==================== irq_controller_flat
==> irq_controller_flat/cell_classes.png <==
Drawn at 6 px/um.
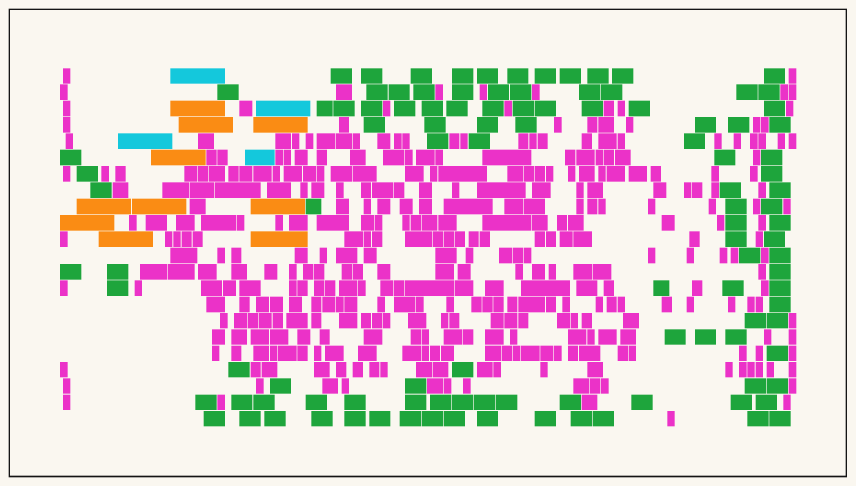
==> irq_controller_flat/met3.png <==
Drawn at 4 px/um. Cells faint in the background.
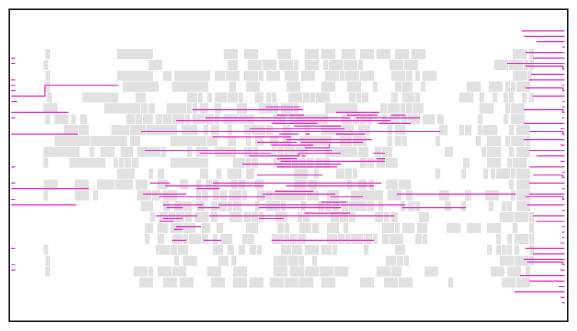
[config.mk]
export PLATFORM = sky130hd
export DESIGN_NAME = irq_controller_flat
export DESIGN_NICKNAME = d
export VERILOG_FILES = /design/src/rtl/irq_controller_pkg.sv /design/src/rtl/irq_controller_if.sv /design/src/rtl/irq_controller_prio_enc.sv /design/src/rtl/irq_controller.sv /design/src/flat_wrapper.sv
export SDC_FILE = /design/constraint.sdc
export NUM_CORES = 1
export LEC_CHECK = 0
export ABC_AREA = 0
export CORE_ASPECT_RATIO = 0.5
export CORE_MARGIN = 8
export CORE_UTILIZATION = 35
export DETAILED_ROUTE_END_ITERATION = 10
export PLACE_DENSITY = 0.71
export SLEW_MARGIN = 5
export SYNTH_ARGS = -nofsm -noshare
export SYNTH_HDL_FRONTEND = slang
export SYNTH_SLANG_ARGS = --single-unit
[constraint.sdc]
create_clock -name clk -period 6.3 [get_ports clk]
set_input_delay 1.575 -clock clk [delete_from_list [all_inputs] [get_ports clk]]
set_output_delay 1.575 -clock clk [all_outputs]
set_load 0.03 [all_outputs]
[src/rtl/irq_controller_pkg.sv]
// Shared types and helpers for the interrupt controller.
package irq_pkg;

  typedef enum logic [1:0] {
    IRQ_IDLE,
    IRQ_REQ,
    IRQ_SERV,
    IRQ_FIN
  } irq_state_t;

  localparam int unsigned MCAUSE_INT_BIT = 31;
  localparam int unsigned IDX_W          = 5;

  // Build an mcause value with the interrupt flag set above the cause code.
  function automatic logic [31:0] mk_mcause(input logic [30:0] code);
    logic [31:0] v;
    v                 = '0;
    v[30:0]           = code;
    v[MCAUSE_INT_BIT] = 1'b1;
    return v;
  endfunction

endpackage

[src/rtl/irq_controller_if.sv]
// Device/core-facing signal bundle of the interrupt controller.
interface irq_controller_if #(
  parameter int unsigned INT_COUNT = 32
);
  logic [INT_COUNT-1:0] int_req_i;
  logic [INT_COUNT-1:0] mie_i;
  logic                 int_ack_i;
  logic                 mret_i;
  logic                 irq_o;
  logic [31:0]          mcause_o;
  logic [INT_COUNT-1:0] int_fin_o;

  modport master (
    output int_req_i, mie_i, int_ack_i, mret_i,
    input  irq_o, mcause_o, int_fin_o
  );

  modport slave (
    input  int_req_i, mie_i, int_ack_i, mret_i,
    output irq_o, mcause_o, int_fin_o
  );
endinterface

[src/rtl/irq_controller_prio_enc.sv]
// Fixed-priority encoder: lowest set index wins.
module irq_prio_enc
  import irq_pkg::*;
#(
  parameter int unsigned N = 32
) (
  input  logic [N-1:0]     req,
  output logic             valid,
  output logic [IDX_W-1:0] index
);

  // Scan from the top down so the lowest set bit is written last.
  always_comb begin
    valid = 1'b0;
    index = '0;
    for (int unsigned i = N; i > 0; i--) begin
      if (req[i-1]) begin
        valid = 1'b1;
        index = IDX_W'(i - 1);
      end
    end
  end

endmodule

[src/rtl/irq_controller.sv]
// Interrupt controller: masks device levels, raises one request to the
// core, tracks the handler through mret and returns a finish pulse.
module irq_controller
  import irq_pkg::*;
#(
  parameter int unsigned INT_COUNT  = 32,
  parameter int unsigned CAUSE_BASE = 16
) (
  input logic             clk,
  input logic             rstn,
  irq_controller_if.slave bus
);

  irq_state_t           state;
  logic [IDX_W-1:0]     idx_q;
  logic                 block_q;
  logic [31:0]          mcause_q;

  logic [INT_COUNT-1:0] eff;
  logic [INT_COUNT-1:0] eff_idle;
  logic [31:0]          eff32;
  logic [31:0]          idx_onehot;
  logic                 enc_valid;
  logic [IDX_W-1:0]     enc_idx;

  // Enabled requests, with the just-finished line hidden for one IDLE cycle.
  always_comb begin
    eff        = bus.int_req_i & bus.mie_i;
    eff32      = 32'(eff);
    idx_onehot = 32'(1) << idx_q;
    eff_idle   = eff;
    if (block_q) eff_idle = eff & ~idx_onehot[INT_COUNT-1:0];
  end

  irq_prio_enc #(.N(INT_COUNT)) u_enc (
    .req   (eff_idle),
    .valid (enc_valid),
    .index (enc_idx)
  );

  // Request/service/finish sequencing; no nesting, no preemption.
  always_ff @(posedge clk or negedge rstn) begin
    if (!rstn) begin
      state    <= IRQ_IDLE;
      idx_q    <= '0;
      block_q  <= 1'b0;
      mcause_q <= '0;
    end else begin
      case (state)
        IRQ_IDLE: begin
          block_q <= 1'b0;
          if (enc_valid) begin
            idx_q    <= enc_idx;
            mcause_q <= mk_mcause(31'(CAUSE_BASE) + 31'(enc_idx));
            state    <= IRQ_REQ;
          end
        end
        IRQ_REQ: begin
          if (bus.int_ack_i)    state <= IRQ_SERV;
          else if (!eff32[idx_q]) state <= IRQ_IDLE;
        end
        IRQ_SERV: begin
          if (bus.mret_i) state <= IRQ_FIN;
        end
        IRQ_FIN: begin
          block_q <= 1'b1;
          state   <= IRQ_IDLE;
        end
        default: state <= IRQ_IDLE;
      endcase
    end
  end

  // Outputs decoded from registered state so reset clears them at once.
  always_comb begin
    bus.irq_o     = (state == IRQ_REQ);
    bus.mcause_o  = mcause_q;
    bus.int_fin_o = '0;
    if (state == IRQ_FIN) bus.int_fin_o = idx_onehot[INT_COUNT-1:0];
  end

endmodule
[src/flat_wrapper.sv]
// flat-port wrapper written by rule: the top's interface ports become plain ports
module irq_controller_flat import irq_pkg::*;
#(
  parameter int unsigned INT_COUNT  = 32,
  parameter int unsigned CAUSE_BASE = 16
)
  (clk, rstn, bus_int_req_i, bus_mie_i, bus_int_ack_i, bus_mret_i, bus_irq_o, bus_mcause_o, bus_int_fin_o);
  irq_controller_if #(.INT_COUNT(INT_COUNT)) bus_i ();
  input logic clk;
  input logic rstn;
  input wire logic [$bits(bus_i.int_req_i)-1:0] bus_int_req_i;
  input wire logic [$bits(bus_i.mie_i)-1:0] bus_mie_i;
  input wire logic [$bits(bus_i.int_ack_i)-1:0] bus_int_ack_i;
  input wire logic [$bits(bus_i.mret_i)-1:0] bus_mret_i;
  output wire logic [$bits(bus_i.irq_o)-1:0] bus_irq_o;
  output wire logic [$bits(bus_i.mcause_o)-1:0] bus_mcause_o;
  output wire logic [$bits(bus_i.int_fin_o)-1:0] bus_int_fin_o;
  assign bus_i.int_req_i = bus_int_req_i;
  assign bus_i.mie_i = bus_mie_i;
  assign bus_i.int_ack_i = bus_int_ack_i;
  assign bus_i.mret_i = bus_mret_i;
  assign bus_irq_o = bus_i.irq_o;
  assign bus_mcause_o = bus_i.mcause_o;
  assign bus_int_fin_o = bus_i.int_fin_o;
  irq_controller #(.INT_COUNT(INT_COUNT), .CAUSE_BASE(CAUSE_BASE)) u_core (.clk(clk), .rstn(rstn), .bus(bus_i));
endmodule
==> reports/results.ini <==
[outcome]
status=finished clean

[cts]
hold_buffers=0
cts_buffers=3
clk_latency_ns=0.23
tritoncts=yes
cts-resized-gates=0
cts_buffer_depth=2
clkTransAtPathRegs_ns=0.04

[placed_design]
dpl.hpwl_um=8324

[floorplanning]
dieArea_um2=10810
fp_util_pct=36.18
io_pins=133

[logic_synthesis]
mux_area_share_pct=7.906
synth_adder_area_share_pct=1.882
ys_top_cells_by_count=63 x nand2_1, 47 x nor2_1, 31 x nand3_1
ys_top_logic_family=simple AND/OR/NAND/NOR gates
yosysTopAreaCellShare_pct=9.412
ys_warn_count=0
syn-cell-area_um2=2659
edf_count=0
async_flop_share_pct=100.0
simple_gate_share_pct=34.82
synth-compound-area-share_pct=33.22

[setup_path]
slowest_stage=clkdlybuf4s50_1
max_stage_delay_ns=0.69
critical_path.max_fanout=30
arrival_ns=2.68
path_depth=5
rr_worst_depth=7
r2r-end=u_core.idx_q[1]$_DFFE_PN0P_
critPathBufInv=2
cp_top_family=buffers and inverters
required_ns=4.72

[power_and_ir_drop]
power_frac_comb_pct=70.0
vdd_ir_drop_max_v=0.0002539
power_w=0.001022
power.leakage_nw=1.380

[layout]
nonClkBufAreaFrac_pct=29.12
comb_area_share_pct=57.61
n_antenna_cell=0
seq_area_um2=251.5
nNetsFinal=561
logic_gates=354
num-nonclk-inverters=10
buffers=110
dominant_cells=multi-input combinational cells

[sta]
worstMarginPinSlew_ns=0.8126
whs_ns=0.4649
final_max_slew_viol_count=0
setup-tns-final_ns=0
fin_ws_ns=2.044
max_freq_mhz=235.0
rsz0062_at_grt=no
slew_headroom_pct=45.82

[global_routing]
grt_pass1_wl_um=16480
grt_max_degree=43
first_global_vias=3202

[flow_run]
cap_violations=0

[min_path]
worstHoldPathType=reg -> reg

Notes on irq_controller_flat/cell_classes.png above:
Key: orange = flops [cells 10]; cyan = clock drivers and dummy loads [cells 4]; magenta = all other logic [cells 364]; green = other buffers and delay cells [cells 110]
Final Util: 51.09%
Site Rows: 22

Notes on irq_controller_flat/met3.png above:
119 nets have wire on it. The layer carries 1400 um of wire.
grt met3 use: 7.387%
detailed-route wire length: 10220 um
via count: 3425

## cell usage in the layout (no fill, tap or decap), drive strengths merged, types with 3 or more instances in the layout
cell,n
a21boi,5
a21oi,24
a22oi,10
a2bb2oi,3
a31oi,11
a32o,3
a32oi,4
a41o,3
a41oi,3
and2,5
buf,3
clkbuf,4
clkdlybuf4s50,107
conb,25
dfrtp,10
ha,4
inv,9
mux2i,3
mux4,7
nand2,63
nand2b,4
nand3,31
nand3b,5
nand4,6
nor2,47
nor2b,6
nor3,8
nor4,3
o2111ai,15
o211ai,3
o21a,3
o21ai,16
o31ai,4
## routing by layer
metal	share of wire [%]	vias up	wire length [um]	track usage, %
met5	0	-	0	0
met1	44	1574	4460	24.20
met4	0.14	0	14	1.303
met3	14	4	1399	7.387
met2	43	207	4349	27.18
li1	-	1640	-	-
## power by group through the flow
stage,clock network [W],logic [W],registers [W]
2_1_floorplan,0,0.000533,0.000150
3_3_place_gp,0,0.000701,0.000182
3_5_place_dp,0,0.000705,0.000181
4_1_cts,0.000127,0.000708,0.000180
5_1_grt,0.000129,0.000781,0.000192
6_report,0.000123,0.000716,0.000184

==================== pdm_out_arb
`config.mk`:
```
export PLATFORM = sky130hd
export DESIGN_NAME = pdm_out_arb
export DESIGN_NICKNAME = d
export VERILOG_FILES = /design/src/rtl/pdm_arb_pkg.sv /design/src/rtl/pdm_out_arb_pick.sv /design/src/rtl/pdm_out_arb.sv
export SDC_FILE = /design/constraint.sdc
export NUM_CORES = 1
export LEC_CHECK = 0
export ABC_AREA = 1
export CAP_MARGIN = 20
export CORE_MARGIN = 2
export CORE_UTILIZATION = 51
export DETAILED_ROUTE_END_ITERATION = 8
export PLACE_DENSITY = 0.8
export SYNTH_ARGS = -nofsm -noshare
export SYNTH_HDL_FRONTEND = slang
export SYNTH_HIERARCHICAL = 1
export SYNTH_SLANG_ARGS = --single-unit
```
`constraint.sdc`:
```
create_clock -name clk -period 2.1 [get_ports clk]
set_input_delay 0.315 -clock clk [delete_from_list [all_inputs] [get_ports clk]]
set_output_delay 0.315 -clock clk [all_outputs]
set_load 0.02 [all_outputs]
```
`src/rtl/pdm_arb_pkg.sv`:
```
// Shared constants and types for the PDM output arbiter.
// The port count is fixed at four in this revision; LEN_W sets the
// width of the per-packet byte counter (packets up to 31 bytes).
package pdm_arb_pkg;

  localparam int NUM_PORTS = 4;
  localparam int LEN_W     = 5;
  localparam int DATA_W    = 8;

  typedef enum logic [2:0] {
    IDLE,
    GRANT,
    WAIT,
    XFER,
    GAPST
  } arb_state_t;

  typedef logic [1:0] port_idx_t;

  // Round-robin successor; the 2-bit index wraps port 4 back to port 1.
  function automatic port_idx_t next_port(input port_idx_t p);
    return p + 2'd1;
  endfunction

endpackage

```
`src/rtl/pdm_out_arb_pick.sv`:
```
// Combinational round-robin search: returns the first pending port at or
// after the pointer, wrapping past port 4 back to port 1.
module pdm_rr_pick
  import pdm_arb_pkg::*;
(
  input  logic [NUM_PORTS-1:0] pend,
  input  port_idx_t            ptr,
  output port_idx_t            gnt,
  output logic                 any
);

  port_idx_t idx;
  logic      found;

  // Walk the four candidates in rotated order and keep the first hit.
  always_comb begin
    gnt   = ptr;
    any   = |pend;
    found = 1'b0;
    idx   = ptr;
    for (int i = 0; i < NUM_PORTS; i++) begin
      idx = ptr + port_idx_t'(i);
      if (!found && pend[idx]) begin
        gnt   = idx;
        found = 1'b1;
      end
    end
  end

endmodule

```
`src/rtl/pdm_out_arb.sv`:
```
// Round-robin scheduler for the four PDM output ports. Captures length
// announcements, issues one proceed pulse at a time and merges the granted
// port's payload onto a single registered byte stream with sop/eop/port tags.
// Optional per-port completed-packet counters: define PDM_ARB_STATS_EN.
module pdm_out_arb
  import pdm_arb_pkg::*;
#(
  parameter int DATA_DLY = 2,
  parameter int GAP      = 1
) (
  input  logic              clk,
  input  logic              rst_b,
  input  logic [LEN_W-1:0]  newdata_len_1,
  input  logic [LEN_W-1:0]  newdata_len_2,
  input  logic [LEN_W-1:0]  newdata_len_3,
  input  logic [LEN_W-1:0]  newdata_len_4,
  input  logic [DATA_W-1:0] data_out_1,
  input  logic [DATA_W-1:0] data_out_2,
  input  logic [DATA_W-1:0] data_out_3,
  input  logic [DATA_W-1:0] data_out_4,
  output logic              proceed_1,
  output logic              proceed_2,
  output logic              proceed_3,
  output logic              proceed_4,
  output logic              pkt_valid,
  output logic [DATA_W-1:0] pkt_data,
  output logic              pkt_sop,
  output logic              pkt_eop,
  output logic [1:0]        pkt_port,
`ifdef PDM_ARB_STATS_EN
  output logic [15:0]       pkt_cnt_1,
  output logic [15:0]       pkt_cnt_2,
  output logic [15:0]       pkt_cnt_3,
  output logic [15:0]       pkt_cnt_4,
`endif
  output logic [NUM_PORTS-1:0] req_err
);

  // WAIT covers DATA_DLY-1 clocks; with DATA_DLY=1 the FSM goes straight to XFER.
  localparam logic [2:0] DLY_INIT = 3'(DATA_DLY - 1);
  localparam logic [1:0] GAP_INIT = 2'(GAP);

  arb_state_t               state;
  logic [NUM_PORTS-1:0]     pend;
  logic [LEN_W-1:0]         len_q [NUM_PORTS];
  logic [LEN_W-1:0]         len_in [NUM_PORTS];
  logic [DATA_W-1:0]        din [NUM_PORTS];
  logic [NUM_PORTS-1:0]     clr;
  logic [NUM_PORTS-1:0]     proceed_q;
  port_idx_t                rr;
  port_idx_t                gnt;
  port_idx_t                pick;
  logic                     pick_any;
  logic [LEN_W-1:0]         cnt;
  logic [2:0]               dly_cnt;
  logic [1:0]               gap_cnt;
  logic                     first;

  // Gather the per-port inputs into arrays and flag the port being granted.
  always_comb begin
    len_in[0] = newdata_len_1;
    len_in[1] = newdata_len_2;
    len_in[2] = newdata_len_3;
    len_in[3] = newdata_len_4;
    din[0]    = data_out_1;
    din[1]    = data_out_2;
    din[2]    = data_out_3;
    din[3]    = data_out_4;
    clr       = '0;
    if (state == GRANT) begin
      clr[gnt] = 1'b1;
    end
  end

  pdm_rr_pick u_pick (
    .pend (pend),
    .ptr  (rr),
    .gnt  (pick),
    .any  (pick_any)
  );

  // Latch requests; a repeat while still pending is flagged and ignored, except
  // on the grant edge where the new request wins over the clear.
  always_ff @(posedge clk or negedge rst_b) begin
    if (!rst_b) begin
      pend    <= '0;
      req_err <= '0;
      for (int p = 0; p < NUM_PORTS; p++) begin
        len_q[p] <= '0;
      end
    end else begin
      for (int p = 0; p < NUM_PORTS; p++) begin
        if (len_in[p] != '0) begin
          if (pend[p] && !clr[p]) begin
            req_err[p] <= 1'b1;
          end else begin
            pend[p]  <= 1'b1;
            len_q[p] <= len_in[p];
          end
        end else if (clr[p]) begin
          pend[p] <= 1'b0;
        end
      end
    end
  end

  // Arbitration FSM with registered proceed and merged-stream outputs.
  always_ff @(posedge clk or negedge rst_b) begin
    if (!rst_b) begin
      state     <= IDLE;
      rr        <= '0;
      gnt       <= '0;
      cnt       <= '0;
      dly_cnt   <= '0;
      gap_cnt   <= '0;
      first     <= 1'b0;
      proceed_q <= '0;
      pkt_valid <= 1'b0;
      pkt_data  <= '0;
      pkt_sop   <= 1'b0;
      pkt_eop   <= 1'b0;
      pkt_port  <= '0;
    end else begin
      proceed_q <= '0;
      pkt_valid <= 1'b0;
      pkt_sop   <= 1'b0;
      pkt_eop   <= 1'b0;
      pkt_data  <= '0;
      case (state)
        IDLE: begin
          if (pick_any) begin
            gnt   <= pick;
            state <= GRANT;
          end
        end
        GRANT: begin
          proceed_q[gnt] <= 1'b1;
          cnt            <= len_q[gnt];
          rr             <= next_port(gnt);
          first          <= 1'b1;
          dly_cnt        <= DLY_INIT;
          state          <= (DATA_DLY > 1) ? WAIT : XFER;
        end
        WAIT: begin
          if (dly_cnt <= 3'd1) begin
            state <= XFER;
          end else begin
            dly_cnt <= dly_cnt - 3'd1;
          end
        end
        XFER: begin
          pkt_valid <= 1'b1;
          pkt_data  <= din[gnt];
          pkt_port  <= gnt;
          pkt_sop   <= first;
          pkt_eop   <= (cnt == 5'd1);
          first     <= 1'b0;
          cnt       <= cnt - 5'd1;
          if (cnt == 5'd1) begin
            gap_cnt <= GAP_INIT;
            state   <= (GAP == 0) ? IDLE : GAPST;
          end
        end
        GAPST: begin
          if (gap_cnt <= 2'd1) begin
            state <= IDLE;
          end else begin
            gap_cnt <= gap_cnt - 2'd1;
          end
        end
        default: state <= IDLE;
      endcase
    end
  end

  assign proceed_1 = proceed_q[0];
  assign proceed_2 = proceed_q[1];
  assign proceed_3 = proceed_q[2];
  assign proceed_4 = proceed_q[3];

`ifdef PDM_ARB_STATS_EN
  logic [15:0] pkt_cnt_q [NUM_PORTS];

  // Count completed packets per port on the eop byte; wraps naturally at 16 bits.
  always_ff @(posedge clk or negedge rst_b) begin
    if (!rst_b) begin
      for (int p = 0; p < NUM_PORTS; p++) begin
        pkt_cnt_q[p] <= '0;
      end
    end else if (state == XFER && cnt == 5'd1) begin
      pkt_cnt_q[gnt] <= pkt_cnt_q[gnt] + 16'd1;
    end
  end

  assign pkt_cnt_1 = pkt_cnt_q[0];
  assign pkt_cnt_2 = pkt_cnt_q[1];
  assign pkt_cnt_3 = pkt_cnt_q[2];
  assign pkt_cnt_4 = pkt_cnt_q[3];
`endif

endmodule
```
==> reports/results.ini <==
[layout]
layout.cells.most_common=nand2_1
design_area_um2=4509
n_antenna_cell=0
nNetsFinal=577
drive_gt1_share_pct=10.60

[power_and_ir_drop]
pg_clk_w=0.00110
power_frac_comb_pct=9.4
power.leakage_nw=2.260
switching_share_pct=22.49
p_int_w=0.002041
p_sw_w=0.0005923
power.density_nw_per_um2=584.0
power_w=0.002634

[logic_synthesis]
top_cell=nand2_1
edf_count=0
synth_cells=432
ys_area_um2=3456
syn-mean-instance-area_um2=8.000
ys_ff=63
ys_warn_count=6
syn-num-nets=495
yosysTopAreaCell=dfrtp_1
ff_type=dfrtp_1

[cts]
clkSinkCount=63
clk_latency_ns=0.34
clockRootBuffer=clkbuf_8
hold_buffers=1

[floorplanning]
row_count=29
dieArea_um2=7450
fp_util_pct=53.51
core-area_um2=6459

[sta]
layout_min_cycle_time_ns=1.639
max_freq_mhz=610.3
whs_ns=0.4697
setup_viol_count_final=0
hold_viol_final=0
final_max_slew_viol_count=0

[global_routing]
grt-ovfl-total=0
grt_pass1_wl_um=13860
grt_max_degree=30

[drt]
routed_via_density=5.227
wl_per_cell_um=13.61
ant_nets=0
vias=3115

[setup_path]
reg2reg_slack_ns=0.47
crit_path_start=req_err[2]$_DFFE_PN0P_
setup.worst_path.start_class=flip-flop
path_depth=1
critPathBufInv=1
critPathCaptureType=primary output
crit_end=req_err[2]
max_stage_delay_ns=0.62
required_ns=1.78
r2r-end=gnt[1]$_DFFE_PN0P_

[outcome]
status=finished clean

[flow_run]
warnings=31

[placed_design]
dpl-instance-area_um2=4290
finalWeightedCongestion=0.8458
dp_cells=579

[min_path]
whs_path_depth=2
worstHoldPathType=reg -> reg
hold_path_startpoint=req_err[3]$_DFFE_PN0P_

cells by family after synthesis:
| logic type | share of synthesized area, % |
|---|---|
| and+or+nand+nor | 31.61 |
| DFF | 45.62 |
| buffers and inverters | 7.422 |
| AOI/OAI and AO/OA | 10.43 |
| adders and majority gates | 3.259 |
| muxes | 1.159 |
| xor gates and xnor gates | 0.5070 |
layout make-up:
| type | count | area (um2) |
|---|---|---|
| Fill cell | 499 | 1949 |
| Multi-Input combinational cell | 310 | 1623 |
| Sequential cell | 63 | 1577 |
| Timing Repair Buffer | 81 | 815.8 |
| Inverter | 49 | 188.9 |
| Clock buffer | 13 | 168.9 |
| Tap cell | 77 | 96.34 |
| Clock inverter | 3 | 40.04 |
registers in the layout, summed over array words and instances (netlist names):
register / flops
dly_cnt: 3
state: 3
pkt_valid: 1
cnt: 5
pkt_port: 2
pkt_sop: 1
req_err: 4
proceed_q: 4
rr: 2
first: 1
len_q: 20
pkt_data: 8
pend: 4
pkt_eop: 1
gap_cnt: 2
gnt: 2
per-layer routing:
layer	vias to the layer above	share of wire [%]	global-route usage (%)
li1	1550	-	-
met1	1452	41	29.51
met2	95	50	40.66
met3	18	6.6	5.905
met4	0	1.8	8.523
met5	-	0	0
==> pdm_out_arb/met4.png <==
Drawn at 4 px/um. Supply wires on this layer in gray. Cells faint in the background.
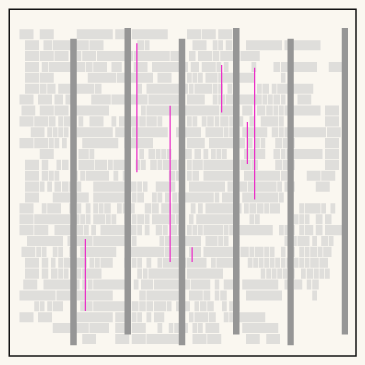
The wires run mostly vertical. The longest straight run is 38.8 um.

==> pdm_out_arb/pins.png <==
Drawn at 4 px/um. Pins as bars across the die edge, other pins in gray.
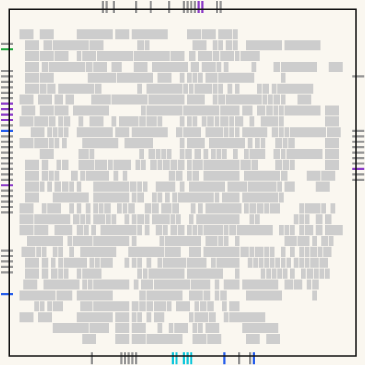
Key: blue = req_err [pins 4, direction output, edge 2 bottom, 2 left]; purple = data_out_2 [pins 8, direction input, edge 5 left, 2 top, 1 right]; cyan = newdata_len_2 [pins 5, direction input, edge bottom]; green = rst_b [pins 1, direction input, edge left]
All pins by edge: 35 left, 15 bottom, 14 top, 11 right.
IO buf count: 74
Die Wd: 86.32 um
DIE HEIGHT: 86.32 um


==================== rr_mux8way_flat
==> rr_mux8way_flat/cell_classes.png <==
Drawn at 4 px/um.
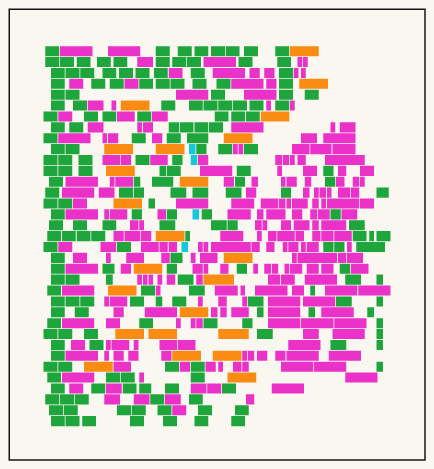
==> rr_mux8way_flat/met3.png <==
Drawn at 4 px/um. Cells faint in the background.
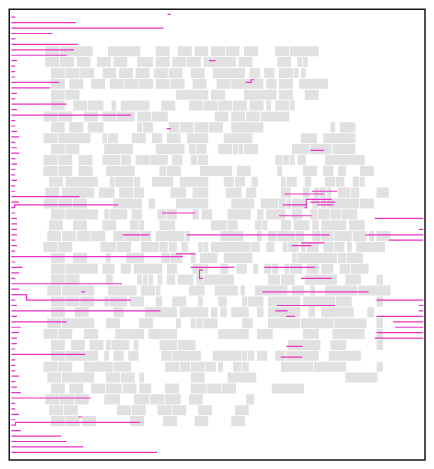
--- src/rtl/rr_mux8way_pkg.sv ---
// Shared constants for the 8-way round-robin merger.
// Source indices and default data width.
package rr_mux8way_pkg;
    localparam int DATA_W = 16;
    localparam int NSRC   = 8;

    typedef logic [2:0] src_t;

    localparam src_t SRC_A = 3'd0;
    localparam src_t SRC_B = 3'd1;
    localparam src_t SRC_C = 3'd2;
    localparam src_t SRC_D = 3'd3;
    localparam src_t SRC_E = 3'd4;
    localparam src_t SRC_F = 3'd5;
    localparam src_t SRC_G = 3'd6;
    localparam src_t SRC_H = 3'd7;
endpackage

--- src/rtl/rr_mux8way_if.sv ---
// Bundle of the eight source channels and the merged output.
// slave = merger side, master = environment side.
interface rr_mux8way_if
    import rr_mux8way_pkg::*;
#(
    parameter int WIDTH = DATA_W
);
    logic [NSRC-1:0]       IN_VALID;
    logic [NSRC*WIDTH-1:0] IN_DATA;
    logic [NSRC-1:0]       IN_READY;
    logic                  OUT_VALID;
    logic [WIDTH-1:0]      OUT_DATA;
    logic [2:0]            OUT_SEL;
    logic                  OUT_READY;

    modport slave (
        input  IN_VALID, IN_DATA, OUT_READY,
        output IN_READY, OUT_VALID, OUT_DATA, OUT_SEL
    );

    modport master (
        output IN_VALID, IN_DATA, OUT_READY,
        input  IN_READY, OUT_VALID, OUT_DATA, OUT_SEL
    );
endinterface

--- src/rtl/rr_mux8way_pick8.sv ---
// Round-robin winner search: first valid bit at or after ptr,
// wrapping mod 8. win is don't-care when any is low.
module rr_pick8
    import rr_mux8way_pkg::*;
(
    input  logic [7:0] valid,
    input  src_t       ptr,
    output src_t       win,
    output logic       any
);
    src_t idx;
    logic found;

    // Scan from ptr upward; the 3-bit sum wraps naturally.
    always_comb begin
        win   = ptr;
        idx   = ptr;
        found = 1'b0;
        for (int i = 0; i < 8; i++) begin
            idx = ptr + src_t'(i);
            if (!found && valid[idx]) begin
                win   = idx;
                found = 1'b1;
            end
        end
    end

    assign any = |valid;
endmodule

--- src/rtl/rr_mux8way.sv ---
// 8-to-1 round-robin channel merger with source tag.
// Holds the priority pointer, output register and ready decode.
module rr_mux8way
    import rr_mux8way_pkg::*;
#(
    parameter int WIDTH = DATA_W
)(
    input  logic          CLK,
    input  logic          RESET,
    rr_mux8way_if.slave   bus
);
    src_t             ptr;
    src_t             win;
    logic             any;
    logic             load_en;
    logic             out_valid;
    logic [WIDTH-1:0] out_data;
    src_t             out_sel;
    logic [WIDTH-1:0] win_data;

    rr_pick8 u_pick (
        .valid (bus.IN_VALID),
        .ptr   (ptr),
        .win   (win),
        .any   (any)
    );

    assign load_en  = !out_valid || bus.OUT_READY;
    assign win_data = bus.IN_DATA[int'(win)*WIDTH +: WIDTH];

    // Grant only the winner, only when the register can take it.
    always_comb begin
        bus.IN_READY = '0;
        if (load_en && any && !RESET)
            bus.IN_READY[win] = 1'b1;
    end

    // Output register and pointer; stall holds everything.
    always_ff @(posedge CLK) begin
        if (RESET) begin
            out_valid <= 1'b0;
            out_data  <= '0;
            out_sel   <= SRC_A;
            ptr       <= SRC_A;
        end else if (load_en) begin
            if (any) begin
                out_valid <= 1'b1;
                out_data  <= win_data;
                out_sel   <= win;
                ptr       <= win + 3'd1;
            end else begin
                out_valid <= 1'b0;
            end
        end
    end

    assign bus.OUT_VALID = out_valid;
    assign bus.OUT_DATA  = out_data;
    assign bus.OUT_SEL   = out_sel;
endmodule

--- src/flat_wrapper.sv ---
// flat-port wrapper written by rule: the top's interface ports become plain ports
module rr_mux8way_flat import rr_mux8way_pkg::*;
#(
    parameter int WIDTH = DATA_W
)
  (CLK, RESET, bus_IN_VALID, bus_IN_DATA, bus_OUT_READY, bus_IN_READY, bus_OUT_VALID, bus_OUT_DATA, bus_OUT_SEL);
  rr_mux8way_if #(.WIDTH(WIDTH)) bus_i ();
  input  logic CLK;
  input  logic RESET;
  input wire logic [$bits(bus_i.IN_VALID)-1:0] bus_IN_VALID;
  input wire logic [$bits(bus_i.IN_DATA)-1:0] bus_IN_DATA;
  input wire logic [$bits(bus_i.OUT_READY)-1:0] bus_OUT_READY;
  output wire logic [$bits(bus_i.IN_READY)-1:0] bus_IN_READY;
  output wire logic [$bits(bus_i.OUT_VALID)-1:0] bus_OUT_VALID;
  output wire logic [$bits(bus_i.OUT_DATA)-1:0] bus_OUT_DATA;
  output wire logic [$bits(bus_i.OUT_SEL)-1:0] bus_OUT_SEL;
  assign bus_i.IN_VALID = bus_IN_VALID;
  assign bus_i.IN_DATA = bus_IN_DATA;
  assign bus_i.OUT_READY = bus_OUT_READY;
  assign bus_IN_READY = bus_i.IN_READY;
  assign bus_OUT_VALID = bus_i.OUT_VALID;
  assign bus_OUT_DATA = bus_i.OUT_DATA;
  assign bus_OUT_SEL = bus_i.OUT_SEL;
  rr_mux8way #(.WIDTH(WIDTH)) u_core (.CLK(CLK), .RESET(RESET), .bus(bus_i));
endmodule
--- config.mk ---
export PLATFORM = sky130hd
export DESIGN_NAME = rr_mux8way_flat
export DESIGN_NICKNAME = d
export VERILOG_FILES = /design/src/rtl/rr_mux8way_pkg.sv /design/src/rtl/rr_mux8way_if.sv /design/src/rtl/rr_mux8way_pick8.sv /design/src/rtl/rr_mux8way.sv /design/src/flat_wrapper.sv
export SDC_FILE = /design/constraint.sdc
export NUM_CORES = 1
export LEC_CHECK = 0
export CORE_ASPECT_RATIO = 1.1
export CORE_MARGIN = 8
export CORE_UTILIZATION = 35
export CTS_BUF_LIST = sky130_fd_sc_hd__clkbuf_2
export CTS_CLUSTER_DIAMETER = 100
export CTS_CLUSTER_SIZE = 16
export DETAILED_ROUTE_END_ITERATION = 8
export GPL_TIMING_DRIVEN = 0
export MAX_ROUTING_LAYER = met4
export PLACE_DENSITY = 0.7
export SLEW_MARGIN = 0
export SYNTH_ARGS = -nofsm -noshare
export SYNTH_HDL_FRONTEND = slang
export SYNTH_SLANG_ARGS = --single-unit
--- constraint.sdc ---
create_clock -name CLK -period 5.8 [get_ports CLK]
set_input_delay 1.45 -clock CLK [delete_from_list [all_inputs] [get_ports CLK]]
set_output_delay 1.45 -clock CLK [all_outputs]
set_load 0.005 [all_outputs]
==> reports/results.ini <==
[setup_path]
required_ns=4.35
critPathBufInv=4
cp_top_family=buffers and inverters
setup.worst_path.start_class=input port
path_class=in -> out
r2r-start=u_core.ptr[0]$_SDFFE_PP0P_
slowest_stage=mux4_2
critPathCaptureType=primary output
critical_path.max_fanout=12

[floorplanning]
io_pins=167
fp_util_pct=35.65
dieArea_um2=11630

[sta]
setup_viol_count_final=0
fin_ws_ns=0.1261
slew_headroom_pct=50.35
max_freq_mhz=176.2
worstMarginPinSlew_ns=0.7397
setup-tns-final_ns=0

[drt]
ant_nets=0
wl_met2_um=6357
dr_wl_met3_um=884
wl_met1_um=4523
routed_via_density=5.481
drcViolationCount=0

[logic_synthesis]
synth-compound-area-share_pct=19.97
yosysUniqueCellTypes=57
synth_stat.cells=278
syn-num-nets=419
simple_gate_share_pct=13.74
ys_area_um2=2950
mux_area_share_pct=41.77

[cts]
cts_buffer_depth=2
clk_latency_ns=0.34
tritoncts=yes
clkSinkCount=23
clkTransAtPathRegs_ns=0.23
cts_setup_buffers=21
hold_buffers=0

[flow_run]
warnings=27

[power_and_ir_drop]
p_seq_share_pct=8.2
vdd_ir_drop_max_v=0.0002909
clkPwrFrac_pct=2.2
powerComb_w=0.00281
power.density_nw_per_um2=624.9
p_int_w=0.001747

[layout]
logic_gates=229
n_antenna_cell=0
buffers=205
dominant_cells=multi-input combinational cells

[global_routing]
grt-ovfl-total=0
grt_pass1_wl_um=19080
grt_max_degree=14
grtUsageMet2_pct=37.50

[placed_design]
dpl-instance-area_um2=4741

[min_path]
hold_path_startpoint=u_core.bus.OUT_DATA[11]$_SDFFE_PP0P_

[outcome]
status=finished clean

About rr_mux8way_flat/cell_classes.png:
Key: cyan = clock drivers and dummy loads [cells 4]; magenta = all other logic [cells 235]; green = other buffers and delay cells [cells 205]; orange = flops [cells 23]
Finished Cell Area: 5017 um2
sequential share of cell area: 9.227%
Final Util: 60.62%
Site Rows: 35

About rr_mux8way_flat/met3.png:
The longest straight run is 42.5 um. The layer holds 7.4% of the routed length. 115 nets have wire on it. The wires run mostly horizontal. The layer carries 885 um of wire.
grt met3 use: 5.158%
via count: 3168
detailed-route wire length: 11870 um

==> cells in the mapped netlist, drive strengths merged <==
cell / n / share of area, %
xor2: 2 / 0.59
mux2: 15 / 5.7
nor2: 21 / 2.8
a22o: 1 / 0.59
nand3: 6 / 1.0
a32o: 1 / 0.38
and2: 4 / 0.85
buf: 17 / 4.9
o211ai: 16 / 6.4
mux4: 36 / 27
o2bb2ai: 1 / 0.30
or3: 2 / 0.59
nand2b: 2 / 0.42
nor2b: 3 / 0.64
a21oi: 11 / 2.0
and3b: 1 / 0.30
a31oi: 3 / 0.64
mux2i: 22 / 8.6
xnor2: 4 / 1.4
nor4b: 1 / 0.30
or4: 3 / 0.76
and3: 3 / 0.64
a22oi: 18 / 4.6
a21o: 2 / 0.51
inv: 6 / 0.76
a32oi: 2 / 1.2
nor3: 2 / 0.72
o22ai: 1 / 0.21
a211oi: 4 / 1.2
dfxtp: 23 / 16
nand2: 30 / 3.9
or3b: 1 / 0.30
o21ai: 6 / 1.5
nand3b: 1 / 0.25
o32a: 1 / 0.38
clkbuf: 3 / 0.38
nand4b: 1 / 0.30
ha: 2 / 0.85

==================== frame_buf_reader
==> frame_buf_reader/wire_density.png <==
Drawn at 4 px/um. The die is cut into 18 by 11 equal tiles; dark purple is low, yellow is high, scaled to the fullest tile. Values are wire area over tile area, all layers added.
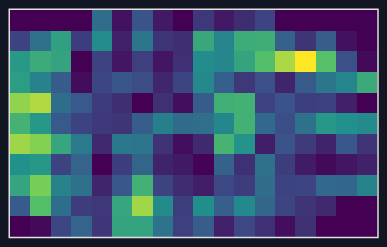
==> frame_buf_reader/final_clocks.png <==
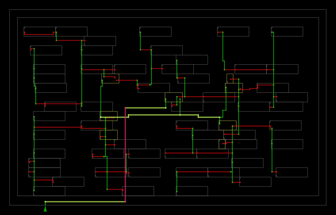
### config.mk
export PLATFORM = sky130hd
export DESIGN_NAME = frame_buf_reader
export DESIGN_NICKNAME = d
export VERILOG_FILES = /design/src/rtl/fb_pkg.sv /design/src/rtl/cdc_toggle_sync.sv /design/src/rtl/frame_buf_reader.sv
export SDC_FILE = /design/constraint.sdc
export NUM_CORES = 1
export LEC_CHECK = 0
export CAP_MARGIN = 20
export CORE_ASPECT_RATIO = 0.6
export CORE_MARGIN = 2
export CORE_UTILIZATION = 42
export CTS_BUF_LIST = sky130_fd_sc_hd__clkbuf_8
export CTS_CLUSTER_DIAMETER = 30
export DETAILED_ROUTE_END_ITERATION = 8
export DONT_BUFFER_PORTS = 1
export PLACE_DENSITY_LB_ADDON = 0.12
export RECOVER_POWER = 50
export SYNTH_ARGS = -nofsm -noshare
export SYNTH_HDL_FRONTEND = slang
export SYNTH_SLANG_ARGS = --single-unit
### constraint.sdc
create_clock -name vga_clk -period 2.1 [get_ports vga_clk]
set_input_delay 0.21 -clock vga_clk [delete_from_list [all_inputs] [get_ports vga_clk]]
set_output_delay 0.21 -clock vga_clk [all_outputs]
set_load 0.05 [all_outputs]
### src/rtl/fb_pkg.sv
// ============================================================================
// fb_pkg : shared constants, FSM state type and colour-bar table for the frame buffer
// Rev 1.0
// ============================================================================
`default_nettype none

package fb_pkg;

  localparam int H_RES     = 640;
  localparam int V_RES     = 480;
  localparam int FRAME_PIX = 307200;
  localparam int PIX_W     = 12;

  typedef enum logic [1:0] {
    NO_FRAME = 2'd0,
    SWAP     = 2'd1,
    DISPLAY  = 2'd2
  } fb_state_t;

  localparam logic [PIX_W-1:0] BAR_COLOURS [8] = '{
    12'hFFF, 12'hFF0, 12'h0FF, 12'h0F0,
    12'hF0F, 12'hF00, 12'h00F, 12'h000
  };

  function automatic logic [PIX_W-1:0] bar_colour(input logic [2:0] idx);
    return BAR_COLOURS[idx];
  endfunction

endpackage

`default_nettype wire

### src/rtl/cdc_toggle_sync.sv
// ============================================================================
// cdc_toggle_sync : 2-FF synchroniser for a toggle signal, emits a 1-cycle pulse per edge
// Rev 1.0
// ============================================================================
`default_nettype none

module cdc_toggle_sync (
  input  logic clk,
  input  logic rst_n,
  input  logic tgl_async,
  output logic pulse
);

  logic r_meta;
  logic r_sync;
  logic r_sync_d;

  always_ff @(posedge clk or negedge rst_n) begin
    if (!rst_n) begin
      r_meta   <= 1'b0;
      r_sync   <= 1'b0;
      r_sync_d <= 1'b0;
    end else begin
      r_meta   <= tgl_async;
      r_sync   <= r_meta;
      r_sync_d <= r_sync;
    end
  end

  assign pulse = r_sync ^ r_sync_d;

endmodule

`default_nettype wire

### src/rtl/frame_buf_reader.sv
// ============================================================================
// frame_buf_reader : read side of the double-buffered camera frame buffer feeding VGA
// Optional colour bars in NO_FRAME with FRAME_BUF_TEST_PATTERN_EN.  Rev 1.0
// ============================================================================
`default_nettype none

module frame_buf_reader #(
  parameter int H_RES  = fb_pkg::H_RES,
  parameter int V_RES  = fb_pkg::V_RES,
  parameter int ADDR_W = 19,
  parameter int PIX_W  = fb_pkg::PIX_W,
  parameter int RD_LAT = 2
) (
  input  logic              vga_clk,
  input  logic              rst_n,
  input  logic              wr_done_tgl,
  input  logic              vs,
  input  logic [ADDR_W-1:0] pix_addr,
  output logic [ADDR_W:0]   mem_rd_addr,
  input  logic [PIX_W-1:0]  mem_rd_data,
  output logic [PIX_W-1:0]  pix_data,
  output logic              rd_bank,
  output logic              wr_bank,
  output logic              frame_valid,
  output logic [7:0]        drop_cnt
);

  import fb_pkg::*;

  localparam logic [ADDR_W-1:0] c_frame_pix = ADDR_W'(H_RES * V_RES);

  fb_state_t         r_state;
  logic              r_vs;
  logic              r_pending;
  logic [RD_LAT:0]   r_vld;
  logic [RD_LAT:0]   r_nf;
  logic              w_done_pulse;
  logic              w_vs_fall;
  logic              w_swap_go;
  logic              w_in_range;
  logic [ADDR_W-1:0] w_pix_part;
  logic [PIX_W-1:0]  w_nf_pix;

  cdc_toggle_sync u_done_sync (
    .clk       (vga_clk),
    .rst_n     (rst_n),
    .tgl_async (wr_done_tgl),
    .pulse     (w_done_pulse)
  );

  assign w_vs_fall  = r_vs & ~vs;
  assign w_swap_go  = w_vs_fall & r_pending & (r_state != SWAP);
  assign w_in_range = pix_addr < c_frame_pix;
  assign w_pix_part = w_in_range ? pix_addr : '0;

  // A done arriving on the cycle the swap is committed belongs to the next frame.
  always_ff @(posedge vga_clk or negedge rst_n) begin
    if (!rst_n) begin
      r_state     <= NO_FRAME;
      r_vs        <= 1'b0;
      r_pending   <= 1'b0;
      rd_bank     <= 1'b0;
      wr_bank     <= 1'b1;
      frame_valid <= 1'b0;
      drop_cnt    <= 8'd0;
    end else begin
      r_vs <= vs;
      if (w_swap_go) begin
        r_pending <= w_done_pulse;
      end else if (w_done_pulse) begin
        r_pending <= 1'b1;
        if (r_pending && (drop_cnt != 8'hFF))
          drop_cnt <= drop_cnt + 8'd1;
      end
      case (r_state)
        NO_FRAME, DISPLAY: begin
          if (w_swap_go)
            r_state <= SWAP;
        end
        SWAP: begin
          rd_bank     <= ~rd_bank;
          wr_bank     <= rd_bank;
          frame_valid <= 1'b1;
          r_state     <= DISPLAY;
        end
        default: r_state <= NO_FRAME;
      endcase
    end
  end

  always_ff @(posedge vga_clk or negedge rst_n) begin
    if (!rst_n) begin
      mem_rd_addr <= '0;
      r_vld       <= '0;
      r_nf        <= '0;
      pix_data    <= '0;
    end else begin
      mem_rd_addr <= {rd_bank, w_pix_part};
      r_vld       <= {r_vld[RD_LAT-1:0], w_in_range};
      r_nf        <= {r_nf[RD_LAT-1:0], (r_state == NO_FRAME)};
      if (!r_vld[RD_LAT])
        pix_data <= '0;
      else if (r_nf[RD_LAT])
        pix_data <= w_nf_pix;
      else
        pix_data <= mem_rd_data;
    end
  end

`ifdef FRAME_BUF_TEST_PATTERN_EN
  logic [2:0] r_bar [RD_LAT+1];

  always_ff @(posedge vga_clk or negedge rst_n) begin
    if (!rst_n) begin
      for (int i = 0; i <= RD_LAT; i++)
        r_bar[i] <= 3'd0;
    end else begin
      r_bar[0] <= pix_addr[9:7];
      for (int i = 1; i <= RD_LAT; i++)
        r_bar[i] <= r_bar[i-1];
    end
  end

  assign w_nf_pix = PIX_W'(bar_colour(r_bar[RD_LAT]));
`else
  assign w_nf_pix = '0;
`endif

endmodule

`default_nettype wire

==> reports/results.ini <==
[outcome]
status=finished clean

[sta]
layout_min_cycle_time_ns=1.693
finalClockPeriodUsage_pct=80.62
whs_ns=0.03440

[placed_design]
dpl.hpwl_um=2220
finalWeightedCongestion=0.7695

[setup_path]
reg2reg_slack_ns=0.41
critPathBufInv=0
rr_worst_depth=4
crit_path_start=r_state[1]$_DFFE_PN0P_

[logic_synthesis]
ys_seq_share_pct=72.14
ys_ff=56
synth_adder_area_share_pct=0.6435

[min_path]
worstHoldPathType=in -> reg

[layout]
fillerInstances=413
seq_area_um2=1403

[power_and_ir_drop]
power.density_nw_per_um2=1316
p_seq_w=0.00165

[floorplanning]
row_count=19
core-area_um2=4517
fp.dieH_um=56.71

[cts]
tritoncts=yes
h-tree-depth=2

[global_routing]
grt-ovfl-total=0

[drt]
drtIter0Drc=44
wl_per_cell_um=14.29
routed_via_density=4.624

## Picture notes: frame_buf_reader/wire_density.png
The emptiest ninth of the die: bottom right. 11% of the tiles are nearly empty. 19% of the tiles are over half the peak. The mean over all tiles is 0.10.

## Picture notes: frame_buf_reader/final_clocks.png
Flops: 56
TritonCTS buffer count: 5
Clock Skews: 0.004399 ns
clock buffers: 6
clk latency of the worst-skew pair: 0.29 ns

==> metrics by stage <==
step,std cells,setup slack (ns),utilization (%)
3_5_place_dp,208,0.4236,45.93
5_1_grt,221,0.2667,48.98
4_1_cts,221,0.4044,49.47
2_1_floorplan,139,0.3994,-
3_3_place_gp,208,0.4643,45.93
6_report,221,0.4070,48.98
==> metal layers <==
layer / share of wire, % / wire length [um] / track usage (%)
met2: 45 / 1423 / 20.38
met4: 0.85 / 27 / 4.478
met3: 13 / 426 / 8.993
met1: 41 / 1281 / 17.05
met5: 0 / 0 / 0
==> state kept, by name (all words and copies together) (netlist names) <==
| name | cells |
|---|---|
| drop_cnt | 8 |
| frame_valid | 1 |
| mem_rd_addr | 20 |
| pix_data | 12 |
| r_nf | 3 |
| r_pending | 1 |
| r_state | 2 |
| r_vld | 3 |
| r_vs | 1 |
| rd_bank | 1 |
| u_done_sync.r_meta | 1 |
| u_done_sync.r_sync | 1 |
| u_done_sync.r_sync_d | 1 |
| wr_bank | 1 |
==> repair_timing <==
| item | CTS | global route |
|---|---|---|
| hold endpoints to repair | 61 | 0 |
| setup endpoints to repair | 0 | 0 |
| hold buffers | 5 | 0 |

==================== pixel_output_streamer
==> pixel_output_streamer/final_clocks.png <==
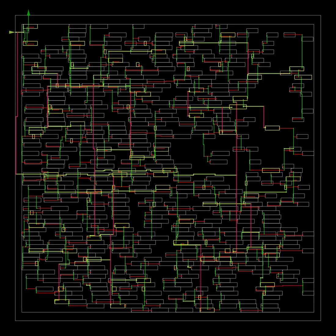
**src/rtl/pixel_out_pkg.sv**
```systemverilog
// rtl/pixel_out_pkg.sv - shared types, FIFO entry layout and clog2 helper for pixel_output_streamer
package pixel_out_pkg;

  typedef enum logic {
    SEND = 1'b0,
    GAP  = 1'b1
  } state_t;

  // FIFO entry is {frame_start, line_end, data[DATA_W-1:0]}
  localparam int DATA_LSB = 0;

  function automatic int flag_le_bit(input int data_w);
    return data_w;
  endfunction

  function automatic int flag_fs_bit(input int data_w);
    return data_w + 1;
  endfunction

  function automatic int clog2(input int value);
    int r;
    r = 0;
    while ((1 << r) < value) r = r + 1;
    return r;
  endfunction

endpackage

```
**src/rtl/sync_fifo.sv**
```systemverilog
// rtl/sync_fifo.sv - synchronous first-word-fall-through FIFO with occupancy counter
module sync_fifo
  import pixel_out_pkg::*;
#(
  parameter int WIDTH = 26,
  parameter int DEPTH = 16
) (
  input  logic             clk,
  input  logic             rst,
  input  logic             push,
  input  logic             pop,
  input  logic [WIDTH-1:0] wdata,
  output logic [WIDTH-1:0] rdata,
  output logic             full,
  output logic             empty
);

  localparam int PTR_W = clog2(DEPTH);
  localparam int CNT_W = PTR_W + 1;

  logic [WIDTH-1:0] mem [DEPTH];
  logic [PTR_W-1:0] wr_ptr;
  logic [PTR_W-1:0] rd_ptr;
  logic [CNT_W-1:0] count;
  logic             do_push;
  logic             do_pop;

  assign full    = (count == CNT_W'(DEPTH));
  assign empty   = (count == '0);
  // A full FIFO refuses a push even when a pop frees a slot in the same cycle.
  assign do_push = push && !full;
  assign do_pop  = pop && !empty;
  assign rdata   = mem[rd_ptr];

  always_ff @(posedge clk) begin
    if (rst) begin
      wr_ptr <= '0;
      rd_ptr <= '0;
      count  <= '0;
    end else begin
      if (do_push) wr_ptr <= wr_ptr + PTR_W'(1);
      if (do_pop)  rd_ptr <= rd_ptr + PTR_W'(1);
      case ({do_push, do_pop})
        2'b10:   count <= count + CNT_W'(1);
        2'b01:   count <= count - CNT_W'(1);
        default: count <= count;
      endcase
    end
  end

  always_ff @(posedge clk) begin
    if (do_push) mem[wr_ptr] <= wdata;
  end

endmodule

```
**src/rtl/pixel_output_streamer.sv**
```systemverilog
// rtl/pixel_output_streamer.sv - buffered pixel output stage with line gap and frame counting
// Optional frame_checksum output enabled by defining OUT_CHECKSUM_EN.
module pixel_output_streamer
  import pixel_out_pkg::*;
#(
  parameter int DATA_W      = 24,
  parameter int FIFO_DEPTH  = 16,
  parameter int LINE_GAP    = 2,
  parameter int FRAME_LINES = 512
) (
  input  logic              Clk_in,
  input  logic              Rst_in,
  input  logic              in_valid,
  output logic              in_ready,
  input  logic              in_frame_start,
  input  logic              in_line_end,
  input  logic [DATA_W-1:0] in_data,
  input  logic              out_ready,
  output logic              Clk_out,
  output logic              Start_out,
  output logic              H_Valid_out,
  output logic              H_Jump_out,
  output logic [DATA_W-1:0] R_Bmp_Data,
  output logic [15:0]       line_count,
  output logic              frame_done
`ifdef OUT_CHECKSUM_EN
  ,
  output logic [DATA_W-1:0] frame_checksum
`endif
);

  localparam int ENTRY_W = DATA_W + 2;
  localparam int FS_BIT  = flag_fs_bit(DATA_W);
  localparam int LE_BIT  = flag_le_bit(DATA_W);
  localparam int GAP_W   = clog2(LINE_GAP + 2);
  localparam logic [GAP_W-1:0] GAP_LOAD = GAP_W'((LINE_GAP > 0) ? LINE_GAP - 1 : 0);
  localparam logic [15:0] LAST_LINE = 16'(FRAME_LINES - 1);

  logic [ENTRY_W-1:0] wdata;
  logic [ENTRY_W-1:0] rdata;
  logic               full;
  logic               empty;
  logic               push;
  logic               pop;
  logic               head_fs;
  logic               head_le;
  logic [15:0]        base_count;
  state_t             state;
  logic [GAP_W-1:0]   gap_cnt;

  assign Clk_out    = Clk_in;
  assign in_ready   = !full;
  assign push       = in_valid && in_ready;
  assign pop        = (state == SEND) && !empty && out_ready;
  assign wdata      = {in_frame_start, in_line_end, in_data};
  assign head_fs    = rdata[FS_BIT];
  assign head_le    = rdata[LE_BIT];
  // Frame start clears before the line end increments, so a single-pixel line counts as 1.
  assign base_count = head_fs ? 16'd0 : line_count;

  sync_fifo #(
    .WIDTH(ENTRY_W),
    .DEPTH(FIFO_DEPTH)
  ) u_fifo (
    .clk  (Clk_in),
    .rst  (Rst_in),
    .push (push),
    .pop  (pop),
    .wdata(wdata),
    .rdata(rdata),
    .full (full),
    .empty(empty)
  );

  always_ff @(posedge Clk_in) begin
    if (Rst_in) begin
      state       <= SEND;
      gap_cnt     <= '0;
      Start_out   <= 1'b0;
      H_Valid_out <= 1'b0;
      H_Jump_out  <= 1'b0;
      R_Bmp_Data  <= '0;
      line_count  <= '0;
      frame_done  <= 1'b0;
`ifdef OUT_CHECKSUM_EN
      frame_checksum <= '0;
`endif
    end else begin
      H_Valid_out <= pop;
      Start_out   <= pop && head_fs;
      H_Jump_out  <= pop && head_le;
      frame_done  <= 1'b0;

      if (pop) begin
        R_Bmp_Data <= rdata[DATA_W-1:DATA_LSB];
`ifdef OUT_CHECKSUM_EN
        frame_checksum <= head_fs ? rdata[DATA_W-1:DATA_LSB]
                                  : (frame_checksum ^ rdata[DATA_W-1:DATA_LSB]);
`endif
        if (head_le) begin
          if (base_count == LAST_LINE) begin
            line_count <= '0;
            frame_done <= 1'b1;
          end else begin
            line_count <= base_count + 16'd1;
          end
        end else begin
          line_count <= base_count;
        end
      end

      case (state)
        SEND: begin
          if (pop && head_le && (LINE_GAP > 0)) begin
            state   <= GAP;
            gap_cnt <= GAP_LOAD;
          end
        end
        GAP: begin
          if (gap_cnt == '0) state <= SEND;
          else gap_cnt <= gap_cnt - GAP_W'(1);
        end
        default: state <= SEND;
      endcase
    end
  end

endmodule

```
**config.mk**
```make
export PLATFORM = sky130hd
export DESIGN_NAME = pixel_output_streamer
export DESIGN_NICKNAME = d
export VERILOG_FILES = /design/src/rtl/pixel_out_pkg.sv /design/src/rtl/sync_fifo.sv /design/src/rtl/pixel_output_streamer.sv
export SDC_FILE = /design/constraint.sdc
export NUM_CORES = 1
export LEC_CHECK = 0
export ABC_AREA = 1
export CAP_MARGIN = 20
export CORE_MARGIN = 4
export CORE_UTILIZATION = 55
export CTS_CLUSTER_SIZE = 40
export DETAILED_ROUTE_END_ITERATION = 7
export PLACE_DENSITY_LB_ADDON = 0.05
export RECOVER_POWER = 100
export SLEW_MARGIN = 20
export SYNTH_ARGS = -nofsm -noshare
export SYNTH_HDL_FRONTEND = slang
export SYNTH_SLANG_ARGS = --single-unit
```
**constraint.sdc**
```tcl
create_clock -name Clk_in -period 3.25 [get_ports Clk_in]
set_input_delay 0.65 -clock Clk_in [delete_from_list [all_inputs] [get_ports Clk_in]]
set_output_delay 0.65 -clock Clk_in [all_outputs]
set_load 0.005 [all_outputs]
```
==> reports/results.ini <==
[drt]
dr.pass1.iters=6
drtIter0Drc=1238
routed_via_density=5.887
vias=13245

[power_and_ir_drop]
power_leader=sequential cells
p_int_w=0.01167
powerComb_w=0.00431
power_w=0.01713
power.density_nw_per_um2=766.3
switching_share_pct=31.89

[placed_design]
finalWeightedCongestion=0.8975
dpl.hpwl_um=28610
dp_cells=2156

[floorplanning]
die_width_um=196.2
row_count=68

[setup_path]
critPathCaptureType=primary output
crit_path_frequent_cell=clkbuf_16
critical_path.max_fanout=2
max_stage_delay_ns=0.56
required_ns=2.60
path_depth=3
critPathBufInv=3
setup.worst_path.start_class=clock port

[global_routing]
grt_max_degree=101
first_global_vias=12622

[logic_synthesis]
ys_top_logic_family=simple AND/OR/NAND/NOR gates
ys_ff=480
synth_stat.cells=1674
synth_cells=1674
ys_sh_xor_pct=0.4496
syn-mean-instance-area_um2=11.64
yosysUniqueCellTypes=38
async_flop_share_pct=0
edf_count=416
syn-num-nets=1714

[cts]
cts_setup_buffers=0
hold_buffers=0
clkTransAtPathRegs_ns=0.06

[outcome]
status=finished clean

[sta]
worstMarginPinSlew_ns=1.221
hold_viol_final=0

[layout]
layout.cells.most_common=edfxtp_1

About pixel_output_streamer/final_clocks.png:
clock buffers: 67
clk latency of the worst-skew pair: 0.70 ns
Flops: 480
Clock Power: 0.00555 W
Clock Skews: 0.02175 ns

[layout make-up]
class                      count  area (um2)  share of cell area (%)
inverter                      93       354.1                   1.584
antenna                        1       2.502                 0.01120
sequential                   480       13780                   61.65
multi-input combinational   1001        4966                   22.22
clock inverter                27       234.0                   1.047
tap                          455       569.3                   2.547
timing repair buffer         126        1062                   4.752
clock buffer                  67        1385                   6.196
[path summary, 6_finish.rpt]
check / startpoint / endpoint / slack [ns]
hold reg to reg: line_count[8]$_SDFFE_PP0P_ / line_count[8]$_SDFFE_PP0P_ / 0.49
setup reg to reg: flip-flop / R_Bmp_Data[15]$_SDFFE_PP0P_ / 0.29
setup / recovery: Clk_in / Clk_out / 0.17
hold / removal: Rst_in / state$_SDFF_PP0_ / 0.40
[metal layers]
metal  GRT usage [%]  part of all wire [%]
met4           8.275                   2.2
met1           37.39                    43
met2           40.37                    47
met3           5.204                   7.6
met5               0                 0.014
[per-stage QoR]
step | instance area (um2) | setup slack, ns
floorplan | 19480 | 0.6398
global placement | 20980 | 0.5037
detailed placement | 20980 | 0.4927
CTS | 22590 | 0.2871
finish | 22350 | 0.1680
global route | 22350 | 0.1399

==================== pix_transmitter
==> pix_transmitter/final_clocks.png <==
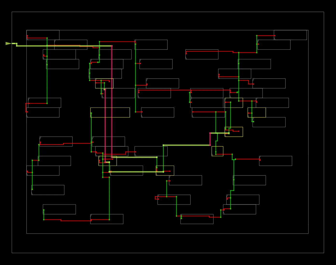
==> pix_transmitter/pins.png <==
Drawn at 4 px/um. Pins as bars across the die edge, other pins in gray.
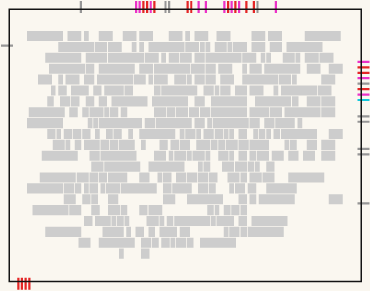
==> pix_transmitter/wire_density.png <==
Drawn at 3 px/um. The die is cut into 18 by 14 equal tiles; dark purple is low, yellow is high, scaled to the fullest tile. Values are wire area over tile area, all layers added.
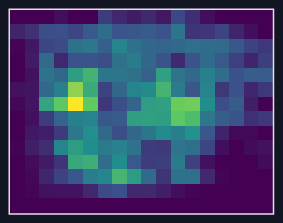
===== config.mk =====
export PLATFORM = sky130hd
export DESIGN_NAME = pix_transmitter
export DESIGN_NICKNAME = d
export VERILOG_FILES = /design/src/rtl/pix_transmitter.sv
export SDC_FILE = /design/constraint.sdc
export NUM_CORES = 1
export LEC_CHECK = 0
export CAP_MARGIN = 20
export CORE_ASPECT_RATIO = 0.75
export CORE_MARGIN = 4
export CORE_UTILIZATION = 50
export DETAILED_ROUTE_END_ITERATION = 6
export PLACE_DENSITY_LB_ADDON = 0.3
export SYNTH_ARGS = -nofsm -noshare
export SYNTH_HDL_FRONTEND = slang
export SYNTH_SLANG_ARGS = --single-unit

===== constraint.sdc =====
create_clock -name clk -period 3.2 [get_ports clk]
set_input_delay 0.64 -clock clk [delete_from_list [all_inputs] [get_ports clk]]
set_output_delay 0.64 -clock clk [all_outputs]
set_load 0.005 [all_outputs]

===== src/rtl/pix_transmitter.sv =====
// Parallel pixel-bus transmitter: frames a 12-bit pixel stream with fv/lv strobes
// on a clk/2 pixel clock, pulling one source word per line-valid period.
module pix_transmitter #(
  parameter int ImageWidth  = 256,
  parameter int ImageHeight = 256,
  parameter int HBlank      = 8,
  parameter int FrameLead   = 4,
  parameter int FrameTail   = 4
) (
  input  logic        clk,
  input  logic        rst,
  input  logic        cmd_start,
  input  logic        cmd_stop,
  input  logic        src_ready,
  output logic        src_trigger,
  input  logic [15:0] src_data,
  output logic        pix_dclk,
  output logic [11:0] pix_d,
  output logic        pix_fv,
  output logic        pix_lv,
  output logic        busy,
  output logic        done,
  output logic        underrun
);

  localparam int CW   = $clog2(ImageWidth + 1);
  localparam int RW   = $clog2(ImageHeight + 1);
  localparam int BMAX = (HBlank > FrameLead) ? ((HBlank > FrameTail) ? HBlank : FrameTail)
                                             : ((FrameLead > FrameTail) ? FrameLead : FrameTail);
  localparam int BW   = $clog2(BMAX + 1);

  localparam logic [CW-1:0] COL_LAST  = CW'(ImageWidth - 1);
  localparam logic [RW-1:0] ROW_LAST  = RW'(ImageHeight - 1);
  localparam logic [BW-1:0] LEAD_LAST = BW'(FrameLead - 1);
  localparam logic [BW-1:0] HB_LAST   = BW'(HBlank - 1);
  localparam logic [BW-1:0] TAIL_LAST = BW'(FrameTail - 1);

  localparam logic [2:0] S_IDLE = 3'd0;
  localparam logic [2:0] S_LEAD = 3'd1;
  localparam logic [2:0] S_LINE = 3'd2;
  localparam logic [2:0] S_HBLK = 3'd3;
  localparam logic [2:0] S_TAIL = 3'd4;

  logic [2:0]    state_q, state_d;
  logic [CW-1:0] col_q, col_d;
  logic [RW-1:0] row_q, row_d;
  logic [BW-1:0] blk_q, blk_d;
  logic          phase_q, start_q, stop_q;
  logic [11:0]   d_q;
  logic          fv_q, lv_q, done_q, under_q;
  logic          stop_pend, start_acc, end_frame, next_line;

  assign busy      = start_q | (state_q != S_IDLE);
  assign stop_pend = stop_q | (cmd_stop & busy);
  assign start_acc = cmd_start & ~busy & ~cmd_stop;

  // Next-period state; only committed on the period boundary (phase_q == 1).
  always_comb begin
    state_d   = state_q;
    col_d     = col_q;
    row_d     = row_q;
    blk_d     = blk_q;
    end_frame = 1'b0;
    case (state_q)
      S_IDLE: if (start_q) begin
        state_d = S_LEAD;
        col_d   = '0;
        row_d   = '0;
        blk_d   = '0;
      end
      S_LEAD: if (blk_q == LEAD_LAST) begin
        state_d = S_LINE;
        col_d   = '0;
      end else blk_d = blk_q + 1'b1;
      S_LINE: if (col_q == COL_LAST) begin
        blk_d = '0;
        if (row_q < ROW_LAST) begin
          state_d = S_HBLK;
          row_d   = row_q + 1'b1;
        end else state_d = S_TAIL;
      end else col_d = col_q + 1'b1;
      S_HBLK: if (blk_q == HB_LAST) begin
        state_d = S_LINE;
        col_d   = '0;
      end else blk_d = blk_q + 1'b1;
      S_TAIL: if (blk_q == TAIL_LAST) begin
        state_d   = S_IDLE;
        end_frame = 1'b1;
      end else blk_d = blk_q + 1'b1;
      default: state_d = S_IDLE;
    endcase
    if (stop_pend) begin
      state_d   = S_IDLE;
      col_d     = '0;
      row_d     = '0;
      blk_d     = '0;
      end_frame = 1'b0;
    end
  end

  assign next_line   = (state_d == S_LINE);
  assign src_trigger = phase_q & next_line & src_ready;

  always_ff @(posedge clk or posedge rst) begin
    if (rst) begin
      state_q <= S_IDLE;
      col_q   <= '0;
      row_q   <= '0;
      blk_q   <= '0;
      phase_q <= 1'b0;
      start_q <= 1'b0;
      stop_q  <= 1'b0;
      d_q     <= '0;
      fv_q    <= 1'b0;
      lv_q    <= 1'b0;
      done_q  <= 1'b0;
      under_q <= 1'b0;
    end else begin
      phase_q <= ~phase_q;
      done_q  <= 1'b0;
      if (phase_q) begin
        state_q <= state_d;
        col_q   <= col_d;
        row_q   <= row_d;
        blk_q   <= blk_d;
        start_q <= 1'b0;
        stop_q  <= 1'b0;
        fv_q    <= (state_d != S_IDLE);
        lv_q    <= next_line;
        d_q     <= (next_line & src_ready) ? src_data[11:0] : 12'd0;
        done_q  <= end_frame;
        if (next_line & ~src_ready) under_q <= 1'b1;
      end
      // A stop seen in the boundary cycle is consumed combinationally above.
      if (cmd_stop & busy & ~phase_q) stop_q <= 1'b1;
      if (start_acc) begin
        start_q <= 1'b1;
        under_q <= 1'b0;
      end
    end
  end

  assign pix_dclk = phase_q;
  assign pix_d    = d_q;
  assign pix_fv   = fv_q;
  assign pix_lv   = lv_q;
  assign done     = done_q;
  assign underrun = under_q;

endmodule


==> reports/results.ini <==
[setup_path]
rr_worst_depth=14
critical_path.max_fanout=5
r2r-end=pix_d[4]$_DFFE_PP0P_
r2r-start=state_q[1]$_DFFE_PP0P_
reg2reg_slack_ns=0.24

[global_routing]
antenna_found_initial=0
first_global_vias=1892
grt_pass1_wl_um=9425

[sta]
layout_min_cycle_time_ns=3.014
fin_ws_ns=0.1860
worstMarginPinSlew_ns=0.7944
rsz0062_at_grt=no
setup_viol_count_final=0
final_max_slew_viol_count=0

[floorplanning]
core-area_um2=4519
fp_util_pct=52.60
dieArea_um2=5933

[drt]
drcViolationCount=0
ant_nets=0
wl_per_cell_um=15.91
dr.pass1.iters=4
drtIter0Drc=190

[cts]
tritoncts=yes
cts_buffers=5

[placed_design]
finalWeightedCongestion=0.8263
dp_cells=336
dpl-instance-area_um2=2786
dpl.hpwl_um=3753

[outcome]
status=finished clean

[layout]
areaGrowthSynthToFinish_pct=26.53
nNetsFinal=320

[power_and_ir_drop]
power.density_nw_per_um2=504.1
powerComb_w=0.000441
clkPwrFrac_pct=30.3
switching_share_pct=33.14
power_w=0.001516
power_frac_comb_pct=29.1

[logic_synthesis]
ys_warn_count=0
edf_count=0
syn-cell-area_um2=2377
ys_seq_share_pct=46.32
ys_ff=44
ys_area_um2=2377
yosysTopAreaCellShare_pct=46.32
ys_top_cells_by_count=44 x dfrtp_1, 32 x nand2_1, 16 x o21ai_0
syn-mean-instance-area_um2=9.509

[min_path]
min_to=pix_d[10]$_DFFE_PP0P_
hold_path_startpoint=pix_d[10]$_DFFE_PP0P_

Notes on pix_transmitter/final_clocks.png above:
Sink Count: 44
Clock Power: 0.000459 W

Notes on pix_transmitter/pins.png above:
Key: cyan = underrun [pins 1, direction output, edge right]; red = src_data [pins 16, direction input, edge 9 top, 4 bottom, 3 right]; magenta = pix_d [pins 12, direction output, edge 9 top, 3 right]
All pins by edge: 22 top, 13 right, 4 bottom, 1 left.
IO buf count: 35
DIE HEIGHT: 67.72 um
Die Wd: 87.62 um

Notes on pix_transmitter/wire_density.png above:
The mean over all tiles is 0.15. The emptiest ninth of the die: bottom right. 21% of the tiles are nearly empty. 9.9% of the tiles are over half the peak.

[cells by family after synthesis]
| family | share of synthesized area [%] |
|---|---|
| fa+ha+maj | 2.105 |
| mux | 1.316 |
| simple gates | 19.58 |
| flops | 46.32 |
| buf+inv | 5.263 |
| compound gates | 25.05 |
| xor+xnor | 0.3685 |
[layer usage]
layer / vias to the layer above / global-route usage (%) / wire, um
met3: 8 / 3.902 / 376
li1: 1011 / - / -
met4: 0 / 6.705 / 63
met2: 71 / 28.67 / 2393
met5: - / 0 / 0
met1: 979 / 31.83 / 2780
[what timing repair did]
action	4_1_cts	5_1_grt
endpoints found under the hold margin	0	0
endpoints found under the setup margin	1	12
setup buffers	9	0
pin swaps	2	2
gates resized	4	4
[area by class of cell]
type / instances / area, um2
tap: 57 / 71.32
clock inverter: 2 / 38.79
multi-input combinational: 179 / 1185
clock buffer: 6 / 82.58
sequential: 44 / 1101
inverter: 12 / 45.04
timing repair buffer: 53 / 484.2
fill: 349 / 1511
[state kept, by name, summed over array words and instances (netlist names)]
signal / flops
pix_d: 12
col_q: 9
row_q: 9
blk_q: 4
state_q: 3
done: 1
pix_dclk: 1
pix_fv: 1
pix_lv: 1
start_q: 1
stop_q: 1
underrun: 1

==================== frame_sequencer
==> frame_sequencer/met4.png <==
Drawn at 2 px/um. Supply wires on this layer in gray. Cells faint in the background.
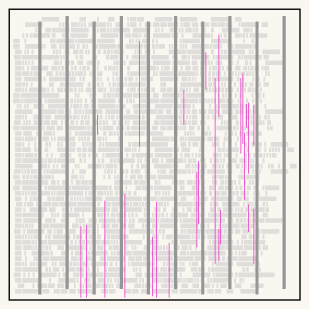
==> frame_sequencer/pins.png <==
Drawn at 2 px/um. Pins as bars across the die edge, other pins in gray.
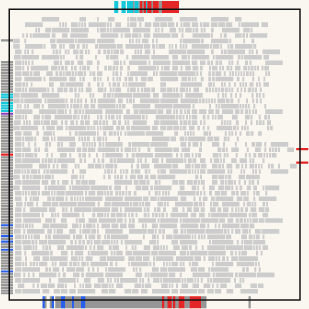
--- src/rtl/frame_seq_pkg.sv ---
// Shared types for the acquisition sequencer: FSM states, capture modes and the
// per-start configuration check record.
package frame_seq_pkg;

  typedef enum logic [2:0] {
    ST_IDLE,
    ST_START,
    ST_WAIT_BUSY,
    ST_WAIT_DONE,
    ST_GAP,
    ST_ABORT,
    ST_DONE
  } state_e;

  typedef enum logic [1:0] {
    MODE_SINGLE = 2'd0,
    MODE_BURST  = 2'd1,
    MODE_CONT   = 2'd2,
    MODE_RSVD   = 2'd3
  } mode_e;

  typedef struct packed {
    mode_e mode;
    logic  count_zero;
    logic  row_inverted;
    logic  col_inverted;
    logic  end_out_of_range;
  } cfg_check_t;

  function automatic logic cfg_legal(input cfg_check_t c);
    return (c.mode != MODE_RSVD) &&
           !((c.mode == MODE_BURST) && c.count_zero) &&
           !c.row_inverted && !c.col_inverted && !c.end_out_of_range;
  endfunction

endpackage

--- src/rtl/seq_watchdog.sv ---
// Per-phase watchdog: counts enabled cycles since the last clear and flags
// expiry in the cycle the count reaches the limit. A zero limit disables it.
module seq_watchdog #(
  parameter int W = 32
) (
  input  logic         clk,
  input  logic         rst,
  input  logic         clear,
  input  logic         enable,
  input  logic [W-1:0] limit,
  output logic         expire
);

  logic [W-1:0] cnt_q;
  logic [W-1:0] cnt_d;

  always_comb begin
    cnt_d = cnt_q;
    if (clear) begin
      cnt_d = '0;
    end else if (enable) begin
      cnt_d = cnt_q + W'(1);
    end
  end

  always_ff @(posedge clk or posedge rst) begin
    if (rst) begin
      cnt_q <= '0;
    end else begin
      cnt_q <= cnt_d;
    end
  end

  // The count starts at 0 on the first cycle of a phase, so a limit of N
  // allows exactly N cycles in the phase.
  assign expire = enable && (limit != '0) && (cnt_q == limit - W'(1));

endmodule

--- src/rtl/frame_sequencer.sv ---
// Acquisition controller in front of the timing generator: sequences single,
// burst and continuous captures with shadowed ROI/integration config and a watchdog.
module frame_sequencer
  import frame_seq_pkg::*;
#(
  parameter int ADDR_W   = 12,
  parameter int IT_W     = 16,
  parameter int FCNT_W   = 8,
  parameter int GAP_W    = 16,
  parameter int WDOG_W   = 32,
  parameter int MAX_ADDR = 2047
) (
  input  logic              clk,
  input  logic              rst,
  input  logic              acq_start,
  input  logic              acq_stop,
  input  logic              acq_abort,
  input  logic [1:0]        cfg_mode,
  input  logic [FCNT_W-1:0] cfg_frame_count,
  input  logic [GAP_W-1:0]  cfg_gap_cycles,
  input  logic [WDOG_W-1:0] cfg_wdog_cycles,
  input  logic [IT_W-1:0]   cfg_int_time,
  input  logic [ADDR_W-1:0] cfg_row_start,
  input  logic [ADDR_W-1:0] cfg_row_end,
  input  logic [ADDR_W-1:0] cfg_col_start,
  input  logic [ADDR_W-1:0] cfg_col_end,
  input  logic              tg_frame_busy,
  input  logic              tg_frame_complete,
  output logic              tg_frame_start,
  output logic              tg_frame_reset,
  output logic [IT_W-1:0]   tg_int_time,
  output logic [ADDR_W-1:0] tg_row_start,
  output logic [ADDR_W-1:0] tg_row_end,
  output logic [ADDR_W-1:0] tg_col_start,
  output logic [ADDR_W-1:0] tg_col_end,
  output logic              seq_busy,
  output logic [FCNT_W-1:0] frame_index,
  output logic              frame_done,
  output logic              seq_done,
  output logic              err_cfg,
  output logic              err_timeout
);

  state_e              state_q, state_d;
  mode_e               mode_q, mode_d;
  logic [FCNT_W-1:0]   fcount_q, fcount_d;
  logic [GAP_W-1:0]    gap_q, gap_d;
  logic [WDOG_W-1:0]   wdog_q, wdog_d;
  logic [IT_W-1:0]     int_q, int_d;
  logic [ADDR_W-1:0]   rs_q, rs_d, re_q, re_d, cs_q, cs_d, ce_q, ce_d;
  logic [FCNT_W-1:0]   idx_q, idx_d;
  logic [GAP_W-1:0]    gap_cnt_q, gap_cnt_d;
  logic                stop_q, stop_d;
  logic                err_cfg_q, err_cfg_d;
  logic                err_to_q, err_to_d;
  logic                frame_reset_q, frame_reset_d;

  cfg_check_t          cfg_chk;
  logic                abort_req;
  logic                last_frame;
  logic                wd_clear;
  logic                wd_enable;
  logic                wd_expire;

  always_comb begin
    cfg_chk.mode             = mode_e'(cfg_mode);
    cfg_chk.count_zero       = (cfg_frame_count == '0);
    cfg_chk.row_inverted     = (cfg_row_start > cfg_row_end);
    cfg_chk.col_inverted     = (cfg_col_start > cfg_col_end);
    cfg_chk.end_out_of_range = (cfg_row_end > ADDR_W'(MAX_ADDR)) ||
                               (cfg_col_end > ADDR_W'(MAX_ADDR));
  end

  assign abort_req  = acq_abort && (state_q inside {ST_START, ST_WAIT_BUSY, ST_WAIT_DONE, ST_GAP});
  // A stop arriving with the completing frame still ends the sequence.
  assign last_frame = stop_q || acq_stop || (mode_q == MODE_SINGLE) ||
                      ((mode_q == MODE_BURST) && (idx_q == fcount_q - FCNT_W'(1)));
  assign wd_enable  = state_q inside {ST_WAIT_BUSY, ST_WAIT_DONE, ST_ABORT};

  seq_watchdog #(.W(WDOG_W)) u_watchdog (
    .clk    (clk),
    .rst    (rst),
    .clear  (wd_clear),
    .enable (wd_enable),
    .limit  (wdog_q),
    .expire (wd_expire)
  );

  always_comb begin
    state_d    = state_q;
    mode_d     = mode_q;
    fcount_d   = fcount_q;
    gap_d      = gap_q;
    wdog_d     = wdog_q;
    int_d      = int_q;
    rs_d       = rs_q;
    re_d       = re_q;
    cs_d       = cs_q;
    ce_d       = ce_q;
    idx_d      = idx_q;
    gap_cnt_d  = gap_cnt_q;
    stop_d     = stop_q;
    err_cfg_d  = err_cfg_q;
    err_to_d   = err_to_q;
    frame_done = 1'b0;

    unique case (state_q)
      ST_IDLE: begin
        if (acq_start) begin
          if (cfg_legal(cfg_chk)) begin
            mode_d    = cfg_chk.mode;
            fcount_d  = cfg_frame_count;
            gap_d     = cfg_gap_cycles;
            wdog_d    = cfg_wdog_cycles;
            int_d     = cfg_int_time;
            rs_d      = cfg_row_start;
            re_d      = cfg_row_end;
            cs_d      = cfg_col_start;
            ce_d      = cfg_col_end;
            idx_d     = '0;
            stop_d    = 1'b0;
            err_cfg_d = 1'b0;
            err_to_d  = 1'b0;
            state_d   = ST_START;
          end else begin
            err_cfg_d = 1'b1;
          end
        end
      end
      ST_START: begin
        if (abort_req) begin
          state_d = ST_ABORT;
        end else begin
          if (acq_stop) stop_d = 1'b1;
          state_d = ST_WAIT_BUSY;
        end
      end
      ST_WAIT_BUSY: begin
        if (abort_req || wd_expire) begin
          state_d = ST_ABORT;
          if (wd_expire) err_to_d = 1'b1;
        end else begin
          if (acq_stop) stop_d = 1'b1;
          if (tg_frame_busy) state_d = ST_WAIT_DONE;
        end
      end
      ST_WAIT_DONE: begin
        if (abort_req || wd_expire) begin
          state_d = ST_ABORT;
          if (wd_expire) err_to_d = 1'b1;
        end else if (tg_frame_complete) begin
          frame_done = 1'b1;
          gap_cnt_d  = '0;
          state_d    = last_frame ? ST_DONE : ST_GAP;
        end else if (acq_stop) begin
          stop_d = 1'b1;
        end
      end
      ST_GAP: begin
        if (abort_req) begin
          state_d = ST_ABORT;
        end else if (acq_stop) begin
          state_d = ST_DONE;
        end else if (tg_frame_busy) begin
          gap_cnt_d = '0;
        end else if (gap_cnt_q == gap_q) begin
          idx_d   = idx_q + FCNT_W'(1);
          state_d = ST_START;
        end else begin
          gap_cnt_d = gap_cnt_q + GAP_W'(1);
        end
      end
      ST_ABORT: begin
        if (wd_expire) begin
          err_to_d = 1'b1;
          state_d  = ST_DONE;
        end else if (!tg_frame_busy) begin
          state_d = ST_DONE;
        end
      end
      ST_DONE: begin
        stop_d  = 1'b0;
        state_d = ST_IDLE;
      end
      default: state_d = ST_IDLE;
    endcase
  end

  // Each watched phase gets a fresh budget on entry.
  assign wd_clear      = (state_d != state_q) &&
                         (state_d inside {ST_WAIT_BUSY, ST_WAIT_DONE, ST_ABORT});
  assign frame_reset_d = (state_d == ST_ABORT) && (state_q != ST_ABORT);

  always_ff @(posedge clk or posedge rst) begin
    if (rst) begin
      state_q       <= ST_IDLE;
      mode_q        <= MODE_SINGLE;
      fcount_q      <= '0;
      gap_q         <= '0;
      wdog_q        <= '0;
      int_q         <= '0;
      rs_q          <= '0;
      re_q          <= '0;
      cs_q          <= '0;
      ce_q          <= '0;
      idx_q         <= '0;
      gap_cnt_q     <= '0;
      stop_q        <= 1'b0;
      err_cfg_q     <= 1'b0;
      err_to_q      <= 1'b0;
      frame_reset_q <= 1'b0;
    end else begin
      state_q       <= state_d;
      mode_q        <= mode_d;
      fcount_q      <= fcount_d;
      gap_q         <= gap_d;
      wdog_q        <= wdog_d;
      int_q         <= int_d;
      rs_q          <= rs_d;
      re_q          <= re_d;
      cs_q          <= cs_d;
      ce_q          <= ce_d;
      idx_q         <= idx_d;
      gap_cnt_q     <= gap_cnt_d;
      stop_q        <= stop_d;
      err_cfg_q     <= err_cfg_d;
      err_to_q      <= err_to_d;
      frame_reset_q <= frame_reset_d;
    end
  end

  assign tg_frame_start = (state_q == ST_START);
  assign tg_frame_reset = frame_reset_q;
  assign tg_int_time    = int_q;
  assign tg_row_start   = rs_q;
  assign tg_row_end     = re_q;
  assign tg_col_start   = cs_q;
  assign tg_col_end     = ce_q;
  assign seq_busy       = (state_q != ST_IDLE);
  assign frame_index    = idx_q;
  assign seq_done       = (state_q == ST_DONE);
  assign err_cfg        = err_cfg_q;
  assign err_timeout    = err_to_q;

endmodule

--- config.mk ---
export PLATFORM = sky130hd
export DESIGN_NAME = frame_sequencer
export DESIGN_NICKNAME = d
export VERILOG_FILES = /design/src/rtl/frame_seq_pkg.sv /design/src/rtl/seq_watchdog.sv /design/src/rtl/frame_sequencer.sv
export SDC_FILE = /design/constraint.sdc
export NUM_CORES = 1
export LEC_CHECK = 0
export ABC_AREA = 1
export CAP_MARGIN = 40
export CORE_UTILIZATION = 53
export CTS_BUF_LIST = sky130_fd_sc_hd__clkbuf_8 sky130_fd_sc_hd__clkbuf_16
export CTS_CLUSTER_SIZE = 40
export DETAILED_ROUTE_END_ITERATION = 12
export HOLD_SLACK_MARGIN = 0.06
export PLACE_DENSITY = 0.81
export SKIP_CTS_REPAIR_TIMING = 1
export SLEW_MARGIN = 20
export SYNTH_ARGS = -nofsm -noshare
export SYNTH_HDL_FRONTEND = slang
export SYNTH_SLANG_ARGS = --single-unit
--- constraint.sdc ---
create_clock -name clk -period 8.15 [get_ports clk]
set_clock_uncertainty 0.05 [all_clocks]
set_input_delay 2.445 -clock clk [delete_from_list [all_inputs] [get_ports clk]]
set_output_delay 2.445 -clock clk [all_outputs]
set_load 0.05 [all_outputs]
==> reports/results.ini <==
[outcome]
status=finished clean

[cts]
tritoncts=yes

[placed_design]
dpl.hpwl_um=22270
dp_cells=1841
dpl-instance-area_um2=13100

[setup_path]
reg2reg_slack_ns=4.46
arrival_ns=4.29
setup.worst_path.start_class=input port

[drt]
drtIter0Drc=718
wl_per_cell_um=16.02

[sta]
hold_viol_final=0

[power_and_ir_drop]
power_frac_comb_pct=47.1
powerComb_w=0.00203

[global_routing]
first_global_vias=9694
grtUsageTotal_pct=29.93

[logic_synthesis]
syn-num-nets=1567

[floorplanning]
dieArea_um2=20930

Notes on frame_sequencer/met4.png above:
The wires run mostly vertical. The layer holds 2.7% of the routed length. The layer carries 821 um of wire. 25 nets have wire on it.

Notes on frame_sequencer/pins.png above:
Key: cyan = cfg_gap_cycles [pins 16, direction input, edge 10 top, 6 left]; blue = cfg_row_end [pins 12, direction input, edge 7 bottom, 5 left]; purple = frame_done [pins 1, direction output, edge left]; red = cfg_wdog_cycles [pins 32, direction input, edge 16 top, 13 bottom, 2 right, 1 left]
All pins by edge: 87 left, 87 bottom, 32 top, 2 right.

-- cell type report --
class	count	share of cell area, %
diodes	3	0.05455
clock buffers	17	3.091
clock inverters	15	1.264
inverters	148	4.091
multi-input cells	1028	39.18
flip-flops and latches	185	33.64
well taps	265	2.409
repair buffers	217	16.27
-- cells by family after synthesis --
family | count (synthesis) | share of synthesized area [%]
XOR/XNOR | 94 | 7.757
adder cells (fa/ha/maj) | 30 | 3.479
AND-OR/OR-AND | 152 | 8.720
AND/OR/NAND/NOR | 752 | 29.99
buffers and inverters | 195 | 7.154
flip-flops | 185 | 42.90
-- critical path: cells and delay by family --
kind            cells  cell delay (ns)
compound gates      1             0.23
buf+inv             2             1.29
simple gates        2             0.32
-- routing by layer --
layer	up-vias	global-route usage (%)	part of all wire, %
met3	56	7.371	6.4
met5	-	0	0
met1	4565	36.76	41
met2	323	50.81	50
met4	0	11.25	2.7
li1	4851	-	-
-- worst max path at each step --
stage	to	slack, ns
final	frame_done	1.36
after floorplan	err_cfg$_DFFE_PP0P_	0.63
after global routing	frame_done	1.26
after detailed placement	frame_done	1.40
after CTS	frame_done	1.36
after global placement	frame_done	1.45

==================== gate_vector_sequencer
==> gate_vector_sequencer/final_clocks.png <==
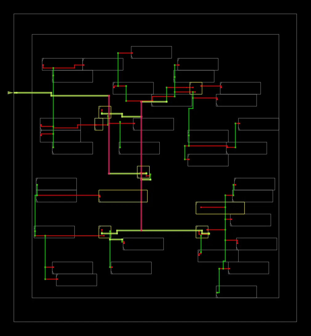
File: config.mk
export PLATFORM = sky130hd
export DESIGN_NAME = gate_vector_sequencer
export DESIGN_NICKNAME = d
export VERILOG_FILES = /design/src/rtl/gate_vector_sequencer.sv
export SDC_FILE = /design/constraint.sdc
export NUM_CORES = 1
export LEC_CHECK = 0
export ABC_CLOCK_PERIOD_IN_PS = 3300
export CORE_ASPECT_RATIO = 1.1
export CORE_MARGIN = 4
export CORE_UTILIZATION = 53
export DETAILED_ROUTE_END_ITERATION = 16
export PLACE_DENSITY = 0.84
export RECOVER_POWER = 25
export REMOVE_ABC_BUFFERS = 1
export SLEW_MARGIN = 20
export SYNTH_ARGS = -nofsm -noshare
export SYNTH_HDL_FRONTEND = slang
export SYNTH_SLANG_ARGS = --single-unit
File: constraint.sdc
create_clock -name clk -period 3.3 [get_ports clk]
set_input_delay 0.99 -clock clk [delete_from_list [all_inputs] [get_ports clk]]
set_output_delay 0.99 -clock clk [all_outputs]
set_load 0.1 [all_outputs]
File: src/rtl/gate_vector_sequencer.sv
// Stimulus/capture sequencer for the two-input basic-gate block: sweeps {a,b}, captures a 24-bit truth table.
// Optional golden compare (err_mask/pass) is compiled in with `define GVS_SELFCHECK_EN.
module gate_vector_sequencer #(
  parameter int SETTLE_CYCLES = 1,
  parameter int CNT_W         = 4
) (
  input  logic        clk,
  input  logic        rst_n,
  input  logic        start,
  output logic        a,
  output logic        b,
  input  logic        and_g,
  input  logic        or_g,
  input  logic        not_a_g,
  input  logic        xor_g,
  input  logic        xnor_g,
  input  logic        nand_g,
  output logic        busy,
  output logic        done,
  output logic        pass,
  output logic [5:0]  err_mask,
  output logic [23:0] truth_table
);

  localparam logic [1:0] S_IDLE   = 2'd0;
  localparam logic [1:0] S_SETTLE = 2'd1;
  localparam logic [1:0] S_SAMPLE = 2'd2;
  localparam logic [1:0] S_DONE   = 2'd3;

  localparam logic [CNT_W-1:0] SETTLE_LD = CNT_W'(SETTLE_CYCLES);
  localparam logic [CNT_W-1:0] CNT_ONE   = CNT_W'(1);

  logic [1:0]       state;
  logic [1:0]       idx;
  logic [CNT_W-1:0] cnt;
  logic [5:0]       sample;

  assign sample = {nand_g, xnor_g, xor_g, not_a_g, or_g, and_g};
  assign busy   = (state != S_IDLE);
  assign done   = (state == S_DONE);

  always_ff @(posedge clk or negedge rst_n) begin
    if (!rst_n) begin
      state       <= S_IDLE;
      idx         <= 2'd0;
      cnt         <= '0;
      a           <= 1'b0;
      b           <= 1'b0;
      truth_table <= '0;
    end else begin
      case (state)
        S_IDLE: begin
          if (start) begin
            idx         <= 2'd0;
            a           <= 1'b0;
            b           <= 1'b0;
            truth_table <= '0;
            cnt         <= SETTLE_LD;
            state       <= S_SETTLE;
          end
        end
        S_SETTLE: begin
          if (cnt == '0) state <= S_SAMPLE;
          else           cnt   <= cnt - CNT_ONE;
        end
        S_SAMPLE: begin
          truth_table[idx*6 +: 6] <= sample;
          if (idx == 2'd3) begin
            state <= S_DONE;
          end else begin
            idx    <= idx + 2'd1;
            {a, b} <= idx + 2'd1;
            cnt    <= SETTLE_LD;
            state  <= S_SETTLE;
          end
        end
        default: state <= S_IDLE;
      endcase
    end
  end

`ifdef GVS_SELFCHECK_EN
  // Expected {nand,xnor,xor,not_a,or,and} word for each operand vector.
  function automatic logic [5:0] golden_word(input logic [1:0] i);
    case (i)
      2'd0:    golden_word = 6'h34;
      2'd1:    golden_word = 6'h2E;
      2'd2:    golden_word = 6'h2A;
      default: golden_word = 6'h13;
    endcase
  endfunction

  always_ff @(posedge clk or negedge rst_n) begin
    if (!rst_n) begin
      err_mask <= '0;
      pass     <= 1'b0;
    end else begin
      case (state)
        S_IDLE:   if (start) err_mask <= '0;
        S_SAMPLE: err_mask <= err_mask | (sample ^ golden_word(idx));
        S_DONE:   pass <= (err_mask == '0);
        default:  ;
      endcase
    end
  end
`else
  assign err_mask = '0;

  always_ff @(posedge clk or negedge rst_n) begin
    if (!rst_n)               pass <= 1'b0;
    else if (state == S_DONE) pass <= 1'b1;
  end
`endif

endmodule

==> reports/results.ini <==
[outcome]
status=complete, but fails checks
violations=max-capacitance violations, max-slew violations

[power_and_ir_drop]
p_sw_w=0.001000
p_seq_w=0.000587
power.density_nw_per_um2=897.2

[drt]
drcViolationCount=0
ant_nets=0
routed_via_density=5.934
wl_met1_um=1818

[logic_synthesis]
yosysUniqueCellTypes=45
syn-mean-instance-area_um2=10.56
synth_adder_area_share_pct=4.739
edf_count=0
synth-compound-area-share_pct=21.12

[sta]
slew_headroom_pct=-16.49
final_max_slew_viol_count=34
finalClockPeriodUsage_pct=79.99
layout_min_cycle_time_ns=2.640
setup_viol_count_final=0

[layout]
final_cell_mix=33 x dfrtp_1, 29 x buf_4, 12 x a22o_1
buffers=38
largest_register=truth_table
dominant_cells=multi-input combinational cells

[cts]
cts_setup_buffers=0
cts_buffer_depth=2
tritoncts=yes
clockRootBuffer=clkbuf_4
cts-resized-gates=0
clkTransAtPathRegs_ns=0.10

[setup_path]
path_class=in -> async
crit_chain=dlygate4sd3_1 > clkbuf_1
setup.worst_path.start_class=input port

[floorplanning]
die_width_um=64.30
io_pins=44
fp_util_pct=55.03
core-area_um2=3358

[global_routing]
gr-max-usage-layer=met2
grtUsageMet2_pct=32.91

[flow_run]
cap_violations=1

[placed_design]
io_buffers=37

## Picture notes: gate_vector_sequencer/final_clocks.png
Sink Count: 33
clk latency of the worst-skew pair: 0.35 ns
Clock Skews: 0.01392 ns

## metrics by stage
stage | power (W) | cell area, um2 | setup WS [ns] | hold slack [ns] | cells
2_1_floorplan | 0.001383 | 1773 | 0.5140 | 0.4467 | 165
5_1_grt | 0.002108 | 2237 | 0.2651 | 0.5072 | 259
3_3_place_gp | 0.001587 | 2138 | 0.8642 | 0.4559 | 251
3_5_place_dp | 0.001628 | 2138 | 0.7607 | 0.4689 | 251
6_report | 0.002007 | 2237 | 0.6604 | 0.4913 | 259
4_1_cts | 0.002007 | 2241 | 0.7458 | 0.4924 | 259
## worst min-delay path by stage
stage | depth (start not counted) | start | endpoint | slack, ns
6_report | 1 | pass$_DFFE_PN0P_ | pass$_DFFE_PN0P_ | 0.49
5_1_grt | 1 | pass$_DFFE_PN0P_ | pass$_DFFE_PN0P_ | 0.51
4_1_cts | 1 | pass$_DFFE_PN0P_ | pass$_DFFE_PN0P_ | 0.49
3_5_place_dp | 1 | pass$_DFFE_PN0P_ | pass$_DFFE_PN0P_ | 0.47
3_3_place_gp | 1 | pass$_DFFE_PN0P_ | pass$_DFFE_PN0P_ | 0.46
2_1_floorplan | 1 | cnt[2]$_DFFE_PN0P_ | cnt[2]$_DFFE_PN0P_ | 0.45

==================== mem_port_arbiter
**config.mk**
```make
export PLATFORM = sky130hd
export DESIGN_NAME = mem_port_arbiter
export DESIGN_NICKNAME = d
export VERILOG_FILES = /design/src/rtl/mem_port_arbiter.sv
export SDC_FILE = /design/constraint.sdc
export NUM_CORES = 1
export LEC_CHECK = 0
export CORE_ASPECT_RATIO = 0.8
export CORE_UTILIZATION = 30
export CTS_BUF_LIST = sky130_fd_sc_hd__clkbuf_4 sky130_fd_sc_hd__clkbuf_8
export DETAILED_ROUTE_END_ITERATION = 7
export HOLD_SLACK_MARGIN = 0.08
export PLACE_DENSITY = 0.79
export SETUP_SLACK_MARGIN = 0.15
export SLEW_MARGIN = 20
export SYNTH_ARGS = -nofsm -noshare
export SYNTH_HDL_FRONTEND = slang
export SYNTH_SLANG_ARGS = --single-unit
```
**constraint.sdc**
```tcl
create_clock -name clk1 -period 2.1 [get_ports clk1]
set_clock_uncertainty 0.1 [all_clocks]
set_input_delay 0.315 -clock clk1 [delete_from_list [all_inputs] [get_ports clk1]]
set_output_delay 0.315 -clock clk1 [all_outputs]
set_load 0.01 [all_outputs]
```
**src/rtl/mem_port_arbiter.sv**
```systemverilog
// Single-port RAM arbiter for the pipe_MIPS32 unified memory: dbg > mem > if,
// with a fetch starvation override, a registered RAM port and read-data routing.
module mem_port_arbiter #(
  parameter int AW           = 10,
  parameter int DW           = 32,
  parameter int STARVE_LIMIT = 4,
  parameter int CW           = 16
) (
  input  logic          clk1,
  input  logic          rst,
  input  logic          dbg_req,
  input  logic          dbg_we,
  input  logic [AW-1:0] dbg_addr,
  input  logic [DW-1:0] dbg_wdata,
  output logic          dbg_gnt,
  output logic          dbg_rvalid,
  output logic [DW-1:0] dbg_rdata,
  input  logic          mem_req,
  input  logic          mem_we,
  input  logic [AW-1:0] mem_addr,
  input  logic [DW-1:0] mem_wdata,
  output logic          mem_gnt,
  output logic          mem_rvalid,
  output logic [DW-1:0] mem_rdata,
  input  logic          if_req,
  input  logic [AW-1:0] if_addr,
  output logic          if_gnt,
  output logic          if_rvalid,
  output logic [DW-1:0] if_rdata,
  output logic          if_stall,
  output logic          ram_en,
  output logic          ram_we,
  output logic [AW-1:0] ram_addr,
  output logic [DW-1:0] ram_wdata,
  input  logic [DW-1:0] ram_rdata,
  output logic [CW-1:0] stall_cnt
);

  localparam int SW = $clog2(STARVE_LIMIT + 1);

  typedef enum logic [1:0] {OWN_NONE, OWN_DBG, OWN_MEM, OWN_IF} owner_t;

  logic [SW-1:0] starve_cnt;
  logic          starved;
  owner_t        own1, own2;

  logic          sel_en;
  logic          sel_we;
  logic [AW-1:0] sel_addr;
  logic [DW-1:0] sel_wdata;
  owner_t        sel_own;

  assign starved = (starve_cnt == SW'(STARVE_LIMIT));

  always_comb begin
    dbg_gnt = 1'b0;
    mem_gnt = 1'b0;
    if_gnt  = 1'b0;
    if (!rst) begin
      if (dbg_req)                            dbg_gnt = 1'b1;
      else if (if_req && (starved || !mem_req)) if_gnt = 1'b1;
      else if (mem_req)                       mem_gnt = 1'b1;
    end
  end

  assign if_stall = if_req & ~if_gnt;

  always_comb begin
    sel_en    = 1'b0;
    sel_we    = 1'b0;
    sel_addr  = '0;
    sel_wdata = '0;
    sel_own   = OWN_NONE;
    if (dbg_gnt) begin
      sel_en    = 1'b1;
      sel_we    = dbg_we;
      sel_addr  = dbg_addr;
      sel_wdata = dbg_wdata;
      sel_own   = dbg_we ? OWN_NONE : OWN_DBG;
    end else if (mem_gnt) begin
      sel_en    = 1'b1;
      sel_we    = mem_we;
      sel_addr  = mem_addr;
      sel_wdata = mem_wdata;
      sel_own   = mem_we ? OWN_NONE : OWN_MEM;
    end else if (if_gnt) begin
      sel_en    = 1'b1;
      sel_addr  = if_addr;
      sel_own   = OWN_IF;
    end
  end

  always_ff @(posedge clk1) begin
    if (rst) begin
      ram_en     <= 1'b0;
      ram_we     <= 1'b0;
      ram_addr   <= '0;
      ram_wdata  <= '0;
      own1       <= OWN_NONE;
      own2       <= OWN_NONE;
      starve_cnt <= '0;
      stall_cnt  <= '0;
    end else begin
      ram_en <= sel_en;
      ram_we <= sel_we;
      // Address/data hold their last value on idle cycles to avoid needless toggling.
      if (sel_en) begin
        ram_addr  <= sel_addr;
        ram_wdata <= sel_wdata;
      end
      own1 <= sel_own;
      own2 <= own1;
      if (if_stall) begin
        if (!starved) starve_cnt <= starve_cnt + SW'(1);
      end else begin
        starve_cnt <= '0;
      end
      if (if_stall && (stall_cnt != {CW{1'b1}})) stall_cnt <= stall_cnt + CW'(1);
    end
  end

  // own2 marks the cycle in which the RAM output belongs to a read.
  assign dbg_rvalid = (own2 == OWN_DBG);
  assign mem_rvalid = (own2 == OWN_MEM);
  assign if_rvalid  = (own2 == OWN_IF);
  assign dbg_rdata  = dbg_rvalid ? ram_rdata : '0;
  assign mem_rdata  = mem_rvalid ? ram_rdata : '0;
  assign if_rdata   = if_rvalid  ? ram_rdata : '0;

endmodule

```
==> reports/results.ini <==
[outcome]
status=finished clean

[sta]
layout_min_cycle_time_ns=2.066
max_freq_mhz=484.1
final_max_slew_viol_count=0

[floorplanning]
nWellTaps=148
die_width_um=124.0
row_count=35

[min_path]
whs_path_depth=1
hold_path_startpoint=own1[1]$_SDFF_PP0_

[placed_design]
dpl-instance-area_um2=6809
io_buffers=295
dpl.hpwl_um=11750
dp_cells=862

[drt]
dr.pass1.iters=5
ant_nets=0
wl_per_cell_um=17.90
routed_via_density=5.121

[flow_run]
warnings=29

[logic_synthesis]
edf_count=0
ys_area_um2=3570
ys_sh_xor_pct=0.2454
mux_area_share_pct=2.769
synth_cells=426
yosysTopAreaCellShare_pct=37.57
yosysUniqueCellTypes=50

[setup_path]
rr_worst_depth=9
crit_path_start=starve_cnt[1]$_SDFFE_PP0N_
critical_path.max_fanout=6
arrival_ns=2.23
setup.worst_path.start_class=flip-flop
path_class=reg -> reg
cp_top_family=buffers and inverters

[power_and_ir_drop]
power.density_nw_per_um2=449.1
p_int_w=0.002448

[global_routing]
first_global_vias=4518
grtUsageMet2_pct=46.58
antenna_found_initial=1

[layout]
comb_area_share_pct=30.31
logic_area_um2=2245
drive_gt1_share_pct=19.79

[cts]
tritoncts=yes

[stage by stage]
stage	TNS [ns]	power (W)	setup WS [ns]
CTS	-0.02248	0.003312	-0.02248
global route	-0.03361	0.003467	-0.01574
global placement	-10.16	0.002214	-0.3960
floorplan	0	0.001673	0.2032
finish	0	0.003326	0.03443
detailed placement	-11.61	0.002232	-0.3805
[timing repair]
action | CTS | global route
setup buffers | 11 | 6
endpoints found under the setup margin | 132 | 91
pin swaps | 7 | 9
resized | 195 | 82
cloned | 3 | 3
[power groups by stage]
| stage | Clock (W) | Sequential [W] | Combinational [W] |
|---|---|---|---|
| 2_1_floorplan | 0 | 0.00143 | 0.000239 |
| 3_3_place_gp | 0 | 0.00140 | 0.000810 |
| 3_5_place_dp | 0 | 0.00141 | 0.000825 |
| 4_1_cts | 0.00108 | 0.00138 | 0.000851 |
| 5_1_grt | 0.00114 | 0.00139 | 0.000942 |
| 6_report | 0.00106 | 0.00138 | 0.000884 |
[state kept, by name, summed over array words and instances (netlist names)]
register,cells
starve_cnt,3
own2,2
ram_we,1
ram_addr,10
own1,2
ram_wdata,32
stall_cnt,16
ram_en,1
==> mem_port_arbiter/final_clocks.png <==
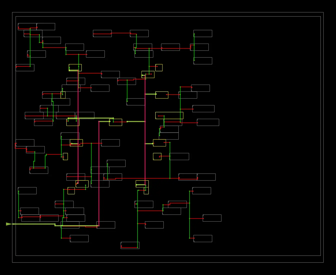
clk latency of the worst-skew pair: 0.33 ns
TritonCTS buffer count: 9
Flops: 67
Sink Count: 67

==> mem_port_arbiter/zoom.png <==
Region (68, 50) to (118, 100) um. Cells in gray, sequential cells in the stronger gray; small squares are vias.
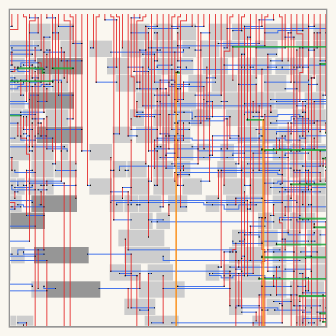
Key: blue = met1; red = met2; green = met3; orange = met4
Most frequent: dlygate4sd2_1 (41), and2_1 (35), clkdlybuf4s50_1 (30). Sequential cells in the window: 7. Netlist names of flops here include ram_addr (5), own2 (2). 175 logic cells have their middle in the window.

==> mem_port_arbiter/met4.png <==
Drawn at 3 px/um. Supply wires on this layer in gray. Cells faint in the background.
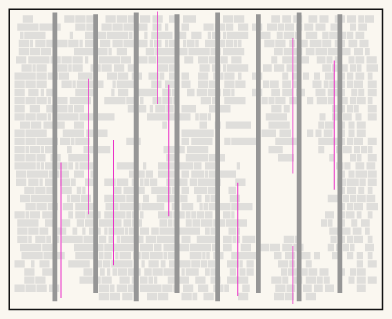
The wires run mostly vertical. The layer holds 2.2% of the routed length. The longest straight run is 44.9 um.
detailed-route wire length: 16150 um
via count: 4619


==================== lsu_dmem_ctrl
==> lsu_dmem_ctrl/final_clocks.png <==
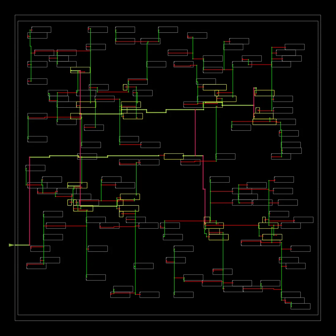
==> lsu_dmem_ctrl/met4.png <==
Drawn at 2 px/um. Supply wires on this layer in gray. Cells faint in the background.
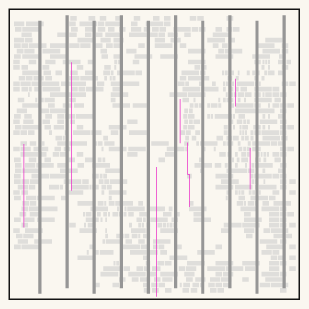
`config.mk`:
```
export PLATFORM = sky130hd
export DESIGN_NAME = lsu_dmem_ctrl
export DESIGN_NICKNAME = d
export VERILOG_FILES = /design/src/rtl/lsu_dmem_ctrl_pkg.sv /design/src/rtl/lsu_dmem_ctrl_load_align.sv /design/src/rtl/lsu_dmem_ctrl.sv
export SDC_FILE = /design/constraint.sdc
export NUM_CORES = 1
export LEC_CHECK = 0
export CORE_UTILIZATION = 30
export CTS_CLUSTER_SIZE = 30
export DETAILED_ROUTE_END_ITERATION = 6
export PLACE_DENSITY_LB_ADDON = 0.2
export SLEW_MARGIN = 15
export SYNTH_ARGS = -nofsm -noshare
export SYNTH_HDL_FRONTEND = slang
export SYNTH_SLANG_ARGS = --single-unit
```
`constraint.sdc`:
```
create_clock -name clk -period 3.2 [get_ports clk]
set_clock_uncertainty 0.1 [all_clocks]
set_input_delay 0.64 -clock clk [delete_from_list [all_inputs] [get_ports clk]]
set_output_delay 0.64 -clock clk [all_outputs]
set_load 0.03 [all_outputs]
```
`src/rtl/lsu_dmem_ctrl_pkg.sv`:
```
`default_nettype none
// ============================================================================
//  Module      : lsu_dmem_ctrl_pkg
//  Description : Shared opcodes, funct3 codes, LSU state encoding and an
//                alignment helper for the MEM-stage load/store unit.
//  Revision    : 1.0 - initial release
// ============================================================================
package lsu_dmem_ctrl_pkg;

    localparam logic [6:0] OPC_LOAD  = 7'b0000011;
    localparam logic [6:0] OPC_STORE = 7'b0100011;

    localparam logic [2:0] F3_B  = 3'b000;
    localparam logic [2:0] F3_H  = 3'b001;
    localparam logic [2:0] F3_W  = 3'b010;
    localparam logic [2:0] F3_BU = 3'b100;
    localparam logic [2:0] F3_HU = 3'b101;

    typedef enum logic [2:0] {
        IDLE  = 3'd0,
        REQ   = 3'd1,
        WAIT  = 3'd2,
        DRAIN = 3'd3,
        DONE  = 3'd4
    } lsu_state_t;

    // size_code is funct3[1:0]: 00 byte, 01 half, anything else word
    function automatic logic is_aligned(input logic [1:0] size_code, input logic [1:0] addr_lo);
        case (size_code)
            2'b00:   return 1'b1;
            2'b01:   return ~addr_lo[0];
            default: return (addr_lo == 2'b00);
        endcase
    endfunction

endpackage : lsu_dmem_ctrl_pkg
`default_nettype wire

```
`src/rtl/lsu_dmem_ctrl_load_align.sv`:
```
`default_nettype none
// ============================================================================
//  Module      : lsu_load_align
//  Description : Combinational load formatter: selects the byte/half lane
//                from a 32-bit read word and sign- or zero-extends it.
//                Shared with the forwarding path.
//  Revision    : 1.0 - initial release
// ============================================================================
module lsu_load_align
    import lsu_dmem_ctrl_pkg::*;
(
    input  logic [2:0]  funct3,
    input  logic [1:0]  addr_lo,
    input  logic [31:0] rdata,
    output logic [31:0] load_data
);

    logic [7:0]  w_byte;
    logic [15:0] w_half;

    // Lane select then extension; unknown funct3 codes behave as a full word
    always_comb begin
        w_byte = rdata[7:0];
        case (addr_lo)
            2'd1:    w_byte = rdata[15:8];
            2'd2:    w_byte = rdata[23:16];
            2'd3:    w_byte = rdata[31:24];
            default: w_byte = rdata[7:0];
        endcase
        w_half = addr_lo[1] ? rdata[31:16] : rdata[15:0];
        case (funct3)
            F3_B:    load_data = {{24{w_byte[7]}}, w_byte};
            F3_H:    load_data = {{16{w_half[15]}}, w_half};
            F3_BU:   load_data = {24'd0, w_byte};
            F3_HU:   load_data = {16'd0, w_half};
            default: load_data = rdata;
        endcase
    end

endmodule : lsu_load_align
`default_nettype wire

```
`src/rtl/lsu_dmem_ctrl.sv`:
```
`default_nettype none
// ============================================================================
//  Module      : lsu_dmem_ctrl
//  Description : MEM-stage load/store unit. Issues loads/stores over a
//                req/gnt/rvalid handshake, stalls the pipeline until the
//                access finishes, formats load data, flags misaligned and
//                timed-out accesses.
//  Revision    : 1.0 - initial release
// ============================================================================
module lsu_dmem_ctrl
    import lsu_dmem_ctrl_pkg::*;
#(
    parameter int MAX_WAIT = 64,
    parameter int CNT_W    = 7
) (
    input  logic        clk,
    input  logic        rst_n,
    input  logic [31:0] instr_mem,
    input  logic        valid_mem,
    input  logic        flush,
    input  logic [31:0] addr_mem,
    input  logic [31:0] wdata_mem,
    output logic        dmem_req,
    output logic        dmem_we,
    output logic [3:0]  dmem_be,
    output logic [31:0] dmem_addr,
    output logic [31:0] dmem_wdata,
    input  logic        dmem_gnt,
    input  logic        dmem_rvalid,
    input  logic [31:0] dmem_rdata,
    output logic        lsu_stall,
    output logic [31:0] load_data,
    output logic        load_valid,
    output logic        misalign_err,
    output logic        timeout_err
);

    lsu_state_t        r_state, w_next;
    logic [6:0]        w_opcode;
    logic [2:0]        w_funct3;
    logic              w_is_load, w_is_store, w_mem_op, w_aligned, w_start;
    logic [3:0]        w_be;
    logic [31:0]       w_wdata;
    logic [31:0]       r_addr, r_wdata, r_load_data;
    logic [3:0]        r_be;
    logic [2:0]        r_funct3;
    logic              r_we;
    logic [CNT_W-1:0]  r_cnt;
    logic              r_misalign, r_timeout;
    logic              w_cnt_last, w_capture, w_timeout;
    logic [31:0]       w_fmt;
    logic              w_unused;

    assign w_opcode   = instr_mem[6:0];
    assign w_funct3   = instr_mem[14:12];
    assign w_unused   = &{1'b0, instr_mem[31:15], instr_mem[11:7]};
    assign w_is_load  = (w_opcode == OPC_LOAD);
    assign w_is_store = (w_opcode == OPC_STORE);
    assign w_mem_op   = valid_mem & (w_is_load | w_is_store);
    assign w_aligned  = is_aligned(w_funct3[1:0], addr_mem[1:0]);
    assign w_start    = (r_state == IDLE) & w_mem_op & w_aligned & ~flush;
    assign w_cnt_last = (r_cnt == CNT_W'(MAX_WAIT - 1));

    // Byte enables and lane-replicated write data for the incoming access
    always_comb begin
        w_be    = 4'b1111;
        w_wdata = wdata_mem;
        case (w_funct3[1:0])
            2'b00: begin
                w_be    = 4'b0001 << addr_mem[1:0];
                w_wdata = {4{wdata_mem[7:0]}};
            end
            2'b01: begin
                w_be    = 4'b0011 << {addr_mem[1], 1'b0};
                w_wdata = {2{wdata_mem[15:0]}};
            end
            default: ;
        endcase
    end

    lsu_load_align u_align (
        .funct3    (r_funct3),
        .addr_lo   (r_addr[1:0]),
        .rdata     (dmem_rdata),
        .load_data (w_fmt)
    );

    // Next-state logic; timeout only fires when the current cycle does not complete
    always_comb begin
        w_next    = r_state;
        w_capture = 1'b0;
        w_timeout = 1'b0;
        case (r_state)
            IDLE: begin
                if (w_start) w_next = REQ;
            end
            REQ: begin
                if (flush) begin
                    w_next = IDLE;
                end else if (dmem_gnt & (r_we | dmem_rvalid)) begin
                    w_next    = DONE;
                    w_capture = ~r_we;
                end else if (w_cnt_last) begin
                    w_next    = IDLE;
                    w_timeout = 1'b1;
                end else if (dmem_gnt) begin
                    w_next = WAIT;
                end
            end
            WAIT: begin
                if (dmem_rvalid) begin
                    w_next    = flush ? IDLE : DONE;
                    w_capture = ~flush;
                end else if (w_cnt_last) begin
                    w_next    = IDLE;
                    w_timeout = 1'b1;
                end else if (flush) begin
                    w_next = DRAIN;
                end
            end
            DRAIN: begin
                if (dmem_rvalid) begin
                    w_next = IDLE;
                end else if (w_cnt_last) begin
                    w_next    = IDLE;
                    w_timeout = 1'b1;
                end
            end
            DONE:    w_next = IDLE;
            default: w_next = IDLE;
        endcase
    end

    // State register
    always_ff @(posedge clk or negedge rst_n) begin
        if (!rst_n) r_state <= IDLE;
        else        r_state <= w_next;
    end

    // Capture the access so the bus fields stay stable while the pipeline is held
    always_ff @(posedge clk or negedge rst_n) begin
        if (!rst_n) begin
            r_addr   <= '0;
            r_be     <= '0;
            r_wdata  <= '0;
            r_funct3 <= '0;
            r_we     <= 1'b0;
        end else if (w_start) begin
            r_addr   <= addr_mem;
            r_be     <= w_be;
            r_wdata  <= w_wdata;
            r_funct3 <= w_funct3;
            r_we     <= w_is_store;
        end
    end

    // Wait counter: cleared on issue, runs while an access is outstanding
    always_ff @(posedge clk or negedge rst_n) begin
        if (!rst_n)
            r_cnt <= '0;
        else if (w_start)
            r_cnt <= '0;
        else if (r_state == REQ || r_state == WAIT || r_state == DRAIN)
            r_cnt <= r_cnt + CNT_W'(1);
    end

    // Load result register and one-cycle error pulses
    always_ff @(posedge clk or negedge rst_n) begin
        if (!rst_n) begin
            r_load_data <= '0;
            r_misalign  <= 1'b0;
            r_timeout   <= 1'b0;
        end else begin
            if (w_capture) r_load_data <= w_fmt;
            r_misalign <= (r_state == IDLE) & w_mem_op & ~w_aligned;
            r_timeout  <= w_timeout;
        end
    end

    assign dmem_req     = (r_state == REQ);
    assign dmem_we      = r_we;
    assign dmem_be      = r_be;
    assign dmem_addr    = {r_addr[31:2], 2'b00};
    assign dmem_wdata   = r_wdata;
    assign lsu_stall    = w_start | (r_state == REQ) | (r_state == WAIT) | (r_state == DRAIN);
    assign load_data    = r_load_data;
    assign load_valid   = (r_state == DONE) & ~r_we;
    assign misalign_err = r_misalign;
    assign timeout_err  = r_timeout;

endmodule : lsu_dmem_ctrl
`default_nettype wire
```
==> reports/results.ini <==
[outcome]
status=finished clean

[placed_design]
finalWeightedCongestion=0.8717
pre_cts_slack_ns=0.1145

[setup_path]
path_class=in -> out
cp_top_family=buffers and inverters
rr_worst_depth=5
crit_path_start=addr_mem[0]
setup.worst_path.start_class=input port
max_stage_delay_ns=0.56
critPathCaptureType=primary output
crit_chain=clkdlybuf4s50_1 > o21ai_0 > nand3_1 > nor2_8 > or2_2 > buf_4
crit_end=lsu_stall
arrival_ns=2.20
critPathBufInv=2

[logic_synthesis]
yosysTopAreaCell=dfrtp_1
ys_warn_count=0
edf_count=0
ys_ff=116
yosysUniqueCellTypes=49
syn-cell-area_um2=6075
synth_stat.cells=512
topCellsByArea=dfrtp_1 48%, mux2_4 17%, buf_4 4.1%

[flow_run]
warnings=48

[floorplanning]
fp_util_pct=30.91
row_count=51

[cts]
cts_buffers=17
cts-resized-gates=0
h-tree-depth=4
hold_buffers=0
tritoncts=yes
cts_buffer_depth=2

[global_routing]
grtUsageTotal_pct=15.98
grtUsageMet2_pct=25.76
grt-ovfl-total=0
grt_max_degree=81

[power_and_ir_drop]
vdd_ir_drop_max_v=0.0003328

[drt]
routed_via_density=4.675
ant_nets=0

[sta]
final_max_slew_viol_count=0
setup-tns-final_ns=0

[layout]
final_cell_mix=213 x clkdlybuf4s50_1, 116 x dfrtp_1, 69 x mux2_4

About lsu_dmem_ctrl/final_clocks.png:
Flops: 116
clock buffers: 21

About lsu_dmem_ctrl/met4.png:
The layer carries 259 um of wire. 4 nets have wire on it. The longest straight run is 64.6 um. The wires run mostly vertical.

[report_power, final]
| group | switching, W | internal, W | leakage (nW) | total, W |
|---|---|---|---|---|
| logic | 0.000973 | 0.000859 | 2.02 | 0.00183 |
| clock network | 0.000672 | 0.00117 | 0.274 | 0.00185 |
| registers | 0.000216 | 0.00177 | 1.54 | 0.00198 |
[area by class of cell]
| type | instances | area [um2] | share of cell area (%) |
|---|---|---|---|
| Clock buffer | 21 | 460.4 | 5.256 |
| Antenna cell | 1 | 2.502 | 0.02857 |
| Multi-Input combinational cell | 328 | 2666 | 30.44 |
| Tap cell | 265 | 331.6 | 3.785 |
| Sequential cell | 116 | 2903 | 33.14 |
| Inverter | 5 | 18.77 | 0.2143 |
| Timing Repair Buffer | 228 | 2270 | 25.91 |
| Clock inverter | 10 | 107.6 | 1.228 |
[worst register-to-register path: stages, from the launching register on]
cell	delay [ns]
dfrtp_1	0.53
nor4_4	0.39
nand4b_4	0.19
nor2_8	0.15
buf_12	0.47
mux2_2	0.44
[registers in the layout, indices dropped and copies added (netlist names)]
signal        cells
dmem_be           4
dmem_wdata       32
dmem_we           1
load_data        32
misalign_err      1
r_addr           32
r_cnt             7
r_funct3          3
r_state           3
timeout_err       1

==================== stack_mem_arbiter
==> stack_mem_arbiter/pins.png <==
Drawn at 6 px/um. Pins as bars across the die edge, other pins in gray.
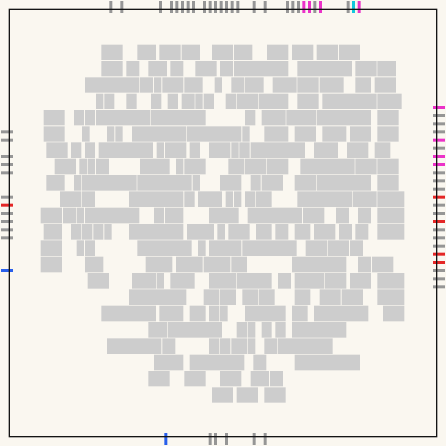
--- src/rtl/stack_mem_arbiter.sv ---
// rtl/stack_mem_arbiter.sv - two-port round-robin arbiter and access sequencer for a shared data memory
//
// Port 0 is the instruction-fetch path and port 1 is the stack push/pop path.
// Only one memory access runs at a time. The access moves through three states:
// IDLE, then ACCESS, then DONE.
//
// Ports:
//   clk, rst            rising-edge clock; asynchronous active-low reset
//   req[1:0], we[1:0]   per-port request and write enable (bit0 = fetch, bit1 = stack)
//   addr0/1, wdata0/1   per-port address and write data
//   gnt[1:0]            one-hot owner, high through ACCESS and DONE
//   done[1:0]           one-cycle completion pulse to the owner
//   rdata               last completed read result
//   busy                high whenever the sequencer is not idle
//   mem_read/mem_write  memory strobes, driven only in ACCESS
//   mem_addr/mem_wdata  memory address and write data, driven only in ACCESS
//   mem_rdata           combinational read data from the memory
module stack_mem_arbiter #(
    parameter int ADDR_W        = 5,
    parameter int DATA_W        = 8,
    parameter int ACCESS_CYCLES = 1
) (
    input  logic              clk,
    input  logic              rst,
    input  logic [1:0]        req,
    input  logic [1:0]        we,
    input  logic [ADDR_W-1:0] addr0,
    input  logic [ADDR_W-1:0] addr1,
    input  logic [DATA_W-1:0] wdata0,
    input  logic [DATA_W-1:0] wdata1,
    output logic [1:0]        gnt,
    output logic [1:0]        done,
    output logic [DATA_W-1:0] rdata,
    output logic              busy,
    output logic              mem_read,
    output logic              mem_write,
    output logic [ADDR_W-1:0] mem_addr,
    output logic [DATA_W-1:0] mem_wdata,
    input  logic [DATA_W-1:0] mem_rdata
);

    localparam int CNT_W = (ACCESS_CYCLES > 1) ? $clog2(ACCESS_CYCLES) : 1;

    typedef enum logic [1:0] {
        ST_IDLE,
        ST_ACCESS,
        ST_DONE
    } state_t;

    state_t            state;
    logic              win_q;
    logic              last_q;
    logic              we_q;
    logic [ADDR_W-1:0] addr_q;
    logic [DATA_W-1:0] wdata_q;
    logic [CNT_W-1:0]  cnt;
    logic              pick;
    logic              in_access;

    // On a tie, the port that was not served last wins.
    // Otherwise the only requesting port wins.
    // last_q resets to 1, so port 0 wins the first tie.
    assign pick = (req == 2'b11) ? ~last_q : req[1];

    always_ff @(posedge clk or negedge rst) begin
        if (!rst) begin
            state   <= ST_IDLE;
            win_q   <= 1'b0;
            last_q  <= 1'b1;
            we_q    <= 1'b0;
            addr_q  <= '0;
            wdata_q <= '0;
            cnt     <= '0;
            gnt     <= 2'b00;
            done    <= 2'b00;
            rdata   <= '0;
            busy    <= 1'b0;
        end else begin
            case (state)
                ST_IDLE: begin
                    if (|req) begin
                        win_q   <= pick;
                        we_q    <= we[pick];
                        addr_q  <= pick ? addr1 : addr0;
                        wdata_q <= pick ? wdata1 : wdata0;
                        cnt     <= CNT_W'(ACCESS_CYCLES - 1);
                        gnt     <= pick ? 2'b10 : 2'b01;
                        busy    <= 1'b1;
                        state   <= ST_ACCESS;
                    end
                end
                ST_ACCESS: begin
                    if (cnt != '0) begin
                        cnt <= cnt - 1'b1;
                    end else begin
                        if (!we_q) begin
                            rdata <= mem_rdata;
                        end
                        done  <= win_q ? 2'b10 : 2'b01;
                        state <= ST_DONE;
                    end
                end
                ST_DONE: begin
                    // Requests are not sampled here.
                    // A request still held high is sampled again in IDLE.
                    done   <= 2'b00;
                    gnt    <= 2'b00;
                    busy   <= 1'b0;
                    last_q <= win_q;
                    state  <= ST_IDLE;
                end
                default: begin
                    state <= ST_IDLE;
                end
            endcase
        end
    end

    // The strobes are decoded from state rather than registered.
    // An asynchronous reset during an access therefore drops them immediately.
    assign in_access = (state == ST_ACCESS);
    assign mem_read  = in_access & ~we_q;
    assign mem_write = in_access & we_q;
    assign mem_addr  = in_access ? addr_q : '0;
    assign mem_wdata = in_access ? wdata_q : '0;

endmodule
--- config.mk ---
export PLATFORM = sky130hd
export DESIGN_NAME = stack_mem_arbiter
export DESIGN_NICKNAME = d
export VERILOG_FILES = /design/src/rtl/stack_mem_arbiter.sv
export SDC_FILE = /design/constraint.sdc
export NUM_CORES = 1
export LEC_CHECK = 0
export CAP_MARGIN = 0
export CORE_MARGIN = 5
export CORE_UTILIZATION = 42
export CTS_CLUSTER_SIZE = 14
export DETAILED_ROUTE_END_ITERATION = 6
export HOLD_SLACK_MARGIN = 0.15
export PLACE_DENSITY = 0.85
export SLEW_MARGIN = 20
export SYNTH_ARGS = -nofsm -noshare
export SYNTH_HDL_FRONTEND = slang
export SYNTH_SLANG_ARGS = --single-unit
export TNS_END_PERCENT = 5
--- constraint.sdc ---
create_clock -name clk -period 2.4 [get_ports clk]
set_clock_uncertainty 0.2 [all_clocks]
set_input_delay 0.36 -clock clk [delete_from_list [all_inputs] [get_ports clk]]
set_output_delay 0.36 -clock clk [all_outputs]
set_load 0.02 [all_outputs]
==> reports/results.ini <==
[outcome]
status=finished clean

[power_and_ir_drop]
power.leakage_nw=1.150
power.density_nw_per_um2=1287
p_seq_w=0.000957
power_w=0.003115

[layout]
biggestRegsByFlops=rdata (8), wdata_q (8), addr_q (5)
design_area_um2=2421
fillerInstances=298
seq_area_share_pct=32.09
dominant_cells=sequential cells
logic_area_um2=724.4
nNetsFinal=267
drive_gt1_share_pct=17.57
areaGrowthSynthToFinish_pct=55.05
clock_area_share_pct=4.858

[global_routing]
gr-max-usage-layer=met2
grt-ovfl-total=0

[drt]
ant_nets=0
dr_wl_met3_um=254
dr.pass1.iters=4
vias=1318
routed_via_density=4.881
highest_layer=met4
wl_met1_um=1616

[logic_synthesis]
ff_type=dfrtp_1
yosysTopAreaCell=dfrtp_1
syn-cell-area_um2=1561
ys_top_cells_by_count=30 x dfrtp_1, 24 x a21oi_1, 14 x and2_1

[cts]
cts_buffers=5
h-tree-depth=2
clkTransAtPathRegs_ns=0.07
clk_latency_ns=0.29

[sta]
rsz0062_at_grt=no
hold_viol_final=0
fin_ws_ns=0.1185
final_max_slew_viol_count=0

[placed_design]
finalWeightedCongestion=0.7652

[floorplanning]
core-area_um2=3633

[setup_path]
rr_worst_depth=5
critical_path.max_fanout=9

[flow_run]
cap_violations=0

[min_path]
worstHoldPathType=in -> async

## Picture notes: stack_mem_arbiter/pins.png
Key: magenta = rdata [pins 8, direction output, edge 4 top, 4 right]; cyan = rst [pins 1, direction input, edge top]; blue = done [pins 2, direction output, edge 1 left, 1 bottom]; red = addr1 [pins 5, direction input, edge 4 right, 1 left]
All pins by edge: 27 top, 23 right, 12 left, 6 bottom.
Die Wd: 70.98 um
IO buf count: 67
DIE HEIGHT: 70.98 um

==> how the worst max path moves through the flow <==
| stage | start | end | slack, ns | depth (start not counted) |
|---|---|---|---|---|
| CTS | state[1]$_DFFE_PN0P_ | mem_addr[0] | 0.007 | 4 |
| detailed placement | state[1]$_DFFE_PN0P_ | mem_addr[4] | 0.10 | 5 |
| floorplan | state[0]$_DFFE_PN0P_ | state[0]$_DFFE_PN0P_ | 0.59 | 4 |
| global placement | state[1]$_DFFE_PN0P_ | mem_addr[4] | 0.18 | 5 |
| global route | state[1]$_DFFE_PN0P_ | mem_addr[4] | 0.02 | 5 |
| finish | state[1]$_DFFE_PN0P_ | mem_addr[4] | 0.12 | 5 |
==> worst max-delay path, stage by stage, from the launching register on <==
cell and delay, ns:
dfrtp_1 0.41, inv_1 0.14, ha_2 0.25, buf_4 0.17, and2_1 0.13, dlygate4sd2_1 0.35
==> kinds of logic (layout without fill, tap and decap cells) <==
kind of cell             Yosys count  after routing  synth area share [%]
adder cells (fa/ha/maj)            6              6                 4.808
AND/OR/NAND/NOR                   48             48                 15.79
multiplexers                      12             12                 8.654
AND-OR/OR-AND                     39             39                 16.99
flip-flops                        31             31                 49.76
buffers and inverters             11             86                 4.006

==================== merge_layer_scheduler
==> merge_layer_scheduler/pins.png <==
Drawn at 8 px/um. Pins as bars across the die edge, other pins in gray.
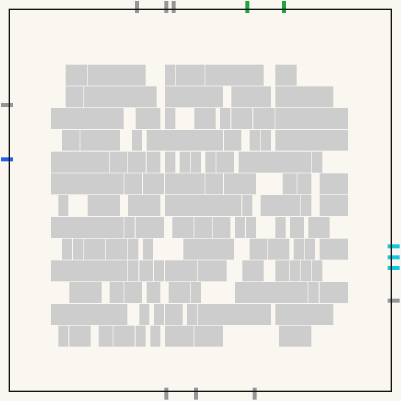
==> merge_layer_scheduler/met3.png <==
Drawn at 10 px/um. Cells faint in the background.
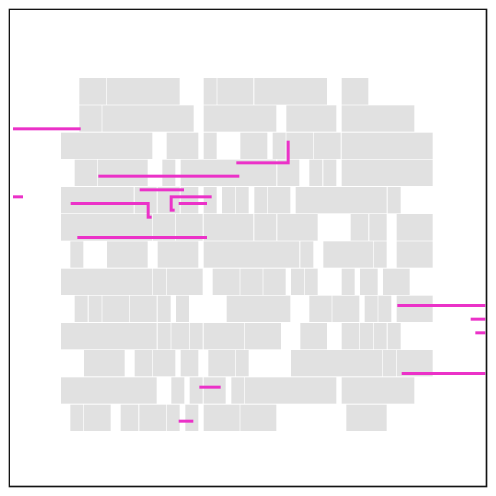
**config.mk**
```make
export PLATFORM = sky130hd
export DESIGN_NAME = merge_layer_scheduler
export DESIGN_NICKNAME = d
export VERILOG_FILES = /design/src/rtl/merge_layer_scheduler.sv
export SDC_FILE = /design/constraint.sdc
export NUM_CORES = 1
export LEC_CHECK = 0
export ABC_AREA = 1
export CORE_MARGIN = 5
export CORE_UTILIZATION = 46
export CTS_BUF_LIST = sky130_fd_sc_hd__clkbuf_8
export DETAILED_ROUTE_END_ITERATION = 8
export GPL_ROUTABILITY_DRIVEN = 0
export HOLD_SLACK_MARGIN = 0.12
export PLACE_DENSITY = 0.76
export RECOVER_POWER = 25
export SLEW_MARGIN = 20
export SYNTH_ARGS = -nofsm -noshare
export SYNTH_HDL_FRONTEND = slang
export SYNTH_SLANG_ARGS = --single-unit
```
**constraint.sdc**
```tcl
create_clock -name clk -period 1.27 [get_ports clk]
set_input_delay 0.254 -clock clk [delete_from_list [all_inputs] [get_ports clk]]
set_output_delay 0.254 -clock clk [all_outputs]
set_load 0.05 [all_outputs]
```
**src/rtl/merge_layer_scheduler.sv**
```systemverilog
// Sequences up to NUM_PAIRS run pairs of one merge layer through a shared 2:1 merge unit.
// Optional watchdog compiled in with `define MERGE_TIMEOUT_EN.
module merge_layer_scheduler #(
    parameter int NUM_PAIRS = 4,
    parameter int PAIR_W    = 2,
    parameter int TIMEOUT   = 15
) (
    input  logic              clk,
    input  logic              rst_n,
    input  logic              start,
    input  logic [PAIR_W:0]   pair_cnt,
    output logic              mrg_load,
    input  logic              mrg_done,
    output logic [PAIR_W-1:0] pair_idx,
    output logic              wr_en,
    output logic              busy,
    output logic              done,
    output logic              timeout_err
);

    if (PAIR_W != $clog2(NUM_PAIRS) || TIMEOUT < 1) begin : g_param_check
        $error("merge_layer_scheduler: PAIR_W must equal clog2(NUM_PAIRS) and TIMEOUT must be >= 1");
    end

    localparam logic [PAIR_W:0] MAX_CNT = (PAIR_W + 1)'(NUM_PAIRS);

    typedef enum logic [2:0] {
        IDLE, LOAD, WAIT_LOW, WAIT_HIGH, WRITE, FINISH
    } state_t;

    state_t            state, state_nx;
    logic [PAIR_W:0]   cnt, cnt_clamped;
    logic [PAIR_W-1:0] idx_nx;
    logic              last_pair;
    logic              wd_expired;
    logic              load_nx, wr_nx, busy_nx, done_nx;

    assign cnt_clamped = (pair_cnt > MAX_CNT) ? MAX_CNT : pair_cnt;
    assign last_pair   = ({1'b0, pair_idx} == (cnt - 1'b1));

`ifdef MERGE_TIMEOUT_EN
    localparam int WD_W = $clog2(TIMEOUT + 1);

    logic [WD_W-1:0] wd_cnt;
    logic            timeout_q;

    // Counts only wait cycles of the current pair; restarted by every load.
    always_ff @(posedge clk or negedge rst_n) begin
        if (!rst_n) begin
            wd_cnt <= '0;
        end else if (state == LOAD) begin
            wd_cnt <= '0;
        end else if (state == WAIT_LOW || state == WAIT_HIGH) begin
            wd_cnt <= wd_cnt + 1'b1;
        end
    end

    assign wd_expired = (state == WAIT_LOW || state == WAIT_HIGH) &&
                        (wd_cnt == WD_W'(TIMEOUT - 1));

    always_ff @(posedge clk or negedge rst_n) begin
        if (!rst_n) begin
            timeout_q <= 1'b0;
        end else if (state == IDLE && start) begin
            timeout_q <= 1'b0;
        end else if (wd_expired && state_nx == FINISH) begin
            timeout_q <= 1'b1;
        end
    end

    assign timeout_err = timeout_q;
`else
    assign wd_expired  = 1'b0;
    assign timeout_err = 1'b0;
`endif

    always_ff @(posedge clk or negedge rst_n) begin
        if (!rst_n) begin
            state <= IDLE;
        end else begin
            state <= state_nx;
        end
    end

    // WAIT_LOW swallows the stale done level left over from the previous merge.
    always_comb begin
        state_nx = state;
        case (state)
            IDLE:      if (start) state_nx = (cnt_clamped == '0) ? FINISH : LOAD;
            LOAD:      state_nx = WAIT_LOW;
            WAIT_LOW: begin
                if (wd_expired)     state_nx = FINISH;
                else if (!mrg_done) state_nx = WAIT_HIGH;
            end
            WAIT_HIGH: begin
                if (mrg_done)        state_nx = WRITE;
                else if (wd_expired) state_nx = FINISH;
            end
            WRITE:     state_nx = last_pair ? FINISH : LOAD;
            FINISH:    state_nx = IDLE;
            default:   state_nx = IDLE;
        endcase
    end

    always_comb begin
        load_nx = (state_nx == LOAD);
        wr_nx   = (state_nx == WRITE);
        done_nx = (state_nx == FINISH);
        busy_nx = (state_nx == LOAD) || (state_nx == WAIT_LOW) ||
                  (state_nx == WAIT_HIGH) || (state_nx == WRITE);
        idx_nx  = pair_idx;
        if (state == IDLE || state_nx == IDLE) begin
            idx_nx = '0;
        end else if (state == WRITE && state_nx == LOAD) begin
            idx_nx = pair_idx + 1'b1;
        end
    end

    // Outputs are registered from the next-state decode so they align with the state.
    always_ff @(posedge clk or negedge rst_n) begin
        if (!rst_n) begin
            mrg_load <= 1'b0;
            wr_en    <= 1'b0;
            busy     <= 1'b0;
            done     <= 1'b0;
            pair_idx <= '0;
            cnt      <= '0;
        end else begin
            mrg_load <= load_nx;
            wr_en    <= wr_nx;
            busy     <= busy_nx;
            done     <= done_nx;
            pair_idx <= idx_nx;
            if (state == IDLE && start) begin
                cnt <= cnt_clamped;
            end
        end
    end

endmodule

```
==> reports/results.ini <==
[min_path]
min_to=cnt[2]$_DFFE_PN0P_
whs_path_depth=2

[layout]
dominant_cells=multi-input combinational cells
design_area_um2=1086
areaGrowthSynthToFinish_pct=67.24
drive_gt1_share_pct=48.25
logic_gates=53
comb_area_share_pct=31.22
logic_area_um2=339.1
flops=12
fillerInstances=78
nonClkBufAreaFrac_pct=28.34

[sta]
fin_ws_ns=-0.2163
rsz0062_at_grt=yes
whs_ns=0.5351
slew_headroom_pct=54.53
layout_min_cycle_time_ns=1.486
setup_viol_count_final=6
skew_ns=0.005442

[setup_path]
path_class=reg -> reg
crit_path_frequent_cell=nand2_2
reg2reg_slack_ns=-0.22
critical_path.max_fanout=4
setup.worst_path.start_class=flip-flop
path_depth=11
r2r-end=pair_idx[0]$_DFFE_PN0P_
max_stage_delay_ns=0.36
cp_top_family=simple AND/OR/NAND/NOR gates
required_ns=1.40

[global_routing]
met1_usage_pct=16.71
antenna_found_initial=0
grtUsageTotal_pct=16.19

[logic_synthesis]
syn-num-nets=90
ff_type=dfrtp_1
syn-cell-area_um2=649.4
async_flop_share_pct=100.0
ys_warn_count=0
syn-mean-instance-area_um2=7.919
synth_cells=82

[floorplanning]
dieArea_um2=2263
core-area_um2=1318
io_pins=14
nWellTaps=15

[drt]
wl_per_cell_um=12.36
wl_met1_um=582
highest_layer=met4
vias=623
wl_met2_um=897
dr_wl_met3_um=83
drcViolationCount=0

[power_and_ir_drop]
clkPwrFrac_pct=16.0
p_int_w=0.001492
p_seq_share_pct=25.5

[placed_design]
dpl-instance-area_um2=953.4
dpl.hpwl_um=1026
pre_cts_slack_ns=-0.2591

[cts]
cts_buffers=3
tritoncts=yes
clk_latency_ns=0.24
h-tree-depth=1

[outcome]
status=complete, but fails checks
violations=negative setup slack

Notes on merge_layer_scheduler/pins.png above:
Key: blue = done [pins 1, direction output, edge left]; cyan = pair_cnt [pins 3, direction input, edge right]; green = pair_idx [pins 2, direction output, edge top]
All pins by edge: 5 top, 4 right, 3 bottom, 2 left.
Die Wd: 47.57 um
IO buf count: 12
DIE HEIGHT: 47.57 um

Notes on merge_layer_scheduler/met3.png above:
The layer carries 83.4 um of wire. The wires run mostly horizontal. 12 nets have wire on it.

-- what timing repair did --
item | in CTS | in global routing
buffers inserted | 2 | 2
pin swaps | 2 | 0
setup endpoints to repair | 4 | 9
resized | 3 | 14
hold buffers | 0 | 0
-- state kept, by name, summed over array words and instances (netlist names) --
register  count
busy          1
cnt           3
done          1
mrg_load      1
pair_idx      2
state         3
wr_en         1
-- logic make-up (layout without fill, tap and decap cells) --
| kind of cell | Yosys count | in the layout | share of synthesized area [%] |
|---|---|---|---|
| flops | 12 | 12 | 46.24 |
| fa+ha+maj | 1 | 1 | 1.926 |
| compound gates | 3 | 3 | 2.311 |
| other cells | 1 | 1 | 0.5775 |
| buf+inv | 17 | 49 | 10.41 |
| simple gates | 47 | 47 | 37.19 |
| xor+xnor | 1 | 1 | 1.349 |
-- cells in the final DEF (no fill, tap or decap), types with 3 or more instances in the layout --
cell type / count
buf_12: 6
buf_4: 15
clkbuf_8: 4
clkdlybuf4s50_1: 5
dfrtp_1: 8
dfrtp_2: 4
inv_1: 10
inv_2: 6
nand2_1: 16
nand2_2: 7
nand3_1: 5
nand3_2: 3
nand4_1: 4
nor2_1: 3
nor2_4: 5

==================== signed_shift_divider
`config.mk`:
```
export PLATFORM = sky130hd
export DESIGN_NAME = signed_shift_divider
export DESIGN_NICKNAME = d
export VERILOG_FILES = /design/src/rtl/calc_pkg.sv /design/src/rtl/signed_shift_divider_negate.sv /design/src/rtl/signed_shift_divider.sv
export SDC_FILE = /design/constraint.sdc
export NUM_CORES = 1
export LEC_CHECK = 0
export CAP_MARGIN = 40
export CORE_MARGIN = 8
export CORE_UTILIZATION = 56
export DETAILED_ROUTE_END_ITERATION = 10
export PLACE_DENSITY = 0.79
export SLEW_MARGIN = 0
export SYNTH_ARGS = -nofsm -noshare
export SYNTH_HDL_FRONTEND = slang
export SYNTH_SLANG_ARGS = --single-unit
```
`constraint.sdc`:
```
create_clock -name clk -period 2 [get_ports clk]
set_input_delay 0.3 -clock clk [delete_from_list [all_inputs] [get_ports clk]]
set_output_delay 0.3 -clock clk [all_outputs]
set_load 0.1 [all_outputs]
```
`src/rtl/calc_pkg.sv`:
```
// Shared calculator definitions: divider FSM states, default operand width
// and the most-negative two's-complement constant helper.
package calc_pkg;

  localparam int DEFAULT_WIDTH = 4;

  typedef enum logic [2:0] {
    IDLE = 3'd0,
    ABS  = 3'd1,
    DIV  = 3'd2,
    FIX  = 3'd3,
    DONE = 3'd4
  } div_state_t;

  // Bit pattern with only bit (width-1) set; callers slice the low width bits.
  function automatic logic [63:0] most_negative(input int width);
    most_negative = 64'd1 << (width - 1);
  endfunction

endpackage

```
`src/rtl/signed_shift_divider_negate.sv`:
```
// Combinational two's-complement negate with a select: passes the value
// through when i_neg is low, returns its negation when high. Negating the
// most-negative value wraps back onto itself, which the divider relies on
// when it reads the result as an unsigned magnitude.
module divide_negate #(
  parameter int N = 4
) (
  input  logic [N-1:0] i_value,
  input  logic         i_neg,
  output logic [N-1:0] o_result
);

  // Select between pass-through and the negated value.
  always_comb begin
    o_result = i_neg ? (~i_value + N'(1)) : i_value;
  end

endmodule

```
`src/rtl/signed_shift_divider.sv`:
```
// Fixed-latency signed divider: latch operands, take magnitudes, run WIDTH
// restoring shift-subtract steps, then restore signs. Quotient truncates
// toward zero; remainder takes the dividend's sign. Divide-by-zero and the
// most-negative / -1 overflow are flagged but take the same latency.
module signed_shift_divider
  import calc_pkg::*;
#(
  parameter int WIDTH = DEFAULT_WIDTH
) (
  input  logic             clk,
  input  logic             rst,
  input  logic             start,
  input  logic [WIDTH-1:0] a,
  input  logic [WIDTH-1:0] b,
  output logic [WIDTH-1:0] q,
  output logic [WIDTH-1:0] r,
  output logic             busy,
  output logic             done,
  output logic             div_by_zero,
  output logic             overflow
);

  localparam int                CW          = $clog2(WIDTH) + 1;
  localparam logic [63:0]       MOST_NEG_64 = most_negative(WIDTH);
  localparam logic [WIDTH-1:0]  MOST_NEG    = MOST_NEG_64[WIDTH-1:0];
  localparam logic [CW-1:0]     LAST_ITER   = CW'(WIDTH - 1);

  div_state_t       r_state;
  div_state_t       w_state_next;

  // Operands as captured on the accepted start.
  logic [WIDTH-1:0] r_a;
  logic [WIDTH-1:0] r_b;

  // Working state of the magnitude division.
  logic             r_sign_q;
  logic             r_sign_r;
  logic [WIDTH-1:0] r_mag_b;
  logic [WIDTH:0]   r_part;
  logic [WIDTH-1:0] r_quo;
  logic [CW-1:0]    r_count;
  logic             r_dbz;
  logic             r_ovf;

  // Result registers driving the outputs.
  logic [WIDTH-1:0] r_q;
  logic [WIDTH-1:0] r_r;
  logic             r_dbz_out;
  logic             r_ovf_out;

  // Negate lanes: lane 0 handles dividend / quotient, lane 1 divisor /
  // remainder. ABS and FIX never overlap, so the two lanes are shared.
  logic [WIDTH-1:0] w_neg_in  [2];
  logic             w_neg_sel [2];
  logic [WIDTH-1:0] w_neg_out [2];
  logic             w_fix;

  // One restoring step.
  logic [WIDTH+1:0] w_shift;
  logic             w_fits;
  logic [WIDTH:0]   w_sub;
  logic [WIDTH:0]   w_part_next;
  logic [WIDTH-1:0] w_quo_next;

  // State register.
  always_ff @(posedge clk) begin
    if (rst) begin
      r_state <= IDLE;
    end else begin
      r_state <= w_state_next;
    end
  end

  // Next-state logic plus the state-decoded busy/done outputs.
  always_comb begin
    w_state_next = r_state;
    busy         = (r_state != IDLE);
    done         = 1'b0;
    case (r_state)
      IDLE: begin
        if (start) begin
          w_state_next = ABS;
        end
      end
      ABS: begin
        w_state_next = DIV;
      end
      DIV: begin
        if (r_count == LAST_ITER) begin
          w_state_next = FIX;
        end
      end
      FIX: begin
        w_state_next = DONE;
      end
      DONE: begin
        done         = 1'b1;
        w_state_next = IDLE;
      end
      default: begin
        w_state_next = IDLE;
      end
    endcase
  end

  // Route operands during ABS and raw results during FIX into the negate lanes.
  always_comb begin
    w_fix        = (r_state == FIX);
    w_neg_in[0]  = w_fix ? r_quo : r_a;
    w_neg_sel[0] = w_fix ? r_sign_q : r_a[WIDTH-1];
    w_neg_in[1]  = w_fix ? r_part[WIDTH-1:0] : r_b;
    w_neg_sel[1] = w_fix ? r_sign_r : r_b[WIDTH-1];
  end

  genvar gi;
  generate
    for (gi = 0; gi < 2; gi++) begin : g_neg
      divide_negate #(
        .N(WIDTH)
      ) u_negate (
        .i_value (w_neg_in[gi]),
        .i_neg   (w_neg_sel[gi]),
        .o_result(w_neg_out[gi])
      );
    end
  endgenerate

  // Shift {P,Q} left, trial-subtract |b|, keep the difference when it fits.
  always_comb begin
    w_shift     = {r_part, r_quo[WIDTH-1]};
    w_fits      = ({1'b0, w_shift} >= {3'b000, r_mag_b});
    w_sub       = w_shift[WIDTH:0] - {1'b0, r_mag_b};
    w_part_next = w_fits ? w_sub : w_shift[WIDTH:0];
    w_quo_next  = {r_quo[WIDTH-2:0], w_fits};
  end

  // Datapath: capture, magnitude setup, iteration and sign fix-up.
  always_ff @(posedge clk) begin
    if (rst) begin
      r_a       <= '0;
      r_b       <= '0;
      r_sign_q  <= 1'b0;
      r_sign_r  <= 1'b0;
      r_mag_b   <= '0;
      r_part    <= '0;
      r_quo     <= '0;
      r_count   <= '0;
      r_dbz     <= 1'b0;
      r_ovf     <= 1'b0;
      r_q       <= '0;
      r_r       <= '0;
      r_dbz_out <= 1'b0;
      r_ovf_out <= 1'b0;
    end else begin
      case (r_state)
        IDLE: begin
          if (start) begin
            r_a <= a;
            r_b <= b;
          end
        end
        ABS: begin
          r_sign_q <= r_a[WIDTH-1] ^ r_b[WIDTH-1];
          r_sign_r <= r_a[WIDTH-1];
          r_quo    <= w_neg_out[0];
          r_mag_b  <= w_neg_out[1];
          r_part   <= '0;
          r_count  <= '0;
          r_dbz    <= (r_b == '0);
          r_ovf    <= (r_a == MOST_NEG) && (r_b == '1);
        end
        DIV: begin
          r_part  <= w_part_next;
          r_quo   <= w_quo_next;
          r_count <= r_count + CW'(1);
        end
        FIX: begin
          // A zero divisor leaves the loop output meaningless; report q=0, r=a.
          if (r_dbz) begin
            r_q <= '0;
            r_r <= r_a;
          end else begin
            r_q <= w_neg_out[0];
            r_r <= w_neg_out[1];
          end
          r_dbz_out <= r_dbz;
          r_ovf_out <= r_ovf;
        end
        default: begin
        end
      endcase
    end
  end

  assign q           = r_q;
  assign r           = r_r;
  assign div_by_zero = r_dbz_out;
  assign overflow    = r_ovf_out;

endmodule

```
==> signed_shift_divider/cell_classes.png <==
Drawn at 8 px/um.
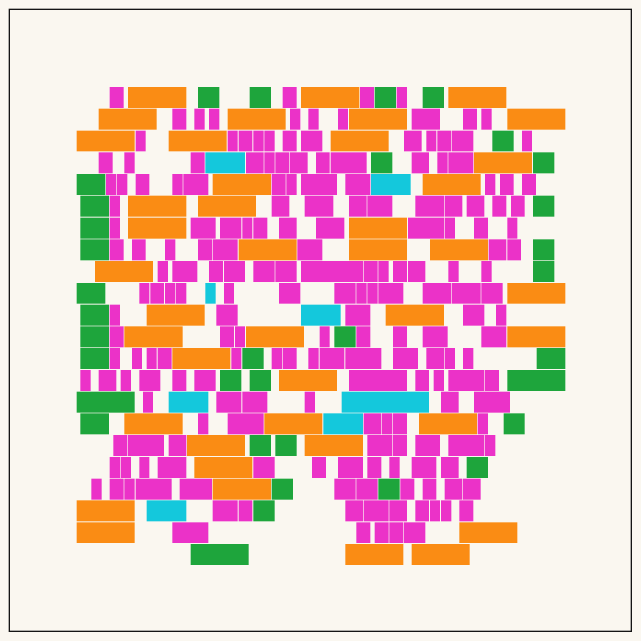
Key: orange = flops [cells 41]; green = other buffers and delay cells [cells 34]; cyan = clock drivers and dummy loads [cells 8]; magenta = all other logic [cells 198]

==> signed_shift_divider/final_clocks.png <==
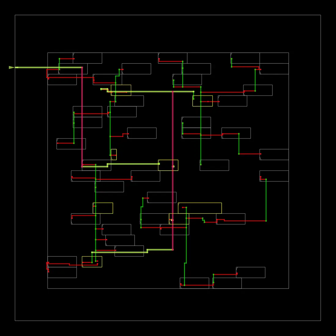
Flops: 41
clk latency of the worst-skew pair: 0.30 ns

==> reports/results.ini <==
[layout]
final_util_pct=69.10
nNetsFinal=300
design_area_um2=2530

[setup_path]
slowest_stage=fa_1
r2r-end=r_part[4]$_SDFFE_PP0N_
critical_path.max_fanout=4
critPathCaptureType=flip-flop
critPathBufInv=2

[global_routing]
grt_max_degree=44
grt-ovfl-total=0

[logic_synthesis]
simple_gate_share_pct=23.34
edf_count=0
ff_type=dfxtp_1
syn-cell-area_um2=2123

[flow_run]
cap_violations=0

[sta]
final_max_slew_viol_count=0
rsz0062_at_grt=no
setup_viol_count_final=0
hold_viol_final=0

[drt]
vias=1882

[cts]
cts_buffer_depth=2
cts_setup_buffers=0

[floorplanning]
fp_util_pct=58.00

[power_and_ir_drop]
power.density_nw_per_um2=792.6
switching_share_pct=28.87

[outcome]
status=finished clean

==> layout make-up <==
type                    instances  area, um2  area share, %
clock buffers                   7      86.33          3.412
repair buffers                 34      317.8          12.56
clock inverters                 1      30.03          1.187
flip-flops and latches         41      820.8          32.44
multi-input cells             188       1177          46.54
inverters                      10      37.54          1.484
well taps                      48      60.06          2.374
==> how the worst min path moves through the flow <==
| stage | from | endpoint | slack, ns | cells after the start |
|---|---|---|---|---|
| finish | q[1]$_SDFFE_PP0N_ | q[1]$_SDFFE_PP0N_ | 0.46 | 2 |
| global route | overflow$_SDFFE_PP0N_ | overflow$_SDFFE_PP0N_ | 0.48 | 2 |
| CTS | div_by_zero$_SDFFE_PP0N_ | div_by_zero$_SDFFE_PP0N_ | 0.46 | 2 |
| detailed placement | div_by_zero$_SDFFE_PP0N_ | div_by_zero$_SDFFE_PP0N_ | 0.45 | 2 |
| global placement | r[2]$_SDFFE_PP0N_ | r[2]$_SDFFE_PP0N_ | 0.44 | 2 |
| floorplan | r_ovf$_SDFFE_PP0P_ | overflow$_SDFFE_PP0N_ | 0.43 | 2 |

==================== mem_ctrl_flat
[src/rtl/mem_ctrl_if.sv]
// mem_ctrl_if: groups the three buses that meet at the memory controller.
//   Instruction fetch: if_valid/if_addr in, if_ready/if_data out.
//   Load/store data:   d_valid/d_wr/d_size/d_addr/d_value in, d_ready/d_res out.
//   Memory port:       mem_din in, mem_dout/mem_a/mem_wr out.
// The master modport is the surrounding system: the front end plus the RAM/IO bus.
// The slave modport is the controller.
//
// Handshake:
//   - A requester raises *_valid and keeps its fields stable until it sees the
//     matching *_ready.
//   - *_ready is a single-cycle pulse. Result data (if_data/d_res) is valid in
//     that cycle and holds until the next completion.
//   - A new request may be presented on the cycle the ready is observed.
interface mem_ctrl_if;
  logic        if_valid;
  logic [31:0] if_addr;
  logic        if_ready;
  logic [31:0] if_data;
  logic        d_valid;
  logic        d_wr;
  logic [2:0]  d_size;
  logic [31:0] d_addr;
  logic [31:0] d_value;
  logic        d_ready;
  logic [31:0] d_res;
  logic [7:0]  mem_din;
  logic [7:0]  mem_dout;
  logic [31:0] mem_a;
  logic        mem_wr;

  modport master (
    output if_valid, if_addr, d_valid, d_wr, d_size, d_addr, d_value, mem_din,
    input  if_ready, if_data, d_ready, d_res, mem_dout, mem_a, mem_wr
  );

  modport slave (
    input  if_valid, if_addr, d_valid, d_wr, d_size, d_addr, d_value, mem_din,
    output if_ready, if_data, d_ready, d_res, mem_dout, mem_a, mem_wr
  );
endinterface

[src/rtl/mem_ctrl.sv]
// mem_ctrl: owns the 8-bit unified RAM/IO port.
//   It arbitrates between instruction fetch and the load/store data port.
//   Each 1/2/4-byte access is split into little-endian byte cycles.
// Ports:
//   clk_in, rst_in (async, active-low)
//   rdy_in         : global freeze when low
//   io_buffer_full : stalls writes that target IO space
//   flush          : cancels an instruction fetch
//   bus            : fetch, data and memory signals (mem_ctrl_if.slave)
//   state_dbg      : current FSM state (IDLE=0, READ=1, WRITE=2, DONE=3)
module mem_ctrl #(
  parameter logic [1:0] IO_ADDR_HI = 2'b11
) (
  input  logic       clk_in,
  input  logic       rst_in,
  input  logic       rdy_in,
  input  logic       io_buffer_full,
  input  logic       flush,
  mem_ctrl_if.slave  bus,
  output logic [1:0] state_dbg
);

  typedef enum logic [1:0] {IDLE = 2'd0, READ = 2'd1, WRITE = 2'd2, DONE = 2'd3} state_t;

  state_t      state;
  logic [2:0]  cnt;
  logic [2:0]  n_q;
  logic        sext_q;
  logic        wr_q;
  logic        grant_d;       // 1: current access belongs to the data port
  logic        last_grant_d;  // 1: data port won the most recent grant
  logic [31:0] base_q;
  logic [31:0] value_q;
  logic [31:0] rdata_q;
  logic        if_ready_q;
  logic        d_ready_q;
  logic [31:0] if_data_q;
  logic [31:0] d_res_q;

  logic        io_block;
  logic        want_if;
  logic        pick_d;
  logic [2:0]  idx;
  logic [7:0]  wbyte;

  function automatic logic [2:0] size_n(input logic [1:0] s);
    case (s)
      2'd0:    size_n = 3'd1;
      2'd1:    size_n = 3'd2;
      default: size_n = 3'd4;
    endcase
  endfunction

  function automatic logic [31:0] extend(input logic [31:0] r, input logic [2:0] n,
                                         input logic sx);
    case (n)
      3'd1:    extend = {{24{sx & r[7]}}, r[7:0]};
      3'd2:    extend = {{16{sx & r[15]}}, r[15:0]};
      default: extend = r;
    endcase
  endfunction

  assign io_block = (base_q[17:16] == IO_ADDR_HI) && io_buffer_full;

  // A flush in IDLE suppresses the fetch request for that edge.
  assign want_if = bus.if_valid && !flush;

  // On a tie the data port wins unless it also won the previous grant.
  assign pick_d = bus.d_valid && (!want_if || !last_grant_d);

  // Read byte index driven on mem_a.
  //   - A byte's data returns one cycle after its address. The capture for byte
  //     cnt-1 therefore happens while the address for byte cnt is on the bus.
  //   - During a freeze the in-flight address is re-driven. The RAM then keeps
  //     returning the byte still owed, so the capture after the freeze is correct.
  //   - The final capture cycle (cnt == n) has no new address. It parks on the
  //     last byte.
  always_comb begin
    idx = cnt;
    if (state == READ && (cnt == n_q || (!rdy_in && cnt != 3'd0))) idx = cnt - 3'd1;
  end

  always_comb begin
    wbyte = 8'd0;
    case (cnt[1:0])
      2'd0: wbyte = value_q[7:0];
      2'd1: wbyte = value_q[15:8];
      2'd2: wbyte = value_q[23:16];
      2'd3: wbyte = value_q[31:24];
      default: wbyte = 8'd0;
    endcase
  end

  assign bus.mem_a    = (state == READ || state == WRITE) ? base_q + {29'd0, idx} : 32'd0;
  assign bus.mem_dout = (state == WRITE) ? wbyte : 8'd0;
  assign bus.mem_wr   = (state == WRITE) && rdy_in && !io_block;
  assign bus.if_ready = if_ready_q;
  assign bus.if_data  = if_data_q;
  assign bus.d_ready  = d_ready_q;
  assign bus.d_res    = d_res_q;
  assign state_dbg    = state;

  always_ff @(posedge clk_in or negedge rst_in) begin
    if (!rst_in) begin
      state        <= IDLE;
      cnt          <= 3'd0;
      n_q          <= 3'd0;
      sext_q       <= 1'b0;
      wr_q         <= 1'b0;
      grant_d      <= 1'b0;
      last_grant_d <= 1'b0;
      base_q       <= 32'd0;
      value_q      <= 32'd0;
      rdata_q      <= 32'd0;
      if_ready_q   <= 1'b0;
      d_ready_q    <= 1'b0;
      if_data_q    <= 32'd0;
      d_res_q      <= 32'd0;
    end else if (rdy_in) begin
      if_ready_q <= 1'b0;
      d_ready_q  <= 1'b0;
      case (state)
        IDLE: begin
          cnt     <= 3'd0;
          rdata_q <= 32'd0;
          if (pick_d) begin
            base_q       <= bus.d_addr;
            value_q      <= bus.d_value;
            wr_q         <= bus.d_wr;
            n_q          <= size_n(bus.d_size[1:0]);
            sext_q       <= bus.d_size[2];
            grant_d      <= 1'b1;
            last_grant_d <= 1'b1;
            state        <= bus.d_wr ? WRITE : READ;
          end else if (want_if) begin
            base_q       <= bus.if_addr;
            value_q      <= 32'd0;
            wr_q         <= 1'b0;
            n_q          <= 3'd4;
            sext_q       <= 1'b0;
            grant_d      <= 1'b0;
            last_grant_d <= 1'b0;
            state        <= READ;
          end
        end
        READ: begin
          if (!grant_d && flush) begin
            state <= IDLE;
          end else begin
            case (cnt)
              3'd1:    rdata_q[7:0]   <= bus.mem_din;
              3'd2:    rdata_q[15:8]  <= bus.mem_din;
              3'd3:    rdata_q[23:16] <= bus.mem_din;
              3'd4:    rdata_q[31:24] <= bus.mem_din;
              default: ;
            endcase
            if (cnt == n_q) state <= DONE;
            else            cnt   <= cnt + 3'd1;
          end
        end
        WRITE: begin
          // A blocked IO write keeps the same byte on the bus for a retry.
          if (!io_block) begin
            if (cnt == n_q - 3'd1) state <= DONE;
            else                   cnt   <= cnt + 3'd1;
          end
        end
        DONE: begin
          state <= IDLE;
          if (grant_d) begin
            d_ready_q <= 1'b1;
            d_res_q   <= wr_q ? 32'd0 : extend(rdata_q, n_q, sext_q);
          end else if (!flush) begin
            if_ready_q <= 1'b1;
            if_data_q  <= rdata_q;
          end
        end
        default: state <= IDLE;
      endcase
    end
  end

endmodule

[src/flat_wrapper.sv]
// flat-port wrapper written by rule: the top's interface ports become plain ports
module mem_ctrl_flat 
#(
  parameter logic [1:0] IO_ADDR_HI = 2'b11
)
  (clk_in, rst_in, rdy_in, io_buffer_full, flush, state_dbg, bus_if_valid, bus_if_addr, bus_d_valid, bus_d_wr, bus_d_size, bus_d_addr, bus_d_value, bus_mem_din, bus_if_ready, bus_if_data, bus_d_ready, bus_d_res, bus_mem_dout, bus_mem_a, bus_mem_wr);
  mem_ctrl_if bus_i ();
  input  logic clk_in;
  input  logic rst_in;
  input  logic rdy_in;
  input  logic io_buffer_full;
  input  logic flush;
  output logic [1:0] state_dbg;
  input wire logic [$bits(bus_i.if_valid)-1:0] bus_if_valid;
  input wire logic [$bits(bus_i.if_addr)-1:0] bus_if_addr;
  input wire logic [$bits(bus_i.d_valid)-1:0] bus_d_valid;
  input wire logic [$bits(bus_i.d_wr)-1:0] bus_d_wr;
  input wire logic [$bits(bus_i.d_size)-1:0] bus_d_size;
  input wire logic [$bits(bus_i.d_addr)-1:0] bus_d_addr;
  input wire logic [$bits(bus_i.d_value)-1:0] bus_d_value;
  input wire logic [$bits(bus_i.mem_din)-1:0] bus_mem_din;
  output wire logic [$bits(bus_i.if_ready)-1:0] bus_if_ready;
  output wire logic [$bits(bus_i.if_data)-1:0] bus_if_data;
  output wire logic [$bits(bus_i.d_ready)-1:0] bus_d_ready;
  output wire logic [$bits(bus_i.d_res)-1:0] bus_d_res;
  output wire logic [$bits(bus_i.mem_dout)-1:0] bus_mem_dout;
  output wire logic [$bits(bus_i.mem_a)-1:0] bus_mem_a;
  output wire logic [$bits(bus_i.mem_wr)-1:0] bus_mem_wr;
  assign bus_i.if_valid = bus_if_valid;
  assign bus_i.if_addr = bus_if_addr;
  assign bus_i.d_valid = bus_d_valid;
  assign bus_i.d_wr = bus_d_wr;
  assign bus_i.d_size = bus_d_size;
  assign bus_i.d_addr = bus_d_addr;
  assign bus_i.d_value = bus_d_value;
  assign bus_i.mem_din = bus_mem_din;
  assign bus_if_ready = bus_i.if_ready;
  assign bus_if_data = bus_i.if_data;
  assign bus_d_ready = bus_i.d_ready;
  assign bus_d_res = bus_i.d_res;
  assign bus_mem_dout = bus_i.mem_dout;
  assign bus_mem_a = bus_i.mem_a;
  assign bus_mem_wr = bus_i.mem_wr;
  mem_ctrl #(.IO_ADDR_HI(IO_ADDR_HI)) u_core (.clk_in(clk_in), .rst_in(rst_in), .rdy_in(rdy_in), .io_buffer_full(io_buffer_full), .flush(flush), .bus(bus_i), .state_dbg(state_dbg));
endmodule
[config.mk]
export PLATFORM = sky130hd
export DESIGN_NAME = mem_ctrl_flat
export DESIGN_NICKNAME = d
export VERILOG_FILES = /design/src/rtl/mem_ctrl_if.sv /design/src/rtl/mem_ctrl.sv /design/src/flat_wrapper.sv
export SDC_FILE = /design/constraint.sdc
export NUM_CORES = 1
export LEC_CHECK = 0
export CORE_ASPECT_RATIO = 2
export CORE_MARGIN = 5
export CORE_UTILIZATION = 34
export DETAILED_ROUTE_END_ITERATION = 10
export PLACE_DENSITY_LB_ADDON = 0.12
export SETUP_SLACK_MARGIN = 0.3
export SLEW_MARGIN = 10
export SYNTH_ARGS = -nofsm -noshare
export SYNTH_HDL_FRONTEND = slang
export SYNTH_SLANG_ARGS = --single-unit
[constraint.sdc]
create_clock -name clk_in -period 4.58 [get_ports clk_in]
set_input_delay 0.458 -clock clk_in [delete_from_list [all_inputs] [get_ports clk_in]]
set_output_delay 0.458 -clock clk_in [all_outputs]
set_load 0.01 [all_outputs]
==> mem_ctrl_flat/zoom.png <==
Region (65, 148) to (115, 198) um. Cells in gray, sequential cells in the stronger gray; small squares are vias.
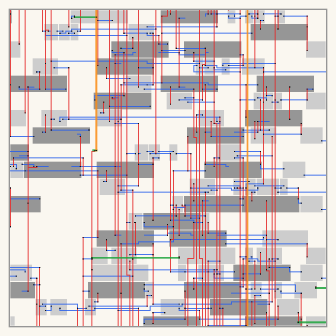
Key: orange = met4; green = met3; red = met2; blue = met1
Most frequent: dfrtp_1 (27), mux2_2 (15), clkdlybuf4s50_1 (13). Netlist names of flops here include u_core.rdata_q (11), u_core.bus.d_res (7), u_core.bus.if_data (6). 92 logic cells have their middle in the window. Sequential cells in the window: 27.

==> mem_ctrl_flat/pins.png <==
Drawn at 2 px/um. Pins as bars across the die edge, other pins in gray.
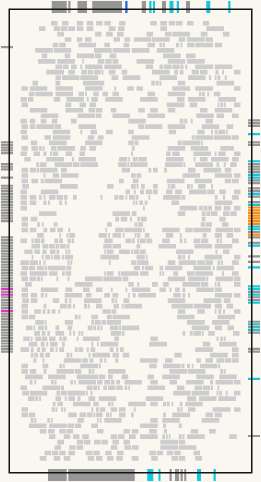
Key: magenta = bus_d_size [pins 3, direction input, edge left]; cyan = bus_if_data [pins 32, direction output, edge 17 right, 8 top, 7 bottom]; orange = bus_mem_din [pins 8, direction input, edge right]; blue = bus_d_wr [pins 1, direction input, edge top]
All pins by edge: 67 left, 58 bottom, 54 right, 45 top.

## critical path, cell delays in order (launching register included)
cell and delay [ns]:
dfrtp_2 0.47, inv_2 0.12, ha_1 0.18, a21oi_1 0.08
o21ai_2 0.23, nor2_1 0.08, xnor2_1 0.13, ha_1 0.34
o21ai_0 0.09, nor2_1 0.17, buf_4 0.21, nand2_1 0.08
or3_1 0.36, a21oi_1 0.15, clkdlybuf4s50_1 0.55
## metrics by stage
step           total power (W)  std cells  util (%)  worst slack [ns]
2_1_floorplan         0.004068        775         -            0.9752
3_3_place_gp          0.005473       1257     44.59            0.2965
3_5_place_dp          0.005512       1257     44.59            0.2519
4_1_cts               0.007070       1289     47.17            0.3224
5_1_grt               0.007459       1293     47.53            0.2292
6_report              0.006967       1293     47.53            0.4516
## metal layers
layer | vias to the layer above | GRT usage, % | wire, um
met5 | - | 0 | 0
met4 | 0 | 7.660 | 841
met3 | 40 | 4.396 | 1226
met2 | 194 | 34.83 | 14070
met1 | 3174 | 19.05 | 8804
li1 | 3158 | - | -
==> reports/results.ini <==
[logic_synthesis]
ys_area_um2=8304
mux_area_share_pct=13.14
syn-mean-instance-area_um2=10.72
yosysTopAreaCell=dfrtp_1

[layout]
design_area_um2=11560
clock_area_share_pct=5.325
nNetsFinal=1122
fillerInstances=2273
seq_area_share_pct=37.48

[power_and_ir_drop]
power_leader=combinational logic
clkPwrFrac_pct=21.7
power.density_nw_per_um2=602.7
powerComb_w=0.00289

[cts]
tritoncts=yes
cts_setup_buffers=0

[setup_path]
r2r-start=u_core.state_dbg[1]$_DFFE_PN0P_
crit_end=bus_mem_a[23]
rr_worst_depth=7
path_class=reg -> out

[floorplanning]
row_count=81
core-area_um2=24320

[sta]
whs_ns=0.1253
final_max_slew_viol_count=0
setup-tns-final_ns=0
hold_viol_final=0

[drt]
drt-total-wl_um=24940
drcViolationCount=0

[global_routing]
grt_max_degree=99
first_global_vias=6887
grt-ovfl-total=0

[outcome]
status=finished clean


==================== mult_div_unit_flat
==> mult_div_unit_flat/zoom.png <==
Region (140, 140) to (190, 190) um. Cells in gray, sequential cells in the stronger gray; small squares are vias.
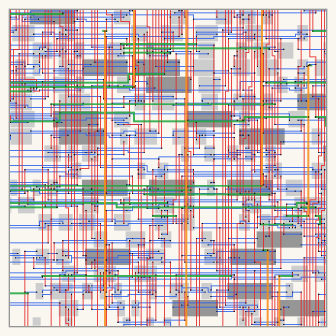
==> mult_div_unit_flat/pins.png <==
Drawn at 1.5 px/um. Pins as bars across the die edge, other pins in gray.
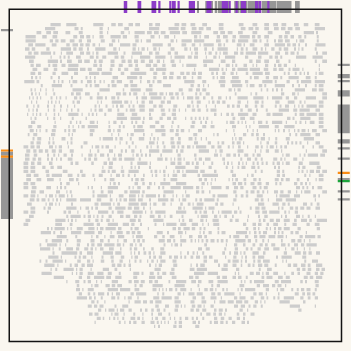
<file path="src/rtl/mdu_pkg.sv">
`default_nettype none
// ============================================================================
// Module      : mdu_pkg
// Description : Shared definitions for the multiply/divide unit: op codes,
//               default operand width, FSM state type and op-decode helpers.
// Revision    : 1.0 - initial release
// ============================================================================
package mdu_pkg;

  localparam int MDU_WIDTH = 32;

  // Op encodings shared with the decoder and hazard unit
  localparam logic [2:0] MD_MULT  = 3'd0;
  localparam logic [2:0] MD_MULTU = 3'd1;
  localparam logic [2:0] MD_DIV   = 3'd2;
  localparam logic [2:0] MD_DIVU  = 3'd3;
  localparam logic [2:0] MD_MTHI  = 3'd4;
  localparam logic [2:0] MD_MTLO  = 3'd5;

  typedef enum logic [1:0] {
    ST_IDLE = 2'd0,
    ST_CALC = 2'd1,
    ST_FIX  = 2'd2
  } mdu_state_e;

  // True for the four iterative ops (MULT/MULTU/DIV/DIVU)
  function automatic logic is_muldiv(input logic [2:0] op);
    return (op == MD_MULT) || (op == MD_MULTU) || (op == MD_DIV) || (op == MD_DIVU);
  endfunction

  function automatic logic is_div_op(input logic [2:0] op);
    return (op == MD_DIV) || (op == MD_DIVU);
  endfunction

  function automatic logic is_signed_op(input logic [2:0] op);
    return (op == MD_MULT) || (op == MD_DIV);
  endfunction

endpackage
`default_nettype wire

</file>
<file path="src/rtl/mult_div_unit_if.sv">
`default_nettype none
// ============================================================================
// Module      : mult_div_unit_if
// Description : Issue/result bundle between the EX stage and the
//               multiply/divide unit.
// Revision    : 1.0 - initial release
// ============================================================================
interface mult_div_unit_if
  import mdu_pkg::*;
#(
  parameter int WIDTH = MDU_WIDTH
) ();

  logic             start;
  logic [2:0]       op;
  logic [WIDTH-1:0] rs_val;
  logic [WIDTH-1:0] rt_val;
  logic             cancel;
  logic             busy;
  logic             done;
  logic [WIDTH-1:0] hi;
  logic [WIDTH-1:0] lo;

  // Pipeline side: issues ops and reads HI/LO
  modport master (
    output start, op, rs_val, rt_val, cancel,
    input  busy, done, hi, lo
  );

  // Unit side
  modport slave (
    input  start, op, rs_val, rt_val, cancel,
    output busy, done, hi, lo
  );

endinterface
`default_nettype wire

</file>
<file path="src/rtl/mdu_step.sv">
`default_nettype none
// ============================================================================
// Module      : mdu_step
// Description : One combinational iteration on magnitudes.
//               Mult: shift-add on {hi,lo}, lo holds the remaining multiplier.
//               Div : restoring shift-subtract, hi = partial remainder,
//                     lo = dividend shifting out / quotient shifting in.
// Revision    : 1.0 - initial release
// ============================================================================
module mdu_step
  import mdu_pkg::*;
#(
  parameter int WIDTH = MDU_WIDTH
) (
  input  logic             is_div_i,
  input  logic [WIDTH-1:0] op_a_i,   // multiplicand or divisor magnitude
  input  logic [WIDTH-1:0] hi_i,
  input  logic [WIDTH-1:0] lo_i,
  output logic [WIDTH-1:0] hi_o,
  output logic [WIDTH-1:0] lo_o
);

  logic [WIDTH:0]   sum;
  logic [WIDTH:0]   shifted;
  logic [WIDTH-1:0] rem_sub;

  // Single iteration: carry of the add is kept so the right shift loses nothing
  always_comb begin
    sum     = {1'b0, hi_i} + (lo_i[0] ? {1'b0, op_a_i} : '0);
    shifted = {hi_i, lo_i[WIDTH-1]};
    // The true difference is below the divisor, so WIDTH bits hold it exactly
    rem_sub = shifted[WIDTH-1:0] - op_a_i;
    hi_o    = hi_i;
    lo_o    = lo_i;
    if (is_div_i) begin
      if (shifted >= {1'b0, op_a_i}) begin
        hi_o = rem_sub;
        lo_o = {lo_i[WIDTH-2:0], 1'b1};
      end else begin
        hi_o = shifted[WIDTH-1:0];
        lo_o = {lo_i[WIDTH-2:0], 1'b0};
      end
    end else begin
      hi_o = sum[WIDTH:1];
      lo_o = {sum[0], lo_i[WIDTH-1:1]};
    end
  end

endmodule
`default_nettype wire

</file>
<file path="src/rtl/mult_div_unit.sv">
`default_nettype none
// ============================================================================
// Module      : mult_div_unit
// Description : Iterative multiply/divide unit producing HI/LO. WIDTH
//               iteration cycles plus one sign-fixup cycle; MTHI/MTLO are
//               single-cycle writes from IDLE.
// Revision    : 1.0 - initial release
// ============================================================================
module mult_div_unit
  import mdu_pkg::*;
#(
  parameter int WIDTH = MDU_WIDTH
) (
  input  logic            clk,
  input  logic            rst_n,
  mult_div_unit_if.slave  bus
);

  localparam int            CW   = (WIDTH > 1) ? $clog2(WIDTH) : 1;
  localparam logic [CW-1:0] LAST = CW'(WIDTH - 1);

  mdu_state_e       state_q, state_d;
  logic [CW-1:0]    count_q, count_d;
  logic [WIDTH-1:0] opa_q, opa_d;
  logic [WIDTH-1:0] acc_hi_q, acc_hi_d;
  logic [WIDTH-1:0] acc_lo_q, acc_lo_d;
  logic [WIDTH-1:0] hi_q, hi_d;
  logic [WIDTH-1:0] lo_q, lo_d;
  logic             is_div_q, is_div_d;
  logic             neg_res_q, neg_res_d;   // negate product / quotient
  logic             neg_rem_q, neg_rem_d;   // negate remainder (dividend sign)
  logic             div0_q, div0_d;
  logic             done_q, done_d;

  logic             op_signed;
  logic [WIDTH-1:0] rs_mag, rt_mag;
  logic [WIDTH-1:0] step_hi, step_lo;
  logic [2*WIDTH-1:0] prod, prod_neg;

  assign op_signed = is_signed_op(bus.op);
  assign rs_mag    = (op_signed && bus.rs_val[WIDTH-1]) ? -bus.rs_val : bus.rs_val;
  assign rt_mag    = (op_signed && bus.rt_val[WIDTH-1]) ? -bus.rt_val : bus.rt_val;
  assign prod      = {acc_hi_q, acc_lo_q};
  assign prod_neg  = -prod;

  mdu_step #(
    .WIDTH (WIDTH)
  ) u_step (
    .is_div_i (is_div_q),
    .op_a_i   (opa_q),
    .hi_i     (acc_hi_q),
    .lo_i     (acc_lo_q),
    .hi_o     (step_hi),
    .lo_o     (step_lo)
  );

  // FSM state register
  always_ff @(posedge clk) begin
    if (!rst_n) state_q <= ST_IDLE;
    else        state_q <= state_d;
  end

  // FSM next state: cancel only matters once an op is in flight
  always_comb begin
    state_d = state_q;
    case (state_q)
      ST_IDLE: if (bus.start && is_muldiv(bus.op)) state_d = ST_CALC;
      ST_CALC: begin
        if (bus.cancel)             state_d = ST_IDLE;
        else if (count_q == LAST)   state_d = ST_FIX;
      end
      ST_FIX:  state_d = ST_IDLE;
      default: state_d = ST_IDLE;
    endcase
  end

  // Datapath next values: operand latch, iteration, sign fixup, HI/LO writes
  always_comb begin
    count_d   = count_q;
    opa_d     = opa_q;
    acc_hi_d  = acc_hi_q;
    acc_lo_d  = acc_lo_q;
    hi_d      = hi_q;
    lo_d      = lo_q;
    is_div_d  = is_div_q;
    neg_res_d = neg_res_q;
    neg_rem_d = neg_rem_q;
    div0_d    = div0_q;
    done_d    = 1'b0;
    case (state_q)
      ST_IDLE: begin
        if (bus.start) begin
          if (is_muldiv(bus.op)) begin
            is_div_d  = is_div_op(bus.op);
            opa_d     = is_div_op(bus.op) ? rt_mag : rs_mag;
            acc_lo_d  = is_div_op(bus.op) ? rs_mag : rt_mag;
            acc_hi_d  = '0;
            count_d   = '0;
            neg_res_d = op_signed && (bus.rs_val[WIDTH-1] ^ bus.rt_val[WIDTH-1]);
            neg_rem_d = op_signed && bus.rs_val[WIDTH-1];
            div0_d    = (bus.rt_val == '0);
          end else if (bus.op == MD_MTHI) begin
            hi_d = bus.rs_val;
          end else if (bus.op == MD_MTLO) begin
            lo_d = bus.rs_val;
          end
        end
      end
      ST_CALC: begin
        if (!bus.cancel) begin
          acc_hi_d = step_hi;
          acc_lo_d = step_lo;
          count_d  = count_q + CW'(1);
        end
      end
      ST_FIX: begin
        if (!bus.cancel) begin
          done_d = 1'b1;
          if (is_div_q) begin
            // Divide by zero keeps the all-ones quotient; the remainder
            // sign fix then reproduces the original dividend.
            lo_d = div0_q ? '1 : (neg_res_q ? -acc_lo_q : acc_lo_q);
            hi_d = neg_rem_q ? -acc_hi_q : acc_hi_q;
          end else begin
            {hi_d, lo_d} = neg_res_q ? prod_neg : prod;
          end
        end
      end
      default: ;
    endcase
  end

  // Datapath registers
  always_ff @(posedge clk) begin
    if (!rst_n) begin
      count_q   <= '0;
      opa_q     <= '0;
      acc_hi_q  <= '0;
      acc_lo_q  <= '0;
      hi_q      <= '0;
      lo_q      <= '0;
      is_div_q  <= 1'b0;
      neg_res_q <= 1'b0;
      neg_rem_q <= 1'b0;
      div0_q    <= 1'b0;
      done_q    <= 1'b0;
    end else begin
      count_q   <= count_d;
      opa_q     <= opa_d;
      acc_hi_q  <= acc_hi_d;
      acc_lo_q  <= acc_lo_d;
      hi_q      <= hi_d;
      lo_q      <= lo_d;
      is_div_q  <= is_div_d;
      neg_res_q <= neg_res_d;
      neg_rem_q <= neg_rem_d;
      div0_q    <= div0_d;
      done_q    <= done_d;
    end
  end

  assign bus.busy = (state_q != ST_IDLE);
  assign bus.done = done_q;
  assign bus.hi   = hi_q;
  assign bus.lo   = lo_q;

endmodule
`default_nettype wire

</file>
<file path="src/flat_wrapper.sv">
// flat-port wrapper written by rule: the top's interface ports become plain ports
module mult_div_unit_flat import mdu_pkg::*;
#(
  parameter int WIDTH = MDU_WIDTH
)
  (clk, rst_n, bus_start, bus_op, bus_rs_val, bus_rt_val, bus_cancel, bus_busy, bus_done, bus_hi, bus_lo);
  mult_div_unit_if #(.WIDTH(WIDTH)) bus_i ();
  input  logic clk;
  input  logic rst_n;
  input wire logic [$bits(bus_i.start)-1:0] bus_start;
  input wire logic [$bits(bus_i.op)-1:0] bus_op;
  input wire logic [$bits(bus_i.rs_val)-1:0] bus_rs_val;
  input wire logic [$bits(bus_i.rt_val)-1:0] bus_rt_val;
  input wire logic [$bits(bus_i.cancel)-1:0] bus_cancel;
  output wire logic [$bits(bus_i.busy)-1:0] bus_busy;
  output wire logic [$bits(bus_i.done)-1:0] bus_done;
  output wire logic [$bits(bus_i.hi)-1:0] bus_hi;
  output wire logic [$bits(bus_i.lo)-1:0] bus_lo;
  assign bus_i.start = bus_start;
  assign bus_i.op = bus_op;
  assign bus_i.rs_val = bus_rs_val;
  assign bus_i.rt_val = bus_rt_val;
  assign bus_i.cancel = bus_cancel;
  assign bus_busy = bus_i.busy;
  assign bus_done = bus_i.done;
  assign bus_hi = bus_i.hi;
  assign bus_lo = bus_i.lo;
  mult_div_unit #(.WIDTH(WIDTH)) u_core (.clk(clk), .rst_n(rst_n), .bus(bus_i));
endmodule
</file>
<file path="config.mk">
export PLATFORM = sky130hd
export DESIGN_NAME = mult_div_unit_flat
export DESIGN_NICKNAME = d
export VERILOG_FILES = /design/src/rtl/mdu_pkg.sv /design/src/rtl/mult_div_unit_if.sv /design/src/rtl/mdu_step.sv /design/src/rtl/mult_div_unit.sv /design/src/flat_wrapper.sv
export SDC_FILE = /design/constraint.sdc
export NUM_CORES = 1
export LEC_CHECK = 0
export CAP_MARGIN = 0
export CELL_PAD_IN_SITES_DETAIL_PLACEMENT = 1
export CELL_PAD_IN_SITES_GLOBAL_PLACEMENT = 1
export CORE_MARGIN = 8
export CORE_UTILIZATION = 35
export CTS_BUF_LIST = sky130_fd_sc_hd__clkbuf_8
export DETAILED_ROUTE_END_ITERATION = 6
export HOLD_SLACK_MARGIN = 0.1
export PLACE_DENSITY_LB_ADDON = 0.1
export SYNTH_ARGS = -nofsm -noshare
export SYNTH_HDL_FRONTEND = slang
export SYNTH_SLANG_ARGS = --single-unit
</file>
<file path="constraint.sdc">
create_clock -name clk -period 3.8 [get_ports clk]
set_input_delay 0.76 -clock clk [delete_from_list [all_inputs] [get_ports clk]]
set_output_delay 0.76 -clock clk [all_outputs]
set_load 0.02 [all_outputs]
</file>
==> reports/results.ini <==
[layout]
flops=172
final_cells=2722
buffers=299
seq_area_um2=3448
areaGrowthSynthToFinish_pct=22.12
nNetsFinal=2313
final_cell_mix=212 x nand2_1, 173 x a21oi_1, 170 x dfxtp_1
drive_gt1_share_pct=11.13
fillerInstances=5182
n_antenna_cell=0
clock_area_share_pct=2.317

[setup_path]
arrival_ns=4.07
reg2reg_slack_ns=0.16
critPathBufInv=4
crit_end=u_core.acc_hi_q[29]$_SDFFE_PN0P_
critical_path.max_fanout=18
rr_worst_depth=15
max_stage_delay_ns=0.46
r2r-end=u_core.acc_hi_q[29]$_SDFFE_PN0P_
required_ns=4.22
setup.worst_path.start_class=flip-flop
path_depth=15
critPathCaptureType=flip-flop

[cts]
tritoncts=yes
clk_latency_ns=0.54
cts_buffers=17
clkSinkCount=172
clockRootBuffer=clkbuf_8
h-tree-depth=4

[outcome]
status=finished clean

[logic_synthesis]
yosysUniqueCellTypes=76
syn-mean-instance-area_um2=7.365
ys_warn_count=0
top_cell=nand2_1
ys_ff=172
edf_count=0
ff_type=dfxtp_1
ys_seq_share_pct=23.53
synth_stat.cells=1987

[floorplanning]
io_pins=137
fp_util_pct=35.20
row_count=75
core-area_um2=41570
dieArea_um2=48610

[power_and_ir_drop]
power_frac_comb_pct=34.2
switching_share_pct=37.98
power_leader=sequential cells
p_sw_w=0.002006
clkPwrFrac_pct=27.9
powerComb_w=0.00181

[global_routing]
grtUsageTotal_pct=28.16
grt_pass1_wl_um=103100
antenna_found_initial=0
met1_usage_pct=38.59
grt-ovfl-total=0

[drt]
drcViolationCount=0
wl_per_cell_um=25.55
drtIter0Drc=1160
routed_via_density=5.978
ant_nets=0

[sta]
setup_viol_count_final=0
fin_ws_ns=0.1584
layout_min_cycle_time_ns=3.642
whs_ns=0.4665

[placed_design]
dp_cells=2690
dpl.hpwl_um=55740

[flow_run]
cap_violations=0
warnings=26

[min_path]
min_to=u_core.bus.hi[18]$_SDFFE_PN0P_
worstHoldPathType=reg -> reg

About mult_div_unit_flat/zoom.png:
Key: orange = met4; red = met2; green = met3; blue = met1
Most frequent: nand2_1 (21), buf_4 (18), dfxtp_1 (18). 142 logic cells have their middle in the window. Netlist names of flops here include u_core.bus.hi (12), u_core.bus.lo (6). Sequential cells in the window: 18.

About mult_div_unit_flat/pins.png:
Key: purple = bus_lo [pins 32, direction output, edge top]; green = bus_busy [pins 1, direction output, edge right]; orange = bus_op [pins 3, direction input, edge 2 left, 1 right]
All pins by edge: 72 top, 35 left, 30 right.
Die Wd: 220.5 um
IO buf count: 136
DIE HEIGHT: 220.5 um

==> logic make-up (layout without fill, tap and decap cells) <==
logic type	after synthesis	in the layout	share of synthesized area (%)
AOI/OAI and AO/OA	669	669	29.60
buffers and inverters	200	396	5.267
DFF	172	172	23.53
muxes	58	58	4.061
adders and majority gates	72	72	6.259
and+or+nand+nor	645	645	21.05
xor gates and xnor gates	171	171	10.23
==> layer usage <==
| layer | up-vias | share of wire (%) |
|---|---|---|
| met3 | 96 | 6.3 |
| met5 | - | 0 |
| met1 | 8091 | 46 |
| li1 | 7584 | - |
| met4 | 0 | 3.2 |
| met2 | 501 | 44 |
==> metrics by stage <==
stage	setup TNS [ns]	total power (W)	util, %	cell area, um2
after floorplan	0	0.003063	-	14630
final	0	0.005283	42.99	17870
after detailed placement	-0.03354	0.003808	41.97	17450
after CTS	0	0.005274	42.96	17860
after global routing	-0.03470	0.005508	42.99	17870
after global placement	0	0.003786	41.97	17450
==> worst register-to-register path, delay by kind of cell (launching register included) <==
kind	cells	cell delay [ns]
buffers and inverters	4	0.67
AND-OR/OR-AND	8	1.97
adder cells (fa/ha/maj)	1	0.25
flip-flops	1	0.37
XOR/XNOR	1	0.19
AND/OR/NAND/NOR	1	0.09

==================== vc_wrr_arbiter
===== src/rtl/vc_wrr_arbiter.sv =====
// Weighted round-robin scheduler moving words from two VC FIFOs into two destination FIFOs.
// Latency: pop is combinational, push (data_out/D*_wr) follows one cycle later; IDLE entry costs one bubble.
// Backpressure: a VC is served only while its head word's destination FIFO is not almost-full.
module vc_wrr_arbiter #(
    parameter int BW = 6,
    parameter int WW = 4,
    parameter int CW = 8
) (
    input  logic          clk,
    input  logic          reset,
    input  logic          active,
    input  logic [WW-1:0] weight_vc0,
    input  logic [WW-1:0] weight_vc1,
    input  logic          VC0_empty,
    input  logic          VC1_empty,
    input  logic [BW-1:0] VC0_data,
    input  logic [BW-1:0] VC1_data,
    input  logic          D0_almost_full,
    input  logic          D1_almost_full,
    output logic          VC0_rd,
    output logic          VC1_rd,
    output logic          D0_wr,
    output logic          D1_wr,
    output logic [BW-1:0] data_out,
    output logic [1:0]    grant,
    output logic [CW-1:0] vc0_count,
    output logic [CW-1:0] vc1_count
);

    typedef enum logic [1:0] {
        IDLE  = 2'd0,
        SERV0 = 2'd1,
        SERV1 = 2'd2
    } state_t;

    state_t        state;
    logic [WW-1:0] credit;
    logic          last_served;   // 0 = VC0 served last, 1 = VC1 served last

    logic          elig0;
    logic          elig1;
    logic [WW-1:0] wt0;
    logic [WW-1:0] wt1;
    logic          pop;
    logic [BW-1:0] pop_word;

    // A VC may go only when active, non-empty and its head's destination has room.
    assign elig0 = active & ~VC0_empty & ~(VC0_data[BW-2] ? D1_almost_full : D0_almost_full);
    assign elig1 = active & ~VC1_empty & ~(VC1_data[BW-2] ? D1_almost_full : D0_almost_full);

    // A zero weight would starve a VC forever, so it is promoted to one word per turn.
    assign wt0 = (weight_vc0 == '0) ? WW'(1) : weight_vc0;
    assign wt1 = (weight_vc1 == '0) ? WW'(1) : weight_vc1;

    assign VC0_rd   = (state == SERV0) & elig0;
    assign VC1_rd   = (state == SERV1) & elig1;
    assign pop      = VC0_rd | VC1_rd;
    assign pop_word = VC1_rd ? VC1_data : VC0_data;

    // Owner is decoded straight from the state register, so grant is glitch-free.
    assign grant = {state == SERV1, state == SERV0};

    // Push register stage: forward the popped word to the destination selected by its dest bit.
    always_ff @(posedge clk) begin
        if (reset) begin
            D0_wr     <= 1'b0;
            D1_wr     <= 1'b0;
            data_out  <= '0;
            vc0_count <= '0;
            vc1_count <= '0;
        end else begin
            D0_wr <= pop & ~pop_word[BW-2];
            D1_wr <= pop &  pop_word[BW-2];
            if (pop) begin
                data_out <= pop_word;
            end
            if (VC0_rd) begin
                vc0_count <= vc0_count + CW'(1);
            end
            if (VC1_rd) begin
                vc1_count <= vc1_count + CW'(1);
            end
        end
    end

    // Turn-ownership FSM: credit counts words left in the current turn.
    always_ff @(posedge clk) begin
        if (reset) begin
            state       <= IDLE;
            credit      <= '0;
            last_served <= 1'b1;
        end else begin
            case (state)
                IDLE: begin
                    if (elig0 & (last_served | ~elig1)) begin
                        state  <= SERV0;
                        credit <= wt0;
                    end else if (elig1) begin
                        state  <= SERV1;
                        credit <= wt1;
                    end
                end
                SERV0: begin
                    if (VC0_rd) begin
                        last_served <= 1'b0;
                        if (credit <= WW'(1)) begin
                            if (elig1) begin
                                state  <= SERV1;
                                credit <= wt1;
                            end else begin
                                credit <= wt0;
                            end
                        end else begin
                            credit <= credit - WW'(1);
                        end
                    end else if (elig1) begin
                        state  <= SERV1;
                        credit <= wt1;
                    end else begin
                        state  <= IDLE;
                        credit <= '0;
                    end
                end
                SERV1: begin
                    if (VC1_rd) begin
                        last_served <= 1'b1;
                        if (credit <= WW'(1)) begin
                            if (elig0) begin
                                state  <= SERV0;
                                credit <= wt0;
                            end else begin
                                credit <= wt1;
                            end
                        end else begin
                            credit <= credit - WW'(1);
                        end
                    end else if (elig0) begin
                        state  <= SERV0;
                        credit <= wt0;
                    end else begin
                        state  <= IDLE;
                        credit <= '0;
                    end
                end
                default: begin
                    state  <= IDLE;
                    credit <= '0;
                end
            endcase
        end
    end

endmodule


===== config.mk =====
export PLATFORM = sky130hd
export DESIGN_NAME = vc_wrr_arbiter
export DESIGN_NICKNAME = d
export VERILOG_FILES = /design/src/rtl/vc_wrr_arbiter.sv
export SDC_FILE = /design/constraint.sdc
export NUM_CORES = 1
export LEC_CHECK = 0
export ABC_AREA = 1
export CORE_MARGIN = 5
export CORE_UTILIZATION = 49
export CTS_CLUSTER_SIZE = 25
export DETAILED_ROUTE_END_ITERATION = 10
export PLACE_DENSITY = 0.77
export SYNTH_ARGS = -nofsm -noshare
export SYNTH_HDL_FRONTEND = slang
export SYNTH_SLANG_ARGS = --single-unit
export TNS_END_PERCENT = 10

===== constraint.sdc =====
create_clock -name clk -period 1.91 [get_ports clk]
set_clock_uncertainty 0.2 [all_clocks]
set_input_delay 0.382 -clock clk [delete_from_list [all_inputs] [get_ports clk]]
set_output_delay 0.382 -clock clk [all_outputs]
set_load 0.01 [all_outputs]

==> vc_wrr_arbiter/cell_classes.png <==
Drawn at 8 px/um.
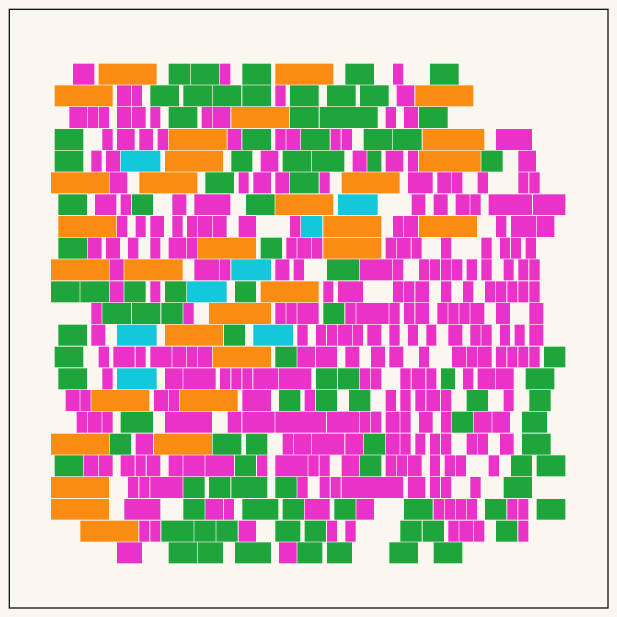
Key: green = other buffers and delay cells [cells 99]; magenta = all other logic [cells 278]; cyan = clock drivers and dummy loads [cells 8]; orange = flops [cells 31]
Finished Cell Area: 3104 um2
CORE AREA: 4029 um2
sequential share of cell area: 20.11%

==> reports/results.ini <==
[cts]
tritoncts=yes
cts_buffers=5
cts_setup_buffers=1
clkTransAtPathRegs_ns=0.07

[drt]
dr.pass1.iters=4
wl_per_cell_um=12.75
vias=2343
wl_met1_um=2569

[power_and_ir_drop]
p_int_w=0.001161
power_leader=sequential cells
switching_share_pct=28.35
p_seq_share_pct=41.4
powerComb_w=0.000374
power_frac_comb_pct=23.0

[layout]
drive_gt1_share_pct=22.84
comb_area_share_pct=39.82
areaGrowthSynthToFinish_pct=51.56
flops=31
nNetsFinal=446
nClkBuffers=7
fillerInstances=320

[logic_synthesis]
mux_area_share_pct=0
yosysTopAreaCell=dfxtp_1
ys_seq_share_pct=30.30
syn-cell-area_um2=2048
ys_area_um2=2048
async_flop_share_pct=0
ys_ff=31
synth_cells=316
topCellsByArea=dfxtp_1 30%, nand2_1 15%, inv_1 8.1%
synth-compound-area-share_pct=13.50
synth_stat.cells=316
yosysUniqueCellTypes=36
ys_warn_count=0
yosysTopAreaCellShare_pct=30.30

[setup_path]
required_ns=1.33
critical_path.max_fanout=4
path_class=reg -> out
slowest_stage=clkdlybuf4s50_1
arrival_ns=1.24
critPathBufInv=1
setup.worst_path.start_class=flip-flop

[placed_design]
dp_cells=452
dpl-instance-area_um2=2888

[outcome]
status=finished clean

[sta]
finalClockPeriodUsage_pct=95.49
setup-tns-final_ns=0
hold_viol_final=0
layout_min_cycle_time_ns=1.824
max_freq_mhz=548.3

[global_routing]
grt_pass1_wl_um=9528
grtUsageTotal_pct=21.84

[floorplanning]
dieArea_um2=5573
row_count=23
fp.dieH_um=74.66
io_pins=55

==> vc_wrr_arbiter/met3.png <==
Drawn at 6 px/um. Cells faint in the background.
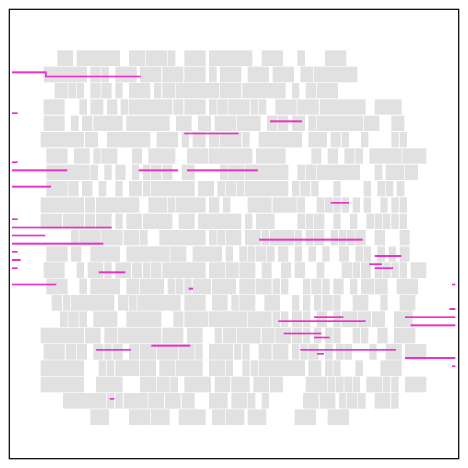
The longest straight run is 17.0 um. The layer carries 230 um of wire. The wires run mostly horizontal. The layer holds 3.9% of the routed length. 35 nets have wire on it.

[per-layer routing]
metal	GRT usage, %	up-vias
met2	39.12	57
li1	-	1214
met3	4.539	6
met1	26.26	1066
met4	6.522	0
met5	0	-
[final timing paths]
check / startpoint / endpoint / slack (ns) / cells past startpoint
worst min-delay path: vc1_count[7]$_SDFFE_PP0P_ / vc1_count[7]$_SDFFE_PP0P_ / 0.26 / 2
worst max register to register: credit[0]$_SDFFE_PP0P_ / credit[1]$_SDFFE_PP0P_ / 0.15 / 12
worst min register to register: vc1_count[7]$_SDFFE_PP0P_ / vc1_count[7]$_SDFFE_PP0P_ / 0.26 / 2
worst max-delay path: vc1_count[0]$_SDFFE_PP0P_ / vc1_count[0] / 0.09 / 1
[placed cells by master, fill, tap and decap left out, types with 3 or more instances in the layout]
cell	n
nand2_1	80
inv_1	43
clkdlybuf4s50_1	43
buf_4	40
nor2_1	30
dfxtp_1	28
nand3_1	22
a21oi_1	17
o21ai_0	17
nor2_4	8
nand4_1	8
nand2_2	7
clkbuf_8	7
inv_2	5
a31oi_1	5
dlygate4sd2_1	5
buf_6	4
a21oi_2	3
nor3_1	3
nor2_2	3
ha_1	3
dfxtp_2	3
dlymetal6s2s_1	3

==================== mem_access_ctrl
==> mem_access_ctrl/met3.png <==
Drawn at 3 px/um. Cells faint in the background.
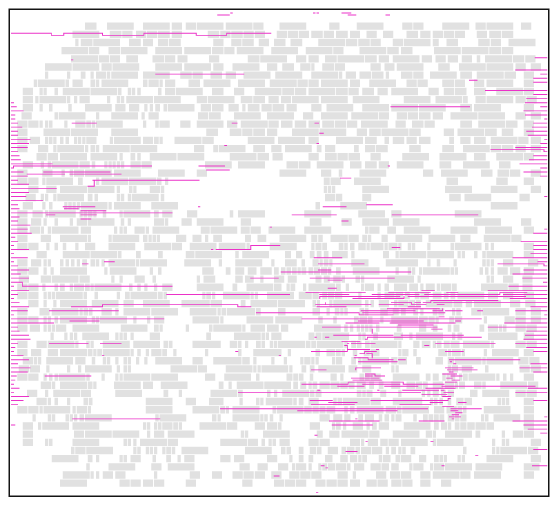
==> mem_access_ctrl/pins.png <==
Drawn at 2 px/um. Pins as bars across the die edge, other pins in gray.
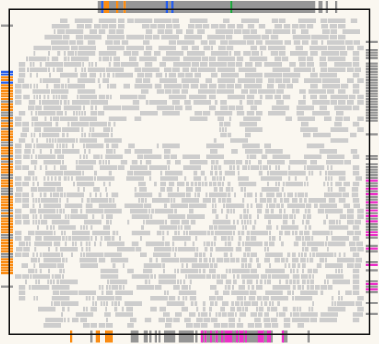
==> mem_access_ctrl/zoom.png <==
Region (109, 96) to (159, 146) um. Cells in gray, sequential cells in the stronger gray; small squares are vias.
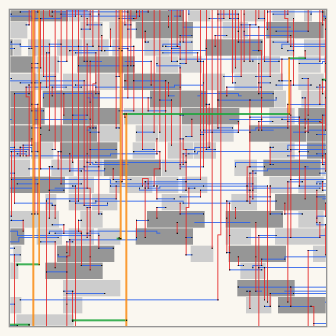
===== src/rtl/mem_ctrl_pkg.sv =====
// Shared opcodes, error codes, FSM states and request record for the RAM access sequencer.
package mem_ctrl_pkg;

   localparam logic [5:0] LD_W    = 6'b000000;
   localparam logic [5:0] LD_UB   = 6'b000001;
   localparam logic [5:0] LD_UH   = 6'b000010;
   localparam logic [5:0] LDD     = 6'b000011;
   localparam logic [5:0] ST_W    = 6'b000100;
   localparam logic [5:0] ST_B    = 6'b000101;
   localparam logic [5:0] ST_H    = 6'b000110;
   localparam logic [5:0] STD     = 6'b000111;
   localparam logic [5:0] LD_SB   = 6'b001001;
   localparam logic [5:0] LD_SH   = 6'b001010;
   localparam logic [5:0] MEM_NOP = 6'b111111;

   localparam logic [1:0] ERR_NONE  = 2'b00;
   localparam logic [1:0] ERR_MSET  = 2'b01;
   localparam logic [1:0] ERR_TOUT  = 2'b10;
   localparam logic [1:0] ERR_ALIGN = 2'b11;

   typedef enum logic [2:0] {
      S_IDLE, S_CHECK, S_ISSUE, S_SETTLE, S_WAIT, S_NEXT, S_DONE
   } state_e;

   typedef struct packed {
      logic        is_if;
      logic [5:0]  op;
      logic [31:0] addr;
      logic [63:0] wdata;
   } mem_req_t;

   // Alignment rule keyed on access size; byte accesses never fault.
   function automatic logic misaligned(input logic [5:0] op, input logic [2:0] a);
      logic m;
      m = 1'b0;
      case (op)
         LD_W, ST_W:          m = (a[1:0] != 2'b00);
         LDD, STD:            m = (a != 3'b000);
         LD_UH, ST_H, LD_SH:  m = a[0];
         default:             m = 1'b0;
      endcase
      return m;
   endfunction

endpackage


===== src/rtl/mem_arb_rr2.sv =====
// Two-requester arbiter: on contention the port not served last wins.
module mem_arb_rr2 (
   input  logic clk,
   input  logic rst_n,
   input  logic req_if,
   input  logic req_d,
   input  logic done_stb,
   input  logic served_if,
   output logic gnt_if,
   output logic gnt_d
);

   // Starts as "fetch served last" so the data port wins the first tie.
   logic last_if;

   always_ff @(posedge clk or negedge rst_n) begin
      if (!rst_n)        last_if <= 1'b1;
      else if (done_stb) last_if <= served_if;
   end

   always_comb begin
      gnt_d  = req_d & (~req_if | last_if);
      gnt_if = req_if & ~gnt_d;
   end

endmodule


===== src/rtl/mem_access_ctrl.sv =====
// Sequencer/arbiter between fetch and data ports and the toggle-enabled RAM;
// doublewords are split into two word accesses.
module mem_access_ctrl
   import mem_ctrl_pkg::*;
#(
   parameter int TIMEOUT_CYC = 15,
   parameter int TO_W        = 4
) (
   input  logic        Clk,
   input  logic        Clr_n,
   input  logic        If_Req,
   input  logic [31:0] If_Addr,
   output logic [31:0] If_Data,
   output logic        If_Done,
   output logic        If_Err,
   input  logic        D_Req,
   input  logic [5:0]  D_Op,
   input  logic [31:0] D_Addr,
   input  logic [63:0] D_WData,
   output logic [63:0] D_RData,
   output logic        D_Done,
   output logic        D_Err,
   output logic [1:0]  D_ErrCode,
   output logic        Mem_Enable,
   output logic [5:0]  Mem_OpCode,
   output logic [31:0] Mem_Addr,
   output logic [31:0] Mem_DataIn,
   input  logic [31:0] Mem_DataOut,
   input  logic        Mem_MFC,
   input  logic        Mem_MSET
);

   state_e            state, state_nx;
   mem_req_t          req;
   logic [5:0]        acc_op;
   logic              phase;
   logic [1:0]        err_code;
   logic [TO_W-1:0]   to_cnt;
   logic              gnt_if, gnt_d;
   logic              dbl, in_done, tout;

   assign dbl     = (req.op == LDD) || (req.op == STD);
   assign in_done = (state == S_DONE);
   assign tout    = (to_cnt == TO_W'(TIMEOUT_CYC));

   mem_arb_rr2 u_arb (
      .clk       (Clk),
      .rst_n     (Clr_n),
      .req_if    (If_Req),
      .req_d     (D_Req),
      .done_stb  (in_done),
      .served_if (req.is_if),
      .gnt_if    (gnt_if),
      .gnt_d     (gnt_d)
   );

   always_ff @(posedge Clk or negedge Clr_n) begin
      if (!Clr_n) state <= S_IDLE;
      else        state <= state_nx;
   end

   always_comb begin
      state_nx = state;
      case (state)
         S_IDLE:   if (gnt_if | gnt_d) state_nx = S_CHECK;
         S_CHECK:  state_nx = misaligned(req.op, req.addr[2:0]) ? S_DONE : S_ISSUE;
         S_ISSUE:  state_nx = S_SETTLE;
         S_SETTLE: state_nx = S_WAIT;
         S_WAIT: begin
            if (Mem_MSET)     state_nx = S_DONE;
            else if (Mem_MFC) state_nx = S_NEXT;
            else if (tout)    state_nx = S_DONE;
         end
         S_NEXT:   state_nx = (dbl && !phase) ? S_ISSUE : S_DONE;
         S_DONE:   state_nx = S_IDLE;
         default:  state_nx = S_IDLE;
      endcase
   end

   always_ff @(posedge Clk or negedge Clr_n) begin
      if (!Clr_n) begin
         req        <= '0;
         acc_op     <= LD_W;
         phase      <= 1'b0;
         err_code   <= ERR_NONE;
         to_cnt     <= '0;
         Mem_Enable <= 1'b0;
         Mem_OpCode <= MEM_NOP;
         Mem_Addr   <= '0;
         Mem_DataIn <= '0;
         If_Data    <= '0;
         D_RData    <= '0;
      end else begin
         case (state)
            S_IDLE: if (gnt_if | gnt_d) begin
               req.is_if <= gnt_if;
               req.op    <= gnt_if ? LD_W : D_Op;
               req.addr  <= gnt_if ? If_Addr : D_Addr;
               req.wdata <= D_WData;
               err_code  <= ERR_NONE;
               phase     <= 1'b0;
            end
            S_CHECK: begin
               if (misaligned(req.op, req.addr[2:0])) err_code <= ERR_ALIGN;
               acc_op <= (req.op == LDD) ? LD_W : (req.op == STD) ? ST_W : req.op;
            end
            S_ISSUE: begin
               Mem_OpCode <= acc_op;
               Mem_Addr   <= req.addr;
               Mem_DataIn <= (req.op == STD && !phase) ? req.wdata[63:32] : req.wdata[31:0];
               Mem_Enable <= ~Mem_Enable;
               to_cnt     <= '0;
            end
            // MSET wins over MFC; an error here also cancels any second phase.
            S_WAIT: begin
               if (Mem_MSET)             err_code <= ERR_MSET;
               else if (Mem_MFC) begin
                  if (req.is_if)         If_Data <= Mem_DataOut;
                  else if (dbl && !phase) D_RData[63:32] <= Mem_DataOut;
                  else                   D_RData[31:0]  <= Mem_DataOut;
               end
               else if (tout)            err_code <= ERR_TOUT;
               else                      to_cnt <= to_cnt + TO_W'(1);
            end
            S_NEXT: if (dbl && !phase) begin
               phase    <= 1'b1;
               req.addr <= req.addr + 32'd4;
            end
            default: ;
         endcase
         if (state_nx == S_DONE) Mem_OpCode <= MEM_NOP;
      end
   end

   always_comb begin
      If_Done   = in_done &  req.is_if;
      D_Done    = in_done & ~req.is_if;
      If_Err    = If_Done & (err_code != ERR_NONE);
      D_Err     = D_Done  & (err_code != ERR_NONE);
      D_ErrCode = D_Done ? err_code : ERR_NONE;
   end

endmodule


===== config.mk =====
export PLATFORM = sky130hd
export DESIGN_NAME = mem_access_ctrl
export DESIGN_NICKNAME = d
export VERILOG_FILES = /design/src/rtl/mem_ctrl_pkg.sv /design/src/rtl/mem_arb_rr2.sv /design/src/rtl/mem_access_ctrl.sv
export SDC_FILE = /design/constraint.sdc
export NUM_CORES = 1
export LEC_CHECK = 0
export CAP_MARGIN = 20
export CORE_ASPECT_RATIO = 0.9
export CORE_MARGIN = 2
export CORE_UTILIZATION = 45
export DETAILED_ROUTE_END_ITERATION = 12
export GPL_TIMING_DRIVEN = 0
export PLACE_DENSITY_LB_ADDON = 0.25
export SKIP_CTS_REPAIR_TIMING = 1
export SYNTH_ARGS = -nofsm -noshare
export SYNTH_HDL_FRONTEND = slang
export SYNTH_SLANG_ARGS = --single-unit

===== constraint.sdc =====
create_clock -name Clk -period 4 [get_ports Clk]
set_input_delay 0.4 -clock Clk [delete_from_list [all_inputs] [get_ports Clk]]
set_output_delay 0.4 -clock Clk [all_outputs]
set_load 0.005 [all_outputs]

==> reports/results.ini <==
[drt]
ant_nets=0
drtIter0Drc=764
vias=10421
dr_wl_met3_um=3040
wl_per_cell_um=19.03

[sta]
setup-tns-final_ns=0
layout_min_cycle_time_ns=2.937
fin_ws_ns=1.063
worstMarginPinSlew_ns=1.025
max_freq_mhz=340.4
whs_ns=0.3552
hold_viol_final=0

[cts]
clkTransAtPathRegs_ns=0.06
clk_latency_ns=0.55
clkSinkCount=287

[logic_synthesis]
ys_warn_count=0
ys_seq_share_pct=57.76
simple_gate_share_pct=16.19
syn-cell-area_um2=12450
synth_adder_area_share_pct=0.2010
syn-num-nets=1370

[layout]
design_area_um2=17330

[setup_path]
crit_chain=buf_2 > nor2b_1 > nand2_1 > nor2_1 > and2_1 > or2_2 > clkdlybuf4s50_1
cp_top_family=simple AND/OR/NAND/NOR gates
critPathBufInv=2
max_stage_delay_ns=0.51
path_class=reg -> out
crit_end=D_Err

[global_routing]
grt_max_degree=125
grt-ovfl-total=0
grtUsageMet2_pct=42.23
grtUsageMet3_pct=5.126
first_global_vias=10525

[floorplanning]
row_count=57

[power_and_ir_drop]
pg_clk_w=0.00262
p_sw_w=0.004139
powerComb_w=0.00447
power.density_nw_per_um2=693.1

[flow_run]
warnings=30

[outcome]
status=finished clean

Notes on mem_access_ctrl/met3.png above:
261 nets have wire on it. The wires run mostly horizontal. The layer holds 8.2% of the routed length.

Notes on mem_access_ctrl/pins.png above:
Key: orange = D_WData [pins 64, direction input, edge 52 left, 7 bottom, 5 top]; blue = D_Op [pins 6, direction input, edge 3 top, 3 left]; green = If_Done [pins 1, direction output, edge top]; magenta = D_Addr [pins 32, direction input, edge 19 bottom, 13 right]
All pins by edge: 122 top, 77 left, 75 bottom, 71 right.
IO buf count: 344
DIE HEIGHT: 161.8 um
Die Wd: 179.3 um

Notes on mem_access_ctrl/zoom.png above:
Key: green = met3; red = met2; blue = met1; orange = met4
Sequential cells in the window: 28. Netlist names of flops here include D_RData (21), If_Data (7). 111 logic cells have their middle in the window. Most frequent: clkdlybuf4s50_1 (36), mux2_2 (30), dfrtp_1 (28).

## cells in the mapped netlist, drive strengths merged, types with 3 or more instances
master	number	area share (%)
dfrtp	280	56
o32ai	3	0.21
buf	22	1.0
xor2	3	0.21
o211ai	14	0.84
and3	12	0.60
nand3	24	0.96
inv	19	0.57
and4	4	0.28
nor3	10	0.57
o32a	8	0.64
nor2b	4	0.20
nand2	363	11
mux2i	44	3.5
nand4	5	0.25
o22ai	8	0.40
nor2	26	0.78
a21o	3	0.18
dfstp	7	1.5
o21ai	67	2.7
a22o	10	0.70
a32oi	3	0.21
a31oi	9	0.45
a21oi	38	1.5
nand2b	3	0.15
clkbuf	52	1.6
a211oi	6	0.36
nor4	3	0.15
and2	10	0.50
mux2	101	9.1
o22a	6	0.42
## area by class of cell
class                           count  area (um2)  area share, %
Clock buffer                       43       819.5          4.730
Multi-Input combinational cell    816        4865          28.07
Timing Repair Buffer              348        3518          20.30
Antenna cell                        1       2.502        0.01444
Clock inverter                     11       95.09         0.5488
Tap cell                          354       442.9          2.556
Sequential cell                   287        7191          41.50
Inverter                           19       71.32         0.4116
Buffer                             74       322.8          1.863

==================== mult8u_ppg_dadda_pipe
## src/rtl/mult8u_pkg.sv

```systemverilog
`default_nettype none
// +----------------------------------------------------------------------------+
// | mult8u_pkg                                                                 |
// | Shared types and the Dadda height schedule for the 8x8 unsigned multiplier.|
// | Revision: 1.0                                                              |
// +----------------------------------------------------------------------------+
package mult8u_pkg;

    localparam int N            = 8;
    localparam int ROW_W        = 2 * N - 2;
    localparam int c_num_levels = 4;
    localparam int c_dadda_heights [c_num_levels] = '{6, 4, 3, 2};

    typedef logic [ROW_W-1:0]          row_t;
    typedef logic [N-1:0][N-1:0]       pp_t;
    // Column k collects the bits of weight 2^(k+1); bit 0 is carried separately.
    typedef logic [ROW_W-1:0][N-1:0]   col_mat_t;

    function automatic int init_height(int k);
        int w = k + 1;
        return (w < N) ? w + 1 : 2 * N - 1 - w;
    endfunction

    function automatic int level_of(int h_out);
        int lvl = -1;
        for (int l = 0; l < c_num_levels; l++) begin
            if (c_dadda_heights[l] == h_out) lvl = l;
        end
        return lvl;
    endfunction

    // Column height entering level lvl.
    function automatic int col_height(int lvl, int k);
        int h [ROW_W];
        int cin;
        int ex;
        for (int c = 0; c < ROW_W; c++) h[c] = init_height(c);
        for (int l = 0; l < lvl; l++) begin
            cin = 0;
            for (int c = 0; c < ROW_W; c++) begin
                ex   = (h[c] + cin > c_dadda_heights[l]) ? h[c] + cin - c_dadda_heights[l] : 0;
                h[c] = h[c] + cin - ex;
                cin  = (ex + 1) / 2;
            end
        end
        return h[k];
    endfunction

    // Bits column k must shed at level lvl: 2 per full adder, 1 per half adder.
    function automatic int excess(int lvl, int k);
        int cin = 0;
        int ex  = 0;
        for (int c = 0; c <= k; c++) begin
            ex  = (col_height(lvl, c) + cin > c_dadda_heights[lvl])
                ? col_height(lvl, c) + cin - c_dadda_heights[lvl] : 0;
            cin = (ex + 1) / 2;
        end
        return ex;
    endfunction

endpackage
`default_nettype wire

```

## src/rtl/mult8u_dadda_level.sv

```systemverilog
`default_nettype none
// +----------------------------------------------------------------------------+
// | mult8u_dadda_level                                                         |
// | One combinational Dadda reduction level down to height H_OUT.              |
// | Revision: 1.0                                                              |
// +----------------------------------------------------------------------------+
module mult8u_dadda_level
    import mult8u_pkg::*;
#(
    parameter int H_OUT = 6
) (
    input  logic [ROW_W-1:0][N-1:0] cols_in,
    output logic [ROW_W-1:0][N-1:0] cols_out
);

    localparam int c_lvl = level_of(H_OUT);
    localparam int c_lv  = (c_lvl < 0) ? 0 : c_lvl;

    logic [ROW_W-1:0][N-1:0] w_sum;
    logic [ROW_W-1:0][N-1:0] w_cry;
    logic                    w_unused;

    generate
        if (c_lvl < 0) begin : g_bad_height
            $error("mult8u_dadda_level: H_OUT is not in the Dadda schedule");
        end else if ((excess(c_lv, ROW_W - 1) + 1) / 2 != 0) begin : g_overflow
            $error("mult8u_dadda_level: carry escapes the top row column");
        end

        for (genvar k = 0; k < ROW_W; k++) begin : g_col
            localparam int c_h  = col_height(c_lv, k);
            localparam int c_ex = excess(c_lv, k);
            localparam int c_fa = c_ex / 2;
            localparam int c_ha = c_ex % 2;
            localparam int c_ns = c_fa + c_ha;
            localparam int c_np = c_h - 3 * c_fa - 2 * c_ha;
            localparam int c_ci = (excess(c_lv, k - 1) + 1) / 2;

            for (genvar i = 0; i < N; i++) begin : g_add
                if (i < c_fa) begin : g_fa
                    assign w_sum[k][i] = ^cols_in[k][3*i +: 3];
                    assign w_cry[k][i] = (cols_in[k][3*i]   & cols_in[k][3*i+1])
                                       | (cols_in[k][3*i]   & cols_in[k][3*i+2])
                                       | (cols_in[k][3*i+1] & cols_in[k][3*i+2]);
                end else if (i == c_fa && c_ha == 1) begin : g_ha
                    assign w_sum[k][i] = cols_in[k][3*c_fa] ^ cols_in[k][3*c_fa+1];
                    assign w_cry[k][i] = cols_in[k][3*c_fa] & cols_in[k][3*c_fa+1];
                end else begin : g_none
                    assign w_sum[k][i] = 1'b0;
                    assign w_cry[k][i] = 1'b0;
                end
            end

            // Output column: adder sums, untouched bits, then carries from column k-1.
            for (genvar j = 0; j < N; j++) begin : g_out
                if (j < c_ns) begin : g_sum
                    assign cols_out[k][j] = w_sum[k][j];
                end else if (j < c_ns + c_np) begin : g_pass
                    assign cols_out[k][j] = cols_in[k][3*c_fa + 2*c_ha + j - c_ns];
                end else if (j < c_ns + c_np + c_ci) begin : g_carry
                    assign cols_out[k][j] = w_cry[k-1][j - c_ns - c_np];
                end else begin : g_zero
                    assign cols_out[k][j] = 1'b0;
                end
            end
        end
    endgenerate

    assign w_unused = ^{cols_in, w_sum, w_cry};

endmodule
`default_nettype wire

```

## src/rtl/mult8u_ppg_dadda_pipe.sv

```systemverilog
`default_nettype none
// +----------------------------------------------------------------------------+
// | mult8u_ppg_dadda_pipe                                                      |
// | 8x8 partial products + Dadda tree to two 14-bit rows, valid/ready pipe.    |
// | MULT8U_PPG_MIDREG_EN adds a register after the 8->6->4 levels (latency 2). |
// | Revision: 1.0                                                              |
// +----------------------------------------------------------------------------+
module mult8u_ppg_dadda_pipe
    import mult8u_pkg::*;
#(
    parameter int N     = 8,
    parameter int ROW_W = 2 * N - 2
) (
    input  logic             clk,
    input  logic             rst_n,
    input  logic             flush,
    input  logic             in_valid,
    output logic             in_ready,
    input  logic [N-1:0]     in_a,
    input  logic [N-1:0]     in_b,
    output logic             out_valid,
    input  logic             out_ready,
    output logic             out_lsb,
    output logic [ROW_W-1:0] out_row_a,
    output logic [ROW_W-1:0] out_row_b
);

    generate
        if (N != 8 || ROW_W != 2 * N - 2) begin : g_bad_cfg
            $error("mult8u_ppg_dadda_pipe supports only N=8 with ROW_W=2*N-2");
        end
    endgenerate

    pp_t      w_pp;
    col_mat_t w_cols0, w_cols1, w_cols2, w_cols3, w_cols4;
    col_mat_t w_mid_cols;
    logic     w_mid_valid, w_mid_lsb, w_lsb;
    logic     w_s2_adv;
    logic     w_unused;

    logic     r_s2_valid;
    logic     r_lsb;
    row_t     r_row_a, r_row_b;

    generate
        for (genvar i = 0; i < N; i++) begin : g_pp_row
            for (genvar j = 0; j < N; j++) begin : g_pp_bit
                assign w_pp[i][j] = in_a[j] & in_b[i];
            end
        end

        // Stack the products of weight k+1 at the bottom of column k.
        for (genvar k = 0; k < ROW_W; k++) begin : g_col0
            localparam int c_imin = (k + 2 > N) ? k + 2 - N : 0;
            for (genvar p = 0; p < N; p++) begin : g_bit
                if (p < init_height(k)) begin : g_pp
                    assign w_cols0[k][p] = w_pp[c_imin + p][k + 1 - c_imin - p];
                end else begin : g_zero
                    assign w_cols0[k][p] = 1'b0;
                end
            end
        end
    endgenerate

    assign w_lsb = w_pp[0][0];

    mult8u_dadda_level #(.H_OUT(c_dadda_heights[0])) u_lvl_a (.cols_in(w_cols0), .cols_out(w_cols1));
    mult8u_dadda_level #(.H_OUT(c_dadda_heights[1])) u_lvl_b (.cols_in(w_cols1), .cols_out(w_cols2));

    assign w_s2_adv = !r_s2_valid || out_ready;

`ifdef MULT8U_PPG_MIDREG_EN
    logic     r_s1_valid;
    logic     r_s1_lsb;
    col_mat_t r_s1_cols;
    logic     w_s1_adv;

    assign w_s1_adv = !r_s1_valid || w_s2_adv;
    assign in_ready = w_s1_adv;

    always_ff @(posedge clk or negedge rst_n) begin
        if (!rst_n) begin
            r_s1_valid <= 1'b0;
            r_s1_lsb   <= 1'b0;
            r_s1_cols  <= '0;
        end else begin
            if (flush)
                r_s1_valid <= 1'b0;
            else if (w_s1_adv)
                r_s1_valid <= in_valid;
            if (w_s1_adv && in_valid) begin
                r_s1_lsb  <= w_lsb;
                r_s1_cols <= w_cols2;
            end
        end
    end

    assign w_mid_valid = r_s1_valid;
    assign w_mid_lsb   = r_s1_lsb;
    assign w_mid_cols  = r_s1_cols;
`else
    assign in_ready    = w_s2_adv;
    assign w_mid_valid = in_valid;
    assign w_mid_lsb   = w_lsb;
    assign w_mid_cols  = w_cols2;
`endif

    mult8u_dadda_level #(.H_OUT(c_dadda_heights[2])) u_lvl_c (.cols_in(w_mid_cols), .cols_out(w_cols3));
    mult8u_dadda_level #(.H_OUT(c_dadda_heights[3])) u_lvl_d (.cols_in(w_cols3), .cols_out(w_cols4));

    always_ff @(posedge clk or negedge rst_n) begin
        if (!rst_n) begin
            r_s2_valid <= 1'b0;
            r_lsb      <= 1'b0;
            r_row_a    <= '0;
            r_row_b    <= '0;
        end else begin
            if (flush)
                r_s2_valid <= 1'b0;
            else if (w_s2_adv)
                r_s2_valid <= w_mid_valid;
            if (w_s2_adv && w_mid_valid) begin
                r_lsb <= w_mid_lsb;
                for (int k = 0; k < ROW_W; k++) begin
                    r_row_a[k] <= w_cols4[k][0];
                    r_row_b[k] <= w_cols4[k][1];
                end
            end
        end
    end

    assign w_unused  = ^w_cols4;
    assign out_valid = r_s2_valid;
    assign out_lsb   = r_lsb;
    assign out_row_a = r_row_a;
    assign out_row_b = r_row_b;

endmodule
`default_nettype wire

```

## config.mk

```make
export PLATFORM = sky130hd
export DESIGN_NAME = mult8u_ppg_dadda_pipe
export DESIGN_NICKNAME = d
export VERILOG_FILES = /design/src/rtl/mult8u_pkg.sv /design/src/rtl/mult8u_dadda_level.sv /design/src/rtl/mult8u_ppg_dadda_pipe.sv
export SDC_FILE = /design/constraint.sdc
export NUM_CORES = 1
export LEC_CHECK = 0
export ABC_AREA = 1
export CELL_PAD_IN_SITES_DETAIL_PLACEMENT = 0
export CELL_PAD_IN_SITES_GLOBAL_PLACEMENT = 1
export CORE_MARGIN = 3
export CORE_UTILIZATION = 40
export CTS_BUF_LIST = sky130_fd_sc_hd__clkbuf_2
export DETAILED_ROUTE_END_ITERATION = 7
export HOLD_SLACK_MARGIN = 0.08
export PLACE_DENSITY_LB_ADDON = 0.25
export SLEW_MARGIN = 20
export SYNTH_ARGS = -nofsm -noshare
export SYNTH_HDL_FRONTEND = slang
export SYNTH_HIERARCHICAL = 1
export SYNTH_SLANG_ARGS = --single-unit
```

## constraint.sdc

```tcl
create_clock -name clk -period 1.1 [get_ports clk]
set_clock_uncertainty 0.1 [all_clocks]
set_input_delay 0.11 -clock clk [delete_from_list [all_inputs] [get_ports clk]]
set_output_delay 0.11 -clock clk [all_outputs]
set_load 0.02 [all_outputs]
```

==> mult8u_ppg_dadda_pipe/pins.png <==
Drawn at 4 px/um. Pins as bars across the die edge, other pins in gray.
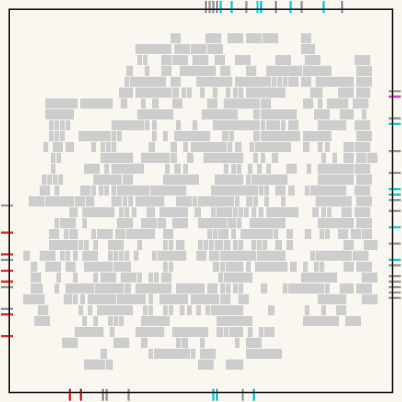
Key: magenta = out_ready [pins 1, direction input, edge right]; cyan = out_row_a [pins 14, direction output, edge 6 top, 5 right, 3 bottom]; red = in_b [pins 8, direction input, edge 6 left, 2 bottom]
All pins by edge: 19 right, 14 top, 10 left, 9 bottom.
Die Wd: 95.45 um
IO buf count: 51
DIE HEIGHT: 95.45 um

==> mult8u_ppg_dadda_pipe/cell_classes.png <==
Drawn at 6 px/um.
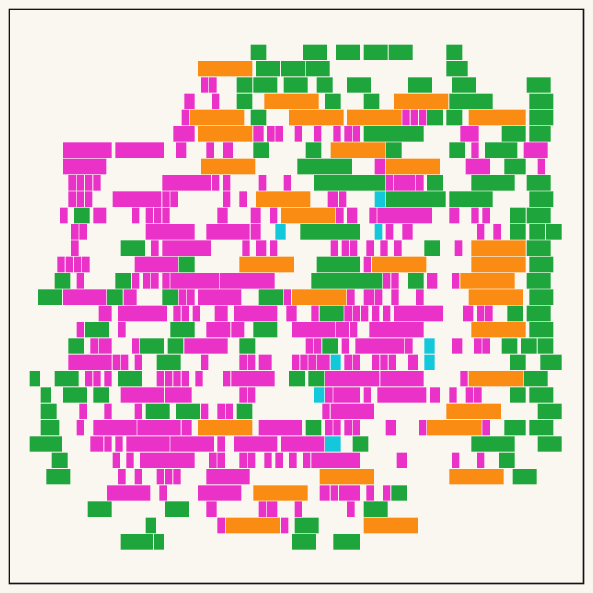
Key: orange = flops [cells 30]; cyan = clock drivers and dummy loads [cells 8]; magenta = all other logic [cells 262]; green = other buffers and delay cells [cells 123]

==> mult8u_ppg_dadda_pipe/met3.png <==
Drawn at 4 px/um. Cells faint in the background.
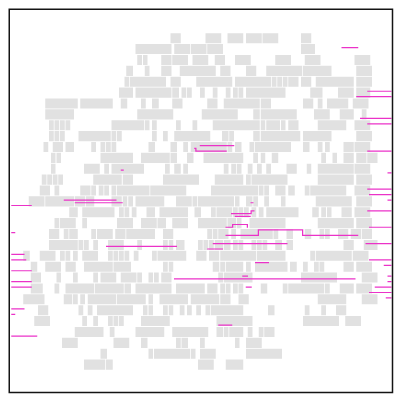
The layer holds 4.3% of the routed length. The layer carries 309 um of wire. The longest straight run is 45.1 um.

==> reports/results.ini <==
[setup_path]
setup.worst_path.start_class=input port
path_depth=9
critPathBufInv=2
arrival_ns=2.41
path_class=in -> reg
slowest_stage=fa_1

[layout]
design_area_um2=4064
nNetsFinal=485
drive_gt1_share_pct=39.95

[floorplanning]
fp_util_pct=42.75
io_pins=52

[power_and_ir_drop]
power.leakage_nw=2.433
clkPwrFrac_pct=11.4
p_int_w=0.002950
p_seq_share_pct=32.6
switching_share_pct=38.50
power_w=0.004797

[drt]
wl_met2_um=3664
drcViolationCount=0
vias=2284
dr.pass1.iters=4
drtIter0Drc=31
routed_via_density=4.375

[cts]
cts_buffer_depth=2
clkTransAtPathRegs_ns=0.17
cts_buffers=5

[outcome]
status=complete, but fails checks
violations=negative setup slack

[sta]
fin_ws_ns=-1.094
setup_viol_count_final=59
setup-tns-final_ns=-20.28
rsz0062_at_grt=yes
worstMarginPinSlew_ns=0.2164
whs_ns=0.1252

[placed_design]
dpl-instance-area_um2=3418
finalWeightedCongestion=0.8338

[logic_synthesis]
ys_warn_count=6

[global_routing]
gr-max-usage-layer=met2
first_global_vias=2394
grtUsageMet2_pct=29.45
met1_usage_pct=22.61
antenna_found_initial=0
grt_pass1_wl_um=11830

[path summary, 6_finish.rpt]
path,from,to,slack (ns)
worst max-delay path,in_a[5],out_row_a[6]$_DFFE_PN0P_,-1.09
worst min-delay path,in_a[7],out_row_a[13]$_DFFE_PN0P_,0.13
worst max register to register,out_valid$_DFFE_PN0P_,out_row_a[10]$_DFFE_PN0P_,-0.30
worst min register to register,out_row_a[7]$_DFFE_PN0P_,out_row_a[7]$_DFFE_PN0P_,0.42
max in group asynchronous,rst_n,out_row_a[3]$_DFFE_PN0P_,0.16
min in group asynchronous,rst_n,out_row_a[11]$_DFFE_PN0P_,0.56
[final cells by class]
cell class                      count  area (um2)
Multi-Input combinational cell    196        1560
Clock buffer                        5       25.02
Inverter                           66       250.2
Sequential cell                    30       752.0
Clock inverter                      3       16.27
Fill cell                         703        3422
Timing Repair Buffer              123        1336
Tap cell                           99       123.9
[what timing repair did]
action	CTS	global route
hold buffers	1	0
gates resized	289	25
setup endpoints to repair	60	61
gates cloned	5	1
pin swaps	34	30
setup buffers	21	9
hold endpoints to repair	30	0
[flip-flops by register name, indices dropped and copies added, names as in the netlist]
signal and count:
out_valid 1, out_row_b 14, out_lsb 1, out_row_a 14

==================== seg7_scan_driver
==> seg7_scan_driver/cell_classes.png <==
Drawn at 4 px/um.
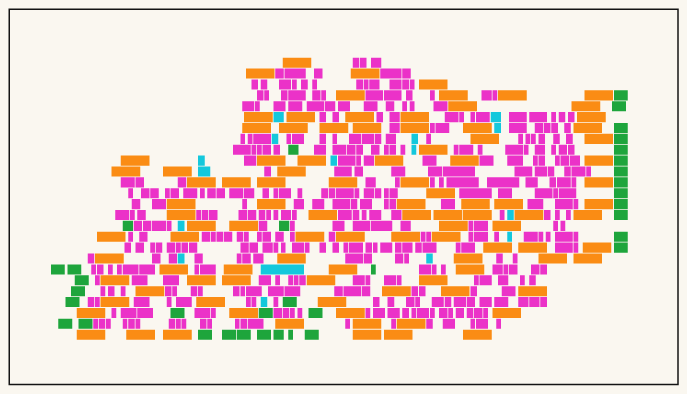
==> seg7_scan_driver/pins.png <==
Drawn at 3 px/um. Pins as bars across the die edge, other pins in gray.
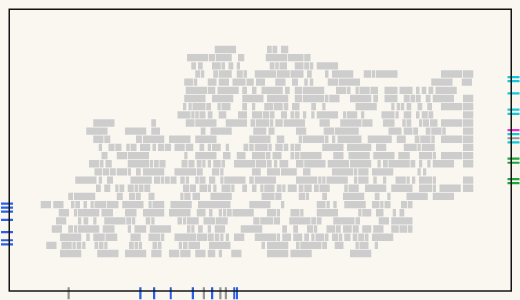
`config.mk`:
```
export PLATFORM = sky130hd
export DESIGN_NAME = seg7_scan_driver
export DESIGN_NICKNAME = d
export VERILOG_FILES = /design/src/rtl/seg7_pkg.sv /design/src/rtl/bin2bcd_seq.sv /design/src/rtl/seg7_scan_driver.sv
export SDC_FILE = /design/constraint.sdc
export NUM_CORES = 1
export LEC_CHECK = 0
export CORE_ASPECT_RATIO = 0.5
export CORE_MARGIN = 10
export CORE_UTILIZATION = 45
export CTS_BUF_LIST = sky130_fd_sc_hd__clkbuf_2
export CTS_CLUSTER_DIAMETER = 60
export CTS_CLUSTER_SIZE = 12
export DETAILED_ROUTE_END_ITERATION = 12
export PLACE_DENSITY = 0.73
export RECOVER_POWER = 100
export SLEW_MARGIN = 20
export SYNTH_ARGS = -nofsm -noshare
export SYNTH_HDL_FRONTEND = slang
export SYNTH_HIERARCHICAL = 1
export SYNTH_SLANG_ARGS = --single-unit
export TNS_END_PERCENT = 5
```
`constraint.sdc`:
```
create_clock -name clk -period 3.3 [get_ports clk]
set_clock_uncertainty 0.1 [all_clocks]
set_input_delay 0.495 -clock clk [delete_from_list [all_inputs] [get_ports clk]]
set_output_delay 0.495 -clock clk [all_outputs]
set_load 0.03 [all_outputs]
```
`src/rtl/seg7_pkg.sv`:
```
// Shared glyphs, converter state and BCD helpers for the seven-segment scan driver.
// Glyphs are active-high {g,f,e,d,c,b,a}; output polarity is applied only at the pins.
package seg7_pkg;

    typedef logic [3:0] bcd_t;

    typedef enum logic [1:0] {
        ST_IDLE   = 2'd0,
        ST_SHIFT  = 2'd1,
        ST_COMMIT = 2'd2
    } cvt_state_t;

    localparam logic [6:0] GLYPH_E     = 7'h79;
    localparam logic [6:0] GLYPH_R     = 7'h50;
    localparam logic [6:0] GLYPH_DASH  = 7'h40;
    localparam logic [6:0] GLYPH_BLANK = 7'h00;

    // One spare digit above the display is always kept so overflow is visible.
    function automatic int bcd_digits(int value_w, int num_digits);
        int n;
        n = (value_w + 2) / 3;
        if (n < num_digits + 1) n = num_digits + 1;
        return n;
    endfunction

    function automatic logic [6:0] digit_glyph(bcd_t d);
        logic [6:0] g;
        case (d)
            4'd0:    g = 7'h3F;
            4'd1:    g = 7'h06;
            4'd2:    g = 7'h5B;
            4'd3:    g = 7'h4F;
            4'd4:    g = 7'h66;
            4'd5:    g = 7'h6D;
            4'd6:    g = 7'h7D;
            4'd7:    g = 7'h07;
            4'd8:    g = 7'h7F;
            4'd9:    g = 7'h6F;
            default: g = GLYPH_BLANK;
        endcase
        return g;
    endfunction

endpackage

```
`src/rtl/bin2bcd_seq.sv`:
```
// Sequential double-dabble binary-to-BCD converter, one bit per cycle.
// Latency: start -> done is VALUE_W+1 cycles; done is a one-cycle pulse in COMMIT.
// Backpressure: start is ignored while busy; the caller holds off new work.
module bin2bcd_seq
    import seg7_pkg::*;
#(
    parameter  int VALUE_W    = 14,
    parameter  int NUM_DIGITS = 4,
    localparam int BCD_N      = bcd_digits(VALUE_W, NUM_DIGITS),
    localparam int CNT_W      = $clog2(VALUE_W + 1)
) (
    input  logic                 clk,
    input  logic                 reset,
    input  logic                 start,
    input  logic [VALUE_W-1:0]   din,
    output logic                 busy,
    output logic                 done,
    output logic [BCD_N*4-1:0]   bcd
);

    cvt_state_t              state_q, state_d;
    logic [VALUE_W-1:0]      bin_q, bin_d;
    logic [BCD_N*4-1:0]      bcd_q, bcd_d;
    logic [BCD_N*4-1:0]      bcd_adj;
    logic [CNT_W-1:0]        cnt_q, cnt_d;

    always_ff @(posedge clk) begin
        if (reset) begin
            state_q <= ST_IDLE;
            bin_q   <= '0;
            bcd_q   <= '0;
            cnt_q   <= '0;
        end else begin
            state_q <= state_d;
            bin_q   <= bin_d;
            bcd_q   <= bcd_d;
            cnt_q   <= cnt_d;
        end
    end

    always_comb begin
        state_d = state_q;
        case (state_q)
            ST_IDLE:   if (start) state_d = ST_SHIFT;
            ST_SHIFT:  if (cnt_q == CNT_W'(VALUE_W - 1)) state_d = ST_COMMIT;
            ST_COMMIT: state_d = ST_IDLE;
            default:   state_d = ST_IDLE;
        endcase
    end

    always_comb begin
        busy = (state_q != ST_IDLE);
        done = (state_q == ST_COMMIT);
        bcd  = bcd_q;
    end

    // Add-3 correction on every nibble, then shift {bcd,bin} left by one.
    always_comb begin
        bcd_adj = bcd_q;
        for (int i = 0; i < BCD_N; i++) begin
            if (bcd_q[4*i +: 4] >= 4'd5) bcd_adj[4*i +: 4] = bcd_q[4*i +: 4] + 4'd3;
        end
        bin_d = bin_q;
        bcd_d = bcd_q;
        cnt_d = cnt_q;
        if (state_q == ST_IDLE && start) begin
            bin_d = din;
            bcd_d = '0;
            cnt_d = '0;
        end else if (state_q == ST_SHIFT) begin
            bcd_d = {bcd_adj[BCD_N*4-2:0], bin_q[VALUE_W-1]};
            bin_d = {bin_q[VALUE_W-2:0], 1'b0};
            cnt_d = cnt_q + CNT_W'(1);
        end
    end

endmodule

```
`src/rtl/seg7_scan_driver.sv`:
```
// Multiplexed N-digit seven-segment driver with BCD conversion, overflow and "Err" display (SEG7_LZB_EN: leading-zero blanking).
// Latency: value_valid to display register VALUE_W+2 cycles; an/seg lag the scan index by 1 cycle.
// Backpressure: none; strobes while busy land in a 1-deep pending slot, last strobe wins.
module seg7_scan_driver
    import seg7_pkg::*;
#(
    parameter int NUM_DIGITS    = 4,
    parameter int VALUE_W       = 14,
    parameter int REFRESH_DIV_W = 16,
    parameter int ACTIVE_LOW    = 1
) (
    input  logic                  clk,
    input  logic                  reset,
    input  logic [VALUE_W-1:0]    value,
    input  logic                  value_valid,
    input  logic                  show_error,
    output logic [6:0]            seg,
    output logic [NUM_DIGITS-1:0] an,
    output logic                  busy,
    output logic                  overflow
);

    localparam int BCD_N = bcd_digits(VALUE_W, NUM_DIGITS);
    localparam int IDX_W = (NUM_DIGITS > 1) ? $clog2(NUM_DIGITS) : 1;
    localparam logic [6:0]            SEG_OFF = (ACTIVE_LOW != 0) ? 7'h7F : 7'h00;
    localparam logic [NUM_DIGITS-1:0] AN_OFF  = (ACTIVE_LOW != 0) ? {NUM_DIGITS{1'b1}} : '0;

    logic                         cvt_start, cvt_busy, cvt_done;
    logic [VALUE_W-1:0]           cvt_din;
    logic [BCD_N*4-1:0]           cvt_bcd;

    logic                         pend_vld_q, pend_vld_d;
    logic [VALUE_W-1:0]           pend_val_q, pend_val_d;
    logic [NUM_DIGITS-1:0][3:0]   dig_q, dig_d;
    logic                         ovf_q, ovf_d;
    logic [REFRESH_DIV_W-1:0]     rfc_q, rfc_d;
    logic [IDX_W-1:0]             idx_q, idx_d;
    logic [6:0]                   seg_q, seg_d;
    logic [NUM_DIGITS-1:0]        an_q, an_d;

    logic [NUM_DIGITS-1:0]        blank_vec;
    logic                         lead_zero;
    logic [6:0]                   seg_act;
    logic [NUM_DIGITS-1:0]        an_act;

    bin2bcd_seq #(
        .VALUE_W    (VALUE_W),
        .NUM_DIGITS (NUM_DIGITS)
    ) u_bin2bcd (
        .clk   (clk),
        .reset (reset),
        .start (cvt_start),
        .din   (cvt_din),
        .busy  (cvt_busy),
        .done  (cvt_done),
        .bcd   (cvt_bcd)
    );

    always_ff @(posedge clk) begin
        if (reset) begin
            pend_vld_q <= 1'b0;
            pend_val_q <= '0;
            dig_q      <= '0;
            ovf_q      <= 1'b0;
            rfc_q      <= '0;
            idx_q      <= '0;
            seg_q      <= SEG_OFF;
            an_q       <= AN_OFF;
        end else begin
            pend_vld_q <= pend_vld_d;
            pend_val_q <= pend_val_d;
            dig_q      <= dig_d;
            ovf_q      <= ovf_d;
            rfc_q      <= rfc_d;
            idx_q      <= idx_d;
            seg_q      <= seg_d;
            an_q       <= an_d;
        end
    end

    // A fresh strobe in IDLE beats a stale pending value.
    always_comb begin
        cvt_start  = !cvt_busy && (value_valid || pend_vld_q);
        cvt_din    = value_valid ? value : pend_val_q;
        pend_vld_d = pend_vld_q;
        pend_val_d = pend_val_q;
        if (cvt_busy && value_valid) begin
            pend_vld_d = 1'b1;
            pend_val_d = value;
        end else if (cvt_start) begin
            pend_vld_d = 1'b0;
        end
        dig_d = dig_q;
        ovf_d = ovf_q;
        if (cvt_done) begin
            dig_d = cvt_bcd[NUM_DIGITS*4-1:0];
            ovf_d = |cvt_bcd[BCD_N*4-1:NUM_DIGITS*4];
        end
    end

    always_comb begin
        rfc_d = rfc_q + REFRESH_DIV_W'(1);
        idx_d = idx_q;
        if (rfc_q == '1) begin
            idx_d = (idx_q == IDX_W'(NUM_DIGITS - 1)) ? '0 : idx_q + IDX_W'(1);
        end
    end

    always_comb begin
        blank_vec = '0;
        lead_zero = 1'b1;
`ifdef SEG7_LZB_EN
        for (int d = NUM_DIGITS - 1; d >= 1; d--) begin
            if (dig_q[d] != 4'd0) lead_zero = 1'b0;
            blank_vec[d] = lead_zero;
        end
`endif
        if (show_error) begin
            if (idx_q == IDX_W'(NUM_DIGITS - 1))
                seg_act = GLYPH_E;
            else if (idx_q == IDX_W'(NUM_DIGITS - 2) || idx_q == IDX_W'(NUM_DIGITS - 3))
                seg_act = GLYPH_R;
            else
                seg_act = GLYPH_BLANK;
        end else if (ovf_q) begin
            seg_act = GLYPH_DASH;
        end else if (blank_vec[idx_q]) begin
            seg_act = GLYPH_BLANK;
        end else begin
            seg_act = digit_glyph(dig_q[idx_q]);
        end
        an_act        = '0;
        an_act[idx_q] = 1'b1;
        seg_d = (ACTIVE_LOW != 0) ? ~seg_act : seg_act;
        an_d  = (ACTIVE_LOW != 0) ? ~an_act  : an_act;
    end

    assign seg      = seg_q;
    assign an       = an_q;
    assign busy     = cvt_busy;
    assign overflow = ovf_q;

endmodule

```
==> reports/results.ini <==
[drt]
wl_met2_um=3946
wl_per_cell_um=13.29
drtIter0Drc=265
dr.pass1.iters=4
highest_layer=met4
vias=3649
routed_via_density=5.250

[layout]
logic_area_um2=2544
seq_area_share_pct=38.46
comb_area_share_pct=48.38
layout.cells.most_common=dfxtp_1

[logic_synthesis]
ys_top_logic_family=simple AND/OR/NAND/NOR gates
syn-num-nets=573
syn-cell-area_um2=4851
ys_ff=101
ys_seq_share_pct=41.68
mux_area_share_pct=10.11
yosysUniqueCellTypes=60
simple_gate_share_pct=19.94
ys_sh_xor_pct=2.708
synth_stat.cells=532
ys_warn_count=6
edf_count=0

[power_and_ir_drop]
p_seq_share_pct=60.4
clkPwrFrac_pct=26.7
p_seq_w=0.00130
p_int_w=0.001559
power.density_nw_per_um2=408.2
vdd_ir_drop_max_v=0.0001474
p_sw_w=0.0005872

[sta]
finalClockPeriodUsage_pct=90.36
layout_min_cycle_time_ns=2.982
worstMarginPinSlew_ns=1.395
rsz0062_at_grt=no

[cts]
clkTransAtPathRegs_ns=0.27
cts-resized-gates=0
clk_latency_ns=0.57
cts_setup_buffers=0
clkSinkCount=101
cts_buffers=9
hold_buffers=0
cts_buffer_depth=2

[floorplanning]
io_pins=31
core-area_um2=10340
dieArea_um2=15580

[setup_path]
slowest_stage=dfxtp_1
critPathCaptureType=primary output
crit_chain=nor2_1 > inv_1 > clkdlybuf4s50_1
max_stage_delay_ns=0.80
critPathBufInv=2

[global_routing]
gr-max-usage-layer=met2
first_global_vias=3465
grtUsageMet3_pct=4.219
grtUsageMet2_pct=19.18
grt_max_degree=33
grtUsageTotal_pct=12.06

[outcome]
status=finished clean

About seg7_scan_driver/cell_classes.png:
Key: cyan = clock drivers and dummy loads [cells 16]; magenta = all other logic [cells 402]; green = other buffers and delay cells [cells 35]; orange = flops [cells 101]

About seg7_scan_driver/pins.png:
Key: magenta = show_error [pins 1, direction input, edge right]; green = an [pins 4, direction output, edge right]; blue = value [pins 14, direction input, edge 7 bottom, 7 left]; cyan = seg [pins 7, direction output, edge right]

-- path summary, 6_finish.rpt --
| check | from | depth (start not counted) | endpoint | slack [ns] |
|---|---|---|---|---|
| worst max-delay path | u_bin2bcd/state_q[1]$_SDFFE_PP0P_ | 3 | busy | 0.32 |
| worst min-delay path | value[5] | 3 | pend_val_q[5]$_SDFFE_PP0P_ | 0.34 |
| worst max register to register | u_bin2bcd/state_q[1]$_SDFFE_PP0P_ | 7 | u_bin2bcd/bin_q[8]$_SDFFE_PP0P_ | 1.01 |
| worst min register to register | u_bin2bcd/bin_q[13]$_SDFFE_PP0P_ | 2 | u_bin2bcd/bcd[0]$_SDFFE_PP0N_ | 0.36 |
-- stage by stage --
stage | instances | setup WS, ns | hold slack, ns | utilization (%)
after CTS | 694 | 0.2303 | 0.2379 | 51.12
final | 695 | 0.3180 | 0.3446 | 50.82
after global routing | 695 | 0.09827 | 0.2808 | 50.82
after floorplan | 532 | 0.9879 | 0.3132 | -
after global placement | 678 | 0.8836 | 0.3276 | 50.05
after detailed placement | 678 | 0.8324 | 0.3369 | 50.05

==================== pipe_chain_flat
==> pipe_chain_flat/met3.png <==
Drawn at 3 px/um. Cells faint in the background.
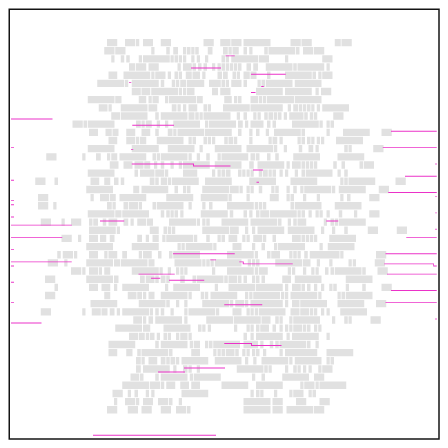
==> pipe_chain_flat/met4.png <==
Drawn at 2 px/um. Supply wires on this layer in gray. Cells faint in the background.
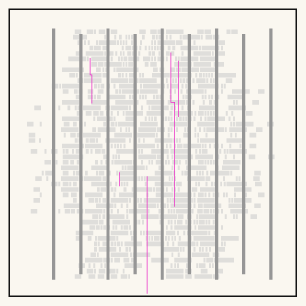
==> src/rtl/pipe_pkg.sv <==
// Shared types and helpers for the pipe_chain skid-buffer register chain.
package pipe_pkg;

    typedef enum logic [1:0] {
        EMPTY = 2'd0,
        BUSY  = 2'd1,
        FULL  = 2'd2
    } stage_state_e;

    // Width that can count 0..2*stages held entries.
    function automatic int occ_width(input int stages);
        return $clog2(2 * stages + 1);
    endfunction

endpackage

==> src/rtl/pipe_chain_if.sv <==
// Upstream/downstream valid/ready bundle for pipe_chain; slave is the chain side.
interface pipe_chain_if #(
    parameter int WIDTH = 32
);
    logic             in_valid;
    logic             in_ready;
    logic [WIDTH-1:0] in_data;
    logic             out_valid;
    logic             out_ready;
    logic [WIDTH-1:0] out_data;

    modport slave (
        input  in_valid, in_data, out_ready,
        output in_ready, out_valid, out_data
    );

    modport master (
        output in_valid, in_data, out_ready,
        input  in_ready, out_valid, out_data
    );
endinterface

==> src/rtl/pipe_skid_stage.sv <==
// One skid-buffer stage: main + skid entry, ready taken straight from the state flop.
module pipe_skid_stage
    import pipe_pkg::*;
#(
    parameter int WIDTH = 32
) (
    input  logic             clk,
    input  logic             rst,
    input  logic             flush,
    input  logic             i_valid,
    input  logic [WIDTH-1:0] i_data,
    output logic             o_ready,
    output logic             o_valid,
    output logic [WIDTH-1:0] o_data,
    input  logic             i_ready
);
    stage_state_e     r_state;
    stage_state_e     w_state_nxt;
    logic [WIDTH-1:0] r_main;
    logic [WIDTH-1:0] r_skid;
    logic             w_acc;
    logic             w_pop;
    logic             w_ld_main;
    logic             w_ld_skid;
    logic             w_mv_skid;

    assign o_ready = (r_state != FULL);
    assign o_valid = (r_state != EMPTY);
    assign o_data  = r_main;
    assign w_acc   = i_valid & o_ready;
    assign w_pop   = o_valid & i_ready;

    always_ff @(posedge clk or posedge rst) begin
        if (rst) r_state <= EMPTY;
        else     r_state <= w_state_nxt;
    end

    always_comb begin
        w_state_nxt = r_state;
        w_ld_main   = 1'b0;
        w_ld_skid   = 1'b0;
        w_mv_skid   = 1'b0;
        case (r_state)
            EMPTY: begin
                if (w_acc) begin
                    w_state_nxt = BUSY;
                    w_ld_main   = 1'b1;
                end
            end
            BUSY: begin
                if (w_acc && !w_pop) begin
                    w_state_nxt = FULL;
                    w_ld_skid   = 1'b1;
                end else if (w_acc && w_pop) begin
                    w_ld_main   = 1'b1;
                end else if (w_pop) begin
                    w_state_nxt = EMPTY;
                end
            end
            FULL: begin
                if (w_pop) begin
                    w_state_nxt = BUSY;
                    w_mv_skid   = 1'b1;
                end
            end
            default: w_state_nxt = EMPTY;
        endcase
        if (flush) w_state_nxt = EMPTY;
    end

    // Flush only drops valid state; payload registers keep their contents.
    always_ff @(posedge clk or posedge rst) begin
        if (rst) begin
            r_main <= '0;
            r_skid <= '0;
        end else if (!flush) begin
            if (w_ld_main)      r_main <= i_data;
            else if (w_mv_skid) r_main <= r_skid;
            if (w_ld_skid)      r_skid <= i_data;
        end
    end

endmodule

==> src/rtl/pipe_chain.sv <==
// STAGES cascaded skid stages with flush; PIPE_CHAIN_OCC_EN adds the occupancy port/counter.
module pipe_chain
    import pipe_pkg::*;
#(
    parameter int WIDTH  = 32,
    parameter int STAGES = 2
) (
    input  logic clk,
    input  logic rst,
    input  logic flush,
    pipe_chain_if.slave bus
`ifdef PIPE_CHAIN_OCC_EN
    ,
    output logic [occ_width(STAGES)-1:0] occupancy
`endif
);
    logic [STAGES:0]            w_vld;
    logic [STAGES:0]            w_rdy;
    logic [STAGES:0][WIDTH-1:0] w_data;

    assign w_vld[0]      = bus.in_valid;
    assign w_data[0]     = bus.in_data;
    assign w_rdy[STAGES] = bus.out_ready;
    // Flush gating is the only combinational input-to-ready path.
    assign bus.in_ready  = w_rdy[0] & ~flush;
    assign bus.out_valid = w_vld[STAGES];
    assign bus.out_data  = w_data[STAGES];

    for (genvar k = 0; k < STAGES; k++) begin : g_stage
        pipe_skid_stage #(.WIDTH(WIDTH)) u_stage (
            .clk     (clk),
            .rst     (rst),
            .flush   (flush),
            .i_valid (w_vld[k]),
            .i_data  (w_data[k]),
            .o_ready (w_rdy[k]),
            .o_valid (w_vld[k+1]),
            .o_data  (w_data[k+1]),
            .i_ready (w_rdy[k+1])
        );
    end

`ifdef PIPE_CHAIN_OCC_EN
    localparam int OW = occ_width(STAGES);
    logic [OW-1:0] r_occ;
    logic          w_in_xfer;
    logic          w_out_xfer;

    assign w_in_xfer  = bus.in_valid & bus.in_ready;
    assign w_out_xfer = bus.out_valid & bus.out_ready;
    assign occupancy  = r_occ;

    always_ff @(posedge clk or posedge rst) begin
        if (rst)                          r_occ <= '0;
        else if (flush)                   r_occ <= '0;
        else if (w_in_xfer && !w_out_xfer) r_occ <= r_occ + 1'b1;
        else if (w_out_xfer && !w_in_xfer) r_occ <= r_occ - 1'b1;
    end
`endif

endmodule
==> src/flat_wrapper.sv <==
// flat-port wrapper written by rule: the top's interface ports become plain ports
module pipe_chain_flat import pipe_pkg::*;
#(
    parameter int WIDTH  = 32,
    parameter int STAGES = 2
)
  (clk, rst, flush, bus_in_valid, bus_in_data, bus_out_ready, bus_in_ready, bus_out_valid, bus_out_data);
  pipe_chain_if #(.WIDTH(WIDTH)) bus_i ();
  input  logic clk;
  input  logic rst;
  input  logic flush;
  input wire logic [$bits(bus_i.in_valid)-1:0] bus_in_valid;
  input wire logic [$bits(bus_i.in_data)-1:0] bus_in_data;
  input wire logic [$bits(bus_i.out_ready)-1:0] bus_out_ready;
  output wire logic [$bits(bus_i.in_ready)-1:0] bus_in_ready;
  output wire logic [$bits(bus_i.out_valid)-1:0] bus_out_valid;
  output wire logic [$bits(bus_i.out_data)-1:0] bus_out_data;
  assign bus_i.in_valid = bus_in_valid;
  assign bus_i.in_data = bus_in_data;
  assign bus_i.out_ready = bus_out_ready;
  assign bus_in_ready = bus_i.in_ready;
  assign bus_out_valid = bus_i.out_valid;
  assign bus_out_data = bus_i.out_data;
  pipe_chain #(.WIDTH(WIDTH), .STAGES(STAGES)) u_core (.clk(clk), .rst(rst), .flush(flush), .bus(bus_i));
endmodule
==> config.mk <==
export PLATFORM = sky130hd
export DESIGN_NAME = pipe_chain_flat
export DESIGN_NICKNAME = d
export VERILOG_FILES = /design/src/rtl/pipe_pkg.sv /design/src/rtl/pipe_chain_if.sv /design/src/rtl/pipe_skid_stage.sv /design/src/rtl/pipe_chain.sv /design/src/flat_wrapper.sv
export SDC_FILE = /design/constraint.sdc
export NUM_CORES = 1
export LEC_CHECK = 0
export ABC_AREA = 1
export CAP_MARGIN = 20
export CORE_MARGIN = 8
export CORE_UTILIZATION = 40
export CTS_BUF_LIST = sky130_fd_sc_hd__clkbuf_4 sky130_fd_sc_hd__clkbuf_8 sky130_fd_sc_hd__clkbuf_16
export CTS_CLUSTER_SIZE = 10
export DETAILED_ROUTE_END_ITERATION = 7
export PLACE_DENSITY = 0.7
export SETUP_SLACK_MARGIN = 0.1
export SYNTH_ARGS = -nofsm -noshare
export SYNTH_HDL_FRONTEND = slang
export SYNTH_SLANG_ARGS = --single-unit
==> constraint.sdc <==
create_clock -name clk -period 7.2 [get_ports clk]
set_clock_uncertainty 0.2 [all_clocks]
set_input_delay 1.08 -clock clk [delete_from_list [all_inputs] [get_ports clk]]
set_output_delay 1.08 -clock clk [all_outputs]
set_load 0.01 [all_outputs]
==> reports/results.ini <==
[floorplanning]
core-area_um2=15770
io_pins=71
nWellTaps=216

[logic_synthesis]
ys_top_cells_by_count=383 x nand2_1, 132 x dfrtp_1, 76 x inv_1
ys_ff=132
simple_gate_share_pct=27.07
syn-num-nets=820
ys_area_um2=6429
top_cell=nand2_1
mux_area_share_pct=0
ys_seq_share_pct=51.38
ff_type=dfrtp_1
syn-cell-area_um2=6429
async_flop_share_pct=100.0
synth-compound-area-share_pct=11.68

[global_routing]
grt_max_degree=82
grtUsageTotal_pct=13.61
first_global_vias=4526

[drt]
routed_via_density=4.512
drtIter0Drc=300
ant_nets=0
drcViolationCount=0
dr.pass1.iters=4

[power_and_ir_drop]
clkPwrFrac_pct=27.3
p_sw_w=0.001171
vdd_ir_drop_max_v=0.0001914
p_seq_share_pct=39.1
power_w=0.003253
power_frac_comb_pct=33.5

[placed_design]
pre_cts_slack_ns=3.247

[min_path]
worstHoldPathType=reg -> reg

[layout]
clock_area_share_pct=7.997
dominant_cells=sequential cells
flops=132
num-nonclk-inverters=79
buffers=76
areaGrowthSynthToFinish_pct=20.71

[cts]
cts_buffer_depth=2

[sta]
slew_headroom_pct=45.78
layout_min_cycle_time_ns=3.561
setup-tns-final_ns=0
max_freq_mhz=280.8

[outcome]
status=finished clean

[setup_path]
reg2reg_slack_ns=4.18
critical_path.max_fanout=6
required_ns=5.92
r2r-start=u_core.g_stage[1].u_stage.r_state[0]$_DFFE_PP0P_
crit_path_start=flush
rr_worst_depth=9

[flow_run]
warnings=26

## Picture notes: pipe_chain_flat/met3.png
38 nets have wire on it. The wires run mostly horizontal. The layer carries 487 um of wire. The layer holds 3.7% of the routed length. The longest straight run is 40.7 um.

## Picture notes: pipe_chain_flat/met4.png
3 nets have wire on it. The longest straight run is 58.5 um. The layer holds 1.5% of the routed length. The layer carries 195 um of wire. The wires run mostly vertical.

placed cells by master, fill, tap and decap left out, types with 5 or more instances in the layout:
cell type / n
buf_4: 5
clkbuf_16: 17
clkdlybuf4s50_1: 70
dfrtp_1: 132
inv_1: 75
nand2_1: 382
nand2_2: 32
nand3_1: 7
nor2_1: 8
o21ai_1: 28
o21ai_2: 64
routing by layer:
| layer | track usage [%] | vias to the layer above | part of all wire [%] |
|---|---|---|---|
| li1 | - | 2503 | - |
| met1 | 18.69 | 2235 | 49 |
| met2 | 20.09 | 67 | 46 |
| met3 | 3.706 | 14 | 3.7 |
| met4 | 4.978 | 0 | 1.5 |
| met5 | 0 | - | 0 |
critical path, stage by stage:
cell and delay [ns]:
clkdlybuf4s50_1 0.52, nor2_1 0.14, clkdlybuf4s50_1 0.54
state kept, by name, indices dropped and copies added, names as in the netlist:
register,count
u_core.g_stage.u_stage.o_data,64
u_core.g_stage.u_stage.r_skid,64
u_core.g_stage.u_stage.r_state,4
cell families after synthesis:
family / Yosys count
buf+inv: 118
compound gates: 99
simple gates: 434
flops: 132

==================== seg_scan_driver
File: config.mk
export PLATFORM = sky130hd
export DESIGN_NAME = seg_scan_driver
export DESIGN_NICKNAME = d
export VERILOG_FILES = /design/src/rtl/seg_scan_driver.sv
export SDC_FILE = /design/constraint.sdc
export NUM_CORES = 1
export LEC_CHECK = 0
export CORE_MARGIN = 1
export CORE_UTILIZATION = 40
export CTS_BUF_LIST = sky130_fd_sc_hd__clkbuf_4 sky130_fd_sc_hd__clkbuf_8
export DETAILED_ROUTE_END_ITERATION = 8
export PLACE_DENSITY = 0.69
export SETUP_SLACK_MARGIN = 0.5
export SYNTH_ARGS = -nofsm -noshare
export SYNTH_HDL_FRONTEND = slang
export SYNTH_SLANG_ARGS = --single-unit
File: constraint.sdc
create_clock -name CLK -period 5.6 [get_ports CLK]
set_clock_uncertainty 0.15 [all_clocks]
set_input_delay 1.4 -clock CLK [delete_from_list [all_inputs] [get_ports CLK]]
set_output_delay 1.4 -clock CLK [all_outputs]
set_load 0.005 [all_outputs]
File: src/rtl/seg_scan_driver.sv
// Four-digit multiplexed seven-segment scan driver with frame-coherent snapshots,
// leading-zero blanking, per-digit decimal points and an inter-digit guard time.
`timescale 1ns/1ps
module seg_scan_driver #(
    parameter int SCAN_DIV     = 50000,
    parameter int BLANK_CYCLES = 500,
    parameter bit ACTIVE_LOW   = 1'b1
) (
    input  logic       CLK,
    input  logic       RST_N,
    input  logic [3:0] units,
    input  logic [3:0] tens,
    input  logic [3:0] hundreds,
    input  logic [3:0] thousands,
    input  logic [3:0] dp_en,
    input  logic       blank_lz,
    output logic [7:0] SEG,
    output logic [3:0] DIGIT,
    output logic       frame_done
);

    localparam int PW = $clog2(SCAN_DIV);
    localparam logic [PW-1:0] P_LAST = PW'(SCAN_DIV - 1);
    localparam logic [7:0] SEG_POL = ACTIVE_LOW ? 8'hFF : 8'h00;
    localparam logic [3:0] DIG_POL = ACTIVE_LOW ? 4'hF : 4'h0;

    logic [PW-1:0] p;
    logic [1:0]    idx;
    logic [15:0]   snap_digits;
    logic [3:0]    snap_dp;
    logic          snap_lz;

    logic          slot_end;
    logic          frame_wrap;
    logic          in_guard;
    logic [3:0]    cur_nib;
    logic [3:0]    lz_mask;
    logic [6:0]    seg7;
    logic [7:0]    seg_next;
    logic [3:0]    digit_next;

    function automatic logic [6:0] decode_bcd(input logic [3:0] d);
        logic [6:0] s;
        case (d)
            4'd0:    s = 7'h3F;
            4'd1:    s = 7'h06;
            4'd2:    s = 7'h5B;
            4'd3:    s = 7'h4F;
            4'd4:    s = 7'h66;
            4'd5:    s = 7'h6D;
            4'd6:    s = 7'h7D;
            4'd7:    s = 7'h07;
            4'd8:    s = 7'h7F;
            4'd9:    s = 7'h6F;
            default: s = 7'h40;
        endcase
        return s;
    endfunction

    always_comb begin
        slot_end   = (p == P_LAST);
        frame_wrap = slot_end && (idx == 2'd3);
        in_guard   = (int'(p) < BLANK_CYCLES);
        cur_nib    = snap_digits[{idx, 2'b00} +: 4];

        // A digit is a leading zero only if it and every more significant digit are 0;
        // invalid nibbles are non-zero so they stop the blanking chain.
        lz_mask[3] = snap_lz && (snap_digits[15:12] == 4'd0);
        lz_mask[2] = lz_mask[3] && (snap_digits[11:8] == 4'd0);
        lz_mask[1] = lz_mask[2] && (snap_digits[7:4] == 4'd0);
        lz_mask[0] = 1'b0;

        seg7       = lz_mask[idx] ? 7'h00 : decode_bcd(cur_nib);
        seg_next   = {snap_dp[idx], seg7} ^ SEG_POL;
        digit_next = (in_guard ? 4'b0000 : (4'b0001 << idx)) ^ DIG_POL;
    end

    always_ff @(posedge CLK or negedge RST_N) begin
        if (!RST_N) begin
            p           <= '0;
            idx         <= 2'd0;
            snap_digits <= 16'h0000;
            snap_dp     <= 4'h0;
            snap_lz     <= 1'b0;
            frame_done  <= 1'b0;
            SEG         <= SEG_POL;
            DIGIT       <= DIG_POL;
        end else begin
            SEG        <= seg_next;
            DIGIT      <= digit_next;
            frame_done <= frame_wrap;
            if (slot_end) begin
                p   <= '0;
                idx <= idx + 2'd1;
            end else begin
                p <= p + PW'(1);
            end
            // Inputs are sampled only here so a displayed frame is always coherent.
            if (frame_wrap) begin
                snap_digits <= {thousands, hundreds, tens, units};
                snap_dp     <= dp_en;
                snap_lz     <= blank_lz;
            end
        end
    end

endmodule

==> seg_scan_driver/final_clocks.png <==
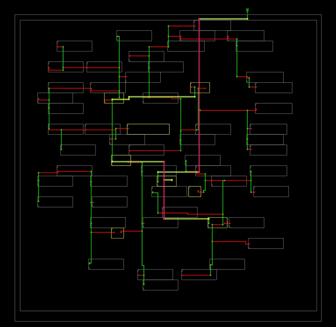
Flops: 52
clk latency of the worst-skew pair: 0.31 ns
clock buffers: 5
Sink Count: 52

==> seg_scan_driver/met3.png <==
Drawn at 6 px/um. Cells faint in the background.
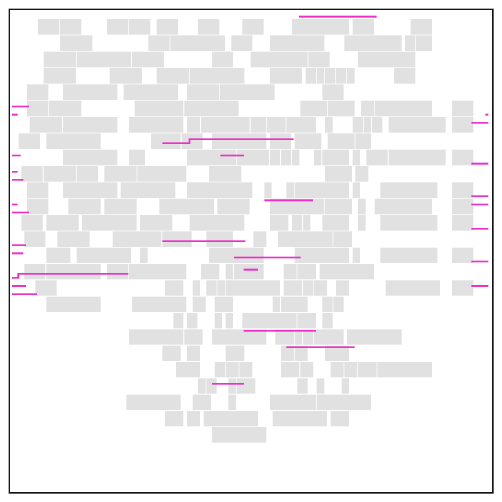
The longest straight run is 18.2 um. 26 nets have wire on it.
detailed-route wire length: 4169 um
grt met3 use: 3.636%
via count: 1484

==> reports/results.ini <==
[setup_path]
r2r-end=snap_digits[2]$_DFFE_PN0P_
crit_end=snap_digits[2]$_DFFE_PN0P_
required_ns=5.64
rr_worst_depth=5
path_class=reg -> reg
r2r-start=p[0]$_DFF_PN0_
max_stage_delay_ns=0.77
critical_path.max_fanout=21
crit_chain=ha_1 > nand3_1 > nor4_4 > nand2_2 > mux2_4
reg2reg_slack_ns=2.59
crit_path_start=p[0]$_DFF_PN0_
slowest_stage=nor4_4

[logic_synthesis]
ys_area_um2=2455
yosysTopAreaCellShare_pct=40.77
ys_ff=52
ys_top_cells_by_count=40 x dfrtp_1, 20 x mux2_4, 12 x dfstp_2
top_cell=dfrtp_1
synth_stat.cells=182

[layout]
design_area_um2=2987
nNetsFinal=254
seq_area_share_pct=44.07
areaGrowthSynthToFinish_pct=21.66
comb_area_share_pct=36.07
logic_gates=118
final_cells=297
final_util_pct=50.44

[sta]
whs_ns=0.3448
hold_viol_final=0
setup_viol_count_final=0
worstMarginPinSlew_ns=0.7055
max_freq_mhz=332.7
slew_headroom_pct=52.61

[drt]
ant_nets=0
wl_met2_um=1845
dr_wl_met3_um=157
wl_per_cell_um=14.04
highest_layer=met4
routed_via_density=4.997

[placed_design]
dpl-instance-area_um2=2870
dpl.hpwl_um=2947
pre_cts_slack_ns=2.621

[cts]
hold_buffers=0
cts_buffer_depth=2
cts_buffers=5

[global_routing]
grtUsageMet2_pct=20.42
grtUsageTotal_pct=14.24
grt_pass1_wl_um=6900
grt-ovfl-total=0
met1_usage_pct=20.51

[min_path]
min_to=p[11]$_DFF_PN0_
worstHoldPathType=reg -> reg

[power_and_ir_drop]
power.density_nw_per_um2=240.1
vdd_ir_drop_max_v=0.0001609

[floorplanning]
row_count=28
core-area_um2=5921
dieArea_um2=6455
nWellTaps=75
fp_util_pct=41.46
io_pins=36

[outcome]
status=finished clean

power by group:
group | leakage (nW) | switching (W) | internal (W)
logic | 0.632 | 0.0000205 | 0.0000371
registers | 0.622 | 0.00000672 | 0.000391
clock network | 0.0583 | 0.000127 | 0.000135
total | 1.31 | 0.000154 | 0.000563
state kept, by name (all words and copies together), names as in the netlist:
register and count:
snap_digits 16, snap_dp 4, snap_lz 1, SEG 8
idx 2, DIGIT 4, p 16, frame_done 1
cell families after synthesis:
kind of cell               share of synthesized area, %
xor gates and xnor gates                          4.995
and+or+nand+nor                                   11.88
buffers and inverters                             2.497
adders and majority gates                         5.097
muxes                                             17.69
AOI/OAI and AO/OA                                 4.231
DFF                                               53.62
layout by cell type (no fill, tap or decap), types with 4 or more instances in the layout:
cell type        instances
nand4_1                  4
ha_1                    10
nand2_1                 10
nor4_1                   6
mux2_4                  20
inv_1                    8
clkbuf_8                 5
xor2_1                   6
dfrtp_1                 40
nor2_1                   9
xnor2_1                  8
clkdlybuf4s50_1         34
mux4_2                   5
nand3_1                  4
o21ai_0                 10
dfstp_2                 12

==================== arb4_sched
--- config.mk ---
export PLATFORM = sky130hd
export DESIGN_NAME = arb4_sched
export DESIGN_NICKNAME = d
export VERILOG_FILES = /design/src/rtl/arb4_sched.sv
export SDC_FILE = /design/constraint.sdc
export NUM_CORES = 1
export LEC_CHECK = 0
export CORE_MARGIN = 2
export CORE_UTILIZATION = 40
export DETAILED_ROUTE_END_ITERATION = 8
export PLACE_DENSITY = 0.66
export SLEW_MARGIN = 20
export SYNTH_ARGS = -nofsm -noshare
export SYNTH_HDL_FRONTEND = slang
export SYNTH_SLANG_ARGS = --single-unit
--- constraint.sdc ---
create_clock -name clk -period 2.15 [get_ports clk]
set_input_delay 0.43 -clock clk [delete_from_list [all_inputs] [get_ports clk]]
set_output_delay 0.43 -clock clk [all_outputs]
set_load 0.05 [all_outputs]
--- src/rtl/arb4_sched.sv ---
// Four-requester arbiter for one shared resource: registered one-hot grant, hold timeout, one-cycle gap.
// Build option: define ARB_RR_EN for round-robin arbitration; otherwise fixed priority 3>2>1>0.
module arb4_sched #(
  parameter int unsigned HOLD_MAX = 16,
  parameter int unsigned CW       = 5
) (
  input  logic       clk,
  input  logic       rst_n,
  input  logic [3:0] req,
  input  logic       done,
  output logic [3:0] gnt,
  output logic [1:0] gnt_id,
  output logic       busy,
  output logic       timeout
);

  typedef enum logic [1:0] {
    S_IDLE = 2'd0,
    S_BUSY = 2'd1,
    S_GAP  = 2'd2
  } state_e;

  localparam int unsigned LIMIT = (HOLD_MAX == 0) ? 0 : HOLD_MAX - 1;
  localparam logic [CW-1:0] CNT_SAT = '1;

  state_e        state_q, state_d;
  logic [CW-1:0] cnt_q, cnt_d;
  logic [1:0]    last_id_q, last_id_d;
  logic [3:0]    gnt_q, gnt_d;
  logic [1:0]    gnt_id_q, gnt_id_d;
  logic          busy_q, busy_d;
  logic          timeout_q, timeout_d;

  logic [1:0]    win_id_c;
  logic          any_req_c;
  logic          owner_req_c;
  logic          limit_hit_c;
  logic          release_c;

`ifdef ARB_RR_EN
  logic [1:0]    rr_idx;
  logic          rr_found;
`endif

  // Winner selection for the current arbitration cycle
  always_comb begin
    win_id_c  = 2'd0;
    any_req_c = |req;
`ifdef ARB_RR_EN
    rr_idx   = 2'd0;
    rr_found = 1'b0;
    for (int k = 0; k < 4; k++) begin
      rr_idx = last_id_q + 2'(k + 1);
      if (!rr_found && req[rr_idx]) begin
        win_id_c = rr_idx;
        rr_found = 1'b1;
      end
    end
`else
    for (int k = 0; k < 4; k++) begin
      if (req[k]) win_id_c = 2'(k);
    end
`endif
  end

  assign owner_req_c = req[gnt_id_q];
  assign limit_hit_c = (HOLD_MAX != 0) && (cnt_q == CW'(LIMIT));
  assign release_c   = done || !owner_req_c || limit_hit_c;

  // State register plus registered outputs
  always_ff @(posedge clk) begin
    if (!rst_n) begin
      state_q   <= S_IDLE;
      cnt_q     <= '0;
      last_id_q <= 2'd3;
      gnt_q     <= 4'b0000;
      gnt_id_q  <= 2'd0;
      busy_q    <= 1'b0;
      timeout_q <= 1'b0;
    end else begin
      state_q   <= state_d;
      cnt_q     <= cnt_d;
      last_id_q <= last_id_d;
      gnt_q     <= gnt_d;
      gnt_id_q  <= gnt_id_d;
      busy_q    <= busy_d;
      timeout_q <= timeout_d;
    end
  end

  // Next-state logic
  always_comb begin
    state_d = state_q;
    unique case (state_q)
      S_IDLE, S_GAP: state_d = any_req_c ? S_BUSY : S_IDLE;
      S_BUSY:        state_d = release_c ? S_GAP : S_BUSY;
      default:       state_d = S_IDLE;
    endcase
  end

  // Next values of the registered outputs and bookkeeping
  always_comb begin
    cnt_d     = cnt_q;
    last_id_d = last_id_q;
    gnt_d     = gnt_q;
    gnt_id_d  = gnt_id_q;
    busy_d    = busy_q;
    timeout_d = 1'b0;
    unique case (state_q)
      S_IDLE, S_GAP: begin
        if (any_req_c) begin
          gnt_d     = 4'(4'b0001 << win_id_c);
          gnt_id_d  = win_id_c;
          busy_d    = 1'b1;
          cnt_d     = '0;
          last_id_d = win_id_c;
        end else begin
          gnt_d  = 4'b0000;
          busy_d = 1'b0;
        end
      end
      S_BUSY: begin
        if (release_c) begin
          gnt_d     = 4'b0000;
          busy_d    = 1'b0;
          cnt_d     = '0;
          // Pulse only when the hold limit alone forced the release
          timeout_d = limit_hit_c && !done && owner_req_c;
        end else if (!((HOLD_MAX == 0) && (cnt_q == CNT_SAT))) begin
          cnt_d = cnt_q + CW'(1);
        end
      end
      default: begin
        gnt_d  = 4'b0000;
        busy_d = 1'b0;
        cnt_d  = '0;
      end
    endcase
  end

  assign gnt     = gnt_q;
  assign gnt_id  = gnt_id_q;
  assign busy    = busy_q;
  assign timeout = timeout_q;

endmodule

==> arb4_sched/wire_density.png <==
Drawn at 6 px/um. The die is cut into 9 by 9 equal tiles; dark purple is low, yellow is high, scaled to the fullest tile. Values are wire area over tile area, all layers added.
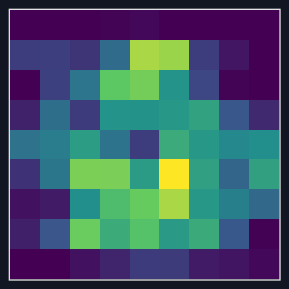
The fullest tile reaches 0.31. The mean over all tiles is 0.10. The emptiest ninth of the die: top right. 33% of the tiles are over half the peak.
via count: 540
Total GRT Usage: 14.81%

==> arb4_sched/pins.png <==
Drawn at 8 px/um. Pins as bars across the die edge, other pins in gray.
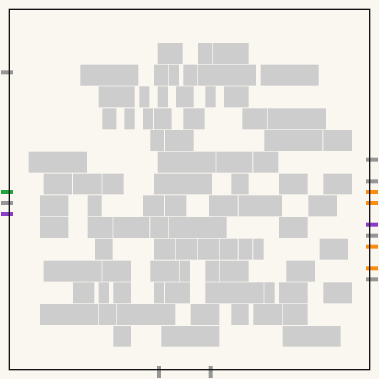
Key: orange = req [pins 4, direction input, edge right]; green = timeout [pins 1, direction output, edge left]; purple = gnt_id [pins 2, direction output, edge 1 left, 1 right]
All pins by edge: 9 right, 4 left, 2 bottom.

==> reports/results.ini <==
[drt]
wl_met1_um=649
highest_layer=met4
routed_via_density=5.400
dr.pass1.iters=4
drt-total-wl_um=1290

[setup_path]
r2r-start=cnt_q[0]$_SDFFE_PN0P_

[sta]
final_max_slew_viol_count=0
max_freq_mhz=504.1
setup_viol_count_final=0
skew_ns=0.003460

[power_and_ir_drop]
vdd_ir_drop_max_v=0.0003528
p_int_w=0.0004085
power.density_nw_per_um2=663.5
clkPwrFrac_pct=27.5
power_frac_comb_pct=19.2
pg_clk_w=0.000155
power.leakage_nw=0.3416

[floorplanning]
core-area_um2=1541
fp_util_pct=43.34
io_pins=15

[layout]
logic_gates=46
nNetsFinal=94
dominant_cells=multi-input combinational cells
comb_area_share_pct=40.15
flops=15
n_antenna_cell=0
largest_register=cnt_q
drive_gt1_share_pct=8.333
largest_register_ffs=5
seq_area_um2=300.3

[min_path]
worstHoldPathType=reg -> reg

[logic_synthesis]
edf_count=0
yosysUniqueCellTypes=29
top_cell=dfxtp_1
syn-mean-instance-area_um2=9.972
async_flop_share_pct=0

[placed_design]
io_buffers=14
dpl.hpwl_um=976.9

[outcome]
status=finished clean

[global_routing]
grt_pass1_wl_um=2139
grt-ovfl-total=0
first_global_vias=515

[cts]
cts_setup_buffers=0

==> arb4_sched/cell_classes.png <==
Drawn at 12 px/um.
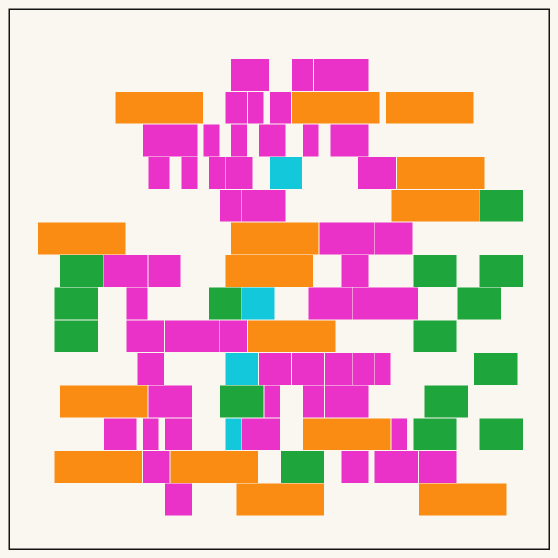
Key: magenta = all other logic [cells 50]; cyan = clock drivers and dummy loads [cells 4]; orange = flops [cells 15]; green = other buffers and delay cells [cells 15]

==> stage by stage <==
stage / total power (W) / hold slack, ns / util (%)
after floorplan: 0.0003725 / 0.4250 / -
after global placement: 0.0004151 / 0.4554 / 53.49
after detailed placement: 0.0004157 / 0.4572 / 53.49
after CTS: 0.0005722 / 0.4768 / 55.19
after global routing: 0.0005935 / 0.4995 / 55.19
final: 0.0005645 / 0.4726 / 55.19
==> cell families (layout without fill, tap and decap cells) <==
family	Yosys count	count (layout)	synth area share (%)
flip-flops	15	15	44.94
XOR/XNOR	1	1	1.311
AND-OR/OR-AND	18	18	20.79
adder cells (fa/ha/maj)	2	2	3.745
multiplexers	3	3	4.495
AND/OR/NAND/NOR	22	22	20.79
buffers and inverters	6	23	3.932
==> worst max-delay path, cell delays in order (launching register included) <==
cell and delay, ns:
dfxtp_1 0.34, ha_1 0.24, and3_1 0.20, ha_1 0.20, or3b_1 0.36, o22ai_2 0.13, and2_1 0.28, a22o_1 0.18
==> worst paths after layout <==
path / to / depth (start not counted)
max: busy$_SDFFE_PN0P_ / 7
min: cnt_q[4]$_SDFFE_PN0P_ / 2
max reg2reg: busy$_SDFFE_PN0P_ / 7
min reg2reg: cnt_q[4]$_SDFFE_PN0P_ / 2


==> gallery <==
Clock routing.
shot_01.png
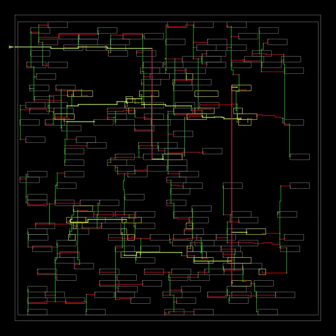
shot_02.png
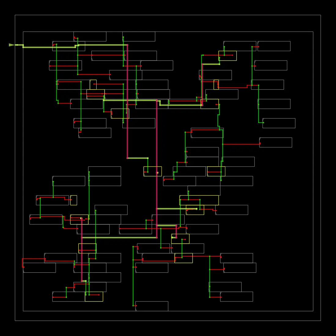
shot_03.png
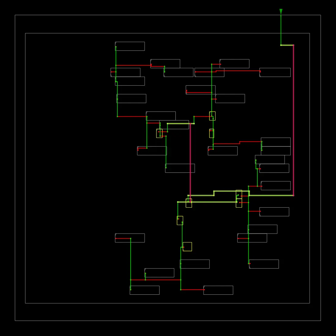
shot_04.png
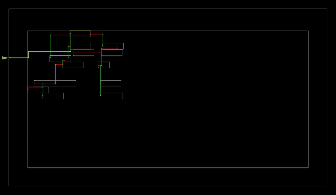
shot_05.png
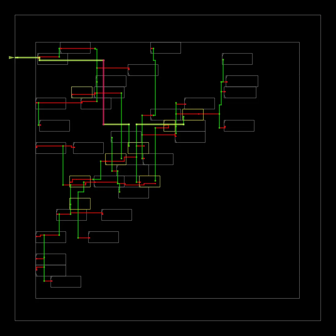
shot_06.png
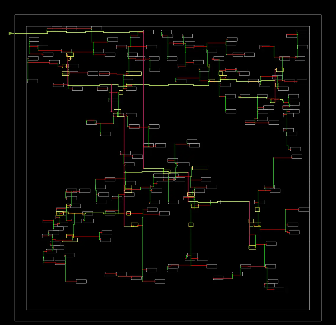
| picture | from |
|---|---|
| shot_06.png | mult_div_unit_flat |
| shot_04.png | irq_controller_flat |
| shot_01.png | frame_sequencer |
| shot_03.png | mult8u_ppg_dadda_pipe |
| shot_05.png | vc_wrr_arbiter |
| shot_02.png | pdm_out_arb |
- fewest sequential cells: shot_04.png


==> layout pictures side by side <==
Signal wires on met4.
Plate I
Drawn at 1.5 px/um. Supply wires on this layer in gray. Cells faint in the background.
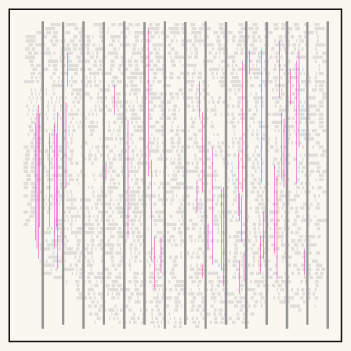
Plate II
Drawn at 2 px/um. Supply wires on this layer in gray. Cells faint in the background.
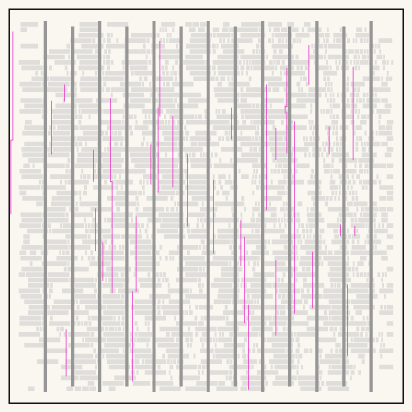
Plate III
Drawn at 2 px/um. Supply wires on this layer in gray. Cells faint in the background.
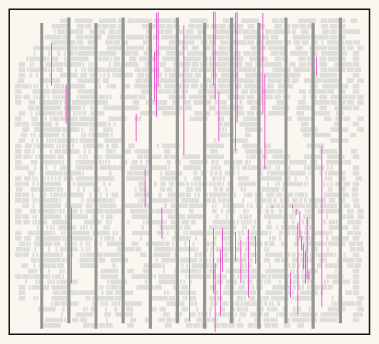
Plate IV
Drawn at 2 px/um. Supply wires on this layer in gray. Cells faint in the background.
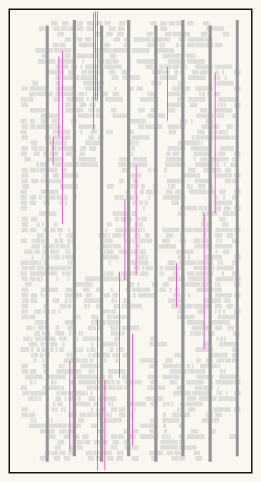
- largest die: Plate I
- Plate I = mult_div_unit_flat
- Plate II = pixel_output_streamer
- Plate IV = mem_ctrl_flat
- Plate III = mem_access_ctrl

Power is estimated from default activity; no workload was simulated.
